# ---- nns_seq_ctrl_td ----
Figure 1. Metal 2 (nns_seq_ctrl_td).
The bar under the picture is 20 microns long.
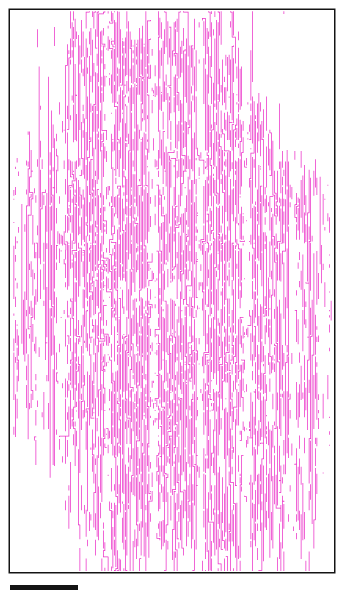

$ cat src/rtl/nns_pkg.sv
// nns_pkg: shared types, widths and helpers for the nearest-neighbour search blocks
package nns_pkg;
  localparam int DEF_W = 15;
  localparam int DIST_W = DEF_W + 2;
  typedef enum logic [1:0] {IDLE, FETCH, DRAIN, DONE} state_t;
  function automatic int log2(input int n);
    int r;
    r = 0;
    while ((1 << r) < n) r++;
    return (r < 1) ? 1 : r;
  endfunction
endpackage

$ cat src/rtl/taxicab_distance.sv
// taxicab_distance: |x1-x2| + |y1-y2| of two packed {x,y} points, widened to N+2 bits
module taxicab_distance #(
  parameter int N = 15
) (
  input  logic [2*N-1:0] p1,
  input  logic [2*N-1:0] p2,
  output logic [N+1:0]   d
);
  logic [N-1:0] dx, dy;
  // absolute differences as max minus min, then a sum that cannot overflow
  always_comb begin
    dx = (p1[2*N-1:N] >= p2[2*N-1:N]) ? p1[2*N-1:N] - p2[2*N-1:N] : p2[2*N-1:N] - p1[2*N-1:N];
    dy = (p1[N-1:0] >= p2[N-1:0]) ? p1[N-1:0] - p2[N-1:0] : p2[N-1:0] - p1[N-1:0];
    d = (N+2)'(dx) + (N+2)'(dy);
  end
endmodule

$ cat src/rtl/nns_seq_ctrl_td.sv
// nns_seq_ctrl_td: streams N database points through one distance unit and tracks the nearest
module nns_seq_ctrl_td
  import nns_pkg::*;
#(
  parameter int W = 15,
  parameter int N = 32,
  parameter int LOGN = log2(N)
) (
  input  logic              clk,
  input  logic              rst,
  input  logic              start,
  input  logic [2*W-1:0]    g_input,
  output logic [LOGN-1:0]   addr,
  output logic              rd_en,
  input  logic [2*W-1:0]    rdata,
  output logic              busy,
  output logic              done,
  output logic [2*W-1:0]    o,
  output logic [LOGN-1:0]   o_idx,
  output logic [W+1:0]      o_dist
);
  localparam logic [LOGN-1:0] LAST = LOGN'(N - 1);
  state_t state, nxt;
  logic [2*W-1:0] q_reg;
  logic [LOGN-1:0] cnt, ridx;
  logic rv, have_min, accept, upd;
  logic [W+1:0] d;

  taxicab_distance #(.N(W)) u_dist (.p1(rdata), .p2(q_reg), .d(d));

  // next state, read strobes and the strict-less update decision
  always_comb begin
    accept = state == IDLE && start;
    nxt = state == IDLE  ? (start ? FETCH : IDLE) :
          state == FETCH ? (cnt == LAST ? DRAIN : FETCH) :
          state == DRAIN ? DONE : IDLE;
    rd_en = state == FETCH;
    addr = rd_en ? cnt : '0;
    busy = state == FETCH || state == DRAIN;
    done = state == DONE;
    upd = rv && (!have_min || o_dist > d);
  end

  // state, query latch, saturating address counter and one-cycle read pipeline
  always_ff @(posedge clk or posedge rst) begin
    if (rst) begin
      state <= IDLE;
      q_reg <= '0;
      cnt <= '0;
      rv <= 1'b0;
      ridx <= '0;
    end else begin
      state <= nxt;
      rv <= rd_en;
      ridx <= addr;
      if (accept) begin
        q_reg <= g_input;
        cnt <= '0;
      end else if (rd_en && cnt != LAST) begin
        cnt <= cnt + LOGN'(1);
      end
    end
  end

  // running minimum; ties keep the earlier index because the compare is strict
  always_ff @(posedge clk or posedge rst) begin
    if (rst) begin
      have_min <= 1'b0;
      o <= '0;
      o_idx <= '0;
      o_dist <= '0;
    end else if (accept) begin
      have_min <= 1'b0;
    end else if (upd) begin
      have_min <= 1'b1;
      o <= rdata;
      o_idx <= ridx;
      o_dist <= d;
    end
  end
endmodule

$ cat config.mk
export PLATFORM = sky130hd
export DESIGN_NAME = nns_seq_ctrl_td
export DESIGN_NICKNAME = d
export VERILOG_FILES = /design/src/rtl/nns_pkg.sv /design/src/rtl/taxicab_distance.sv /design/src/rtl/nns_seq_ctrl_td.sv
export SDC_FILE = /design/constraint.sdc
export NUM_CORES = 1
export LEC_CHECK = 0
export CORE_ASPECT_RATIO = 1.75
export CORE_UTILIZATION = 50
export DETAILED_ROUTE_END_ITERATION = 12
export PLACE_DENSITY = 0.83
export SYNTH_ARGS = -nofsm -noshare
export SYNTH_HDL_FRONTEND = slang
export SYNTH_HIERARCHICAL = 1
export SYNTH_SLANG_ARGS = --single-unit
export TNS_END_PERCENT = 5
$ cat constraint.sdc
create_clock -name clk -period 5.65 [get_ports clk]
set_input_delay 0.565 -clock clk [delete_from_list [all_inputs] [get_ports clk]]
set_output_delay 0.565 -clock clk [all_outputs]
set_load 0.1 [all_outputs]
# ---- stack_alu_unit ----
$ cat config.mk
export PLATFORM = sky130hd
export DESIGN_NAME = stack_alu_unit
export DESIGN_NICKNAME = d
export VERILOG_FILES = /design/src/rtl/stack_alu_unit.sv
export SDC_FILE = /design/constraint.sdc
export NUM_CORES = 1
export LEC_CHECK = 0
export ABC_CLOCK_PERIOD_IN_PS = 3100
export CAP_MARGIN = 0
export CORE_AREA = 4 4 88 90
export DETAILED_ROUTE_END_ITERATION = 12
export DIE_AREA = 0 0 92 94
export PLACE_DENSITY = 0.76
export RECOVER_POWER = 50
export SLEW_MARGIN = 20
export SYNTH_ARGS = -nofsm -noshare
export SYNTH_HDL_FRONTEND = slang
export SYNTH_SLANG_ARGS = --single-unit
$ cat constraint.sdc
create_clock -name clk -period 3.1 [get_ports clk]
set_clock_uncertainty 0.05 [all_clocks]
set_input_delay 0.465 -clock clk [delete_from_list [all_inputs] [get_ports clk]]
set_output_delay 0.465 -clock clk [all_outputs]
set_load 0.02 [all_outputs]
$ cat src/rtl/stack_alu_unit.sv
// Stack-machine ALU: pops one or two operands from an external LIFO,
// applies one of eight operations, pushes the result and reports Z/S/C/V.
module stack_alu_unit #(
  parameter int DATA_LEN = 8,
  parameter int CNT_W    = 4
) (
  input  logic                clk,
  input  logic                rstn,
  input  logic                start,
  input  logic [2:0]          opcode,
  output logic                busy,
  output logic                done,
  output logic                err,
  output logic                z_flag,
  output logic                s_flag,
  output logic                c_flag,
  output logic                v_flag,
  input  logic [CNT_W-1:0]    stk_count,
  input  logic [DATA_LEN-1:0] stk_data_out,
  output logic                stk_pop,
  output logic                stk_push,
  output logic [DATA_LEN-1:0] stk_data_in
);

  localparam int M = DATA_LEN - 1;

  typedef enum logic [2:0] {
    IDLE, POP1, CAP1, POP2, CAP2, EXEC, PUSH, DONE
  } state_t;

  typedef enum logic [2:0] {
    OP_ADD, OP_SUB, OP_AND, OP_OR, OP_XOR, OP_NEG, OP_SHL, OP_SAR
  } op_t;

  state_t              state, state_n;
  op_t                 op_q, op_n;
  logic [DATA_LEN-1:0] op1, op1_n, op2, op2_n, res, res_n;
  logic                res_c, res_c_n, res_v, res_v_n;
  logic                busy_n, done_n, err_n, pop_n, push_n;
  logic                z_n, s_n, c_n, v_n;
  logic [DATA_LEN-1:0] data_in_n;

  logic [DATA_LEN-1:0] alu_res;
  logic [DATA_LEN:0]   sum_w;
  logic                alu_c, alu_v;
  logic [CNT_W-1:0]    need;

  // Operand order: op1 is the former top of stack, op2 the entry beneath it.
  always_comb begin
    // NOTE: every variable gets a default first so no path through the case infers a latch.
    alu_res = '0;
    alu_c   = 1'b0;
    alu_v   = 1'b0;
    sum_w   = '0;
    unique case (op_q)
      OP_ADD: begin
        sum_w   = {1'b0, op2} + {1'b0, op1};
        alu_res = sum_w[M:0];
        alu_c   = sum_w[DATA_LEN];
        alu_v   = (op2[M] == op1[M]) && (alu_res[M] != op2[M]);
      end
      OP_SUB: begin
        alu_res = op2 - op1;
        alu_c   = op2 < op1;
        alu_v   = (op2[M] != op1[M]) && (alu_res[M] != op2[M]);
      end
      OP_AND: alu_res = op2 & op1;
      OP_OR:  alu_res = op2 | op1;
      OP_XOR: alu_res = op2 ^ op1;
      OP_NEG: begin
        alu_res = '0 - op1;
        alu_c   = |op1;
        alu_v   = op1 == {1'b1, {M{1'b0}}};
      end
      OP_SHL: begin
        alu_res = {op1[M-1:0], 1'b0};
        alu_c   = op1[M];
        alu_v   = op1[M] ^ op1[M-1];
      end
      OP_SAR: begin
        alu_res = {op1[M], op1[M:1]};
        alu_c   = op1[0];
      end
      default: ;
    endcase
  end

  // Underflow is judged against the incoming opcode before anything is popped.
  assign need = (opcode >= 3'(OP_NEG)) ? CNT_W'(1) : CNT_W'(2);

  always_comb begin
    state_n   = state;
    op_n      = op_q;
    op1_n     = op1;
    op2_n     = op2;
    res_n     = res;
    res_c_n   = res_c;
    res_v_n   = res_v;
    busy_n    = busy;
    done_n    = 1'b0;
    err_n     = err;
    pop_n     = 1'b0;
    push_n    = 1'b0;
    data_in_n = stk_data_in;
    z_n       = z_flag;
    s_n       = s_flag;
    c_n       = c_flag;
    v_n       = v_flag;
    unique case (state)
      IDLE: if (start) begin
        op_n   = op_t'(opcode);
        busy_n = 1'b1;
        err_n  = 1'b0;
        if (stk_count < need) begin
          state_n = DONE;
          err_n   = 1'b1;
          done_n  = 1'b1;
        end else begin
          state_n = POP1;
          pop_n   = 1'b1;
        end
      end
      POP1: state_n = CAP1;
      CAP1: begin
        op1_n = stk_data_out;
        if (op_q >= OP_NEG) begin
          state_n = EXEC;
        end else begin
          state_n = POP2;
          pop_n   = 1'b1;
        end
      end
      POP2: state_n = CAP2;
      CAP2: begin
        op2_n   = stk_data_out;
        state_n = EXEC;
      end
      EXEC: begin
        res_n     = alu_res;
        res_c_n   = alu_c;
        res_v_n   = alu_v;
        data_in_n = alu_res;
        push_n    = 1'b1;
        state_n   = PUSH;
      end
      PUSH: begin
        z_n     = (res == '0);
        s_n     = res[M];
        c_n     = res_c;
        v_n     = res_v;
        done_n  = 1'b1;
        state_n = DONE;
      end
      DONE: begin
        busy_n  = 1'b0;
        state_n = IDLE;
      end
      default: state_n = IDLE;
    endcase
  end

  always_ff @(posedge clk or negedge rstn) begin
    if (!rstn) begin
      state       <= IDLE;
      op_q        <= OP_ADD;
      op1         <= '0;
      op2         <= '0;
      res         <= '0;
      res_c       <= 1'b0;
      res_v       <= 1'b0;
      busy        <= 1'b0;
      done        <= 1'b0;
      err         <= 1'b0;
      stk_pop     <= 1'b0;
      stk_push    <= 1'b0;
      stk_data_in <= '0;
      z_flag      <= 1'b0;
      s_flag      <= 1'b0;
      c_flag      <= 1'b0;
      v_flag      <= 1'b0;
    end else begin
      // NOTE: non-blocking so every register samples the pre-edge values computed above.
      state       <= state_n;
      op_q        <= op_n;
      op1         <= op1_n;
      op2         <= op2_n;
      res         <= res_n;
      res_c       <= res_c_n;
      res_v       <= res_v_n;
      busy        <= busy_n;
      done        <= done_n;
      err         <= err_n;
      stk_pop     <= pop_n;
      stk_push    <= push_n;
      stk_data_in <= data_in_n;
      z_flag      <= z_n;
      s_flag      <= s_n;
      c_flag      <= c_n;
      v_flag      <= v_n;
    end
  end

endmodule

# ---- param_cache_flat ----
### src/rtl/param_cache_if.sv
// Bus bundle between the parametrised cache and its CPU, memory and snoop agents.
// The slave view belongs to the cache; the master view belongs to the surrounding system.
interface param_cache_if #(
    parameter int ADDR_W     = 16,
    parameter int DATA_W     = 8,
    parameter int LINE_WORDS = 2
);
    localparam int MEM_W = DATA_W * LINE_WORDS;
    localparam int REQ_W = 1 + ADDR_W + DATA_W;

    logic [REQ_W-1:0]  cpu_request;
    logic              cpu_request_ready;
    logic              cpu_busy;
    logic [DATA_W-1:0] data_out;
    logic              data_out_ready;
    logic [REQ_W-1:0]  memory_request;
    logic              memory_request_ready;
    logic [MEM_W-1:0]  memory_response;
    logic              memory_response_ready;
    logic              invalidate_valid;
    logic [ADDR_W-1:0] invalidate_address;

    modport slave (
        input  cpu_request, cpu_request_ready,
        input  memory_response, memory_response_ready,
        input  invalidate_valid, invalidate_address,
        output cpu_busy, data_out, data_out_ready,
        output memory_request, memory_request_ready
    );

    modport master (
        output cpu_request, cpu_request_ready,
        output memory_response, memory_response_ready,
        output invalidate_valid, invalidate_address,
        input  cpu_busy, data_out, data_out_ready,
        input  memory_request, memory_request_ready
    );
endinterface

### src/rtl/param_cache.sv
// Direct-mapped, write-through, no-write-allocate cache with snoop invalidation.
// A snoop that hits the line being fetched poisons the fill so stale data is never installed.
//
// state      | meaning
// S_IDLE     | ready for a CPU request, poison cleared
// S_LOOKUP   | tag/valid compare on the latched request
// S_MEM_REQ  | one-cycle memory request pulse
// S_MEM_WAIT | waiting for line data (read) or write ack
// S_FILL     | install fetched line, select requested word
// S_RESPOND  | one-cycle completion pulse to the CPU
module param_cache #(
    parameter int ADDR_W     = 16,
    parameter int DATA_W     = 8,
    parameter int LINE_WORDS = 2,
    parameter int SETS       = 16
) (
    input logic          clock,
    input logic          reset,
    param_cache_if.slave bus
);
    localparam int OFF_W = $clog2(LINE_WORDS);
    localparam int IDX_W = $clog2(SETS);
    localparam int TAG_W = ADDR_W - OFF_W - IDX_W;
    localparam int MEM_W = DATA_W * LINE_WORDS;
    localparam int REQ_W = 1 + ADDR_W + DATA_W;

    typedef enum logic [2:0] {
        S_IDLE,
        S_LOOKUP,
        S_MEM_REQ,
        S_MEM_WAIT,
        S_FILL,
        S_RESPOND
    } state_t;

    state_t            state_q, state_d;
    logic [REQ_W-1:0]  req_q, req_d;
    logic [REQ_W-1:0]  mem_req_q, mem_req_d;
    logic [DATA_W-1:0] data_out_q, data_out_d;
    logic [MEM_W-1:0]  fill_q, fill_d;
    logic              poison_q, poison_d;
    logic [SETS-1:0]   valid_q, valid_d;
    logic [TAG_W-1:0]  tag_q  [SETS];
    logic [MEM_W-1:0]  line_q [SETS];

    logic              req_wr;
    logic [ADDR_W-1:0] req_addr;
    logic [DATA_W-1:0] req_wdata;
    logic [OFF_W-1:0]  req_off;
    logic [IDX_W-1:0]  req_idx;
    logic [TAG_W-1:0]  req_tag;
    logic [IDX_W-1:0]  inv_idx;
    logic [TAG_W-1:0]  inv_tag;
    logic              hit;
    logic              inv_stored_hit;
    logic              inv_pending_hit;
    logic              wr_ack_hit;

    function automatic logic [DATA_W-1:0] word_sel(input logic [MEM_W-1:0] line,
                                                   input logic [OFF_W-1:0] off);
        word_sel = '0;
        for (int w = 0; w < LINE_WORDS; w++) begin
            if (off == OFF_W'(w)) word_sel = line[w*DATA_W +: DATA_W];
        end
    endfunction

    function automatic logic [MEM_W-1:0] word_put(input logic [MEM_W-1:0]  line,
                                                  input logic [OFF_W-1:0]  off,
                                                  input logic [DATA_W-1:0] word);
        word_put = line;
        for (int w = 0; w < LINE_WORDS; w++) begin
            if (off == OFF_W'(w)) word_put[w*DATA_W +: DATA_W] = word;
        end
    endfunction

    assign req_wr    = req_q[REQ_W-1];
    assign req_addr  = req_q[DATA_W +: ADDR_W];
    assign req_wdata = req_q[DATA_W-1:0];
    assign req_off   = req_addr[OFF_W-1:0];
    assign req_idx   = req_addr[OFF_W +: IDX_W];
    assign req_tag   = req_addr[ADDR_W-1 -: TAG_W];
    assign inv_idx   = bus.invalidate_address[OFF_W +: IDX_W];
    assign inv_tag   = bus.invalidate_address[ADDR_W-1 -: TAG_W];

    // All compares use pre-edge valid/tag, so a same-cycle snoop never masks a lookup hit.
    assign hit             = valid_q[req_idx] && (tag_q[req_idx] == req_tag);
    assign inv_stored_hit  = bus.invalidate_valid && valid_q[inv_idx] && (tag_q[inv_idx] == inv_tag);
    assign inv_pending_hit = bus.invalidate_valid && (inv_idx == req_idx) && (inv_tag == req_tag);
    assign wr_ack_hit      = (state_q == S_MEM_WAIT) && bus.memory_response_ready && req_wr && hit;

    always_comb begin
        state_d    = state_q;
        req_d      = req_q;
        mem_req_d  = mem_req_q;
        data_out_d = data_out_q;
        fill_d     = fill_q;
        poison_d   = poison_q;
        valid_d    = valid_q;

        if (inv_stored_hit) valid_d[inv_idx] = 1'b0;

        case (state_q)
            S_IDLE: begin
                poison_d = 1'b0;
                if (bus.cpu_request_ready) begin
                    req_d   = bus.cpu_request;
                    state_d = S_LOOKUP;
                end
            end
            S_LOOKUP: begin
                if (!req_wr && hit) begin
                    data_out_d = word_sel(line_q[req_idx], req_off);
                    state_d    = S_RESPOND;
                end else begin
                    mem_req_d = req_wr ? req_q
                                       : {1'b0, req_addr[ADDR_W-1:OFF_W], {OFF_W{1'b0}}, {DATA_W{1'b0}}};
                    state_d   = S_MEM_REQ;
                end
            end
            S_MEM_REQ: state_d = S_MEM_WAIT;
            S_MEM_WAIT: begin
                if (bus.memory_response_ready) begin
                    if (req_wr) begin
                        data_out_d = req_wdata;
                        state_d    = S_RESPOND;
                    end else begin
                        fill_d  = bus.memory_response;
                        state_d = S_FILL;
                    end
                end
            end
            S_FILL: begin
                // Any snoop into the set being filled leaves it invalid, on top of earlier poison.
                valid_d[req_idx] = !(poison_q || (bus.invalidate_valid && (inv_idx == req_idx)));
                data_out_d       = word_sel(fill_q, req_off);
                state_d          = S_RESPOND;
            end
            S_RESPOND: begin
                poison_d = 1'b0;
                state_d  = S_IDLE;
            end
            default: state_d = S_IDLE;
        endcase

        if (!req_wr && inv_pending_hit &&
            ((state_q == S_MEM_REQ) || (state_q == S_MEM_WAIT) || (state_q == S_FILL))) begin
            poison_d = 1'b1;
        end
    end

    always_ff @(posedge clock) begin
        if (!reset) begin
            state_q    <= S_IDLE;
            req_q      <= '0;
            mem_req_q  <= '0;
            data_out_q <= '0;
            fill_q     <= '0;
            poison_q   <= 1'b0;
            valid_q    <= '0;
        end else begin
            state_q    <= state_d;
            req_q      <= req_d;
            mem_req_q  <= mem_req_d;
            data_out_q <= data_out_d;
            fill_q     <= fill_d;
            poison_q   <= poison_d;
            valid_q    <= valid_d;
        end
    end

    // Line and tag storage carry no reset; valid bits alone qualify their contents.
    always_ff @(posedge clock) begin
        if (reset) begin
            if (state_q == S_FILL) begin
                line_q[req_idx] <= fill_q;
                tag_q[req_idx]  <= req_tag;
            end else if (wr_ack_hit) begin
                line_q[req_idx] <= word_put(line_q[req_idx], req_off, req_wdata);
            end
        end
    end

    assign bus.cpu_busy             = (state_q != S_IDLE);
    assign bus.data_out             = data_out_q;
    assign bus.data_out_ready       = (state_q == S_RESPOND);
    assign bus.memory_request       = mem_req_q;
    assign bus.memory_request_ready = (state_q == S_MEM_REQ);
endmodule

### src/flat_wrapper.sv
// flat-port wrapper written by rule: the top's interface ports become plain ports
module param_cache_flat 
#(
    parameter int ADDR_W     = 16,
    parameter int DATA_W     = 8,
    parameter int LINE_WORDS = 2,
    parameter int SETS       = 16
)
  (clock, reset, bus_cpu_request, bus_cpu_request_ready, bus_memory_response, bus_memory_response_ready, bus_invalidate_valid, bus_invalidate_address, bus_cpu_busy, bus_data_out, bus_data_out_ready, bus_memory_request, bus_memory_request_ready);
  param_cache_if #(.ADDR_W(ADDR_W), .DATA_W(DATA_W), .LINE_WORDS(LINE_WORDS)) bus_i ();
  input logic clock;
  input logic reset;
  input wire logic [$bits(bus_i.cpu_request)-1:0] bus_cpu_request;
  input wire logic [$bits(bus_i.cpu_request_ready)-1:0] bus_cpu_request_ready;
  input wire logic [$bits(bus_i.memory_response)-1:0] bus_memory_response;
  input wire logic [$bits(bus_i.memory_response_ready)-1:0] bus_memory_response_ready;
  input wire logic [$bits(bus_i.invalidate_valid)-1:0] bus_invalidate_valid;
  input wire logic [$bits(bus_i.invalidate_address)-1:0] bus_invalidate_address;
  output wire logic [$bits(bus_i.cpu_busy)-1:0] bus_cpu_busy;
  output wire logic [$bits(bus_i.data_out)-1:0] bus_data_out;
  output wire logic [$bits(bus_i.data_out_ready)-1:0] bus_data_out_ready;
  output wire logic [$bits(bus_i.memory_request)-1:0] bus_memory_request;
  output wire logic [$bits(bus_i.memory_request_ready)-1:0] bus_memory_request_ready;
  assign bus_i.cpu_request = bus_cpu_request;
  assign bus_i.cpu_request_ready = bus_cpu_request_ready;
  assign bus_i.memory_response = bus_memory_response;
  assign bus_i.memory_response_ready = bus_memory_response_ready;
  assign bus_i.invalidate_valid = bus_invalidate_valid;
  assign bus_i.invalidate_address = bus_invalidate_address;
  assign bus_cpu_busy = bus_i.cpu_busy;
  assign bus_data_out = bus_i.data_out;
  assign bus_data_out_ready = bus_i.data_out_ready;
  assign bus_memory_request = bus_i.memory_request;
  assign bus_memory_request_ready = bus_i.memory_request_ready;
  param_cache #(.ADDR_W(ADDR_W), .DATA_W(DATA_W), .LINE_WORDS(LINE_WORDS), .SETS(SETS)) u_core (.clock(clock), .reset(reset), .bus(bus_i));
endmodule
### config.mk
export PLATFORM = sky130hd
export DESIGN_NAME = param_cache_flat
export DESIGN_NICKNAME = d
export VERILOG_FILES = /design/src/rtl/param_cache_if.sv /design/src/rtl/param_cache.sv /design/src/flat_wrapper.sv
export SDC_FILE = /design/constraint.sdc
export NUM_CORES = 1
export LEC_CHECK = 0
export CAP_MARGIN = 20
export CELL_PAD_IN_SITES_DETAIL_PLACEMENT = 0
export CELL_PAD_IN_SITES_GLOBAL_PLACEMENT = 1
export CORE_MARGIN = 2
export CORE_UTILIZATION = 52
export DETAILED_ROUTE_END_ITERATION = 7
export PLACE_DENSITY = 0.77
export SKIP_LAST_GASP = 1
export SLEW_MARGIN = 20
export SYNTH_ARGS = -nofsm -noshare
export SYNTH_HDL_FRONTEND = slang
export SYNTH_SLANG_ARGS = --single-unit
### constraint.sdc
create_clock -name clock -period 10.75 [get_ports clock]
set_input_delay 3.225 -clock clock [delete_from_list [all_inputs] [get_ports clock]]
set_output_delay 3.225 -clock clock [all_outputs]
set_load 0.05 [all_outputs]
Figure 2. Placement view (stack_alu_unit).
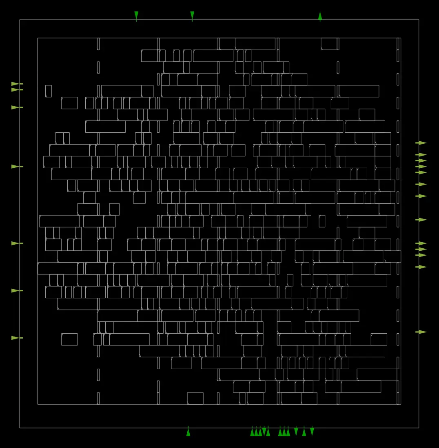
Finished Layout Cells: 501
Tapcells: 99

Figure 3. Register map, names as in the netlist (stack_alu_unit).
Other sequential cells in the stronger grey, the rest of the logic in the fainter grey.
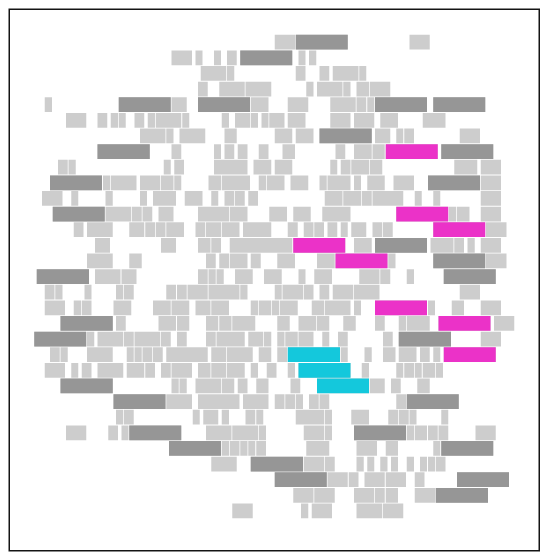
legend:
  cyan:
    name_in_the_netlist: op_q
    placed_flops: 3
  magenta:
    name_in_the_netlist: res
    placed_flops: 8
    where: east
not coloured: 30

==> results_slide.txt, stack_alu_unit <==
Flow Results at a Glance

Synth
  – YS chip area: roughly 3200 sq um
  – Post-synth top cells: nand2_1, o21ai_0, dfrtp_1
  – Net Count, Synth: ~430
  – Synth Area in Compound Gates: 0.2464
  – YS warnings: 0

Timing
  – Max Slew Vio Count: 42
  – Least-Margin Pin Slew: 2.259 ns
  – Setup slack after layout: about 0.52 ns

Final layout
  – ClkCell Share: 0.02816
  – Clock buffer count: 5

Clocking
  – Clock transition at path regs: around 0.080 ns

Job
  – Max Cap Viol: 1

Drt
  – WL/cell: ~17 microns
  – Routed wire length: between 8000 and 9000 microns

Global routing
  – GR Layer Usage met1: 0.2779
  – Number of global-route vias before repair: about 2700
  – GRT Total Usage: 0.1995
  – Largest net degree at the start of global routing: approximately 42

Status
  – Failing checks: max-capacitance violations, max-slew violations
  – Status: complete, but fails checks

Critical path
  – WP data required: around 3.3 ns

Floorplanning
  – Row Count: 31
  – IO Count: 35
  – Die X: between 90 and 100 microns
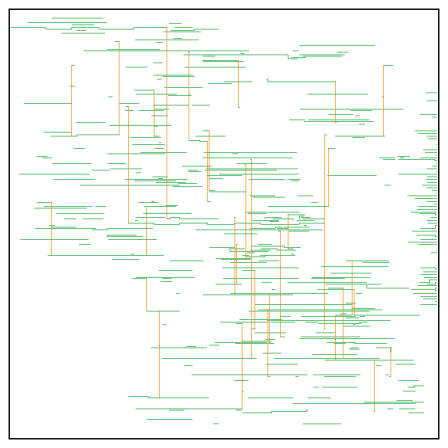
Figure 4: param_cache_flat, metal layers overlaid.
Only two layers are drawn.
legend:
  green:
    layer: M3
    wire_length: 5390 microns
  orange:
    layer: M4
    wire_length: 1220 microns
Vias: 13550
WL/cell: 27.20 microns
routed wire length: 58330 microns
GRT Total Usage: 0.2541

Figure 5. Register map, names as in the netlist (param_cache_flat).
Other sequential cells in the stronger grey, the rest of the logic in the fainter grey.
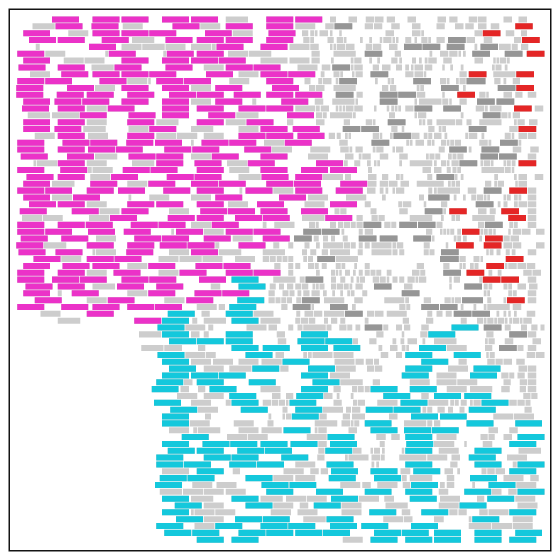
legend:
  magenta:
    name_in_the_netlist: u_core.line_q
    placed_flops: 256
  cyan:
    name_in_the_netlist: u_core.tag_q
    placed_flops: 176
  red:
    name_in_the_netlist: u_core.bus.memory_request
    placed_flops: 25
post-layout util: 0.6018
register area: 14940 sq um
Seq/total area: 0.5641

==> results_slide.txt, param_cache_flat <==
Flow Results at a Glance

Synth
  – Synth unique cells: roughly 52
  – MUX share of area: 0.2044
  – EDFF count, synth: approximately 430
  – Area leader, netlist: edfxtp_1
  – Commonest flop: edfxtp_1
  – Post-synth top cells: edfxtp_1, mux4_2, nand2_1

Timing
  – Worst hold slack: 0.4635 ns
  – Final setup viols: 0
  – Slew Limit Headroom: 0.1977
  – Worst Clk Skew: around 0.053 ns
  – Total negative setup slack: 0 ns

Clocking
  – Max Buffers Root-to-Sink: 3
  – Post-CTS Resized: 0
  – H-tree levels: 2

Drt
  – Vias/cell: roughly 6.3

Final layout
  – Layout cells sized above 1: 0.2294
  – # fillers: 3271
  – Reg with most FFs: u_core.line_q
  – Finished Layout Cells: between 2000 and 2500
  – Area of the multi-input gates: between 7000 and 8000 sq um
  – Multi-input combinational cell count: roughly 770

Place
  – Placed Instances: between 2000 and 2500

Critical path
  – Critical Path Stages: 9

Global routing
  – Largest net degree at the start of global routing: between 60 and 70
  – Grt total ovfl: 0
  – Met3 Use GR: 0.04809

Status
  – Status: completed

Floorplanning
  – IO Count: 98
Figure 6. Port wiring (nns_seq_ctrl_td).
The bar under the picture is 20 microns long.
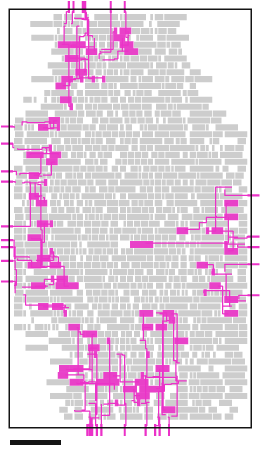
legend:
  magenta:
    port: rdata
    direction: input
    edge: 10 south, 9 west, 6 north, 5 east
    end_cells: 88
    wire: 1450 microns

## Picture notes: Figure 1
nets with wire on the layer: 1191
wire length on this layer: 14800 microns
longest straight run: 89.1 microns
main direction: vertical

==> results_slide.txt, nns_seq_ctrl_td <==
Flow Results at a Glance

Synth
  – Syn Area/Cell: 9.141 sq um
  – EDFF count, synth: 0
  – Post-synth top cells: nand2_1, dfrtp_1, ha_1

Status
  – Status: complete, but fails checks
  – Failing checks: negative setup slack

Floorplanning
  – Initial core utilization: 0.5095

Drt
  – Met1 Routed Length: approximately 9800 microns
  – DR iter-0 viols: about 710
  – Routed wire length: approximately 30000 microns

Timing
  – Final setup viols: ~52
  – Setup slack after layout: -0.5016 ns
  – Slew Limit Headroom: 0.3080

Final layout
  – Flops: 96

Global routing
  – Initial antenna violation count: 0

# ---- fetch_ctrl ----
Figure 7. Port wiring (fetch_ctrl).
The bar under the picture is 50 microns long.
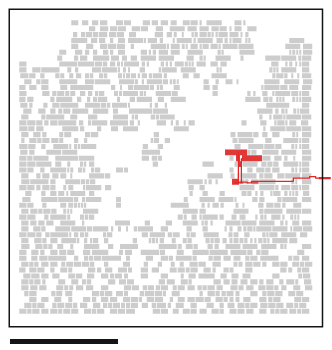

--- src/rtl/fetch_ctrl_pkg.sv ---
// -----------------------------------------------------------------------------
// fetch_ctrl_pkg
// Shared definitions for the instruction-fetch sequencer.
//   - SEL_PC_* : pc_mux select encodings. They mirror the pc_mux header so that
//                fetch_ctrl and pc_mux agree on the select bus.
//   - fc_state_e : fetch FSM states (FC_REQ / FC_WAIT / FC_DRAIN, 2 bits).
//   - is_misaligned() : word-alignment test used by the optional fault logic.
// -----------------------------------------------------------------------------
package fetch_ctrl_pkg;

    localparam int SEL_PC_WIDTH = 2;

    localparam logic [SEL_PC_WIDTH-1:0] SEL_PC_ADD4 = 2'd0;
    localparam logic [SEL_PC_WIDTH-1:0] SEL_PC_JAL  = 2'd1;
    localparam logic [SEL_PC_WIDTH-1:0] SEL_PC_JALR = 2'd2;

    localparam int FC_STATE_W = 2;

    typedef enum logic [FC_STATE_W-1:0] {
        FC_REQ   = 2'd0,  // request may be presented, address = pc_q
        FC_WAIT  = 2'd1,  // one request outstanding, response wanted
        FC_DRAIN = 2'd2   // one request outstanding, response to be dropped
    } fc_state_e;

    function automatic logic is_misaligned(input logic [31:0] addr);
        return (addr[1:0] != 2'b00);
    endfunction

endpackage

--- src/rtl/fetch_buf.sv ---
// -----------------------------------------------------------------------------
// fetch_buf
// One-entry pc/instruction holding register between instruction memory and
// decode. Pop (valid_o & ready_i) and push may happen in the same cycle; a
// flush empties the entry and wins over everything else. Contents stay stable
// while valid_o is high and ready_i is low.
//
// Ports
//   clk, rst        : clock, synchronous active-high reset
//   flush_i         : drop any held entry
//   push_i          : load {push_pc_i, push_inst_i}
//   valid_o, pc_o, inst_o : held entry towards decode
//   ready_i         : decode accepts the held entry
//   full_blocked_o  : entry held and not being taken this cycle
// -----------------------------------------------------------------------------
module fetch_buf (
    input  logic        clk,
    input  logic        rst,
    input  logic        flush_i,
    input  logic        push_i,
    input  logic [31:0] push_pc_i,
    input  logic [31:0] push_inst_i,
    output logic        valid_o,
    output logic [31:0] pc_o,
    output logic [31:0] inst_o,
    input  logic        ready_i,
    output logic        full_blocked_o
);

    logic        valid_q, valid_d;
    logic [31:0] pc_q, pc_d;
    logic [31:0] inst_q, inst_d;

    always_comb begin
        valid_d = valid_q;
        pc_d    = pc_q;
        inst_d  = inst_q;
        if (valid_q && ready_i) begin
            valid_d = 1'b0;
        end
        if (push_i) begin
            valid_d = 1'b1;
            pc_d    = push_pc_i;
            inst_d  = push_inst_i;
        end
        if (flush_i) begin
            valid_d = 1'b0;
        end
    end

    always_ff @(posedge clk) begin
        if (rst) begin
            valid_q <= 1'b0;
            pc_q    <= 32'd0;
            inst_q  <= 32'd0;
        end else begin
            valid_q <= valid_d;
            pc_q    <= pc_d;
            inst_q  <= inst_d;
        end
    end

    assign valid_o        = valid_q;
    assign pc_o           = pc_q;
    assign inst_o         = inst_q;
    assign full_blocked_o = valid_q & ~ready_i;

endmodule

--- src/rtl/fetch_ctrl.sv ---
// -----------------------------------------------------------------------------
// fetch_ctrl
// Instruction-fetch sequencer. Owns the fetch PC (pc_q), drives the external
// pc_mux every cycle, keeps at most one instruction-memory request in flight
// and hands fetched words to decode through a one-entry buffer (fetch_buf).
// Execute-stage redirects have priority over hazard stalls, which have
// priority over normal sequential advance.
//
// Build option
//   FETCH_CTRL_MISALIGN_EN : adds output fetch_fault. A redirect to a target
//   with addr[1:0] != 0 still loads pc_q but sets a sticky fault that stops
//   all further requests until rst.
//
// Ports
//   clk, rst                     : clock, synchronous active-high reset
//   mux_pc/rs1/imm/pc_sel/taken/stall : operands and controls to pc_mux
//   mux_next_pc                  : pc_mux result, next value of pc_q
//   imem_req_valid/addr/ready    : request channel to instruction memory
//   imem_rsp_valid/data          : response channel (one per accepted request)
//   if_valid/pc/inst, if_ready   : instruction handoff to decode
//   ex_redirect/pc_sel/taken/pc/rs1/imm : redirect from execute
//   hazard_stall                 : freeze fetch
//   fetch_fault                  : sticky misaligned-target flag (option only)
// -----------------------------------------------------------------------------
module fetch_ctrl
    import fetch_ctrl_pkg::*;
#(
    parameter logic [31:0] RESET_PC = 32'h0000_0000
) (
    input  logic                    clk,
    input  logic                    rst,
    output logic [31:0]             mux_pc,
    output logic [31:0]             mux_rs1,
    output logic [31:0]             mux_imm,
    output logic [SEL_PC_WIDTH-1:0] mux_pc_sel,
    output logic                    mux_taken,
    output logic                    mux_stall,
    input  logic [31:0]             mux_next_pc,
    output logic                    imem_req_valid,
    output logic [31:0]             imem_req_addr,
    input  logic                    imem_req_ready,
    input  logic                    imem_rsp_valid,
    input  logic [31:0]             imem_rsp_data,
    output logic                    if_valid,
    output logic [31:0]             if_pc,
    output logic [31:0]             if_inst,
    input  logic                    if_ready,
    input  logic                    ex_redirect,
    input  logic [SEL_PC_WIDTH-1:0] ex_pc_sel,
    input  logic                    ex_taken,
    input  logic [31:0]             ex_pc,
    input  logic [31:0]             ex_rs1,
    input  logic [31:0]             ex_imm,
`ifdef FETCH_CTRL_MISALIGN_EN
    output logic                    fetch_fault,
`endif
    input  logic                    hazard_stall
);

    fc_state_e   state_q, state_d;
    logic [31:0] pc_q, pc_d;
    logic [31:0] req_pc_q, req_pc_d;   // address of the request in flight

    logic        buf_blocked;
    logic        buf_push;
    logic        fault_halt;
    logic        req_ok;
    logic        advance;

    // A redirect in REQ withholds the request: pc_q is about to change, so the
    // current address is on the wrong path.
    assign req_ok = (state_q == FC_REQ) & ~ex_redirect & ~hazard_stall
                  & ~buf_blocked & ~fault_halt;
    assign advance        = req_ok & imem_req_ready;
    assign imem_req_valid = req_ok;
    assign imem_req_addr  = pc_q;

    // pc_mux drive
    always_comb begin
        mux_pc     = pc_q;
        mux_rs1    = 32'd0;
        mux_imm    = 32'd0;
        mux_pc_sel = SEL_PC_ADD4;
        mux_taken  = 1'b0;
        mux_stall  = ~advance;
        if (ex_redirect) begin
            mux_pc     = ex_pc;
            mux_rs1    = ex_rs1;
            mux_imm    = ex_imm;
            mux_pc_sel = ex_pc_sel;
            mux_taken  = ex_taken;
            mux_stall  = 1'b0;
        end
    end

    // Next state, PC update and buffer capture
    always_comb begin
        state_d  = state_q;
        pc_d     = pc_q;
        req_pc_d = req_pc_q;
        buf_push = 1'b0;

        if (ex_redirect || advance) begin
            pc_d = mux_next_pc;
        end

        case (state_q)
            FC_REQ: begin
                if (advance) begin
                    state_d  = FC_WAIT;
                    req_pc_d = pc_q;
                end
            end
            FC_WAIT: begin
                if (ex_redirect) begin
                    // Response (now or later) belongs to the old path.
                    state_d = imem_rsp_valid ? FC_REQ : FC_DRAIN;
                end else if (imem_rsp_valid) begin
                    state_d  = FC_REQ;
                    buf_push = 1'b1;
                end
            end
            FC_DRAIN: begin
                if (imem_rsp_valid) begin
                    state_d = FC_REQ;
                end
            end
            default: begin
                state_d = FC_REQ;
            end
        endcase
    end

    always_ff @(posedge clk) begin
        if (rst) begin
            state_q  <= FC_REQ;
            pc_q     <= RESET_PC;
            req_pc_q <= 32'd0;
        end else begin
            state_q  <= state_d;
            pc_q     <= pc_d;
            req_pc_q <= req_pc_d;
        end
    end

`ifdef FETCH_CTRL_MISALIGN_EN
    logic fault_q, fault_d;

    always_comb begin
        fault_d = fault_q;
        if (ex_redirect && is_misaligned(mux_next_pc)) begin
            fault_d = 1'b1;
        end
    end

    always_ff @(posedge clk) begin
        if (rst) begin
            fault_q <= 1'b0;
        end else begin
            fault_q <= fault_d;
        end
    end

    assign fault_halt  = fault_q;
    assign fetch_fault = fault_q;
`else
    assign fault_halt = 1'b0;
`endif

    fetch_buf u_buf (
        .clk            (clk),
        .rst            (rst),
        .flush_i        (ex_redirect),
        .push_i         (buf_push),
        .push_pc_i      (req_pc_q),
        .push_inst_i    (imem_rsp_data),
        .valid_o        (if_valid),
        .pc_o           (if_pc),
        .inst_o         (if_inst),
        .ready_i        (if_ready),
        .full_blocked_o (buf_blocked)
    );

endmodule

--- config.mk ---
export PLATFORM = sky130hd
export DESIGN_NAME = fetch_ctrl
export DESIGN_NICKNAME = d
export VERILOG_FILES = /design/src/rtl/fetch_ctrl_pkg.sv /design/src/rtl/fetch_buf.sv /design/src/rtl/fetch_ctrl.sv
export SDC_FILE = /design/constraint.sdc
export NUM_CORES = 1
export LEC_CHECK = 0
export CORE_AREA = 4 4 140 142
export CTS_BUF_LIST = sky130_fd_sc_hd__clkbuf_4
export DETAILED_ROUTE_END_ITERATION = 16
export DIE_AREA = 0 0 144 146
export GPL_ROUTABILITY_DRIVEN = 0
export MAX_ROUTING_LAYER = met4
export PLACE_DENSITY = 0.75
export SLEW_MARGIN = 20
export SYNTH_ARGS = -nofsm -noshare
export SYNTH_HDL_FRONTEND = slang
export SYNTH_SLANG_ARGS = --single-unit
--- constraint.sdc ---
create_clock -name clk -period 1.7 [get_ports clk]
set_clock_uncertainty 0.05 [all_clocks]
set_input_delay 0.17 -clock clk [delete_from_list [all_inputs] [get_ports clk]]
set_output_delay 0.17 -clock clk [all_outputs]
set_load 0.01 [all_outputs]
# ---- rv_div_seq ----
===== src/rtl/rv_div_seq.sv =====
// rv_div_seq: iterative RV32M divider (DIV, DIVU, REM, REMU) with no adder of
// its own. It drives the core's combinational ALU every cycle it needs
// arithmetic and consumes the ALU result in the same cycle. One restoring
// step takes a CMP cycle and a SUB cycle, so 32 quotient bits take 64 cycles.
`timescale 1ns/1ps

module rv_div_seq #(
   parameter bit         CMP_SKIP     = 1'b0,   // 1: skip SUB when rem < divisor
   // ALU control codes; keep these equal to the core's ALU decode.
   parameter logic [4:0] ALU_CTRL_ADD = 5'd0,
   parameter logic [4:0] ALU_CTRL_SUB = 5'd8,
   parameter logic [4:0] ALU_CMP_LTU  = 5'd3
) (
   input  logic        i_clk,
   input  logic        i_reset_n,
   input  logic        i_flush,
   input  logic        i_valid,
   output logic        o_ready,
   input  logic [1:0]  i_op,
   input  logic [31:0] i_dividend,
   input  logic [31:0] i_divisor,
   output logic        o_valid,
   input  logic        i_ready,
   output logic [31:0] o_result,
   output logic        o_busy,
   output logic [31:0] o_alu_a,
   output logic [31:0] o_alu_b,
   output logic [4:0]  o_alu_ctrl,
   input  logic [31:0] i_alu_result
);

   typedef enum logic [2:0] {
      S_IDLE, S_NEG_A, S_NEG_B, S_CMP, S_SUB, S_FIX, S_DONE
   } state_t;

   state_t      state, state_nxt;
   logic [1:0]  op;          // op[1]: remainder wanted, op[0]: unsigned
   logic        a_neg, b_neg;
   logic [31:0] divisor;
   logic [31:0] rem;
   logic [31:0] quo;         // dividend bits shift out, quotient bits shift in
   logic        lt;
   logic [4:0]  cnt;

   // Decode of the incoming request, only meaningful in IDLE
   logic acc_signed, acc_a_neg, acc_b_neg, acc_div_zero, acc_ovf;
   assign acc_signed   = ~i_op[0];
   assign acc_a_neg    = acc_signed & i_dividend[31];
   assign acc_b_neg    = acc_signed & i_divisor[31];
   assign acc_div_zero = (i_divisor == 32'h0);
   assign acc_ovf      = acc_signed & (i_dividend == 32'h8000_0000) &
                         (i_divisor == 32'hFFFF_FFFF);

   // Restoring-division step terms. A set rem_msb means the shifted
   // candidate is really >= 2^32, so it is never below the divisor.
   logic [31:0] cand;
   logic        rem_msb, cmp_lt, last, need_fix;
   assign cand     = {rem[30:0], quo[31]};
   assign rem_msb  = rem[31];
   assign cmp_lt   = i_alu_result[0] & ~rem_msb;
   assign last     = (cnt == 5'd31);
   assign need_fix = op[1] ? a_neg : (a_neg ^ b_neg);

   // State register
   always_ff @(posedge i_clk or negedge i_reset_n) begin
      // NOTE: clocked state uses non-blocking assignments so every register
      // samples the values from before the edge, independent of block order.
      if (!i_reset_n) state <= S_IDLE;
      else            state <= state_nxt;
   end

   // Next-state selection; flush overrides everything but reset
   always_comb begin
      // NOTE: default assignment first so no path leaves state_nxt unassigned,
      // which would infer a latch.
      state_nxt = state;
      if (i_flush) begin
         state_nxt = S_IDLE;
      end else begin
         case (state)
            S_IDLE:  if (i_valid) begin
                        if (acc_div_zero || acc_ovf) state_nxt = S_DONE;
                        else if (acc_a_neg)          state_nxt = S_NEG_A;
                        else if (acc_b_neg)          state_nxt = S_NEG_B;
                        else                         state_nxt = S_CMP;
                     end
            S_NEG_A: state_nxt = b_neg ? S_NEG_B : S_CMP;
            S_NEG_B: state_nxt = S_CMP;
            S_CMP:   if (CMP_SKIP && cmp_lt)
                        state_nxt = last ? (need_fix ? S_FIX : S_DONE) : S_CMP;
                     else
                        state_nxt = S_SUB;
            S_SUB:   state_nxt = last ? (need_fix ? S_FIX : S_DONE) : S_CMP;
            S_FIX:   state_nxt = S_DONE;
            S_DONE:  if (i_ready) state_nxt = S_IDLE;
            default: state_nxt = S_IDLE;
         endcase
      end
   end

   // Datapath registers: operand capture, negation, shift/subtract, final fix
   always_ff @(posedge i_clk or negedge i_reset_n) begin
      if (!i_reset_n) begin
         op      <= 2'b00;
         a_neg   <= 1'b0;
         b_neg   <= 1'b0;
         divisor <= 32'h0;
         rem     <= 32'h0;
         quo     <= 32'h0;
         lt      <= 1'b0;
         cnt     <= 5'd0;
      end else if (!i_flush) begin
         case (state)
            S_IDLE: if (i_valid) begin
               op      <= i_op;
               a_neg   <= acc_a_neg;
               b_neg   <= acc_b_neg;
               divisor <= i_divisor;
               lt      <= 1'b0;
               cnt     <= 5'd0;
               // Special cases load the final answer and skip the loop
               if (acc_div_zero) begin
                  quo <= 32'hFFFF_FFFF;
                  rem <= i_dividend;
               end else if (acc_ovf) begin
                  quo <= 32'h8000_0000;
                  rem <= 32'h0;
               end else begin
                  quo <= i_dividend;
                  rem <= 32'h0;
               end
            end
            S_NEG_A: quo     <= i_alu_result;
            S_NEG_B: divisor <= i_alu_result;
            S_CMP: begin
               lt <= cmp_lt;
               if (CMP_SKIP && cmp_lt) begin
                  rem <= cand;
                  quo <= {quo[30:0], 1'b0};
                  cnt <= cnt + 5'd1;
               end
            end
            S_SUB: begin
               rem <= lt ? cand : i_alu_result;
               quo <= {quo[30:0], ~lt};
               cnt <= cnt + 5'd1;
            end
            S_FIX: if (op[1]) rem <= i_alu_result;
                   else       quo <= i_alu_result;
            default: ;
         endcase
      end
   end

   // Outputs: handshake flags, result mux and ALU drive per state
   always_comb begin
      o_ready    = (state == S_IDLE);
      o_busy     = (state != S_IDLE);
      o_valid    = (state == S_DONE);
      o_result   = (state == S_DONE) ? (op[1] ? rem : quo) : 32'h0;
      o_alu_a    = 32'h0;
      o_alu_b    = 32'h0;
      o_alu_ctrl = ALU_CTRL_ADD;
      case (state)
         S_NEG_A: begin o_alu_b = quo;     o_alu_ctrl = ALU_CTRL_SUB; end
         S_NEG_B: begin o_alu_b = divisor; o_alu_ctrl = ALU_CTRL_SUB; end
         S_CMP:   begin
            o_alu_a    = cand;
            o_alu_b    = divisor;
            o_alu_ctrl = ALU_CMP_LTU;
         end
         S_SUB:   begin
            o_alu_a    = cand;
            o_alu_b    = divisor;
            o_alu_ctrl = ALU_CTRL_SUB;
         end
         S_FIX:   begin
            o_alu_b    = op[1] ? rem : quo;
            o_alu_ctrl = ALU_CTRL_SUB;
         end
         default: ;
      endcase
   end

endmodule

===== config.mk =====
export PLATFORM = sky130hd
export DESIGN_NAME = rv_div_seq
export DESIGN_NICKNAME = d
export VERILOG_FILES = /design/src/rtl/rv_div_seq.sv
export SDC_FILE = /design/constraint.sdc
export NUM_CORES = 1
export LEC_CHECK = 0
export CAP_MARGIN = 15
export CORE_MARGIN = 3
export CORE_UTILIZATION = 45
export CTS_BUF_LIST = sky130_fd_sc_hd__clkbuf_4 sky130_fd_sc_hd__clkbuf_8
export CTS_CLUSTER_DIAMETER = 30
export CTS_CLUSTER_SIZE = 14
export DETAILED_ROUTE_END_ITERATION = 10
export PLACE_DENSITY = 0.75
export SLEW_MARGIN = 20
export SYNTH_ARGS = -nofsm -noshare
export SYNTH_HDL_FRONTEND = slang
export SYNTH_SLANG_ARGS = --single-unit
export TNS_END_PERCENT = 100

===== constraint.sdc =====
create_clock -name i_clk -period 5.5 [get_ports i_clk]
set_clock_uncertainty 0.15 [all_clocks]
set_input_delay 1.1 -clock i_clk [delete_from_list [all_inputs] [get_ports i_clk]]
set_output_delay 1.1 -clock i_clk [all_outputs]
set_load 0.02 [all_outputs]

Figure 8. Metal layers overlaid (fetch_ctrl).
Only two layers are drawn.
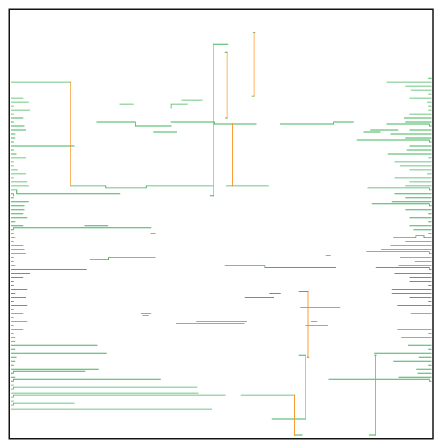
legend:
  green:
    layer: M3
    wire_length: 1830 microns
  orange:
    layer: M4
    wire_length: 237 microns
WL/cell: 16.83 microns
Vias: 6197
routed wire length: 22160 microns
GRT Total Usage: 0.2070

## Picture notes: Figure 7
legend:
  red:
    port: imem_rsp_valid
    direction: input
    edge: east
    end_cells: 5
    wire: 75.7 microns
Buffers on Ports: 367
IO Count: 368

==> results_slide.txt, fetch_ctrl <==
Flow Results at a Glance

Floorplanning
  – Initial core utilization: 0.3239
  – Tapcells: between 200 and 250

Worst hold path
  – Hold Crit Endpoint: u_buf.valid_o

Final layout
  – Most common logic cells in the final layout: clkdlybuf4s50_1, nand2_1, a21oi_1, dfxtp_1, and2_1
  – Area of the multi-input gates: between 3000 and 4000 sq um

Synth
  – Adder Area Share: 0
  – MUX share of area: 0.1139
  – EDFF count, synth: 0

Critical path
  – Worst reg2reg setup slack: 0 ns
  – Worst Path Buf+Inv: 1
  – Critical Path Slowest Stage Cell: or4_4
  – Maximum net fanout on the critical path: 2
  – Reg2reg end: req_pc_q[4]

Drt
  – Met2 routed WL: about 10000 microns
  – DR DRC count: 0
  – Metal3 WL: around 1800 microns

Pwr
  – Clock-net power: 2.37 mW
  – Largest Pwr Group: sequential cells
  – P_sw: approximately 1.8 mW

Timing
  – Setup slack after layout: -0.1316 ns
  – Final Hold Fails: 0
  – Final setup viols: 3
  – Least-Margin Pin Slew: roughly 0.42 ns

Global routing
  – Largest net degree at the start of global routing: 89

Clocking
  – Post-CTS Hold Fix Bufs: 0
  – CTS root buffer: clkbuf_4

Status
  – Failing checks: negative setup slack
  – Status: complete, but fails checks
Figure 9. Port wiring (rv_div_seq).
The bar under the picture is 50 microns long.
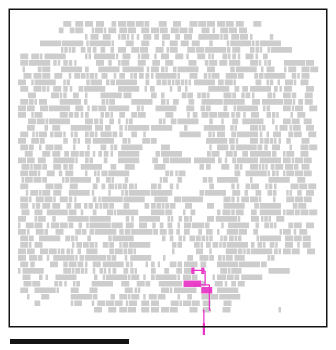
legend:
  magenta:
    port: i_valid
    direction: input
    edge: south
    end_cells: 4
    wire: 37.4 microns
Buffers on Ports: 204
IO Count: 207

==> results_slide.txt, rv_div_seq <==
Flow Results at a Glance

Critical path
  – Reg2reg end: divisor[16]

Final layout
  – Most numerous logic cell after layout: clkdlybuf4s50_1
  – Top flop regs: divisor: 32 flops, quo: 32 flops, rem: 32 flops

Place
  – Placed Instances: between 1000 and 1500
  – Detailed Place HPWL: approximately 18000 microns

Synth
  – Synthesized instance count: 890
  – EDFF count, synth: 0
  – Commonest flop: dfrtp_1
  – Ys cells: between 800 and 900

Timing
  – Final setup viols: 0
  – RSZ-0062 raised after global routing: false

Clocking
  – Post-CTS Hold Fix Bufs: 0

Status
  – Status: completed

Pwr
  – Clock-net power: roughly 0.50 mW

Global routing
  – Largest net degree at the start of global routing: approximately 68

# ---- ntru_conv_seq ----
Figure 10. Metal layers overlaid (ntru_conv_seq).
Only two layers are drawn.
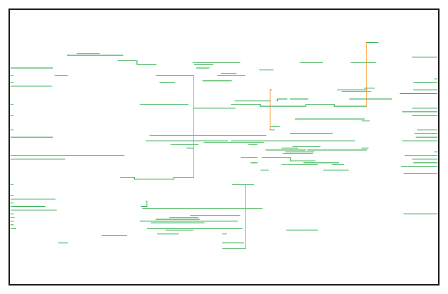

$ cat src/rtl/ntru_pkg.sv
// Shared types for the NTRU convolution sequencer.
// Coefficient width (mod 2048), coefficient type, and sequencer states.
package ntru_pkg;

    localparam int unsigned Q_BITS = 11;

    typedef logic [Q_BITS-1:0] coef_t;

    typedef enum logic [2:0] {
        IDLE,
        CLEAR,
        RUN,
        DRAIN,
        DONE
    } conv_state_t;

endpackage

$ cat src/rtl/ntru_conv_seq_mac.sv
// 11-bit multiply-accumulate: result = num3 + num1*num2 mod 2048.
// Ports: num1/num2 multiplicands, num3 accumulator, result (combinational).
module AU_COMP11x11
    import ntru_pkg::*;
(
    input  coef_t num1,
    input  coef_t num2,
    input  coef_t num3,
    output coef_t result
);

    // 11-bit context truncates product and sum to mod 2048.
    assign result = num3 + num1 * num2;

endmodule

$ cat src/rtl/ntru_conv_seq.sv
// Sequencer for c = a*b mod (x^N - 1), coefficients mod 2048, one MAC/cycle.
// Ports: clk, rst, start, busy, done, a/b/c RAM read ports, c RAM write port.
module ntru_conv_seq
    import ntru_pkg::*;
#(
    parameter int unsigned N  = 509,
    parameter int unsigned AW = $clog2(N)
) (
    input  logic          clk,
    input  logic          rst,
    input  logic          start,
    output logic          busy,
    output logic          done,
    output logic [AW-1:0] a_addr,
    input  coef_t         a_data,
    output logic [AW-1:0] b_addr,
    input  coef_t         b_data,
    output logic [AW-1:0] c_raddr,
    input  coef_t         c_rdata,
    output logic [AW-1:0] c_waddr,
    output coef_t         c_wdata,
    output logic          c_we
);

    localparam logic [AW-1:0] LAST = AW'(N - 1);

    conv_state_t   state;
    logic          v1;
    logic [AW-1:0] k1;
    logic          drain_q;
    coef_t         mac;

    AU_COMP11x11 u_mac (
        .num1   (a_data),
        .num2   (b_data),
        .num3   (c_rdata),
        .result (mac)
    );

    always_ff @(posedge clk or posedge rst) begin
        if (rst) begin
            state   <= IDLE;
            busy    <= 1'b0;
            done    <= 1'b0;
            a_addr  <= '0;
            b_addr  <= '0;
            c_raddr <= '0;
            c_waddr <= '0;
            c_wdata <= '0;
            c_we    <= 1'b0;
            v1      <= 1'b0;
            k1      <= '0;
            drain_q <= 1'b0;
        end else begin
            unique case (state)
                IDLE: begin
                    done <= 1'b0;
                    c_we <= 1'b0;
                    if (start) begin
                        state   <= CLEAR;
                        busy    <= 1'b1;
                        c_we    <= 1'b1;
                        c_wdata <= '0;
                        c_waddr <= '0;
                        v1      <= 1'b0;
                        drain_q <= 1'b0;
                    end
                end
                CLEAR: begin
                    if (c_waddr == LAST) begin
                        state   <= RUN;
                        c_we    <= 1'b0;
                        a_addr  <= '0;
                        b_addr  <= '0;
                        c_raddr <= '0;
                    end else begin
                        c_waddr <= c_waddr + 1'b1;
                    end
                end
                RUN: begin
                    // Issue stage feeds a 2-deep write-back shift.
                    v1      <= 1'b1;
                    k1      <= c_raddr;
                    c_we    <= v1;
                    c_waddr <= k1;
                    c_wdata <= mac;
                    if (b_addr == LAST) begin
                        b_addr  <= '0;
                        // Next row starts at k = i+1 (wrapped).
                        c_raddr <= (a_addr == LAST) ? '0 : a_addr + 1'b1;
                        if (a_addr == LAST) begin
                            state <= DRAIN;
                        end else begin
                            a_addr <= a_addr + 1'b1;
                        end
                    end else begin
                        b_addr  <= b_addr + 1'b1;
                        c_raddr <= (c_raddr == LAST) ? '0 : c_raddr + 1'b1;
                    end
                end
                DRAIN: begin
                    v1      <= 1'b0;
                    c_we    <= v1;
                    c_waddr <= k1;
                    c_wdata <= mac;
                    drain_q <= 1'b1;
                    if (drain_q) begin
                        state <= DONE;
                        busy  <= 1'b0;
                        done  <= 1'b1;
                    end
                end
                DONE: begin
                    done  <= 1'b0;
                    c_we  <= 1'b0;
                    state <= IDLE;
                end
                default: state <= IDLE;
            endcase
        end
    end

endmodule

$ cat config.mk
export PLATFORM = sky130hd
export DESIGN_NAME = ntru_conv_seq
export DESIGN_NICKNAME = d
export VERILOG_FILES = /design/src/rtl/ntru_pkg.sv /design/src/rtl/ntru_conv_seq_mac.sv /design/src/rtl/ntru_conv_seq.sv
export SDC_FILE = /design/constraint.sdc
export NUM_CORES = 1
export LEC_CHECK = 0
export ABC_AREA = 1
export CAP_MARGIN = 40
export CORE_ASPECT_RATIO = 0.6
export CORE_MARGIN = 8
export CORE_UTILIZATION = 45
export CTS_CLUSTER_DIAMETER = 30
export DETAILED_ROUTE_END_ITERATION = 10
export GPL_TIMING_DRIVEN = 0
export PLACE_DENSITY = 0.68
export RECOVER_POWER = 25
export SLEW_MARGIN = 20
export SYNTH_ARGS = -nofsm -noshare
export SYNTH_HDL_FRONTEND = slang
export SYNTH_SLANG_ARGS = --single-unit
$ cat constraint.sdc
create_clock -name clk -period 2.6 [get_ports clk]
set_clock_uncertainty 0.15 [all_clocks]
set_input_delay 0.52 -clock clk [delete_from_list [all_inputs] [get_ports clk]]
set_output_delay 0.52 -clock clk [all_outputs]
set_load 0.02 [all_outputs]
# ---- core_sequencer ----
==> src/rtl/core_pkg.sv <==
// Shared encodings for the core sequencer: FSM states and trap cause codes.
package core_pkg;

  typedef enum logic [2:0] {
    ST_FETCH  = 3'd0,
    ST_DECODE = 3'd1,
    ST_EXEC   = 3'd2,
    ST_MEM    = 3'd3,
    ST_WB     = 3'd4,
    ST_TRAP   = 3'd5
  } state_t;

  typedef enum logic [1:0] {
    CAUSE_NONE     = 2'b00,
    CAUSE_FETCH_TO = 2'b01,
    CAUSE_DATA_TO  = 2'b10,
    CAUSE_ILLEGAL  = 2'b11
  } cause_t;

endpackage

==> src/rtl/seq_watchdog.sv <==
// Memory-handshake watchdog: counts cycles a request waits unacknowledged and
// flags expiry on the cycle the count sits at MEM_TIMEOUT-1 with still no ack.
module seq_watchdog #(
  parameter int MEM_TIMEOUT = 16
) (
  input  logic clk,
  input  logic reset,
  input  logic clr,
  input  logic inc,
  output logic expired
);

  localparam int W = $clog2(MEM_TIMEOUT) + 1;

  logic [W-1:0] cnt;

  assign expired = inc && (cnt == W'(MEM_TIMEOUT - 1));

  always_ff @(posedge clk or negedge reset) begin
    if (!reset) begin
      cnt <= '0;
    end else if (clr) begin
      cnt <= '0;
    end else if (inc) begin
      cnt <= cnt + W'(1);
    end
  end

endmodule

==> src/rtl/core_sequencer.sv <==
// Multi-cycle fetch/decode/execute/memory/writeback sequencer with trap handling.
// Optional perf counters are built when SEQ_PERF_CNT_EN is defined.
module core_sequencer
  import core_pkg::*;
#(
  parameter int MEM_TIMEOUT = 16,
  parameter int CNT_W       = 64
) (
  input  logic             clk,
  input  logic             reset,
  input  logic             run,
  output logic             imem_req,
  input  logic             imem_ack,
  output logic             instr_we,
  output logic             decode_en,
  input  logic             illegal,
  input  logic             is_load,
  input  logic             is_store,
  input  logic             writes_rd,
  input  logic [4:0]       dest,
  output logic             exec_en,
  output logic             dmem_req,
  output logic             dmem_we,
  input  logic             dmem_ack,
  output logic             rf_we,
  output logic             pc_we,
  output logic             trap,
  output logic [1:0]       trap_cause,
  input  logic             trap_clr,
  output logic [CNT_W-1:0] cycle_cnt,
  output logic [CNT_W-1:0] instret_cnt,
  output logic [2:0]       state_dbg
);

  state_t state;
  cause_t cause;
  logic   fetch_pend;
  logic   dmem_done;
  logic   wd_inc;
  logic   wd_clr;
  logic   wd_expired;

  // Handshake: req is the valid side, ack the ready side. A transfer completes
  // in the cycle both are high; once raised, req holds until that cycle and
  // only drops early on a watchdog trap or reset. Acks without a req are ignored.
  always_comb begin
    imem_req   = reset && (state == ST_FETCH) && (run || fetch_pend);
    instr_we   = imem_req && imem_ack;
    decode_en  = (state == ST_DECODE);
    exec_en    = (state == ST_EXEC);
    dmem_req   = (state == ST_MEM);
    dmem_we    = dmem_req && is_store;
    dmem_done  = dmem_req && dmem_ack;
    rf_we      = (state == ST_WB) && writes_rd && (dest != 5'd0);
    pc_we      = (state == ST_WB) || (dmem_done && is_store);
    trap       = (state == ST_TRAP);
    trap_cause = cause;
    state_dbg  = state;
    wd_inc     = (imem_req && !imem_ack) || (dmem_req && !dmem_ack);
    wd_clr     = !wd_inc;
  end

  seq_watchdog #(
    .MEM_TIMEOUT(MEM_TIMEOUT)
  ) u_watchdog (
    .clk    (clk),
    .reset  (reset),
    .clr    (wd_clr),
    .inc    (wd_inc),
    .expired(wd_expired)
  );

  always_ff @(posedge clk or negedge reset) begin
    if (!reset) begin
      state      <= ST_FETCH;
      cause      <= CAUSE_NONE;
      fetch_pend <= 1'b0;
    end else begin
      case (state)
        ST_FETCH: begin
          if (wd_expired) begin
            state      <= ST_TRAP;
            cause      <= CAUSE_FETCH_TO;
            fetch_pend <= 1'b0;
          end else if (instr_we) begin
            state      <= ST_DECODE;
            fetch_pend <= 1'b0;
          end else begin
            // Keeps the request alive even if run drops mid-handshake.
            fetch_pend <= imem_req;
          end
        end
        ST_DECODE: begin
          if (illegal) begin
            state <= ST_TRAP;
            cause <= CAUSE_ILLEGAL;
          end else begin
            state <= ST_EXEC;
          end
        end
        ST_EXEC: begin
          state <= (is_load || is_store) ? ST_MEM : ST_WB;
        end
        ST_MEM: begin
          if (wd_expired) begin
            state <= ST_TRAP;
            cause <= CAUSE_DATA_TO;
          end else if (dmem_done) begin
            state <= is_store ? ST_FETCH : ST_WB;
          end
        end
        ST_WB: begin
          state <= ST_FETCH;
        end
        ST_TRAP: begin
          if (trap_clr) begin
            state <= ST_FETCH;
            cause <= CAUSE_NONE;
          end
        end
        default: begin
          state <= ST_FETCH;
          cause <= CAUSE_NONE;
        end
      endcase
    end
  end

`ifdef SEQ_PERF_CNT_EN
  logic [CNT_W-1:0] cycle_q;
  logic [CNT_W-1:0] instret_q;

  always_ff @(posedge clk or negedge reset) begin
    if (!reset) begin
      cycle_q   <= '0;
      instret_q <= '0;
    end else begin
      cycle_q <= cycle_q + CNT_W'(1);
      if (pc_we) begin
        instret_q <= instret_q + CNT_W'(1);
      end
    end
  end

  assign cycle_cnt   = cycle_q;
  assign instret_cnt = instret_q;
`else
  assign cycle_cnt   = '0;
  assign instret_cnt = '0;
`endif

endmodule

==> config.mk <==
export PLATFORM = sky130hd
export DESIGN_NAME = core_sequencer
export DESIGN_NICKNAME = d
export VERILOG_FILES = /design/src/rtl/core_pkg.sv /design/src/rtl/seq_watchdog.sv /design/src/rtl/core_sequencer.sv
export SDC_FILE = /design/constraint.sdc
export NUM_CORES = 1
export LEC_CHECK = 0
export ABC_AREA = 1
export ABC_CLOCK_PERIOD_IN_PS = 1900
export CORE_MARGIN = 5
export CORE_UTILIZATION = 31
export DETAILED_ROUTE_END_ITERATION = 10
export MAX_ROUTING_LAYER = met4
export PLACE_DENSITY = 0.82
export SYNTH_ARGS = -nofsm -noshare
export SYNTH_HDL_FRONTEND = slang
export SYNTH_SLANG_ARGS = --single-unit
export TNS_END_PERCENT = 5
==> constraint.sdc <==
create_clock -name clk -period 1.9 [get_ports clk]
set_clock_uncertainty 0.2 [all_clocks]
set_input_delay 0.475 -clock clk [delete_from_list [all_inputs] [get_ports clk]]
set_output_delay 0.475 -clock clk [all_outputs]
set_load 0.005 [all_outputs]
# ---- branch_predictor_ahr ----
==> src/rtl/branch_predictor_ahr.sv <==
// Local-history (AHR) branch predictor: direct-mapped BTB plus shared 2-bit PHT.
// Define BRPRED_STATS_EN to add update/mispredict counters.
module branch_predictor_ahr #(
  parameter int IDX_W  = 4,
  parameter int HIST_W = 4
) (
  input  logic        clk,
  input  logic        rst,
  input  logic [31:0] pc,
  input  logic        en,
  input  logic        br,
  input  logic [31:0] tgt,
  output logic        hit,
  output logic        taken,
  output logic [31:0] prdbr
`ifdef BRPRED_STATS_EN
  ,
  output logic [31:0] num_upd,
  output logic [31:0] num_mispred
`endif
);

  localparam int N     = 1 << IDX_W;
  localparam int P     = 1 << HIST_W;
  localparam int TAG_W = 32 - IDX_W;

  logic              valid_q [N];
  logic [TAG_W-1:0]  tag_q   [N];
  logic [31:0]       tgt_q   [N];
  logic [HIST_W-1:0] hist_q  [N];
  logic [1:0]        pht_q   [P];

  logic [IDX_W-1:0]  idx;
  logic [TAG_W-1:0]  tag;
  logic [HIST_W-1:0] hist_cur;
  logic [1:0]        ctr_cur;

  logic [1:0]        ctr_d;
  logic [HIST_W-1:0] hist_d;
  logic [31:0]       tgt_d;

  assign idx      = pc[IDX_W-1:0];
  assign tag      = pc[31:IDX_W];
  assign hist_cur = hist_q[idx];
  assign ctr_cur  = pht_q[hist_cur];

  assign hit   = valid_q[idx] && (tag_q[idx] == tag);
  assign taken = hit && ctr_cur[1];
  assign prdbr = taken ? tgt_q[idx] : pc + 32'd1;

  always_comb begin
    ctr_d = ctr_cur;
    if (br && ctr_cur != 2'b11)
      ctr_d = ctr_cur + 2'd1;
    else if (!br && ctr_cur != 2'b00)
      ctr_d = ctr_cur - 2'd1;
  end

  // A miss restarts the history; a not-taken hit keeps the old target.
  always_comb begin
    hist_d = {{(HIST_W-1){1'b0}}, br};
    tgt_d  = tgt;
    if (hit) begin
      hist_d = {hist_cur[HIST_W-2:0], br};
      if (!br)
        tgt_d = tgt_q[idx];
    end
  end

  always_ff @(posedge clk or posedge rst) begin
    if (rst) begin
      for (int i = 0; i < N; i++) begin
        valid_q[i] <= 1'b0;
        tag_q[i]   <= '0;
        tgt_q[i]   <= '0;
        hist_q[i]  <= '0;
      end
      for (int j = 0; j < P; j++)
        pht_q[j] <= 2'b01;
    end else if (en) begin
      valid_q[idx] <= 1'b1;
      tag_q[idx]   <= tag;
      tgt_q[idx]   <= tgt_d;
      hist_q[idx]  <= hist_d;
      if (hit)
        pht_q[hist_cur] <= ctr_d;
    end
  end

`ifdef BRPRED_STATS_EN
  logic [31:0] upd_q, upd_d;
  logic [31:0] mis_q, mis_d;
  logic        mispred;

  assign mispred = (taken != br) ||
                   (taken && br && (tgt_q[idx] != tgt));

  always_comb begin
    upd_d = upd_q;
    mis_d = mis_q;
    if (en) begin
      upd_d = upd_q + 32'd1;
      if (mispred)
        mis_d = mis_q + 32'd1;
    end
  end

  always_ff @(posedge clk or posedge rst) begin
    if (rst) begin
      upd_q <= '0;
      mis_q <= '0;
    end else begin
      upd_q <= upd_d;
      mis_q <= mis_d;
    end
  end

  assign num_upd     = upd_q;
  assign num_mispred = mis_q;
`endif

endmodule

==> config.mk <==
export PLATFORM = sky130hd
export DESIGN_NAME = branch_predictor_ahr
export DESIGN_NICKNAME = d
export VERILOG_FILES = /design/src/rtl/branch_predictor_ahr.sv
export SDC_FILE = /design/constraint.sdc
export NUM_CORES = 2
export LEC_CHECK = 0
export CAP_MARGIN = 20
export CORE_ASPECT_RATIO = 0.8
export CORE_MARGIN = 2
export CORE_UTILIZATION = 30
export DETAILED_ROUTE_END_ITERATION = 8
export PLACE_DENSITY = 0.42
export REMOVE_ABC_BUFFERS = 1
export SYNTH_ARGS = -nofsm -noshare
export SYNTH_HDL_FRONTEND = slang
export SYNTH_SLANG_ARGS = --single-unit
==> constraint.sdc <==
create_clock -name clk -period 56.7 [get_ports clk]
set_clock_uncertainty 0.05 [all_clocks]
set_input_delay 17.01 -clock clk [delete_from_list [all_inputs] [get_ports clk]]
set_output_delay 17.01 -clock clk [all_outputs]
set_load 0.02 [all_outputs]
# ---- pio_host_bridge ----
[src/rtl/pio_pkg.sv]
// Shared definitions for the pio host bridge: action codes, address map and FSM/decoder enums.
package pio_pkg;

  localparam logic [3:0] ACT_NONE  = 4'd0;
  localparam logic [3:0] ACT_INSTR = 4'd1;
  localparam logic [3:0] ACT_PEND  = 4'd2;
  localparam logic [3:0] ACT_PULL  = 4'd3;
  localparam logic [3:0] ACT_PUSH  = 4'd4;
  localparam logic [3:0] ACT_GRPS  = 4'd5;
  localparam logic [3:0] ACT_EN    = 4'd6;
  localparam logic [3:0] ACT_DIV   = 4'd7;
  localparam logic [3:0] ACT_SIDES = 4'd8;
  localparam logic [3:0] ACT_IMM   = 4'd9;
  localparam logic [3:0] ACT_SHIFT = 4'd10;

  localparam logic [2:0] ADDR_INSTR_HI = 3'b000;     // 0x00-0x1F
  localparam logic [1:0] ADDR_CFG_HI   = 2'b01;      // 0x40-0x7F
  localparam logic [5:0] ADDR_PUSH_HI  = 6'b100000;  // 0x80-0x83
  localparam logic [7:0] ADDR_STATUS   = 8'h84;
  localparam logic [5:0] ADDR_PULL_HI  = 6'b110000;  // 0xC0-0xC3

  typedef enum logic [2:0] {
    ST_IDLE, ST_DECODE, ST_WAIT_TX, ST_WAIT_RX, ST_ISSUE, ST_CAPTURE, ST_RESP
  } state_e;

  typedef enum logic [2:0] {
    K_ILLEGAL, K_INSTR, K_CFG, K_PUSH, K_PULL, K_STATUS
  } kind_e;

  function automatic logic cfg_code_legal(input logic [3:0] c);
    case (c)
      ACT_PEND, ACT_GRPS, ACT_EN, ACT_DIV, ACT_SIDES, ACT_IMM, ACT_SHIFT: return 1'b1;
      default: return 1'b0;
    endcase
  endfunction

endpackage

[src/rtl/pio_bridge_decode.sv]
// Combinational request classifier: address + direction -> request kind, action code, index.
module pio_bridge_decode
  import pio_pkg::*;
(
  input  logic [7:0] addr,
  input  logic       write,
  output kind_e      kind,
  output logic [3:0] code,
  output logic [4:0] idx,
  output logic       legal
);

  // Classify the latched request against the address map
  always_comb begin
    kind  = K_ILLEGAL;
    code  = ACT_NONE;
    idx   = 5'd0;
    legal = 1'b0;
    if (write && addr[7:5] == ADDR_INSTR_HI) begin
      kind  = K_INSTR;
      code  = ACT_INSTR;
      idx   = addr[4:0];
      legal = 1'b1;
    end else if (write && addr[7:6] == ADDR_CFG_HI && cfg_code_legal(addr[3:0])) begin
      kind  = K_CFG;
      code  = addr[3:0];
      idx   = {3'b000, addr[5:4]};
      legal = 1'b1;
    end else if (write && addr[7:2] == ADDR_PUSH_HI) begin
      kind  = K_PUSH;
      code  = ACT_PUSH;
      idx   = {3'b000, addr[1:0]};
      legal = 1'b1;
    end else if (!write && addr == ADDR_STATUS) begin
      kind  = K_STATUS;
      legal = 1'b1;
    end else if (!write && addr[7:2] == ADDR_PULL_HI) begin
      kind  = K_PULL;
      code  = ACT_PULL;
      idx   = {3'b000, addr[1:0]};
      legal = 1'b1;
    end else begin
      kind  = K_ILLEGAL;
    end
  end

endmodule

[src/rtl/pio_host_bridge.sv]
// Host register interface to pio action strobes; one request in flight, one response per accept.
module pio_host_bridge
  import pio_pkg::*;
#(
  parameter int PULL_LAT = 1,
  parameter int TIMEOUT  = 1024
) (
  input  logic        clk,
  input  logic        reset_n,
  input  logic        req_valid,
  output logic        req_ready,
  input  logic        req_write,
  input  logic [7:0]  req_addr,
  input  logic [31:0] req_wdata,
  output logic        rsp_valid,
  output logic        rsp_err,
  output logic [31:0] rsp_rdata,
  output logic [3:0]  action,
  output logic [4:0]  index,
  output logic [1:0]  mindex,
  output logic [31:0] din,
  input  logic [31:0] dout,
  input  logic [3:0]  tx_full,
  input  logic [3:0]  rx_empty
);

  localparam logic [31:0] TIMEOUT_M1  = 32'(TIMEOUT - 1);
  localparam logic [31:0] PULL_LAT_M1 = 32'(PULL_LAT - 1);
  localparam logic        USE_TIMEOUT = (TIMEOUT != 0);

  state_e      state_q, state_d;
  logic [7:0]  addr_q, addr_d;
  logic [31:0] wdata_q, wdata_d;
  logic        write_q, write_d;
  logic [31:0] stall_q, stall_d;
  logic [31:0] lat_q, lat_d;
  logic        req_ready_q, req_ready_d;
  logic        rsp_valid_q, rsp_valid_d;
  logic        rsp_err_q, rsp_err_d;
  logic [31:0] rsp_rdata_q, rsp_rdata_d;
  logic [3:0]  action_q, action_d;
  logic [4:0]  index_q, index_d;
  logic [1:0]  mindex_q, mindex_d;
  logic [31:0] din_q, din_d;

  kind_e       dec_kind;
  logic [3:0]  dec_code;
  logic [4:0]  dec_idx;
  logic        dec_legal;
  logic [1:0]  m_s;
  logic        go_issue_s;

  pio_bridge_decode u_decode (
    .addr  (addr_q),
    .write (write_q),
    .kind  (dec_kind),
    .code  (dec_code),
    .idx   (dec_idx),
    .legal (dec_legal)
  );

  assign m_s = dec_idx[1:0];

  // Next-state logic; all outputs are registered as they are loaded on entry to ISSUE/RESP
  always_comb begin
    state_d     = state_q;
    addr_d      = addr_q;
    wdata_d     = wdata_q;
    write_d     = write_q;
    stall_d     = stall_q;
    lat_d       = lat_q;
    rsp_valid_d = 1'b0;
    rsp_err_d   = 1'b0;
    rsp_rdata_d = 32'd0;
    go_issue_s  = 1'b0;
    case (state_q)
      ST_IDLE: begin
        if (req_valid && req_ready_q) begin
          addr_d  = req_addr;
          wdata_d = req_wdata;
          write_d = req_write;
          state_d = ST_DECODE;
        end else begin
          state_d = ST_IDLE;
        end
      end
      ST_DECODE: begin
        if (!dec_legal) begin
          state_d     = ST_RESP;
          rsp_valid_d = 1'b1;
          rsp_err_d   = 1'b1;
        end else if (dec_kind == K_STATUS) begin
          state_d     = ST_RESP;
          rsp_valid_d = 1'b1;
          rsp_rdata_d = {24'd0, rx_empty, tx_full};
        end else if (dec_kind == K_PUSH) begin
          state_d = ST_WAIT_TX;
          stall_d = 32'd0;
        end else if (dec_kind == K_PULL) begin
          state_d = ST_WAIT_RX;
          stall_d = 32'd0;
        end else begin
          go_issue_s = 1'b1;
        end
      end
      ST_WAIT_TX, ST_WAIT_RX: begin
        if ((state_q == ST_WAIT_TX) ? !tx_full[m_s] : !rx_empty[m_s]) begin
          go_issue_s = 1'b1;
        end else if (USE_TIMEOUT && stall_q == TIMEOUT_M1) begin
          state_d     = ST_RESP;
          rsp_valid_d = 1'b1;
          rsp_err_d   = 1'b1;
        end else begin
          stall_d = stall_q + 32'd1;
        end
      end
      ST_ISSUE: begin
        if (dec_kind == K_PULL) begin
          state_d = ST_CAPTURE;
          lat_d   = 32'd0;
        end else begin
          state_d     = ST_RESP;
          rsp_valid_d = 1'b1;
        end
      end
      ST_CAPTURE: begin
        if (lat_q == PULL_LAT_M1) begin
          state_d     = ST_RESP;
          rsp_valid_d = 1'b1;
          rsp_rdata_d = dout;
        end else begin
          lat_d = lat_q + 32'd1;
        end
      end
      ST_RESP: state_d = ST_IDLE;
      default: state_d = ST_IDLE;
    endcase

    if (go_issue_s) begin
      state_d  = ST_ISSUE;
      action_d = dec_code;
      index_d  = (dec_kind == K_INSTR) ? dec_idx : 5'd0;
      mindex_d = (dec_kind == K_INSTR) ? 2'd0 : m_s;
      din_d    = write_q ? wdata_q : 32'd0;
    end else begin
      action_d = ACT_NONE;
      index_d  = 5'd0;
      mindex_d = 2'd0;
      din_d    = 32'd0;
    end
    req_ready_d = (state_d == ST_IDLE);
  end

  // State and output registers
  always_ff @(posedge clk or negedge reset_n) begin
    if (!reset_n) begin
      state_q     <= ST_IDLE;
      addr_q      <= 8'd0;
      wdata_q     <= 32'd0;
      write_q     <= 1'b0;
      stall_q     <= 32'd0;
      lat_q       <= 32'd0;
      req_ready_q <= 1'b0;
      rsp_valid_q <= 1'b0;
      rsp_err_q   <= 1'b0;
      rsp_rdata_q <= 32'd0;
      action_q    <= ACT_NONE;
      index_q     <= 5'd0;
      mindex_q    <= 2'd0;
      din_q       <= 32'd0;
    end else begin
      state_q     <= state_d;
      addr_q      <= addr_d;
      wdata_q     <= wdata_d;
      write_q     <= write_d;
      stall_q     <= stall_d;
      lat_q       <= lat_d;
      req_ready_q <= req_ready_d;
      rsp_valid_q <= rsp_valid_d;
      rsp_err_q   <= rsp_err_d;
      rsp_rdata_q <= rsp_rdata_d;
      action_q    <= action_d;
      index_q     <= index_d;
      mindex_q    <= mindex_d;
      din_q       <= din_d;
    end
  end

  assign req_ready = req_ready_q;
  assign rsp_valid = rsp_valid_q;
  assign rsp_err   = rsp_err_q;
  assign rsp_rdata = rsp_rdata_q;
  assign action    = action_q;
  assign index     = index_q;
  assign mindex    = mindex_q;
  assign din       = din_q;

endmodule

[config.mk]
export PLATFORM = sky130hd
export DESIGN_NAME = pio_host_bridge
export DESIGN_NICKNAME = d
export VERILOG_FILES = /design/src/rtl/pio_pkg.sv /design/src/rtl/pio_bridge_decode.sv /design/src/rtl/pio_host_bridge.sv
export SDC_FILE = /design/constraint.sdc
export NUM_CORES = 1
export LEC_CHECK = 0
export ABC_CLOCK_PERIOD_IN_PS = 3300
export CELL_PAD_IN_SITES_DETAIL_PLACEMENT = 1
export CELL_PAD_IN_SITES_GLOBAL_PLACEMENT = 2
export CORE_MARGIN = 3
export CORE_UTILIZATION = 33
export DETAILED_ROUTE_END_ITERATION = 16
export GPL_TIMING_DRIVEN = 1
export HOLD_SLACK_MARGIN = 0.12
export PLACE_DENSITY_LB_ADDON = 0.1
export SETUP_SLACK_MARGIN = 0.5
export SYNTH_ARGS = -nofsm -noshare
export SYNTH_HDL_FRONTEND = slang
export SYNTH_SLANG_ARGS = --single-unit
[constraint.sdc]
create_clock -name clk -period 3.3 [get_ports clk]
set_input_delay 0.825 -clock clk [delete_from_list [all_inputs] [get_ports clk]]
set_output_delay 0.825 -clock clk [all_outputs]
set_load 0.02 [all_outputs]
Figure 11. Port wiring (ntru_conv_seq).
The bar under the picture is 50 microns long.
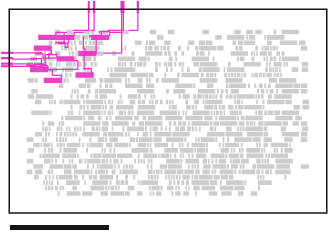
legend:
  magenta:
    port: a_addr
    direction: output
    edge: 5 north, 4 west
    end_cells: 9
    wire: 360 microns
IO Count: 86
Buffers on Ports: 79

About Figure 10:
legend:
  orange:
    layer: M4
    wire_length: 101 microns
  green:
    layer: M3
    wire_length: 1280 microns

==> results_slide.txt, ntru_conv_seq <==
Flow Results at a Glance

Critical path
  – Maximum net fanout on the critical path: 8
  – Reg2reg end: a_addr[2]
  – Crit path arrival time: roughly 4.3 ns

Synth
  – Simple share: 0.2294
  – Synthesized instance count: around 740
  – EDFF count, synth: 0
  – Yosys xor share: 0.01571
  – Synth async-reset ratio: 1.000
  – YS chip area: 5575 sq um
  – Ys cells: 743

Timing
  – Final setup viols: 8
  – Setup slack after layout: -1.528 ns
  – Tmin final: roughly 4.1 ns

Final layout
  – Seq/total area: 0.2120
  – P&R area growth vs syn: 35.53%
  – Clock buffer count: 12
  – Most numerous logic cell after layout: nand2_1
  – Layout cells sized above 1: 0.2131
  – Top cell category: multi-input combinational cells

Status
  – Failing checks: negative setup slack
  – Status: complete, but fails checks

Pwr
  – Comb. pwr: about 4.2 mW

Worst hold path
  – Hold Path Depth: 2

Global routing
  – Largest net degree at the start of global routing: 53
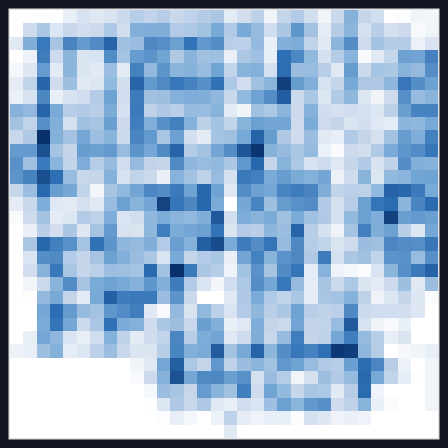
Figure 12: pio_host_bridge, wiring heat map.
The die is cut into 32 by 32 equal tiles; white is low, dark blue is high, scaled to the fullest tile. Values are wire area over tile area, all layers added.
densest ninth of the die: centre
mean over tiles: 0.13
emptiest ninth of the die: south-west
nearly empty tiles: 12%
tiles over half the peak: 26%
routed wire length: 22450 microns
GRT Total Usage: 0.1684
Vias: 6116
WL/cell: 18.03 microns

==> results_slide.txt, pio_host_bridge <==
Flow Results at a Glance

Status
  – Status: completed

Timing
  – Fin crit share: 0.8794
  – Final Hold Fails: 0

Drt
  – DR DRC count: 0

Floorplanning
  – Die Area: approximately 26000 sq um

Place
  – Detailed Place HPWL: 14760 microns

Final layout
  – ClkCell Share: 0.05364

Worst hold path
  – Worst hold path class: primary input to asynchronous set/reset pin

Synth
  – MUX share of area: 0.08109
  – Yosys xor share: 0.03513
  – YS warnings: 0

Global routing
  – Number of global-route vias before repair: roughly 6700

Pwr
  – Clock-net power: ~2.1 mW

Critical path
  – Worst reg2reg setup slack: approximately 0.4 ns
  – Worst r2r src: addr_q[4]
  – Reg2reg end: lat_q[30]
Figure 13. Port wiring (branch_predictor_ahr).
The bar under the picture is 100 microns long.
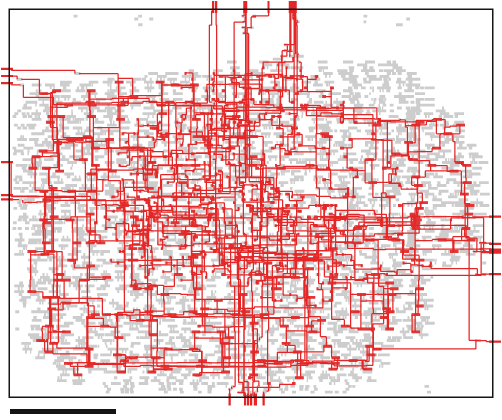
legend:
  red:
    port: pc
    direction: input
    edge: 12 north, 7 east, 7 south, 6 west
    end_cells: 843
    wire: 26.9 mm

Figure 14. Placement view (branch_predictor_ahr).
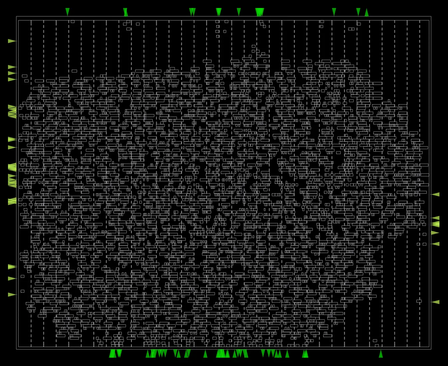
Finished Layout Cells: 6938
Tapcells: 2144
Flops: 1072

==> results_slide.txt, branch_predictor_ahr <==
Flow Results at a Glance

Status
  – Status: completed

Floorplanning
  – Die height: approximately 370 microns

Timing
  – Slew Limit Headroom: 0.2290
  – Final setup viols: 0

Clocking
  – CTS root buffer: clkbuf_16
  – Post-CTS Hold Fix Bufs: 0

Pwr
  – Sequential power: around 1.0 mW
  – Clk network pwr share: 0.360
  – Clock-net power: between 0.7 and 0.8 mW

Critical path
  – Critical path, cell by cell: buf_8, buf_4, buf_4, and2_1, a22oi_1, nand2_1, o221a_2, nand4_1, a2111o_1, or4_1, buf_4, nor2_4, buf_4, mux2_2, clkdlybuf4s50_1
  – Setup CP Type: primary input to output pin
  – Crit path arrival time: about 24 ns

Drt
  – Vias/cell: approximately 5
  – Routed wire length: between 150000 and 200000 microns

Place
  – Dpl cell area: about 52000 sq um

Worst hold path
  – Hold Crit Endpoint: valid_q[13]

Global routing
  – GRT busiest layer: met1

Final layout
  – Design Area, Final: roughly 56000 sq um

Synth
  – Syn Area/Cell: ~10 sq um
Figure 15. Register map, names as in the netlist (core_sequencer).
Other sequential cells in the stronger grey, the rest of the logic in the fainter grey.
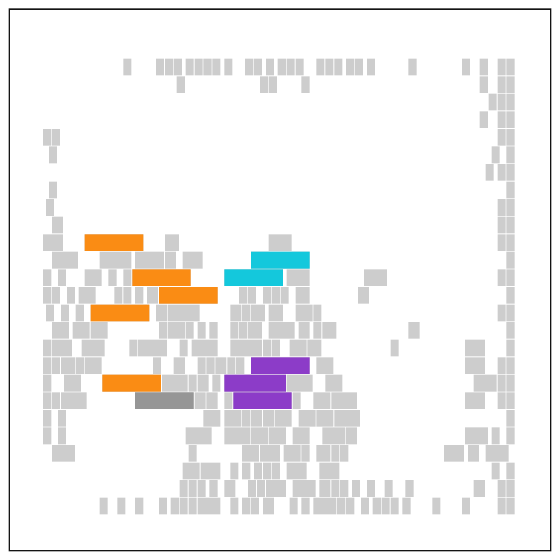
legend:
  purple:
    name_in_the_netlist: state_dbg
    placed_flops: 3
  orange:
    name_in_the_netlist: u_watchdog.cnt
    placed_flops: 5
    where: west
  cyan:
    name_in_the_netlist: trap_cause
    placed_flops: 2
not coloured: 1
post-layout util: 0.3423
register area: 276.5 sq um

==> results_slide.txt, core_sequencer <==
Flow Results at a Glance

Status
  – Status: complete, but fails checks
  – Failing checks: negative setup slack

Drt
  – Met2 routed WL: about 1700 microns
  – Drt first pass iters: 4
  – Vias/cell: 3.277

Pwr
  – Clk network pwr share: 0.144
  – Comb power frac: 0.633
  – P per Cell Area: 911.5 nW/um^2
  – Largest Pwr Group: combinational cells

Critical path
  – Startpoint Class: flop
  – Crit path arrival time: 1.28 ns
  – Worst Setup End Kind: output pin
  – Delay-heaviest family, CP: simple AND/OR/NAND/NOR gates

Global routing
  – Met2 usage: 0.1555
  – Largest net degree at the start of global routing: 12

Floorplanning
  – Die X: 83.63 microns

Final layout
  – Seq/total area: 0.1562
  – ClkCell Share: 0.02544

Timing
  – Worst hold slack: ~0.11 ns
  – Setup slack after layout: -0.05377 ns
  – Final setup viols: 4

Clocking
  – Post-CTS Resized: 49

Worst hold path
  – Worst hold path class: primary input to asynchronous set/reset pin

Synth
  – Biggest area cells: buf_4, dfrtp_1, nand2_1
  – Synth top area share: 0.5719

==> notes/layouts.md <==
Pictures saved along the way, in no particular order.

Metal layers overlaid.
Only two layers are drawn.
picture 1
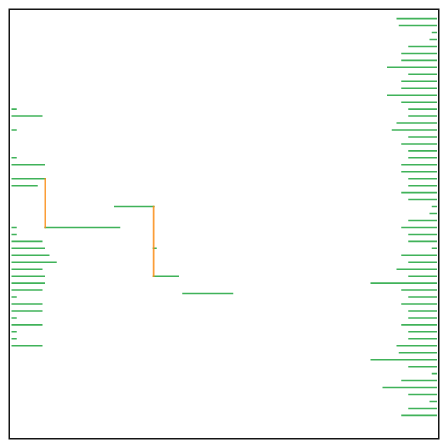
picture 2
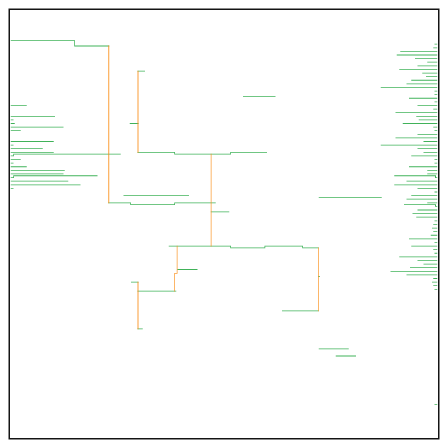
picture 3
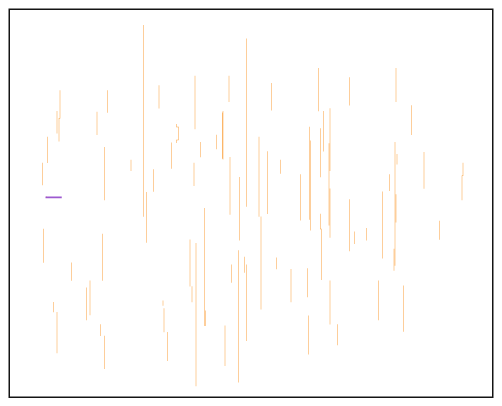
Picture 1 comes from core_sequencer.
Picture 2 comes from pio_host_bridge.
Picture 3 comes from branch_predictor_ahr.


# ---- instr_assembler_flat ----
[config.mk]
export PLATFORM = sky130hd
export DESIGN_NAME = instr_assembler_flat
export DESIGN_NICKNAME = d
export VERILOG_FILES = /design/src/rtl/instr_pkg.sv /design/src/rtl/instr_assembler_if.sv /design/src/rtl/instr_len_decode.sv /design/src/rtl/instr_assembler.sv /design/src/flat_wrapper.sv
export SDC_FILE = /design/constraint.sdc
export NUM_CORES = 1
export LEC_CHECK = 0
export CORE_ASPECT_RATIO = 0.75
export CORE_UTILIZATION = 38
export CTS_CLUSTER_SIZE = 14
export DETAILED_ROUTE_END_ITERATION = 8
export PLACE_DENSITY = 0.68
export REMOVE_ABC_BUFFERS = 1
export SLEW_MARGIN = 0
export SYNTH_ARGS = -nofsm -noshare
export SYNTH_HDL_FRONTEND = slang
export SYNTH_SLANG_ARGS = --single-unit
[constraint.sdc]
create_clock -name clk -period 3.6 [get_ports clk]
set_clock_uncertainty 0.2 [all_clocks]
set_input_delay 0.72 -clock clk [delete_from_list [all_inputs] [get_ports clk]]
set_output_delay 0.72 -clock clk [all_outputs]
set_load 0.1 [all_outputs]
[src/rtl/instr_pkg.sv]
// Shared definitions for the instruction assembler and the decoder:
// default stream geometry and the assembler state encoding.
package instr_pkg;

  localparam int unsigned INSTR_WORD_W    = 8;
  localparam int unsigned INSTR_MAX_WORDS = 3;
  localparam int unsigned INSTR_LEN_LSB   = 6;
  localparam int unsigned INSTR_LEN_W     = 2;

  typedef enum logic [1:0] {
    IDLE    = 2'd0,
    COLLECT = 2'd1,
    DONE    = 2'd2
  } instr_state_e;

endpackage

[src/rtl/instr_assembler_if.sv]
// Word stream in / assembled instruction out handshake bundle.
// master: fetch stream plus decoder side; slave: the assembler.
interface instr_assembler_if import instr_pkg::*; #(
  parameter int unsigned WORD_W    = INSTR_WORD_W,
  parameter int unsigned MAX_WORDS = INSTR_MAX_WORDS
) ();

  localparam int unsigned LEN_OUT_W = $clog2(MAX_WORDS + 1);

  logic                          in_valid;
  logic                          in_ready;
  logic [WORD_W-1:0]             in_word;
  logic                          op_valid;
  logic                          op_ready;
  logic [WORD_W*MAX_WORDS-1:0]   opcode;
  logic [LEN_OUT_W-1:0]          op_len;

  modport master (
    output in_valid, in_word, op_ready,
    input  in_ready, op_valid, opcode, op_len
  );

  modport slave (
    input  in_valid, in_word, op_ready,
    output in_ready, op_valid, opcode, op_len
  );

endinterface

[src/rtl/instr_len_decode.sv]
// Length field of word0 -> number of words in the instruction.
// need is one bit wider than the field so that field+1 never wraps.
module instr_len_decode import instr_pkg::*; #(
  parameter int unsigned MAX_WORDS = INSTR_MAX_WORDS,
  parameter int unsigned LEN_W     = INSTR_LEN_W
) (
  input  logic [LEN_W-1:0] len_field_i,
  output logic [LEN_W:0]   need_o,
  output logic             illegal_o
);

  // need = field + 1; anything beyond MAX_WORDS is not representable
  always_comb begin
    need_o    = (LEN_W+1)'(len_field_i) + (LEN_W+1)'(1);
    illegal_o = (32'(need_o) > MAX_WORDS);
  end

endmodule

[src/rtl/instr_assembler.sv]
// Variable-length instruction assembler.
// Collects WORD_W-bit words into a WORD_W*MAX_WORDS opcode (word0 in the
// MSBs), length taken from a field of word0, handshaked on both sides.
// Optional macro INSTR_ASM_LEN_ERR_EN: adds the err output and rejects
// word0 values whose length exceeds MAX_WORDS instead of clamping them.
module instr_assembler import instr_pkg::*; #(
  parameter int unsigned WORD_W    = INSTR_WORD_W,
  parameter int unsigned MAX_WORDS = INSTR_MAX_WORDS,
  parameter int unsigned LEN_LSB   = INSTR_LEN_LSB,
  parameter int unsigned LEN_W     = INSTR_LEN_W
) (
  input  logic              clk,
  input  logic              rst,
  input  logic              flush,
  instr_assembler_if.slave  bus
`ifdef INSTR_ASM_LEN_ERR_EN
  ,
  output logic              err
`endif
);

  localparam int unsigned OP_W = WORD_W * MAX_WORDS;
  localparam int unsigned LW   = $clog2(MAX_WORDS + 1);

  instr_state_e          state_q, state_d, start_state;
  logic [LW-1:0]         cnt_q, cnt_d;
  logic [OP_W-1:0]       opcode_q, opcode_d;
  logic [LW-1:0]         op_len_q, op_len_d;
  logic [LEN_W:0]        need_raw;
  logic [LW-1:0]         need_eff;
  logic                  len_illegal;
  logic                  reject;
  logic                  in_ready;
  logic                  op_valid;
  logic                  xfer_in, xfer_out;
  logic                  start, collect, last_word;
  logic [MAX_WORDS-1:0]  slot_sel;

  instr_len_decode #(
    .MAX_WORDS (MAX_WORDS),
    .LEN_W     (LEN_W)
  ) u_len_decode (
    .len_field_i (bus.in_word[LEN_LSB +: LEN_W]),
    .need_o      (need_raw),
    .illegal_o   (len_illegal)
  );

`ifdef INSTR_ASM_LEN_ERR_EN
  assign reject   = len_illegal;
  assign need_eff = LW'(need_raw);
`else
  assign reject   = 1'b0;
  assign need_eff = len_illegal ? LW'(MAX_WORDS) : LW'(need_raw);
`endif

  // Handshake outputs are a pure function of state; in DONE the input side
  // follows op_ready so a new word0 can land in the same cycle the result leaves
  always_comb begin
    op_valid = (state_q == DONE);
    in_ready = (state_q == DONE) ? bus.op_ready : 1'b1;
  end

  assign xfer_in  = bus.in_valid & in_ready;
  assign xfer_out = op_valid & bus.op_ready;
  // In DONE a transfer in implies a transfer out, so word0 capture is any
  // accepted word outside COLLECT
  assign start     = xfer_in & (state_q != COLLECT);
  assign collect   = xfer_in & (state_q == COLLECT);
  assign last_word = (LW'(cnt_q + LW'(1)) == op_len_q);

  // State register
  always_ff @(posedge clk or negedge rst) begin
    if (!rst) state_q <= IDLE;
    else      state_q <= state_d;
  end

  // Next-state selection; flush overrides everything
  always_comb begin
    if (reject)                     start_state = IDLE;
    else if (need_eff == LW'(1))    start_state = DONE;
    else                            start_state = COLLECT;

    state_d = state_q;
    if (flush) begin
      state_d = IDLE;
    end else begin
      case (state_q)
        IDLE:    if (start) state_d = start_state;
        COLLECT: if (collect && last_word) state_d = DONE;
        DONE: begin
          if (start)         state_d = start_state;
          else if (xfer_out) state_d = IDLE;
        end
        default: state_d = IDLE;
      endcase
    end
  end

  // One-hot slot select from the word counter
  always_comb begin
    slot_sel = '0;
    for (int unsigned i = 0; i < MAX_WORDS; i++) begin
      slot_sel[i] = (cnt_q == LW'(i));
    end
  end

  // Datapath next values: word0 clears the opcode, later words fill their slot;
  // op_len doubles as the target length while collecting
  always_comb begin
    cnt_d    = cnt_q;
    opcode_d = opcode_q;
    op_len_d = op_len_q;
    if (flush) begin
      cnt_d = '0;
    end else if (start) begin
      cnt_d = '0;
      if (!reject) begin
        opcode_d                     = '0;
        opcode_d[OP_W-1 -: WORD_W]   = bus.in_word;
        op_len_d                     = need_eff;
        if (need_eff != LW'(1)) cnt_d = LW'(1);
      end
    end else if (collect) begin
      for (int unsigned i = 0; i < MAX_WORDS; i++) begin
        if (slot_sel[i]) opcode_d[OP_W-1-i*WORD_W -: WORD_W] = bus.in_word;
      end
      cnt_d = last_word ? '0 : LW'(cnt_q + LW'(1));
    end
  end

  // Datapath registers
  always_ff @(posedge clk or negedge rst) begin
    if (!rst) begin
      cnt_q    <= '0;
      opcode_q <= '0;
      op_len_q <= '0;
    end else begin
      cnt_q    <= cnt_d;
      opcode_q <= opcode_d;
      op_len_q <= op_len_d;
    end
  end

`ifdef INSTR_ASM_LEN_ERR_EN
  logic err_q;

  // Single-cycle pulse for a rejected word0
  always_ff @(posedge clk or negedge rst) begin
    if (!rst) err_q <= 1'b0;
    else      err_q <= start & reject & ~flush;
  end

  assign err = err_q;
`endif

  assign bus.in_ready = in_ready;
  assign bus.op_valid = op_valid;
  assign bus.opcode   = opcode_q;
  assign bus.op_len   = op_len_q;

endmodule
[src/flat_wrapper.sv]
// flat-port wrapper written by rule: the top's interface ports become plain ports
module instr_assembler_flat import instr_pkg::*;
#(
  parameter int unsigned WORD_W    = INSTR_WORD_W,
  parameter int unsigned MAX_WORDS = INSTR_MAX_WORDS,
  parameter int unsigned LEN_LSB   = INSTR_LEN_LSB,
  parameter int unsigned LEN_W     = INSTR_LEN_W
)
  (clk, rst, flush, bus_in_valid, bus_in_word, bus_op_ready, bus_in_ready, bus_op_valid, bus_opcode, bus_op_len);
  instr_assembler_if #(.WORD_W(WORD_W), .MAX_WORDS(MAX_WORDS)) bus_i ();
  input  logic clk;
  input  logic rst;
  input  logic flush;
  input wire logic [$bits(bus_i.in_valid)-1:0] bus_in_valid;
  input wire logic [$bits(bus_i.in_word)-1:0] bus_in_word;
  input wire logic [$bits(bus_i.op_ready)-1:0] bus_op_ready;
  output wire logic [$bits(bus_i.in_ready)-1:0] bus_in_ready;
  output wire logic [$bits(bus_i.op_valid)-1:0] bus_op_valid;
  output wire logic [$bits(bus_i.opcode)-1:0] bus_opcode;
  output wire logic [$bits(bus_i.op_len)-1:0] bus_op_len;
  assign bus_i.in_valid = bus_in_valid;
  assign bus_i.in_word = bus_in_word;
  assign bus_i.op_ready = bus_op_ready;
  assign bus_in_ready = bus_i.in_ready;
  assign bus_op_valid = bus_i.op_valid;
  assign bus_opcode = bus_i.opcode;
  assign bus_op_len = bus_i.op_len;
  instr_assembler #(.WORD_W(WORD_W), .MAX_WORDS(MAX_WORDS), .LEN_LSB(LEN_LSB), .LEN_W(LEN_W)) u_core (.clk(clk), .rst(rst), .flush(flush), .bus(bus_i));
endmodule
# ---- je_fifo_drain ----
File: config.mk
export PLATFORM = sky130hd
export DESIGN_NAME = je_fifo_drain
export DESIGN_NICKNAME = d
export VERILOG_FILES = /design/src/rtl/je_fifo_drain.sv
export SDC_FILE = /design/constraint.sdc
export NUM_CORES = 1
export LEC_CHECK = 0
export CAP_MARGIN = 20
export CORE_MARGIN = 2
export CORE_UTILIZATION = 44
export CTS_BUF_LIST = sky130_fd_sc_hd__clkbuf_8
export DETAILED_ROUTE_END_ITERATION = 10
export PLACE_DENSITY = 0.78
export SLEW_MARGIN = 20
export SYNTH_ARGS = -nofsm -noshare
export SYNTH_HDL_FRONTEND = slang
export SYNTH_SLANG_ARGS = --single-unit
File: constraint.sdc
create_clock -name clk -period 2.02 [get_ports clk]
set_input_delay 0.202 -clock clk [delete_from_list [all_inputs] [get_ports clk]]
set_output_delay 0.202 -clock clk [all_outputs]
set_load 0.01 [all_outputs]
File: src/rtl/je_fifo_drain.sv
// Drains a byte-wide FIFO (byte address + data per entry) into 32-bit word writes,
// merging bytes that land in the same word and issuing partial words after an idle hold.
module je_fifo_drain #(
    parameter int ASZ  = 17,
    parameter int HOLD = 8
) (
    input  logic           clk,
    input  logic           reset,
    input  logic [ASZ+7:0] fifo_data,
    input  logic           fifo_empty,
    output logic           fifo_read,
    input  logic           flush,
    output logic           mem_req,
    output logic [ASZ-3:0] mem_addr,
    output logic [31:0]    mem_wdata,
    output logic [3:0]     mem_be,
    input  logic           mem_ack,
    output logic           idle,
    output logic [1:0]     dbg_state
);

    localparam logic [1:0] IDLE   = 2'd0;
    localparam logic [1:0] CHECK  = 2'd1;
    localparam logic [1:0] SETTLE = 2'd2;
    localparam logic [1:0] ISSUE  = 2'd3;

    localparam int HW = (HOLD > 1) ? $clog2(HOLD) : 1;

    logic [1:0]     state;
    logic [1:0]     state_nxt;
    logic           empty_q;
    logic [ASZ-3:0] buf_addr;
    logic [31:0]    buf_data;
    logic [3:0]     buf_be;
    logic [HW-1:0]  hold_cnt;

    logic           head_valid;
    logic [ASZ-3:0] head_word;
    logic [1:0]     head_lane;
    logic [7:0]     head_byte;
    logic           buf_empty;
    logic           mergeable;
    logic           merge;
    logic           hold_done;
    logic [3:0]     lane_mask;
    logic [31:0]    lane_data;

    // The FIFO head is only trusted once fifo_empty has been low for two samples.
    assign head_valid = !fifo_empty && !empty_q;
    assign head_word  = fifo_data[ASZ+7:10];
    assign head_lane  = fifo_data[9:8];
    assign head_byte  = fifo_data[7:0];
    assign buf_empty  = (buf_be == 4'b0000);
    assign lane_mask  = 4'b0001 << head_lane;
    assign lane_data  = {24'b0, head_byte} << {head_lane, 3'b000};
    assign mergeable  = buf_empty || ((buf_addr == head_word) && !buf_be[head_lane]);
    assign merge      = (state == CHECK) && head_valid && mergeable;
    assign hold_done  = (hold_cnt == HW'(HOLD - 1));

    assign fifo_read = merge;
    assign mem_req   = (state == ISSUE);
    assign mem_addr  = buf_addr;
    assign mem_wdata = buf_data;
    assign mem_be    = buf_be;
    assign idle      = (state == IDLE) && buf_empty;
    assign dbg_state = state;

    always_comb begin
        state_nxt = state;
        case (state)
            IDLE: begin
                if (head_valid) state_nxt = CHECK;
            end
            CHECK: begin
                if (head_valid) begin
                    if (!mergeable)                           state_nxt = ISSUE;
                    else if ((buf_be | lane_mask) == 4'b1111) state_nxt = ISSUE;
                    else                                      state_nxt = SETTLE;
                end else if (buf_empty) begin
                    state_nxt = IDLE;
                end else if (flush || hold_done) begin
                    state_nxt = ISSUE;
                end
            end
            SETTLE: state_nxt = CHECK;
            ISSUE: begin
                if (mem_ack) state_nxt = CHECK;
            end
            default: state_nxt = IDLE;
        endcase
    end

    always_ff @(posedge clk or posedge reset) begin
        if (reset) begin
            state   <= IDLE;
            empty_q <= 1'b1;
        end else begin
            state   <= state_nxt;
            empty_q <= fifo_empty;
        end
    end

    // Word buffer: lanes not yet written stay zero because the buffer is cleared on every ack.
    always_ff @(posedge clk or posedge reset) begin
        if (reset) begin
            buf_addr <= '0;
            buf_data <= '0;
            buf_be   <= '0;
            hold_cnt <= '0;
        end else if (merge) begin
            buf_addr <= head_word;
            buf_data <= buf_data | lane_data;
            buf_be   <= buf_be | lane_mask;
            hold_cnt <= '0;
        end else if ((state == ISSUE) && mem_ack) begin
            buf_addr <= '0;
            buf_data <= '0;
            buf_be   <= '0;
            hold_cnt <= '0;
        end else if ((state == CHECK) && !head_valid && !buf_empty && !flush && !hold_done) begin
            hold_cnt <= hold_cnt + 1'b1;
        end
    end

endmodule

# ---- uart_rx_path_flat ----
[src/rtl/uart_pkg.sv]
// Shared types and constants for the UART receive path.
// Latency: n/a (declarations only).
// Backpressure: n/a.
package uart_pkg;

  // Receiver oversampling ratio and the tick (counted from the detecting
  // tick) on which the start bit is re-checked at its centre.
  localparam int OVERSAMPLE = 16;
  localparam int MID_SAMPLE = 7;

  typedef enum logic [2:0] {
    IDLE      = 3'd0,
    START     = 3'd1,
    DATA      = 3'd2,
    STOP      = 3'd3,
    DONE      = 3'd4,
    WAIT_HIGH = 3'd5
  } rx_state_t;

  // Integer division rounded to nearest, used to derive tick divisors.
  function automatic int div_round(input int num, input int den);
    return (num + den / 2) / den;
  endfunction

endpackage

[src/rtl/uart_rx_path_if.sv]
// Pin/handshake bundle between the UART receive path and its sequencer.
// Latency: n/a (wires only).
// Backpressure: done is held until the sequencer drops run.
interface uart_rx_path_if;

  logic       rx;
  logic       run;
  logic       baud_tx_tick;
  logic       baud_rx_tick;
  logic [7:0] data;
  logic       done;
  logic       frame_err;

  // Sequencer side: drives the line and run, consumes ticks and results.
  modport master (
    output rx,
    output run,
    input  baud_tx_tick,
    input  baud_rx_tick,
    input  data,
    input  done,
    input  frame_err
  );

  // Receive path side.
  modport slave (
    input  rx,
    input  run,
    output baud_tx_tick,
    output baud_rx_tick,
    output data,
    output done,
    output frame_err
  );

endinterface

[src/rtl/uart_rx_path_baud_tick_gen.sv]
// Free-running divider producing a one-cycle tick every DIV clocks.
// Latency: tick is high while the counter sits at DIV-1.
// Backpressure: none; runs continuously out of reset.
module baud_tick_gen #(
  parameter int DIV = 2
) (
  input  logic CLKIN,
  input  logic RST,
  output logic tick
);

  localparam int W = (DIV > 1) ? $clog2(DIV) : 1;
  localparam logic [W-1:0] LAST = W'(DIV - 1);

  logic [W-1:0] cnt;

  // Count 0..DIV-1 and wrap.
  always_ff @(posedge CLKIN or posedge RST) begin
    if (RST) begin
      cnt <= '0;
    end else if (cnt == LAST) begin
      cnt <= '0;
    end else begin
      cnt <= cnt + W'(1);
    end
  end

  assign tick = (cnt == LAST);

endmodule

[src/rtl/uart_rx_path.sv]
// UART 8N1 receiver with 1x (tx) and 16x (rx) baud tick generators.
// Latency: done/data/frame_err register one cycle after the stop-bit sampling tick.
// Backpressure: done and data hold until run is seen low; line activity meanwhile is ignored.
module uart_rx_path #(
  parameter int CLK_HZ     = 12_000_000,
  parameter int BAUD       = 9600,
  parameter int OVERSAMPLE = 16
) (
  input  logic          CLKIN,
  input  logic          RST,
  uart_rx_path_if.slave bus
);

  import uart_pkg::*;

  localparam int TX_DIV = div_round(CLK_HZ, BAUD);
  localparam int RX_DIV = div_round(CLK_HZ, BAUD * OVERSAMPLE);

  // The detecting tick loads cnt=0, so the counter reaches MID_SAMPLE on
  // the start-bit centre tick; each data/stop bit then spans a full
  // 16-tick wrap of the 4-bit counter.
  localparam logic [3:0] MID_CNT = 4'(MID_SAMPLE);
  localparam logic [3:0] BIT_END = 4'(uart_pkg::OVERSAMPLE - 1);

  logic tx_tick;
  logic rx_tick;

  baud_tick_gen #(.DIV(TX_DIV)) u_tx_tick (
    .CLKIN (CLKIN),
    .RST   (RST),
    .tick  (tx_tick)
  );

  baud_tick_gen #(.DIV(RX_DIV)) u_rx_tick (
    .CLKIN (CLKIN),
    .RST   (RST),
    .tick  (rx_tick)
  );

  assign bus.baud_tx_tick = tx_tick;
  assign bus.baud_rx_tick = rx_tick;

  logic rx_meta;
  logic rx_s;

  // Two-flop synchroniser; resets to the idle-high line level.
  always_ff @(posedge CLKIN or posedge RST) begin
    if (RST) begin
      rx_meta <= 1'b1;
      rx_s    <= 1'b1;
    end else begin
      rx_meta <= bus.rx;
      rx_s    <= rx_meta;
    end
  end

  rx_state_t  state,     state_nxt;
  logic [3:0] cnt,       cnt_nxt;
  logic [2:0] bitcnt,    bitcnt_nxt;
  logic [7:0] shreg,     shreg_nxt;
  logic [7:0] data_q,    data_nxt;
  logic       done_q,    done_nxt;
  logic       ferr_q,    ferr_nxt;

  // Receiver state and datapath registers.
  always_ff @(posedge CLKIN or posedge RST) begin
    if (RST) begin
      state  <= IDLE;
      cnt    <= '0;
      bitcnt <= '0;
      shreg  <= '0;
      data_q <= '0;
      done_q <= 1'b0;
      ferr_q <= 1'b0;
    end else begin
      state  <= state_nxt;
      cnt    <= cnt_nxt;
      bitcnt <= bitcnt_nxt;
      shreg  <= shreg_nxt;
      data_q <= data_nxt;
      done_q <= done_nxt;
      ferr_q <= ferr_nxt;
    end
  end

  // Next-state logic: run=0 overrides every cycle, otherwise advance on rx ticks.
  always_comb begin
    state_nxt  = state;
    cnt_nxt    = cnt;
    bitcnt_nxt = bitcnt;
    shreg_nxt  = shreg;
    data_nxt   = data_q;
    done_nxt   = done_q;
    ferr_nxt   = ferr_q;

    if (!bus.run) begin
      state_nxt = IDLE;
      done_nxt  = 1'b0;
    end else if (rx_tick) begin
      unique case (state)
        IDLE: begin
          if (!rx_s) begin
            state_nxt = START;
            cnt_nxt   = '0;
          end
        end

        START: begin
          cnt_nxt = cnt + 4'd1;
          if ((cnt + 4'd1) == MID_CNT) begin
            if (!rx_s) begin
              state_nxt  = DATA;
              cnt_nxt    = '0;
              bitcnt_nxt = '0;
              ferr_nxt   = 1'b0;
            end else begin
              // Line went back high before mid-bit: a glitch, not a start.
              state_nxt = IDLE;
            end
          end
        end

        DATA: begin
          if (cnt == BIT_END) begin
            cnt_nxt   = '0;
            shreg_nxt = {rx_s, shreg[7:1]};
            if (bitcnt == 3'd7) begin
              state_nxt = STOP;
            end else begin
              bitcnt_nxt = bitcnt + 3'd1;
            end
          end else begin
            cnt_nxt = cnt + 4'd1;
          end
        end

        STOP: begin
          if (cnt == BIT_END) begin
            cnt_nxt = '0;
            if (rx_s) begin
              data_nxt  = shreg;
              done_nxt  = 1'b1;
              ferr_nxt  = 1'b0;
              state_nxt = DONE;
            end else begin
              // Bad stop bit: keep the previous byte, wait for the line to idle.
              ferr_nxt  = 1'b1;
              state_nxt = WAIT_HIGH;
            end
          end else begin
            cnt_nxt = cnt + 4'd1;
          end
        end

        WAIT_HIGH: begin
          if (rx_s) begin
            state_nxt = IDLE;
          end
        end

        DONE: begin
          // Parked until the sequencer drops run.
          state_nxt = DONE;
        end

        default: begin
          state_nxt = IDLE;
        end
      endcase
    end
  end

  assign bus.data      = data_q;
  assign bus.done      = done_q;
  assign bus.frame_err = ferr_q;

endmodule

[src/flat_wrapper.sv]
// flat-port wrapper written by rule: the top's interface ports become plain ports
module uart_rx_path_flat import uart_pkg::*;
#(
  parameter int CLK_HZ     = 12_000_000,
  parameter int BAUD       = 9600,
  parameter int OVERSAMPLE = 16
)
  (CLKIN, RST, bus_rx, bus_run, bus_baud_tx_tick, bus_baud_rx_tick, bus_data, bus_done, bus_frame_err);
  uart_rx_path_if bus_i ();
  input  logic CLKIN;
  input  logic RST;
  input wire logic [$bits(bus_i.rx)-1:0] bus_rx;
  input wire logic [$bits(bus_i.run)-1:0] bus_run;
  output wire logic [$bits(bus_i.baud_tx_tick)-1:0] bus_baud_tx_tick;
  output wire logic [$bits(bus_i.baud_rx_tick)-1:0] bus_baud_rx_tick;
  output wire logic [$bits(bus_i.data)-1:0] bus_data;
  output wire logic [$bits(bus_i.done)-1:0] bus_done;
  output wire logic [$bits(bus_i.frame_err)-1:0] bus_frame_err;
  assign bus_i.rx = bus_rx;
  assign bus_i.run = bus_run;
  assign bus_baud_tx_tick = bus_i.baud_tx_tick;
  assign bus_baud_rx_tick = bus_i.baud_rx_tick;
  assign bus_data = bus_i.data;
  assign bus_done = bus_i.done;
  assign bus_frame_err = bus_i.frame_err;
  uart_rx_path #(.CLK_HZ(CLK_HZ), .BAUD(BAUD), .OVERSAMPLE(OVERSAMPLE)) u_core (.CLKIN(CLKIN), .RST(RST), .bus(bus_i));
endmodule
[config.mk]
export PLATFORM = sky130hd
export DESIGN_NAME = uart_rx_path_flat
export DESIGN_NICKNAME = d
export VERILOG_FILES = /design/src/rtl/uart_pkg.sv /design/src/rtl/uart_rx_path_if.sv /design/src/rtl/uart_rx_path_baud_tick_gen.sv /design/src/rtl/uart_rx_path.sv /design/src/flat_wrapper.sv
export SDC_FILE = /design/constraint.sdc
export NUM_CORES = 1
export LEC_CHECK = 0
export ABC_AREA = 1
export ABC_CLOCK_PERIOD_IN_PS = 1900
export CORE_UTILIZATION = 45
export DETAILED_ROUTE_END_ITERATION = 10
export PLACE_DENSITY = 0.66
export SLEW_MARGIN = 20
export SYNTH_ARGS = -nofsm -noshare
export SYNTH_HDL_FRONTEND = slang
export SYNTH_HIERARCHICAL = 1
export SYNTH_SLANG_ARGS = --single-unit
[constraint.sdc]
create_clock -name CLKIN -period 1.9 [get_ports CLKIN]
set_clock_uncertainty 0.05 [all_clocks]
set_input_delay 0.38 -clock CLKIN [delete_from_list [all_inputs] [get_ports CLKIN]]
set_output_delay 0.38 -clock CLKIN [all_outputs]
set_load 0.03 [all_outputs]
Figure 16. Placement view (je_fifo_drain).
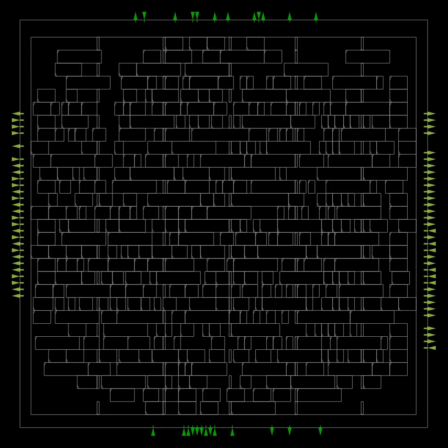
core box area: 6350 sq um
Seq/total area: 0.3149
# fillers: 482
Finished Layout Cells: 517
Flops: 57

Figure 17. Register map, names as in the netlist (je_fifo_drain).
Other sequential cells in the stronger grey, the rest of the logic in the fainter grey.
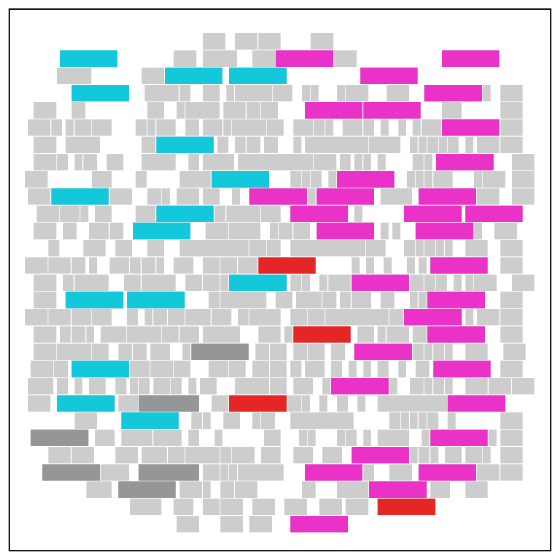
legend:
  cyan:
    name_in_the_netlist: mem_addr
    placed_flops: 15
  magenta:
    name_in_the_netlist: mem_wdata
    placed_flops: 32
  red:
    name_in_the_netlist: mem_be
    placed_flops: 4
not coloured: 6

==> results_slide.txt, je_fifo_drain <==
Flow Results at a Glance

Synth
  – Synth unique cells: 37
  – Synth top area share: 0.4832
  – Biggest area cells: dfrtp_1, nand2_1, o21ai_0
  – Post-synth top cells: nand2_1, dfrtp_1, o21ai_0

Timing
  – Least-Margin Pin Slew: 0.4809 ns
  – Worst hold slack: roughly 0.23 ns
  – Setup slack after layout: -0.2242 ns
  – Final setup viols: 57

Global routing
  – GR Layer Usage met1: 0.3028
  – Number of global-route vias before repair: 2948

Status
  – Status: complete, but fails checks
  – Failing checks: negative setup slack

Final layout
  – Most common logic cells in the final layout: nand2_1, clkdlybuf4s50_1, dfrtp_1, buf_4, o21ai_1
  – P&R area growth vs syn: 56.43%
  – Diodes inserted: 0

Critical path
  – FF-to-FF path depth: 7
  – Crit path arrival time: 2.04 ns
  – Maximum net fanout on the critical path: 2

Pwr
  – Max VDD drop: 801.8 uV
  – Internal power: around 4.4 mW

Clocking
  – Setup repair bufs after CTS: 1
  – CTS sink count: 57
  – CTS tree: done

Job
  – Max Cap Viol: 0
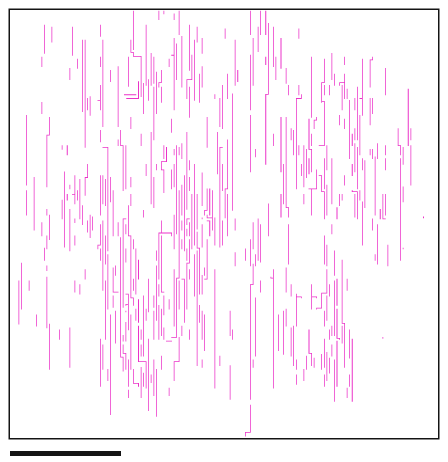
Figure 18: uart_rx_path_flat, metal 2.
The bar under the picture is 20 microns long.
nets with wire on the layer: 261
wire length on this layer: 2170 microns
main direction: vertical
longest straight run: 21.6 microns
routed wire length: 4492 microns
met2 usage: 0.2726

==> results_slide.txt, uart_rx_path_flat <==
Flow Results at a Glance

Pwr
  – Clock-net power: ~0.85 mW
  – Comb power frac: 0.021
  – Switch share: 0.1867
  – Power Total: 1.912 mW
  – Largest Pwr Group: sequential cells

Final layout
  – Register area: roughly 1200 sq um
  – Clock buffer count: 5
  – Most numerous logic cell after layout: nand2_1
  – ClkCell Share: 0.04348

Timing
  – Tmin final: around 1.8 ns
  – Total negative setup slack: 0 ns
  – Worst hold slack: roughly 0.31 ns

Drt
  – DR iter-0 viols: 82
  – Met1 Routed Length: 2174 microns

Global routing
  – Initial antenna violation count: 0
  – GR Layer Usage met1: 0.2195

Synth
  – Yosys xor share: 0.01371
  – Syn Area/Cell: ~8.5 sq um
  – Net Count, Synth: approximately 310
  – EDFF count, synth: 0
  – Count leader, synth: nand2_1

Job
  – Max Cap Viol: 0

Critical path
  – Critical Path Stages: 6
  – Worst r2r src: u_core/u_rx_tick/cnt[1]
  – Setup CP Type: flop to output pin
  – Crit. Startpoint: u_core/u_rx_tick/cnt[1]

Floorplanning
  – Tapcells: 72

Worst hold path
  – Worst Hold Launch: u_core/rx_meta

Clocking
  – Post-CTS Hold Fix Bufs: 0

Status
  – Status: completed
Figure 19. Metal 2 (instr_assembler_flat).
The bar under the picture is 20 microns long.
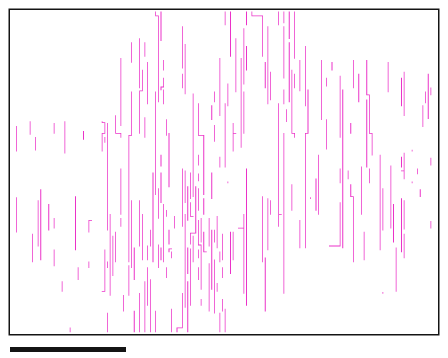
wire length on this layer: 1290 microns
main direction: vertical
nets with wire on the layer: 144
Vias: 931
met2 usage: 0.2464
routed wire length: 2979 microns

==> results_slide.txt, instr_assembler_flat <==
Flow Results at a Glance

Status
  – Status: completed

Place
  – Setup WS pre-CTS: 0.7746 ns

Global routing
  – GR Layer Usage met1: 0.2424
  – Number of global-route vias before repair: 1006

Drt
  – WL/cell: between 10 and 15 microns
  – Drt first pass iters: 2

Final layout
  – Buffers, non-clock: 41
  – Most common logic cells in the final layout: dfrtp_1, buf_4, mux2_4, clkdlybuf4s50_1, and2_1
  – Multi-input combinational cell count: roughly 67

Pwr
  – Clock-net power: 0.247 mW

Critical path
  – Worst reg2reg setup slack: about 1.5 ns
  – Startpoint Class: primary input
  – Critical path, cell by cell: clkdlybuf4s50_1, or3b_1, buf_4

Synth
  – YS warnings: 0
  – Flops after synth: 30

Worst hold path
  – Hold Crit Endpoint: u_core.bus.opcode[18]
  – Worst hold path class: flop to flop

Timing
  – Total negative setup slack: 0 ns

Clocking
  – Post-CTS Hold Fix Bufs: 0

==> layout pictures side by side <==
Metal layers overlaid.
Only two layers are drawn.
image #1
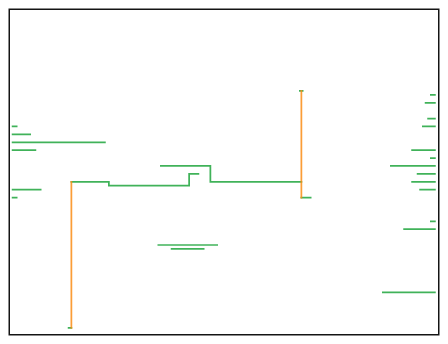
image #2
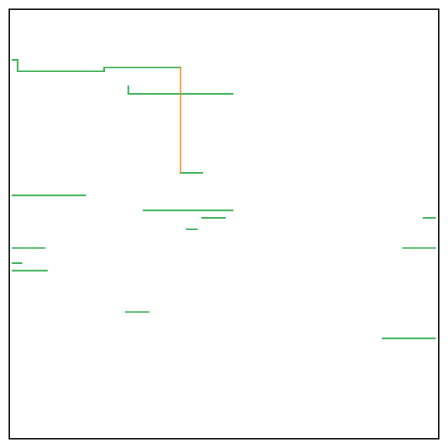
image #3
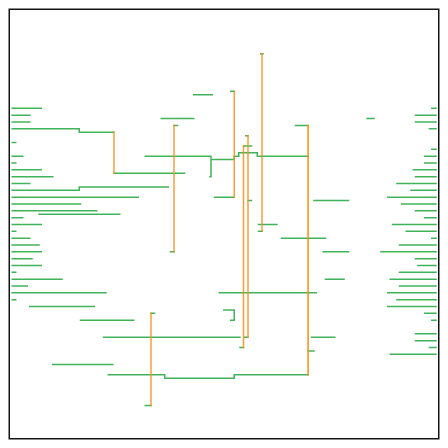
For uart_rx_path_flat, see image #2.
For instr_assembler_flat, see image #1.
For je_fifo_drain, see image #3.


# ---- pipeline_hazard_unit_flat ----
Figure 20. Port wiring (pipeline_hazard_unit_flat).
The bar under the picture is 20 microns long.
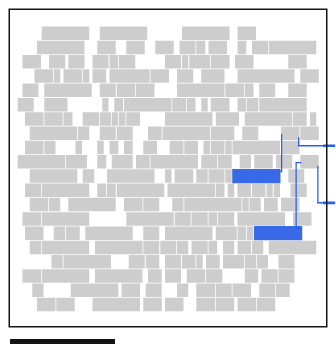

--- src/rtl/pipeline_hazard_unit_if.sv ---
// Bundle between the ID-stage decode fields and the hazard/forwarding controls.
// The master drives the decoded instruction; the slave (hazard unit) returns the controls.
interface pipeline_hazard_unit_if #(
   parameter int REG_ID_LEN = 3,
   parameter int CNT_LEN    = 16
);
   logic                  id_valid;
   logic [REG_ID_LEN-1:0] id_rs1;
   logic [REG_ID_LEN-1:0] id_rs2;
   logic                  id_rs1_used;
   logic                  id_rs2_used;
   logic [REG_ID_LEN-1:0] id_rd;
   logic                  id_wr_en;
   logic                  id_is_load;
   logic                  id_sets_flags;
   logic                  id_uses_flags;
   logic                  id_redirect;

   logic                  stall_if;
   logic                  bubble_ex;
   logic                  flush_if;
   logic [1:0]            fwd_sel1_ex;
   logic [1:0]            fwd_sel2_ex;
   logic                  id_bypass1;
   logic                  id_bypass2;
   logic [CNT_LEN-1:0]    stall_cnt;

   modport master (
      output id_valid, id_rs1, id_rs2, id_rs1_used, id_rs2_used, id_rd,
             id_wr_en, id_is_load, id_sets_flags, id_uses_flags, id_redirect,
      input  stall_if, bubble_ex, flush_if, fwd_sel1_ex, fwd_sel2_ex,
             id_bypass1, id_bypass2, stall_cnt
   );

   modport slave (
      input  id_valid, id_rs1, id_rs2, id_rs1_used, id_rs2_used, id_rd,
             id_wr_en, id_is_load, id_sets_flags, id_uses_flags, id_redirect,
      output stall_if, bubble_ex, flush_if, fwd_sel1_ex, fwd_sel2_ex,
             id_bypass1, id_bypass2, stall_cnt
   );
endinterface

--- src/rtl/pipeline_hazard_unit.sv ---
// Hazard and forwarding controller for the 5-stage pipeline: shadow scoreboard of
// EX/MEM/WB, load-use and flag stalls, ID redirect flush, EX forwarding, WB bypass.
module pipeline_hazard_unit #(
   parameter int REG_ID_LEN = 3,
   parameter int CNT_LEN    = 16
) (
   input logic               clk,
   input logic               rst,
   pipeline_hazard_unit_if.slave hz
);

   typedef struct packed {
      logic                  valid;
      logic [REG_ID_LEN-1:0] rd;
      logic                  wr_en;
      logic                  is_load;
      logic                  sets_flags;
   } entry_t;

   entry_t             s_ex;
   entry_t             s_mem;
   entry_t             s_wb;
   entry_t             s_ex_d;
   logic [1:0]         sel1_q;
   logic [1:0]         sel2_q;
   logic [1:0]         sel1_d;
   logic [1:0]         sel2_d;
   logic [CNT_LEN-1:0] cnt_q;

   logic m_ex1, m_ex2, m_mem1, m_mem2, m_wb1, m_wb2;
   logic load_use, flag_stall, stall, flush, advance;

   function automatic logic match(input entry_t e, input logic [REG_ID_LEN-1:0] r);
      return e.valid && e.wr_en && (e.rd == r);
   endfunction

   assign m_ex1  = hz.id_rs1_used && match(s_ex,  hz.id_rs1);
   assign m_ex2  = hz.id_rs2_used && match(s_ex,  hz.id_rs2);
   assign m_mem1 = hz.id_rs1_used && match(s_mem, hz.id_rs1);
   assign m_mem2 = hz.id_rs2_used && match(s_mem, hz.id_rs2);
   assign m_wb1  = hz.id_rs1_used && match(s_wb,  hz.id_rs1);
   assign m_wb2  = hz.id_rs2_used && match(s_wb,  hz.id_rs2);

   assign load_use   = hz.id_valid && s_ex.is_load && (m_ex1 || m_ex2);
   assign flag_stall = hz.id_valid && hz.id_uses_flags && s_ex.valid && s_ex.sets_flags;
   assign stall      = load_use || flag_stall;
   // A stalled branch must not redirect yet; it is re-evaluated next cycle.
   assign flush      = hz.id_redirect && hz.id_valid && !stall;
   assign advance    = hz.id_valid && !stall && !flush;

   assign hz.stall_if    = stall;
   assign hz.bubble_ex   = stall;
   assign hz.flush_if    = flush;
   assign hz.id_bypass1  = hz.id_valid && m_wb1;
   assign hz.id_bypass2  = hz.id_valid && m_wb2;
   assign hz.fwd_sel1_ex = sel1_q;
   assign hz.fwd_sel2_ex = sel2_q;
   assign hz.stall_cnt   = cnt_q;

   always_comb begin
      s_ex_d = '0;
      if (advance) begin
         s_ex_d.valid      = 1'b1;
         s_ex_d.rd         = hz.id_rd;
         s_ex_d.wr_en      = hz.id_wr_en;
         s_ex_d.is_load    = hz.id_is_load;
         s_ex_d.sets_flags = hz.id_sets_flags;
      end
   end

   // Youngest producer wins; a load in EX cannot forward (that case stalls instead).
   always_comb begin
      sel1_d = 2'd0;
      sel2_d = 2'd0;
      if (advance) begin
         if (m_ex1 && !s_ex.is_load)      sel1_d = 2'd1;
         else if (m_mem1)                 sel1_d = 2'd2;
         if (m_ex2 && !s_ex.is_load)      sel2_d = 2'd1;
         else if (m_mem2)                 sel2_d = 2'd2;
      end
   end

   always_ff @(posedge clk or posedge rst) begin
      if (rst) begin
         s_ex   <= '0;
         s_mem  <= '0;
         s_wb   <= '0;
         sel1_q <= 2'd0;
         sel2_q <= 2'd0;
      end else begin
         s_ex   <= s_ex_d;
         s_mem  <= s_ex;
         s_wb   <= s_mem;
         sel1_q <= sel1_d;
         sel2_q <= sel2_d;
      end
   end

   always_ff @(posedge clk or posedge rst) begin
      if (rst)
         cnt_q <= '0;
      else if (stall && (cnt_q != {CNT_LEN{1'b1}}))
         cnt_q <= cnt_q + CNT_LEN'(1);
   end

endmodule
--- src/flat_wrapper.sv ---
// flat-port wrapper written by rule: the top's interface ports become plain ports
module pipeline_hazard_unit_flat 
#(
   parameter int REG_ID_LEN = 3,
   parameter int CNT_LEN    = 16
)
  (clk, rst, hz_id_valid, hz_id_rs1, hz_id_rs2, hz_id_rs1_used, hz_id_rs2_used, hz_id_rd, hz_id_wr_en, hz_id_is_load, hz_id_sets_flags, hz_id_uses_flags, hz_id_redirect, hz_stall_if, hz_bubble_ex, hz_flush_if, hz_fwd_sel1_ex, hz_fwd_sel2_ex, hz_id_bypass1, hz_id_bypass2, hz_stall_cnt);
  pipeline_hazard_unit_if #(.REG_ID_LEN(REG_ID_LEN), .CNT_LEN(CNT_LEN)) hz_i ();
  input logic clk;
  input logic rst;
  input wire logic [$bits(hz_i.id_valid)-1:0] hz_id_valid;
  input wire logic [$bits(hz_i.id_rs1)-1:0] hz_id_rs1;
  input wire logic [$bits(hz_i.id_rs2)-1:0] hz_id_rs2;
  input wire logic [$bits(hz_i.id_rs1_used)-1:0] hz_id_rs1_used;
  input wire logic [$bits(hz_i.id_rs2_used)-1:0] hz_id_rs2_used;
  input wire logic [$bits(hz_i.id_rd)-1:0] hz_id_rd;
  input wire logic [$bits(hz_i.id_wr_en)-1:0] hz_id_wr_en;
  input wire logic [$bits(hz_i.id_is_load)-1:0] hz_id_is_load;
  input wire logic [$bits(hz_i.id_sets_flags)-1:0] hz_id_sets_flags;
  input wire logic [$bits(hz_i.id_uses_flags)-1:0] hz_id_uses_flags;
  input wire logic [$bits(hz_i.id_redirect)-1:0] hz_id_redirect;
  output wire logic [$bits(hz_i.stall_if)-1:0] hz_stall_if;
  output wire logic [$bits(hz_i.bubble_ex)-1:0] hz_bubble_ex;
  output wire logic [$bits(hz_i.flush_if)-1:0] hz_flush_if;
  output wire logic [$bits(hz_i.fwd_sel1_ex)-1:0] hz_fwd_sel1_ex;
  output wire logic [$bits(hz_i.fwd_sel2_ex)-1:0] hz_fwd_sel2_ex;
  output wire logic [$bits(hz_i.id_bypass1)-1:0] hz_id_bypass1;
  output wire logic [$bits(hz_i.id_bypass2)-1:0] hz_id_bypass2;
  output wire logic [$bits(hz_i.stall_cnt)-1:0] hz_stall_cnt;
  assign hz_i.id_valid = hz_id_valid;
  assign hz_i.id_rs1 = hz_id_rs1;
  assign hz_i.id_rs2 = hz_id_rs2;
  assign hz_i.id_rs1_used = hz_id_rs1_used;
  assign hz_i.id_rs2_used = hz_id_rs2_used;
  assign hz_i.id_rd = hz_id_rd;
  assign hz_i.id_wr_en = hz_id_wr_en;
  assign hz_i.id_is_load = hz_id_is_load;
  assign hz_i.id_sets_flags = hz_id_sets_flags;
  assign hz_i.id_uses_flags = hz_id_uses_flags;
  assign hz_i.id_redirect = hz_id_redirect;
  assign hz_stall_if = hz_i.stall_if;
  assign hz_bubble_ex = hz_i.bubble_ex;
  assign hz_flush_if = hz_i.flush_if;
  assign hz_fwd_sel1_ex = hz_i.fwd_sel1_ex;
  assign hz_fwd_sel2_ex = hz_i.fwd_sel2_ex;
  assign hz_id_bypass1 = hz_i.id_bypass1;
  assign hz_id_bypass2 = hz_i.id_bypass2;
  assign hz_stall_cnt = hz_i.stall_cnt;
  pipeline_hazard_unit #(.REG_ID_LEN(REG_ID_LEN), .CNT_LEN(CNT_LEN)) u_core (.clk(clk), .rst(rst), .hz(hz_i));
endmodule
--- config.mk ---
export PLATFORM = sky130hd
export DESIGN_NAME = pipeline_hazard_unit_flat
export DESIGN_NICKNAME = d
export VERILOG_FILES = /design/src/rtl/pipeline_hazard_unit_if.sv /design/src/rtl/pipeline_hazard_unit.sv /design/src/flat_wrapper.sv
export SDC_FILE = /design/constraint.sdc
export NUM_CORES = 1
export LEC_CHECK = 0
export ABC_CLOCK_PERIOD_IN_PS = 3300
export CORE_UTILIZATION = 52
export CTS_CLUSTER_DIAMETER = 30
export CTS_CLUSTER_SIZE = 12
export DETAILED_ROUTE_END_ITERATION = 8
export PLACE_DENSITY = 0.81
export SYNTH_ARGS = -nofsm -noshare
export SYNTH_HDL_FRONTEND = slang
export SYNTH_SLANG_ARGS = --single-unit
--- constraint.sdc ---
create_clock -name clk -period 3.3 [get_ports clk]
set_input_delay 0.66 -clock clk [delete_from_list [all_inputs] [get_ports clk]]
set_output_delay 0.66 -clock clk [all_outputs]
set_load 0.02 [all_outputs]
# ---- gfx_line_pixel_writer ----
===== config.mk =====
export PLATFORM = sky130hd
export DESIGN_NAME = gfx_line_pixel_writer
export DESIGN_NICKNAME = d
export VERILOG_FILES = /design/src/rtl/gfx_line_pixel_writer.sv
export SDC_FILE = /design/constraint.sdc
export NUM_CORES = 1
export LEC_CHECK = 0
export CORE_ASPECT_RATIO = 0.8
export CORE_MARGIN = 4
export CORE_UTILIZATION = 30
export CTS_CLUSTER_DIAMETER = 40
export DETAILED_ROUTE_END_ITERATION = 12
export PLACE_DENSITY = 0.53
export SLEW_MARGIN = 20
export SYNTH_ARGS = -nofsm -noshare
export SYNTH_HDL_FRONTEND = slang
export SYNTH_SLANG_ARGS = --single-unit

===== constraint.sdc =====
create_clock -name clk_i -period 7.59 [get_ports clk_i]
set_input_delay 1.1385 -clock clk_i [delete_from_list [all_inputs] [get_ports clk_i]]
set_output_delay 1.1385 -clock clk_i [all_outputs]
set_load 0.01 [all_outputs]

===== src/rtl/gfx_line_pixel_writer.sv =====
// gfx_line_pixel_writer
// Takes the major/minor point stream of a Bresenham line stage and turns it
// into clipped pixel-write requests. The upstream stage is paced through
// read_pixel_o so that the small point FIFO never overflows. A single output
// register presents x/y/address to the memory stage over a valid/ack handshake.
module gfx_line_pixel_writer #(
    parameter int point_width = 16,
    parameter int addr_width  = 32,
    parameter int fifo_depth  = 4
) (
    input  logic                          clk_i,
    input  logic                          rst_i,
    input  logic                          line_busy_i,
    input  logic                          line_valid_i,
    input  logic                          x_major_i,
    input  logic signed [point_width-1:0] major_i,
    input  logic signed [point_width-1:0] minor_i,
    output logic                          read_pixel_o,
    input  logic signed [point_width-1:0] clip_x0_i,
    input  logic signed [point_width-1:0] clip_y0_i,
    input  logic signed [point_width-1:0] clip_x1_i,
    input  logic signed [point_width-1:0] clip_y1_i,
    input  logic        [addr_width-1:0]  base_i,
    input  logic        [point_width-1:0] stride_i,
    output logic                          write_o,
    input  logic                          ack_i,
    output logic        [point_width-1:0] x_o,
    output logic        [point_width-1:0] y_o,
    output logic        [addr_width-1:0]  addr_o,
    output logic                          busy_o,
    output logic                          done_o,
    output logic                          overflow_o
);

    localparam int PTR_W  = $clog2(fifo_depth);
    localparam int CNT_W  = PTR_W + 1;
    // Wide enough for the full y*stride product and for the address itself
    localparam int WIDE_W = (addr_width > 2 * point_width) ? addr_width : 2 * point_width;

    // Point storage; contents need no reset, only the pointers/count do
    logic signed [point_width-1:0] fifo_x_q [fifo_depth];
    logic signed [point_width-1:0] fifo_y_q [fifo_depth];

    logic [PTR_W-1:0]              wr_ptr_q, wr_ptr_d;
    logic [PTR_W-1:0]              rd_ptr_q, rd_ptr_d;
    logic [CNT_W-1:0]              count_q, count_d;
    logic                          overflow_q, overflow_d;
    logic                          write_q, write_d;
    logic signed [point_width-1:0] x_q, x_d;
    logic signed [point_width-1:0] y_q, y_d;
    logic [addr_width-1:0]         addr_q, addr_d;
    logic                          busy_prev_q, busy_prev_d;
    logic                          done_q, done_d;

    logic                          fifo_empty;
    logic                          fifo_full;
    logic                          load_en;
    logic                          pop;
    logic                          push;
    logic                          drop;
    logic                          busy_now;
    logic signed [point_width-1:0] push_x;
    logic signed [point_width-1:0] push_y;
    logic signed [point_width-1:0] head_x;
    logic signed [point_width-1:0] head_y;
    logic                          head_in_clip;
    logic [WIDE_W-1:0]             x_wide;
    logic [WIDE_W-1:0]             y_wide;
    logic [WIDE_W-1:0]             stride_wide;
    logic [WIDE_W-1:0]             base_wide;
    logic [WIDE_W-1:0]             addr_wide;

    // FIFO control, clip test and address arithmetic for the head entry
    always_comb begin
        fifo_empty = (count_q == '0);
        fifo_full  = (count_q == CNT_W'(fifo_depth));
        // The output register can take a new point when idle or being acked
        load_en    = ~write_q | ack_i;
        pop        = load_en & ~fifo_empty;
        // A full FIFO still accepts a point if the head leaves in the same cycle
        push       = line_valid_i & (~fifo_full | pop);
        drop       = line_valid_i & fifo_full & ~pop;

        // Undo the major/minor swap of the line stage
        push_x     = x_major_i ? major_i : minor_i;
        push_y     = x_major_i ? minor_i : major_i;

        head_x     = fifo_x_q[rd_ptr_q];
        head_y     = fifo_y_q[rd_ptr_q];

        head_in_clip = (head_x >= clip_x0_i) && (head_x < clip_x1_i) &&
                       (head_y >= clip_y0_i) && (head_y < clip_y1_i);

        // y is non-negative for any point that survives clipping, so it is
        // multiplied as unsigned; x keeps its sign so negative clip origins work
        x_wide      = {{(WIDE_W - point_width){head_x[point_width-1]}}, head_x};
        y_wide      = {{(WIDE_W - point_width){1'b0}}, head_y};
        stride_wide = {{(WIDE_W - point_width){1'b0}}, stride_i};
        base_wide   = WIDE_W'(base_i);
        addr_wide   = base_wide + y_wide * stride_wide + x_wide;

        busy_now    = line_busy_i | ~fifo_empty | write_q;
    end

    // Next-state logic for pointers, count, output register and status flags
    always_comb begin
        wr_ptr_d    = wr_ptr_q;
        rd_ptr_d    = rd_ptr_q;
        count_d     = count_q + CNT_W'(push) - CNT_W'(pop);
        overflow_d  = overflow_q | drop;
        write_d     = write_q;
        x_d         = x_q;
        y_d         = y_q;
        addr_d      = addr_q;
        busy_prev_d = busy_now;
        done_d      = busy_prev_q & ~busy_now;

        if (push) begin
            wr_ptr_d = wr_ptr_q + PTR_W'(1);
        end
        if (pop) begin
            rd_ptr_d = rd_ptr_q + PTR_W'(1);
        end

        if (load_en) begin
            if (pop) begin
                // Clipped points are consumed but never presented downstream
                write_d = head_in_clip;
                x_d     = head_x;
                y_d     = head_y;
                addr_d  = addr_wide[addr_width-1:0];
            end else begin
                write_d = 1'b0;
            end
        end
    end

    // Point storage write port
    always_ff @(posedge clk_i) begin
        if (push) begin
            fifo_x_q[wr_ptr_q] <= push_x;
            fifo_y_q[wr_ptr_q] <= push_y;
        end
    end

    // State registers with asynchronous reset
    always_ff @(posedge clk_i or posedge rst_i) begin
        if (rst_i) begin
            wr_ptr_q    <= '0;
            rd_ptr_q    <= '0;
            count_q     <= '0;
            overflow_q  <= 1'b0;
            write_q     <= 1'b0;
            x_q         <= '0;
            y_q         <= '0;
            addr_q      <= '0;
            busy_prev_q <= 1'b0;
            done_q      <= 1'b0;
        end else begin
            wr_ptr_q    <= wr_ptr_d;
            rd_ptr_q    <= rd_ptr_d;
            count_q     <= count_d;
            overflow_q  <= overflow_d;
            write_q     <= write_d;
            x_q         <= x_d;
            y_q         <= y_d;
            addr_q      <= addr_d;
            busy_prev_q <= busy_prev_d;
            done_q      <= done_d;
        end
    end

    // Outputs; the request/busy gating keeps everything quiet while reset is held
    always_comb begin
        // Two free slots cover the one-cycle read->valid latency plus the
        // unsolicited first point of a new line
        read_pixel_o = ~rst_i & (count_q <= CNT_W'(fifo_depth - 3));
        busy_o       = ~rst_i & busy_now;
        write_o      = write_q;
        x_o          = x_q;
        y_o          = y_q;
        addr_o       = addr_q;
        done_o       = done_q;
        overflow_o   = overflow_q;
    end

endmodule


# ---- du_mem_dump_tx ----
<file path="config.mk">
export PLATFORM = sky130hd
export DESIGN_NAME = du_mem_dump_tx
export DESIGN_NICKNAME = d
export VERILOG_FILES = /design/src/rtl/du_mem_dump_tx.sv
export SDC_FILE = /design/constraint.sdc
export NUM_CORES = 1
export LEC_CHECK = 0
export CORE_ASPECT_RATIO = 1.1
export CORE_MARGIN = 3
export CORE_UTILIZATION = 34
export DETAILED_ROUTE_END_ITERATION = 8
export PLACE_DENSITY = 0.64
export SETUP_SLACK_MARGIN = 0.4
export SYNTH_ARGS = -nofsm -noshare
export SYNTH_HDL_FRONTEND = slang
export SYNTH_SLANG_ARGS = --single-unit
export TNS_END_PERCENT = 100
</file>
<file path="constraint.sdc">
create_clock -name clk -period 5.8 [get_ports clk]
set_input_delay 1.16 -clock clk [delete_from_list [all_inputs] [get_ports clk]]
set_output_delay 1.16 -clock clk [all_outputs]
set_load 0.05 [all_outputs]
</file>
<file path="src/rtl/du_mem_dump_tx.sv">
// Debug-unit memory dump serializer: optional header word, then a run of memory
// words split into UART bytes for the shared Tx FIFO, closed by an XOR checksum byte.
`timescale 1ns/1ps
module du_mem_dump_tx #(
    parameter int NB_WORD      = 32,
    parameter int NB_UART_DATA = 8,
    parameter int NB_ADDR      = 8,
    parameter int NB_COUNT     = 9,
    parameter int ADDR_STEP    = 1
) (
    input  logic                    clk,
    input  logic                    i_rst,
    input  logic                    i_start,
    input  logic [NB_ADDR-1:0]      i_base_addr,
    input  logic [NB_COUNT-1:0]     i_count,
    input  logic                    i_big_endian,
    input  logic                    i_hdr_en,
    input  logic [NB_WORD-1:0]      i_hdr_word,
    input  logic                    i_abort,
    input  logic                    i_fifo_full,
    input  logic [NB_WORD-1:0]      i_mem_data,
    output logic                    o_mem_rd,
    output logic [NB_ADDR-1:0]      o_mem_raddr,
    output logic                    o_wr,
    output logic [NB_UART_DATA-1:0] o_wdata,
    output logic                    o_tx_start,
    output logic                    o_busy,
    output logic                    o_done
);
    localparam int NBYTES  = NB_WORD / NB_UART_DATA;
    localparam int NB_BCNT = (NBYTES > 1) ? $clog2(NBYTES) : 1;

    typedef enum logic [2:0] {
        ST_IDLE, ST_READ, ST_WAIT, ST_SEND, ST_CSUM, ST_DONE
    } state_t;

    state_t                  state, state_next;
    logic [NB_ADDR-1:0]      addr;
    logic [NB_COUNT-1:0]     words_left;
    logic [NB_WORD-1:0]      shreg;
    logic [NB_UART_DATA-1:0] csum;
    logic [NB_BCNT-1:0]      byte_cnt;
    logic                    big_endian;
    logic                    tx_started;
    logic                    last_byte;
    logic [NB_UART_DATA-1:0] cur_byte;

    assign last_byte = (byte_cnt == NB_BCNT'(NBYTES - 1));
    assign cur_byte  = big_endian ? shreg[NB_WORD-1 -: NB_UART_DATA] : shreg[NB_UART_DATA-1:0];
    assign o_busy    = (state == ST_READ) || (state == ST_WAIT) ||
                       (state == ST_SEND) || (state == ST_CSUM);
    assign o_done    = (state == ST_DONE) && !i_abort;

    always_ff @(posedge clk or posedge i_rst) begin
        if (i_rst) state <= ST_IDLE;
        else       state <= state_next;
    end

    always_comb begin
        state_next  = state;
        o_mem_rd    = 1'b0;
        o_mem_raddr = '0;
        o_wr        = 1'b0;
        o_wdata     = '0;
        case (state)
            ST_IDLE: begin
                if (i_start) begin
                    if (i_hdr_en)          state_next = ST_SEND;
                    else if (i_count == 0) state_next = ST_CSUM;
                    else                   state_next = ST_READ;
                end
            end
            ST_READ: begin
                o_mem_rd   = 1'b1;
                state_next = ST_WAIT;
            end
            ST_WAIT: state_next = ST_SEND;
            ST_SEND: begin
                if (!i_fifo_full) begin
                    o_wr    = 1'b1;
                    o_wdata = cur_byte;
                    if (last_byte) state_next = (words_left != 0) ? ST_READ : ST_CSUM;
                end
            end
            ST_CSUM: begin
                if (!i_fifo_full) begin
                    o_wr       = 1'b1;
                    o_wdata    = csum;
                    state_next = ST_DONE;
                end
            end
            ST_DONE: state_next = ST_IDLE;
            default: state_next = ST_IDLE;
        endcase
        // Abort wins over any pending write or read in the same cycle.
        if (i_abort && state != ST_IDLE) begin
            state_next = ST_IDLE;
            o_wr       = 1'b0;
            o_wdata    = '0;
            o_mem_rd   = 1'b0;
        end
        if (o_mem_rd) o_mem_raddr = addr;
    end

    always_ff @(posedge clk or posedge i_rst) begin
        if (i_rst) begin
            addr       <= '0;
            words_left <= '0;
            shreg      <= '0;
            csum       <= '0;
            byte_cnt   <= '0;
            big_endian <= 1'b0;
            tx_started <= 1'b0;
            o_tx_start <= 1'b0;
        end else begin
            o_tx_start <= 1'b0;
            case (state)
                ST_IDLE: begin
                    if (i_start) begin
                        addr       <= i_base_addr;
                        words_left <= i_count;
                        big_endian <= i_big_endian;
                        csum       <= '0;
                        byte_cnt   <= '0;
                        tx_started <= 1'b0;
                        if (i_hdr_en) shreg <= i_hdr_word;
                    end
                end
                ST_WAIT: begin
                    shreg      <= i_mem_data;
                    addr       <= addr + NB_ADDR'(ADDR_STEP);
                    words_left <= words_left - NB_COUNT'(1);
                    byte_cnt   <= '0;
                end
                ST_SEND: begin
                    if (o_wr) begin
                        shreg    <= big_endian ? (shreg << NB_UART_DATA) : (shreg >> NB_UART_DATA);
                        csum     <= csum ^ cur_byte;
                        byte_cnt <= last_byte ? '0 : byte_cnt + NB_BCNT'(1);
                    end
                end
                default: ;
            endcase
            // Kick the transmitter once per transfer, the cycle after its first byte.
            if (o_wr && !tx_started) begin
                tx_started <= 1'b1;
                o_tx_start <= 1'b1;
            end
        end
    end
endmodule

</file>
# ---- mu0_control ----
==> config.mk <==
export PLATFORM = sky130hd
export DESIGN_NAME = mu0_control
export DESIGN_NICKNAME = d
export VERILOG_FILES = /design/src/rtl/mu0_pkg.sv /design/src/rtl/mu0_control.sv
export SDC_FILE = /design/constraint.sdc
export NUM_CORES = 1
export LEC_CHECK = 0
export ABC_AREA = 1
export CORE_MARGIN = 2
export CORE_UTILIZATION = 38
export CTS_CLUSTER_DIAMETER = 60
export DETAILED_ROUTE_END_ITERATION = 10
export GPL_TIMING_DRIVEN = 0
export PLACE_DENSITY = 0.74
export SETUP_SLACK_MARGIN = 0.3
export SLEW_MARGIN = 20
export SYNTH_ARGS = -nofsm -noshare
export SYNTH_HDL_FRONTEND = slang
export SYNTH_SLANG_ARGS = --single-unit
==> constraint.sdc <==
create_clock -name Clk -period 1.8 [get_ports Clk]
set_input_delay 0.36 -clock Clk [delete_from_list [all_inputs] [get_ports Clk]]
set_output_delay 0.36 -clock Clk [all_outputs]
set_load 0.01 [all_outputs]
==> src/rtl/mu0_pkg.sv <==
// Shared MU0 definitions: controller state encoding, opcode values
// (IR[15:12]) and ALU function (M) encodings. Also imported by the
// MU0 datapath benches.
package mu0_pkg;

  typedef enum logic [1:0] {
    S_FETCH = 2'd0,
    S_EXEC  = 2'd1,
    S_HALT  = 2'd2
  } state_e;

  localparam logic [3:0] OP_LDA = 4'd0;
  localparam logic [3:0] OP_STA = 4'd1;
  localparam logic [3:0] OP_ADD = 4'd2;
  localparam logic [3:0] OP_SUB = 4'd3;
  localparam logic [3:0] OP_JMP = 4'd4;
  localparam logic [3:0] OP_JGE = 4'd5;
  localparam logic [3:0] OP_JNE = 4'd6;
  localparam logic [3:0] OP_STP = 4'd7;

  localparam logic [1:0] M_Y   = 2'b00;  // pass Y
  localparam logic [1:0] M_ADD = 2'b01;  // X + Y
  localparam logic [1:0] M_INC = 2'b10;  // X + 1
  localparam logic [1:0] M_SUB = 2'b11;  // X - Y

endpackage

==> src/rtl/mu0_control.sv <==
// MU0 control unit: FETCH / EXEC / HALT state machine with a combinational
// output decode and a saturating retired-instruction counter.
// Ports:
//   Clk, Reset         clock, synchronous active-high reset
//   F, N, Z            opcode and Acc negative/zero flags from the datapath
//   Mem_Rdy            memory completes the current Rd/Wr this cycle
//   X_sel/Y_sel/Addr_sel, PC_En/IR_En/Acc_En, M   datapath controls
//   Rd, Wr             memory strobes
//   Halted             high while in HALT
//   Instr_Count        retired instructions (saturating)
module mu0_control
  import mu0_pkg::*;
#(
  parameter int CNT_W = 16
) (
  input  logic             Clk,
  input  logic             Reset,
  input  logic [3:0]       F,
  input  logic             N,
  input  logic             Z,
  input  logic             Mem_Rdy,
  output logic             X_sel,
  output logic             Y_sel,
  output logic             Addr_sel,
  output logic             PC_En,
  output logic             IR_En,
  output logic             Acc_En,
  output logic [1:0]       M,
  output logic             Rd,
  output logic             Wr,
  output logic             Halted,
  output logic [CNT_W-1:0] Instr_Count
);

  localparam logic [CNT_W-1:0] CNT_ONE = {{(CNT_W-1){1'b0}}, 1'b1};

  state_e           state_q, state_d;
  logic [CNT_W-1:0] cnt_q, cnt_d;
  logic             retire;  // EXEC finishes its instruction this cycle
  logic             take;    // jump condition met

  always_comb begin
    state_d  = state_q;
    retire   = 1'b0;
    take     = 1'b0;
    X_sel    = 1'b0;
    Y_sel    = 1'b0;
    Addr_sel = 1'b0;
    PC_En    = 1'b0;
    IR_En    = 1'b0;
    Acc_En   = 1'b0;
    M        = M_Y;
    Rd       = 1'b0;
    Wr       = 1'b0;

    case (state_q)
      S_FETCH: begin
        // Read instruction at PC while PC <- PC + 1; loads only when
        // memory completes so a stalled fetch leaves PC/IR untouched.
        Rd    = 1'b1;
        X_sel = 1'b1;
        M     = M_INC;
        IR_En = Mem_Rdy;
        PC_En = Mem_Rdy;
        if (Mem_Rdy) state_d = S_EXEC;
      end
      S_EXEC: begin
        case (F)
          OP_LDA: begin
            Addr_sel = 1'b1;
            Rd       = 1'b1;
            M        = M_Y;
            Acc_En   = Mem_Rdy;
            retire   = Mem_Rdy;
          end
          OP_STA: begin
            Addr_sel = 1'b1;
            Wr       = 1'b1;
            retire   = Mem_Rdy;
          end
          OP_ADD, OP_SUB: begin
            Addr_sel = 1'b1;
            Rd       = 1'b1;
            M        = (F == OP_ADD) ? M_ADD : M_SUB;
            Acc_En   = Mem_Rdy;
            retire   = Mem_Rdy;
          end
          OP_JMP, OP_JGE, OP_JNE: begin
            take   = (F == OP_JMP) || (F == OP_JGE && !N) || (F == OP_JNE && !Z);
            Y_sel  = take;
            PC_En  = take;
            retire = 1'b1;
          end
          default: retire = 1'b1;  // STP and NOPs
        endcase
        if (retire) state_d = (F == OP_STP) ? S_HALT : S_FETCH;
      end
      S_HALT:  state_d = S_HALT;
      default: state_d = S_FETCH;
    endcase

    // Reset must not disturb the datapath or memory in the cycle it is applied.
    if (Reset) begin
      PC_En  = 1'b0;
      IR_En  = 1'b0;
      Acc_En = 1'b0;
      Rd     = 1'b0;
      Wr     = 1'b0;
    end

    cnt_d = (retire && cnt_q != '1) ? cnt_q + CNT_ONE : cnt_q;
  end

  always_ff @(posedge Clk) begin
    if (Reset) begin
      state_q <= S_FETCH;
      cnt_q   <= '0;
    end else begin
      state_q <= state_d;
      cnt_q   <= cnt_d;
    end
  end

  assign Halted      = (state_q == S_HALT);
  assign Instr_Count = cnt_q;

endmodule

Figure 21. Metal layers overlaid (gfx_line_pixel_writer).
Only two layers are drawn.
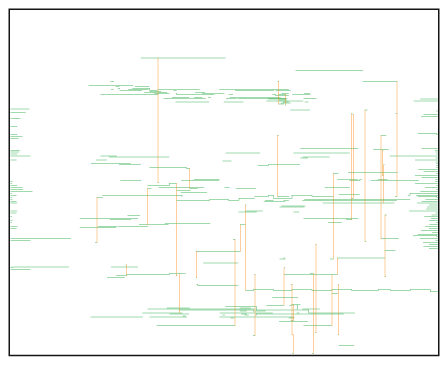
legend:
  orange:
    layer: M4
    wire_length: 1320 microns
  green:
    layer: M3
    wire_length: 3880 microns
Vias: 14340
routed wire length: 58210 microns
GRT Total Usage: 0.1699
WL/cell: 18.97 microns

==> results_slide.txt, gfx_line_pixel_writer <==
Flow Results at a Glance

Status
  – Status: completed

Drt
  – DR iter-0 viols: approximately 890
  – Final ANT Viol Nets: 0

Final layout
  – # fillers: roughly 6500
  – Post-layout util: 0.3757
  – Layout Nets: about 2800
  – Logic share of the area: 0.4991
  – Design Area, Final: between 20000 and 25000 sq um

Critical path
  – Worst Path Buf+Inv: 5
  – Cell mode on critical path: fa_1
  – Startpoint Class: flop
  – Crit. Startpoint: rd_ptr_q[0]

Clocking
  – Post-CTS Resized: 0

Synth
  – Dominant kind of combinational cell: adder cells
  – Biggest area cells: fa_1, edfxtp_1, ha_1
  – Adder Area Share: 0.3726
  – Syn Area/Cell: around 10 sq um

Job
  – Max Cap Viol: 0

Floorplanning
  – Die height: 238.9 microns
  – Die Area: ~71000 sq um

Worst hold path
  – Worst hold path class: flop to flop

Global routing
  – Grt total ovfl: 0

Timing
  – Max frequency: between 100 and 150 MHz
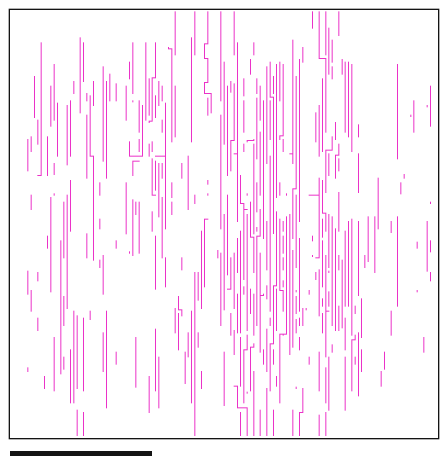
Figure 22: pipeline_hazard_unit_flat, metal 2.
The bar under the picture is 20 microns long.
wire length on this layer: 1890 microns
nets with wire on the layer: 201
share of all routed wire: 48%
longest straight run: 25.2 microns
main direction: vertical

About Figure 20:
legend:
  blue:
    port: hz_fwd_sel1_ex
    direction: output
    edge: east
    end_cells: 2
    wire: 36.5 microns

==> results_slide.txt, pipeline_hazard_unit_flat <==
Flow Results at a Glance

Floorplanning
  – Tapcells: between 40 and 50
  – Die X: about 60 microns

Status
  – Status: completed

Clocking
  – Clock transition at path regs: 0.12 ns
  – Post-CTS Hold Fix Bufs: 0
  – Clk latency late pin: between 0.3 and 0.4 ns
  – H-tree levels: 2

Drt
  – Final ANT Viol Nets: 0

Timing
  – Max Slew Vio Count: 0

Final layout
  – Most common logic cells in the final layout: clkdlybuf4s50_1, dfrtp_1, xor2_1, buf_4, nand2_1
  – Post-layout util: 0.7768

Critical path
  – Crit. Startpoint: hz_id_rs1[2]

Global routing
  – GRT busiest layer: met2
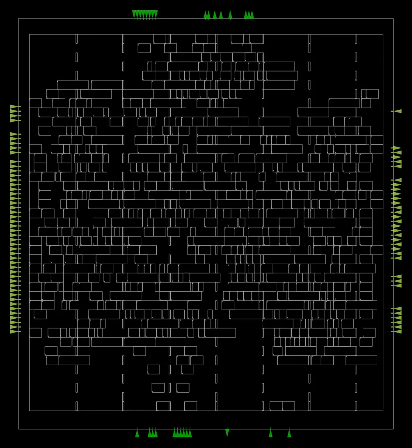
Figure 23: du_mem_dump_tx, placement view.
post-layout util: 0.4736
core box area: 11700 sq um
Seq/total area: 0.2939
# fillers: 1169
Row Count: 41

Figure 24. Metal layers overlaid (du_mem_dump_tx).
Only two layers are drawn.
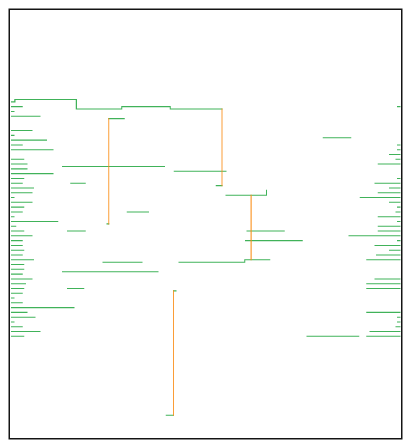
legend:
  orange:
    layer: M4
    wire_length: 105 microns
  green:
    layer: M3
    wire_length: 640 microns
WL/cell: 16.87 microns
Vias: 3750

==> results_slide.txt, du_mem_dump_tx <==
Flow Results at a Glance

Critical path
  – Cell mode on critical path: clkdlybuf4s50_1
  – Worst setup path endpoint: o_mem_raddr[3]

Global routing
  – Met3 Use GR: 0.03130
  – Initial antenna violation count: 0

Synth
  – Seq/Total Area, Yosys: 0.3935
  – Count leader, synth: dfrtp_1

Final layout
  – Buffers, non-clock: around 120
  – Most numerous logic cell after layout: clkdlybuf4s50_1
  – Finished Layout Cells: 712

Clocking
  – CTS root buffer: clkbuf_16

Drt
  – DR iter-0 viols: between 200 and 250

Timing
  – Setup slack after layout: 1.009 ns
  – Worst Clk Skew: slightly below 0.008 ns

Status
  – Status: completed
Figure 25. Metal 2 (mu0_control).
The bar under the picture is 20 microns long.
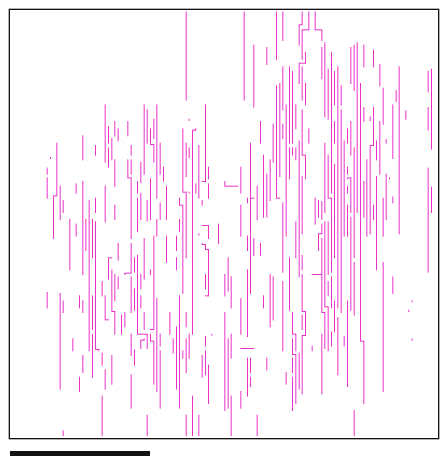
wire length on this layer: 1650 microns
nets with wire on the layer: 202
longest straight run: 36.7 microns

==> results_slide.txt, mu0_control <==
Flow Results at a Glance

Clocking
  – Post-CTS Hold Fix Bufs: 0
  – Clock transition at path regs: around 0.11 ns
  – Post-CTS Resized: approximately 110

Synth
  – Ys cells: 179
  – YS chip area: 1232 sq um
  – Post-Syn Area: approximately 1200 sq um
  – Net Count, Synth: between 150 and 200

Global routing
  – Largest net degree at the start of global routing: 11
  – Met2 usage: 0.3088

Timing
  – RSZ-0062 raised after global routing: true

Critical path
  – FF-to-FF path depth: 9
  – Worst r2r src: Instr_Count[0]
  – Critical path, cell by cell: inv_4, nand2_4, nor3_4, nand2_2, a21oi_2, buf_2
  – Startpoint Class: flop

Worst hold path
  – Worst Hold Launch: Reset

Drt
  – Drt first pass iters: 4
  – Met2 routed WL: between 1500 and 2000 microns

Status
  – Status: completed

Final layout
  – # fillers: 290
  – Design Area, Final: ~1900 sq um

==> notes/layouts.md <==
Pictures saved along the way, in no particular order.

Register map, names as in the netlist.
panel A
Other sequential cells in the stronger grey, the rest of the logic in the fainter grey.
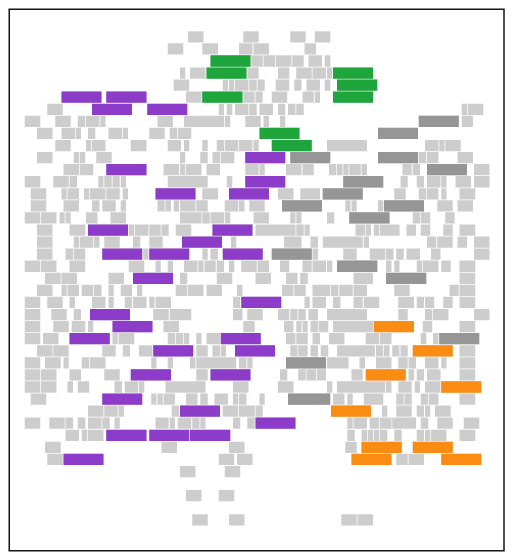
panel B
Other sequential cells in the stronger grey, the rest of the logic in the fainter grey.
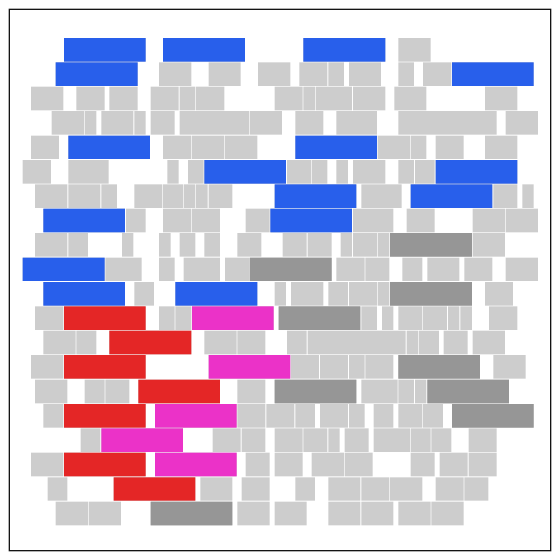
panel C
Other sequential cells in the stronger grey, the rest of the logic in the fainter grey.
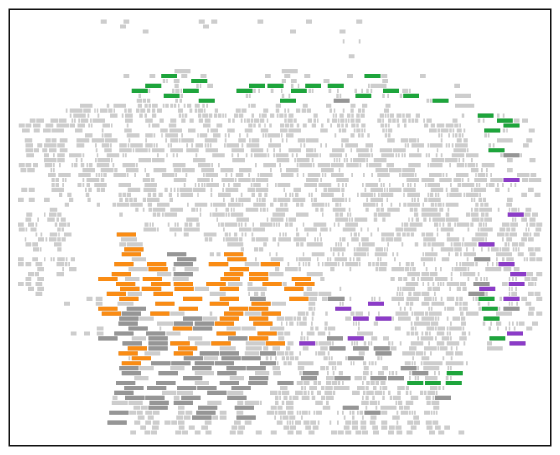
panel D
Other cells in grey.
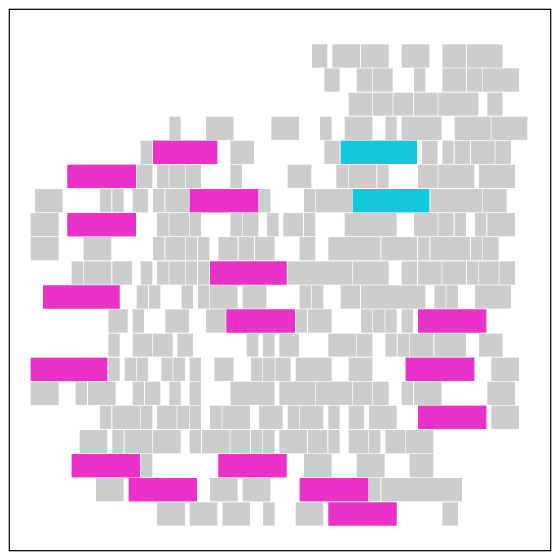
| picture | from |
|---|---|
| panel C | gfx_line_pixel_writer |
| panel A | du_mem_dump_tx |
| panel B | pipeline_hazard_unit_flat |
| panel D | mu0_control |
Of these, most cells: panel C
Of these, fewest sequential cells: panel D

Key to panel D:
legend:
  cyan:
    name_in_the_netlist: state_q
    placed_flops: 2
  magenta:
    name_in_the_netlist: Instr_Count
    placed_flops: 16



==> layout pictures side by side <==
Metal 2.
shot_01.png
The bar under the picture is 20 microns long.
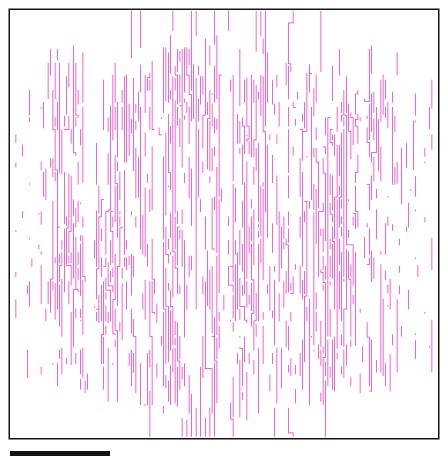
shot_02.png
The bar under the picture is 50 microns long.
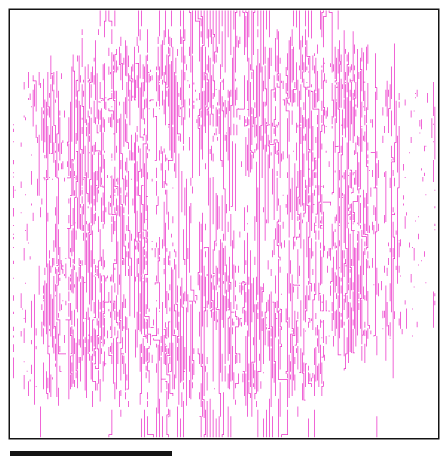
shot_03.png
The bar under the picture is 50 microns long.
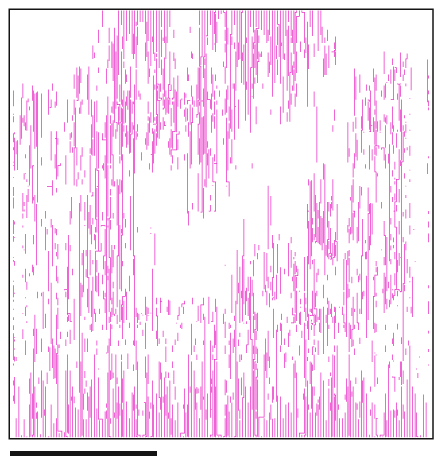
shot_04.png
The bar under the picture is 50 microns long.
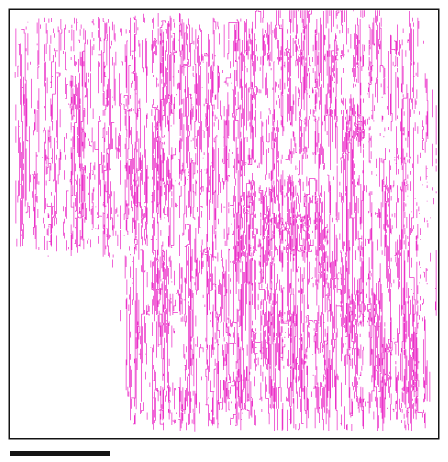
shot_05.png
The bar under the picture is 20 microns long.
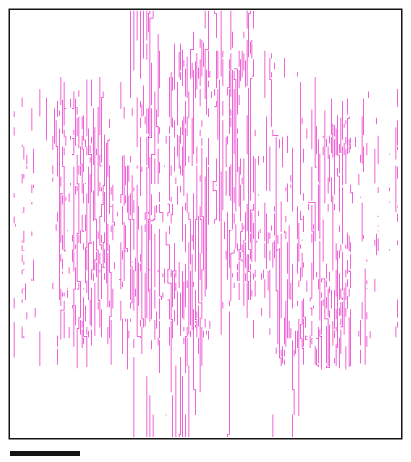
shot_06.png
The bar under the picture is 50 microns long.
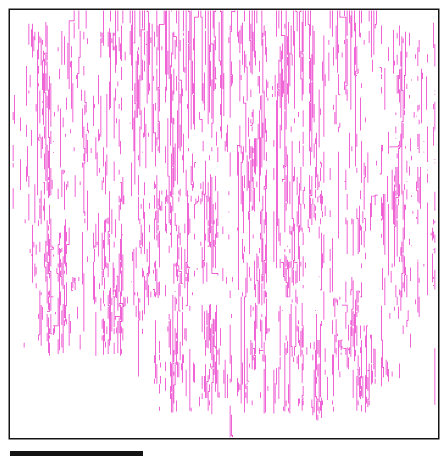
- smallest die: shot_01.png
- largest die: shot_04.png
shot_01.png -> je_fifo_drain
shot_04.png -> param_cache_flat
shot_06.png -> pio_host_bridge
shot_02.png -> rv_div_seq
shot_05.png -> du_mem_dump_tx
shot_03.png -> fetch_ctrl

Key to shot_02.png:
nets with wire on the layer: 907
wire length on this layer: 12100 microns


## Gallery

Port wiring.
(a)
The bar under the picture is 50 microns long.
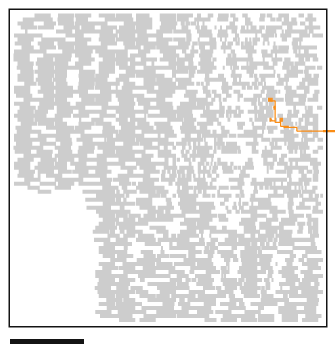
(b)
The bar under the picture is 20 microns long.
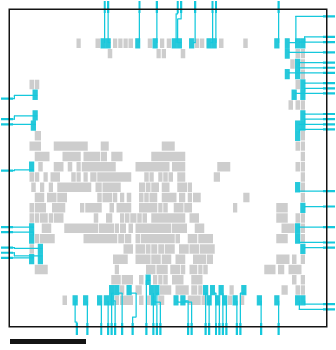
(c)
The bar under the picture is 20 microns long.
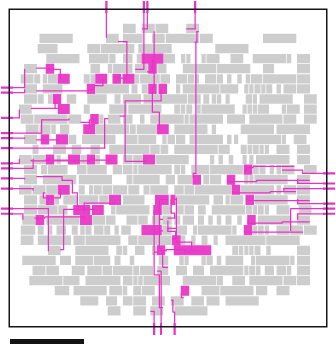
(d)
The bar under the picture is 20 microns long.
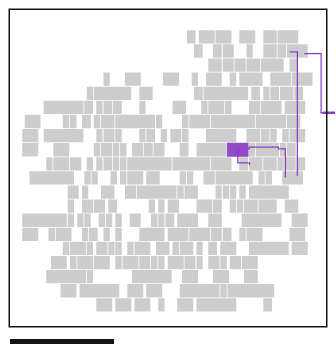
(e)
The bar under the picture is 100 microns long.
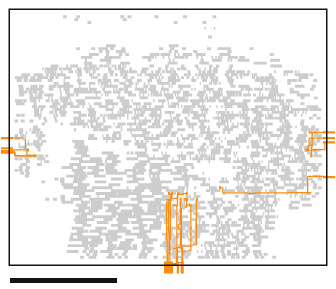
(f)
The bar under the picture is 50 microns long.
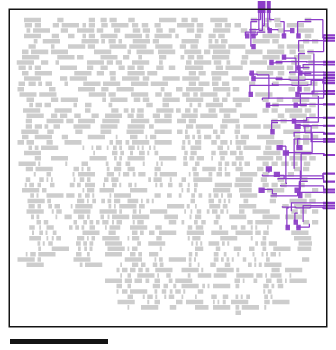
je_fifo_drain: (c)
gfx_line_pixel_writer: (e)
mu0_control: (d)
core_sequencer: (b)
pio_host_bridge: (f)
param_cache_flat: (a)

Key to (b):
legend:
  cyan:
    port: cycle_cnt
    direction: output
    edge: 24 south, 21 east, 10 north, 9 west
    end_cells: 64
    wire: 497 microns

Power and IR drop assume default switching activity.
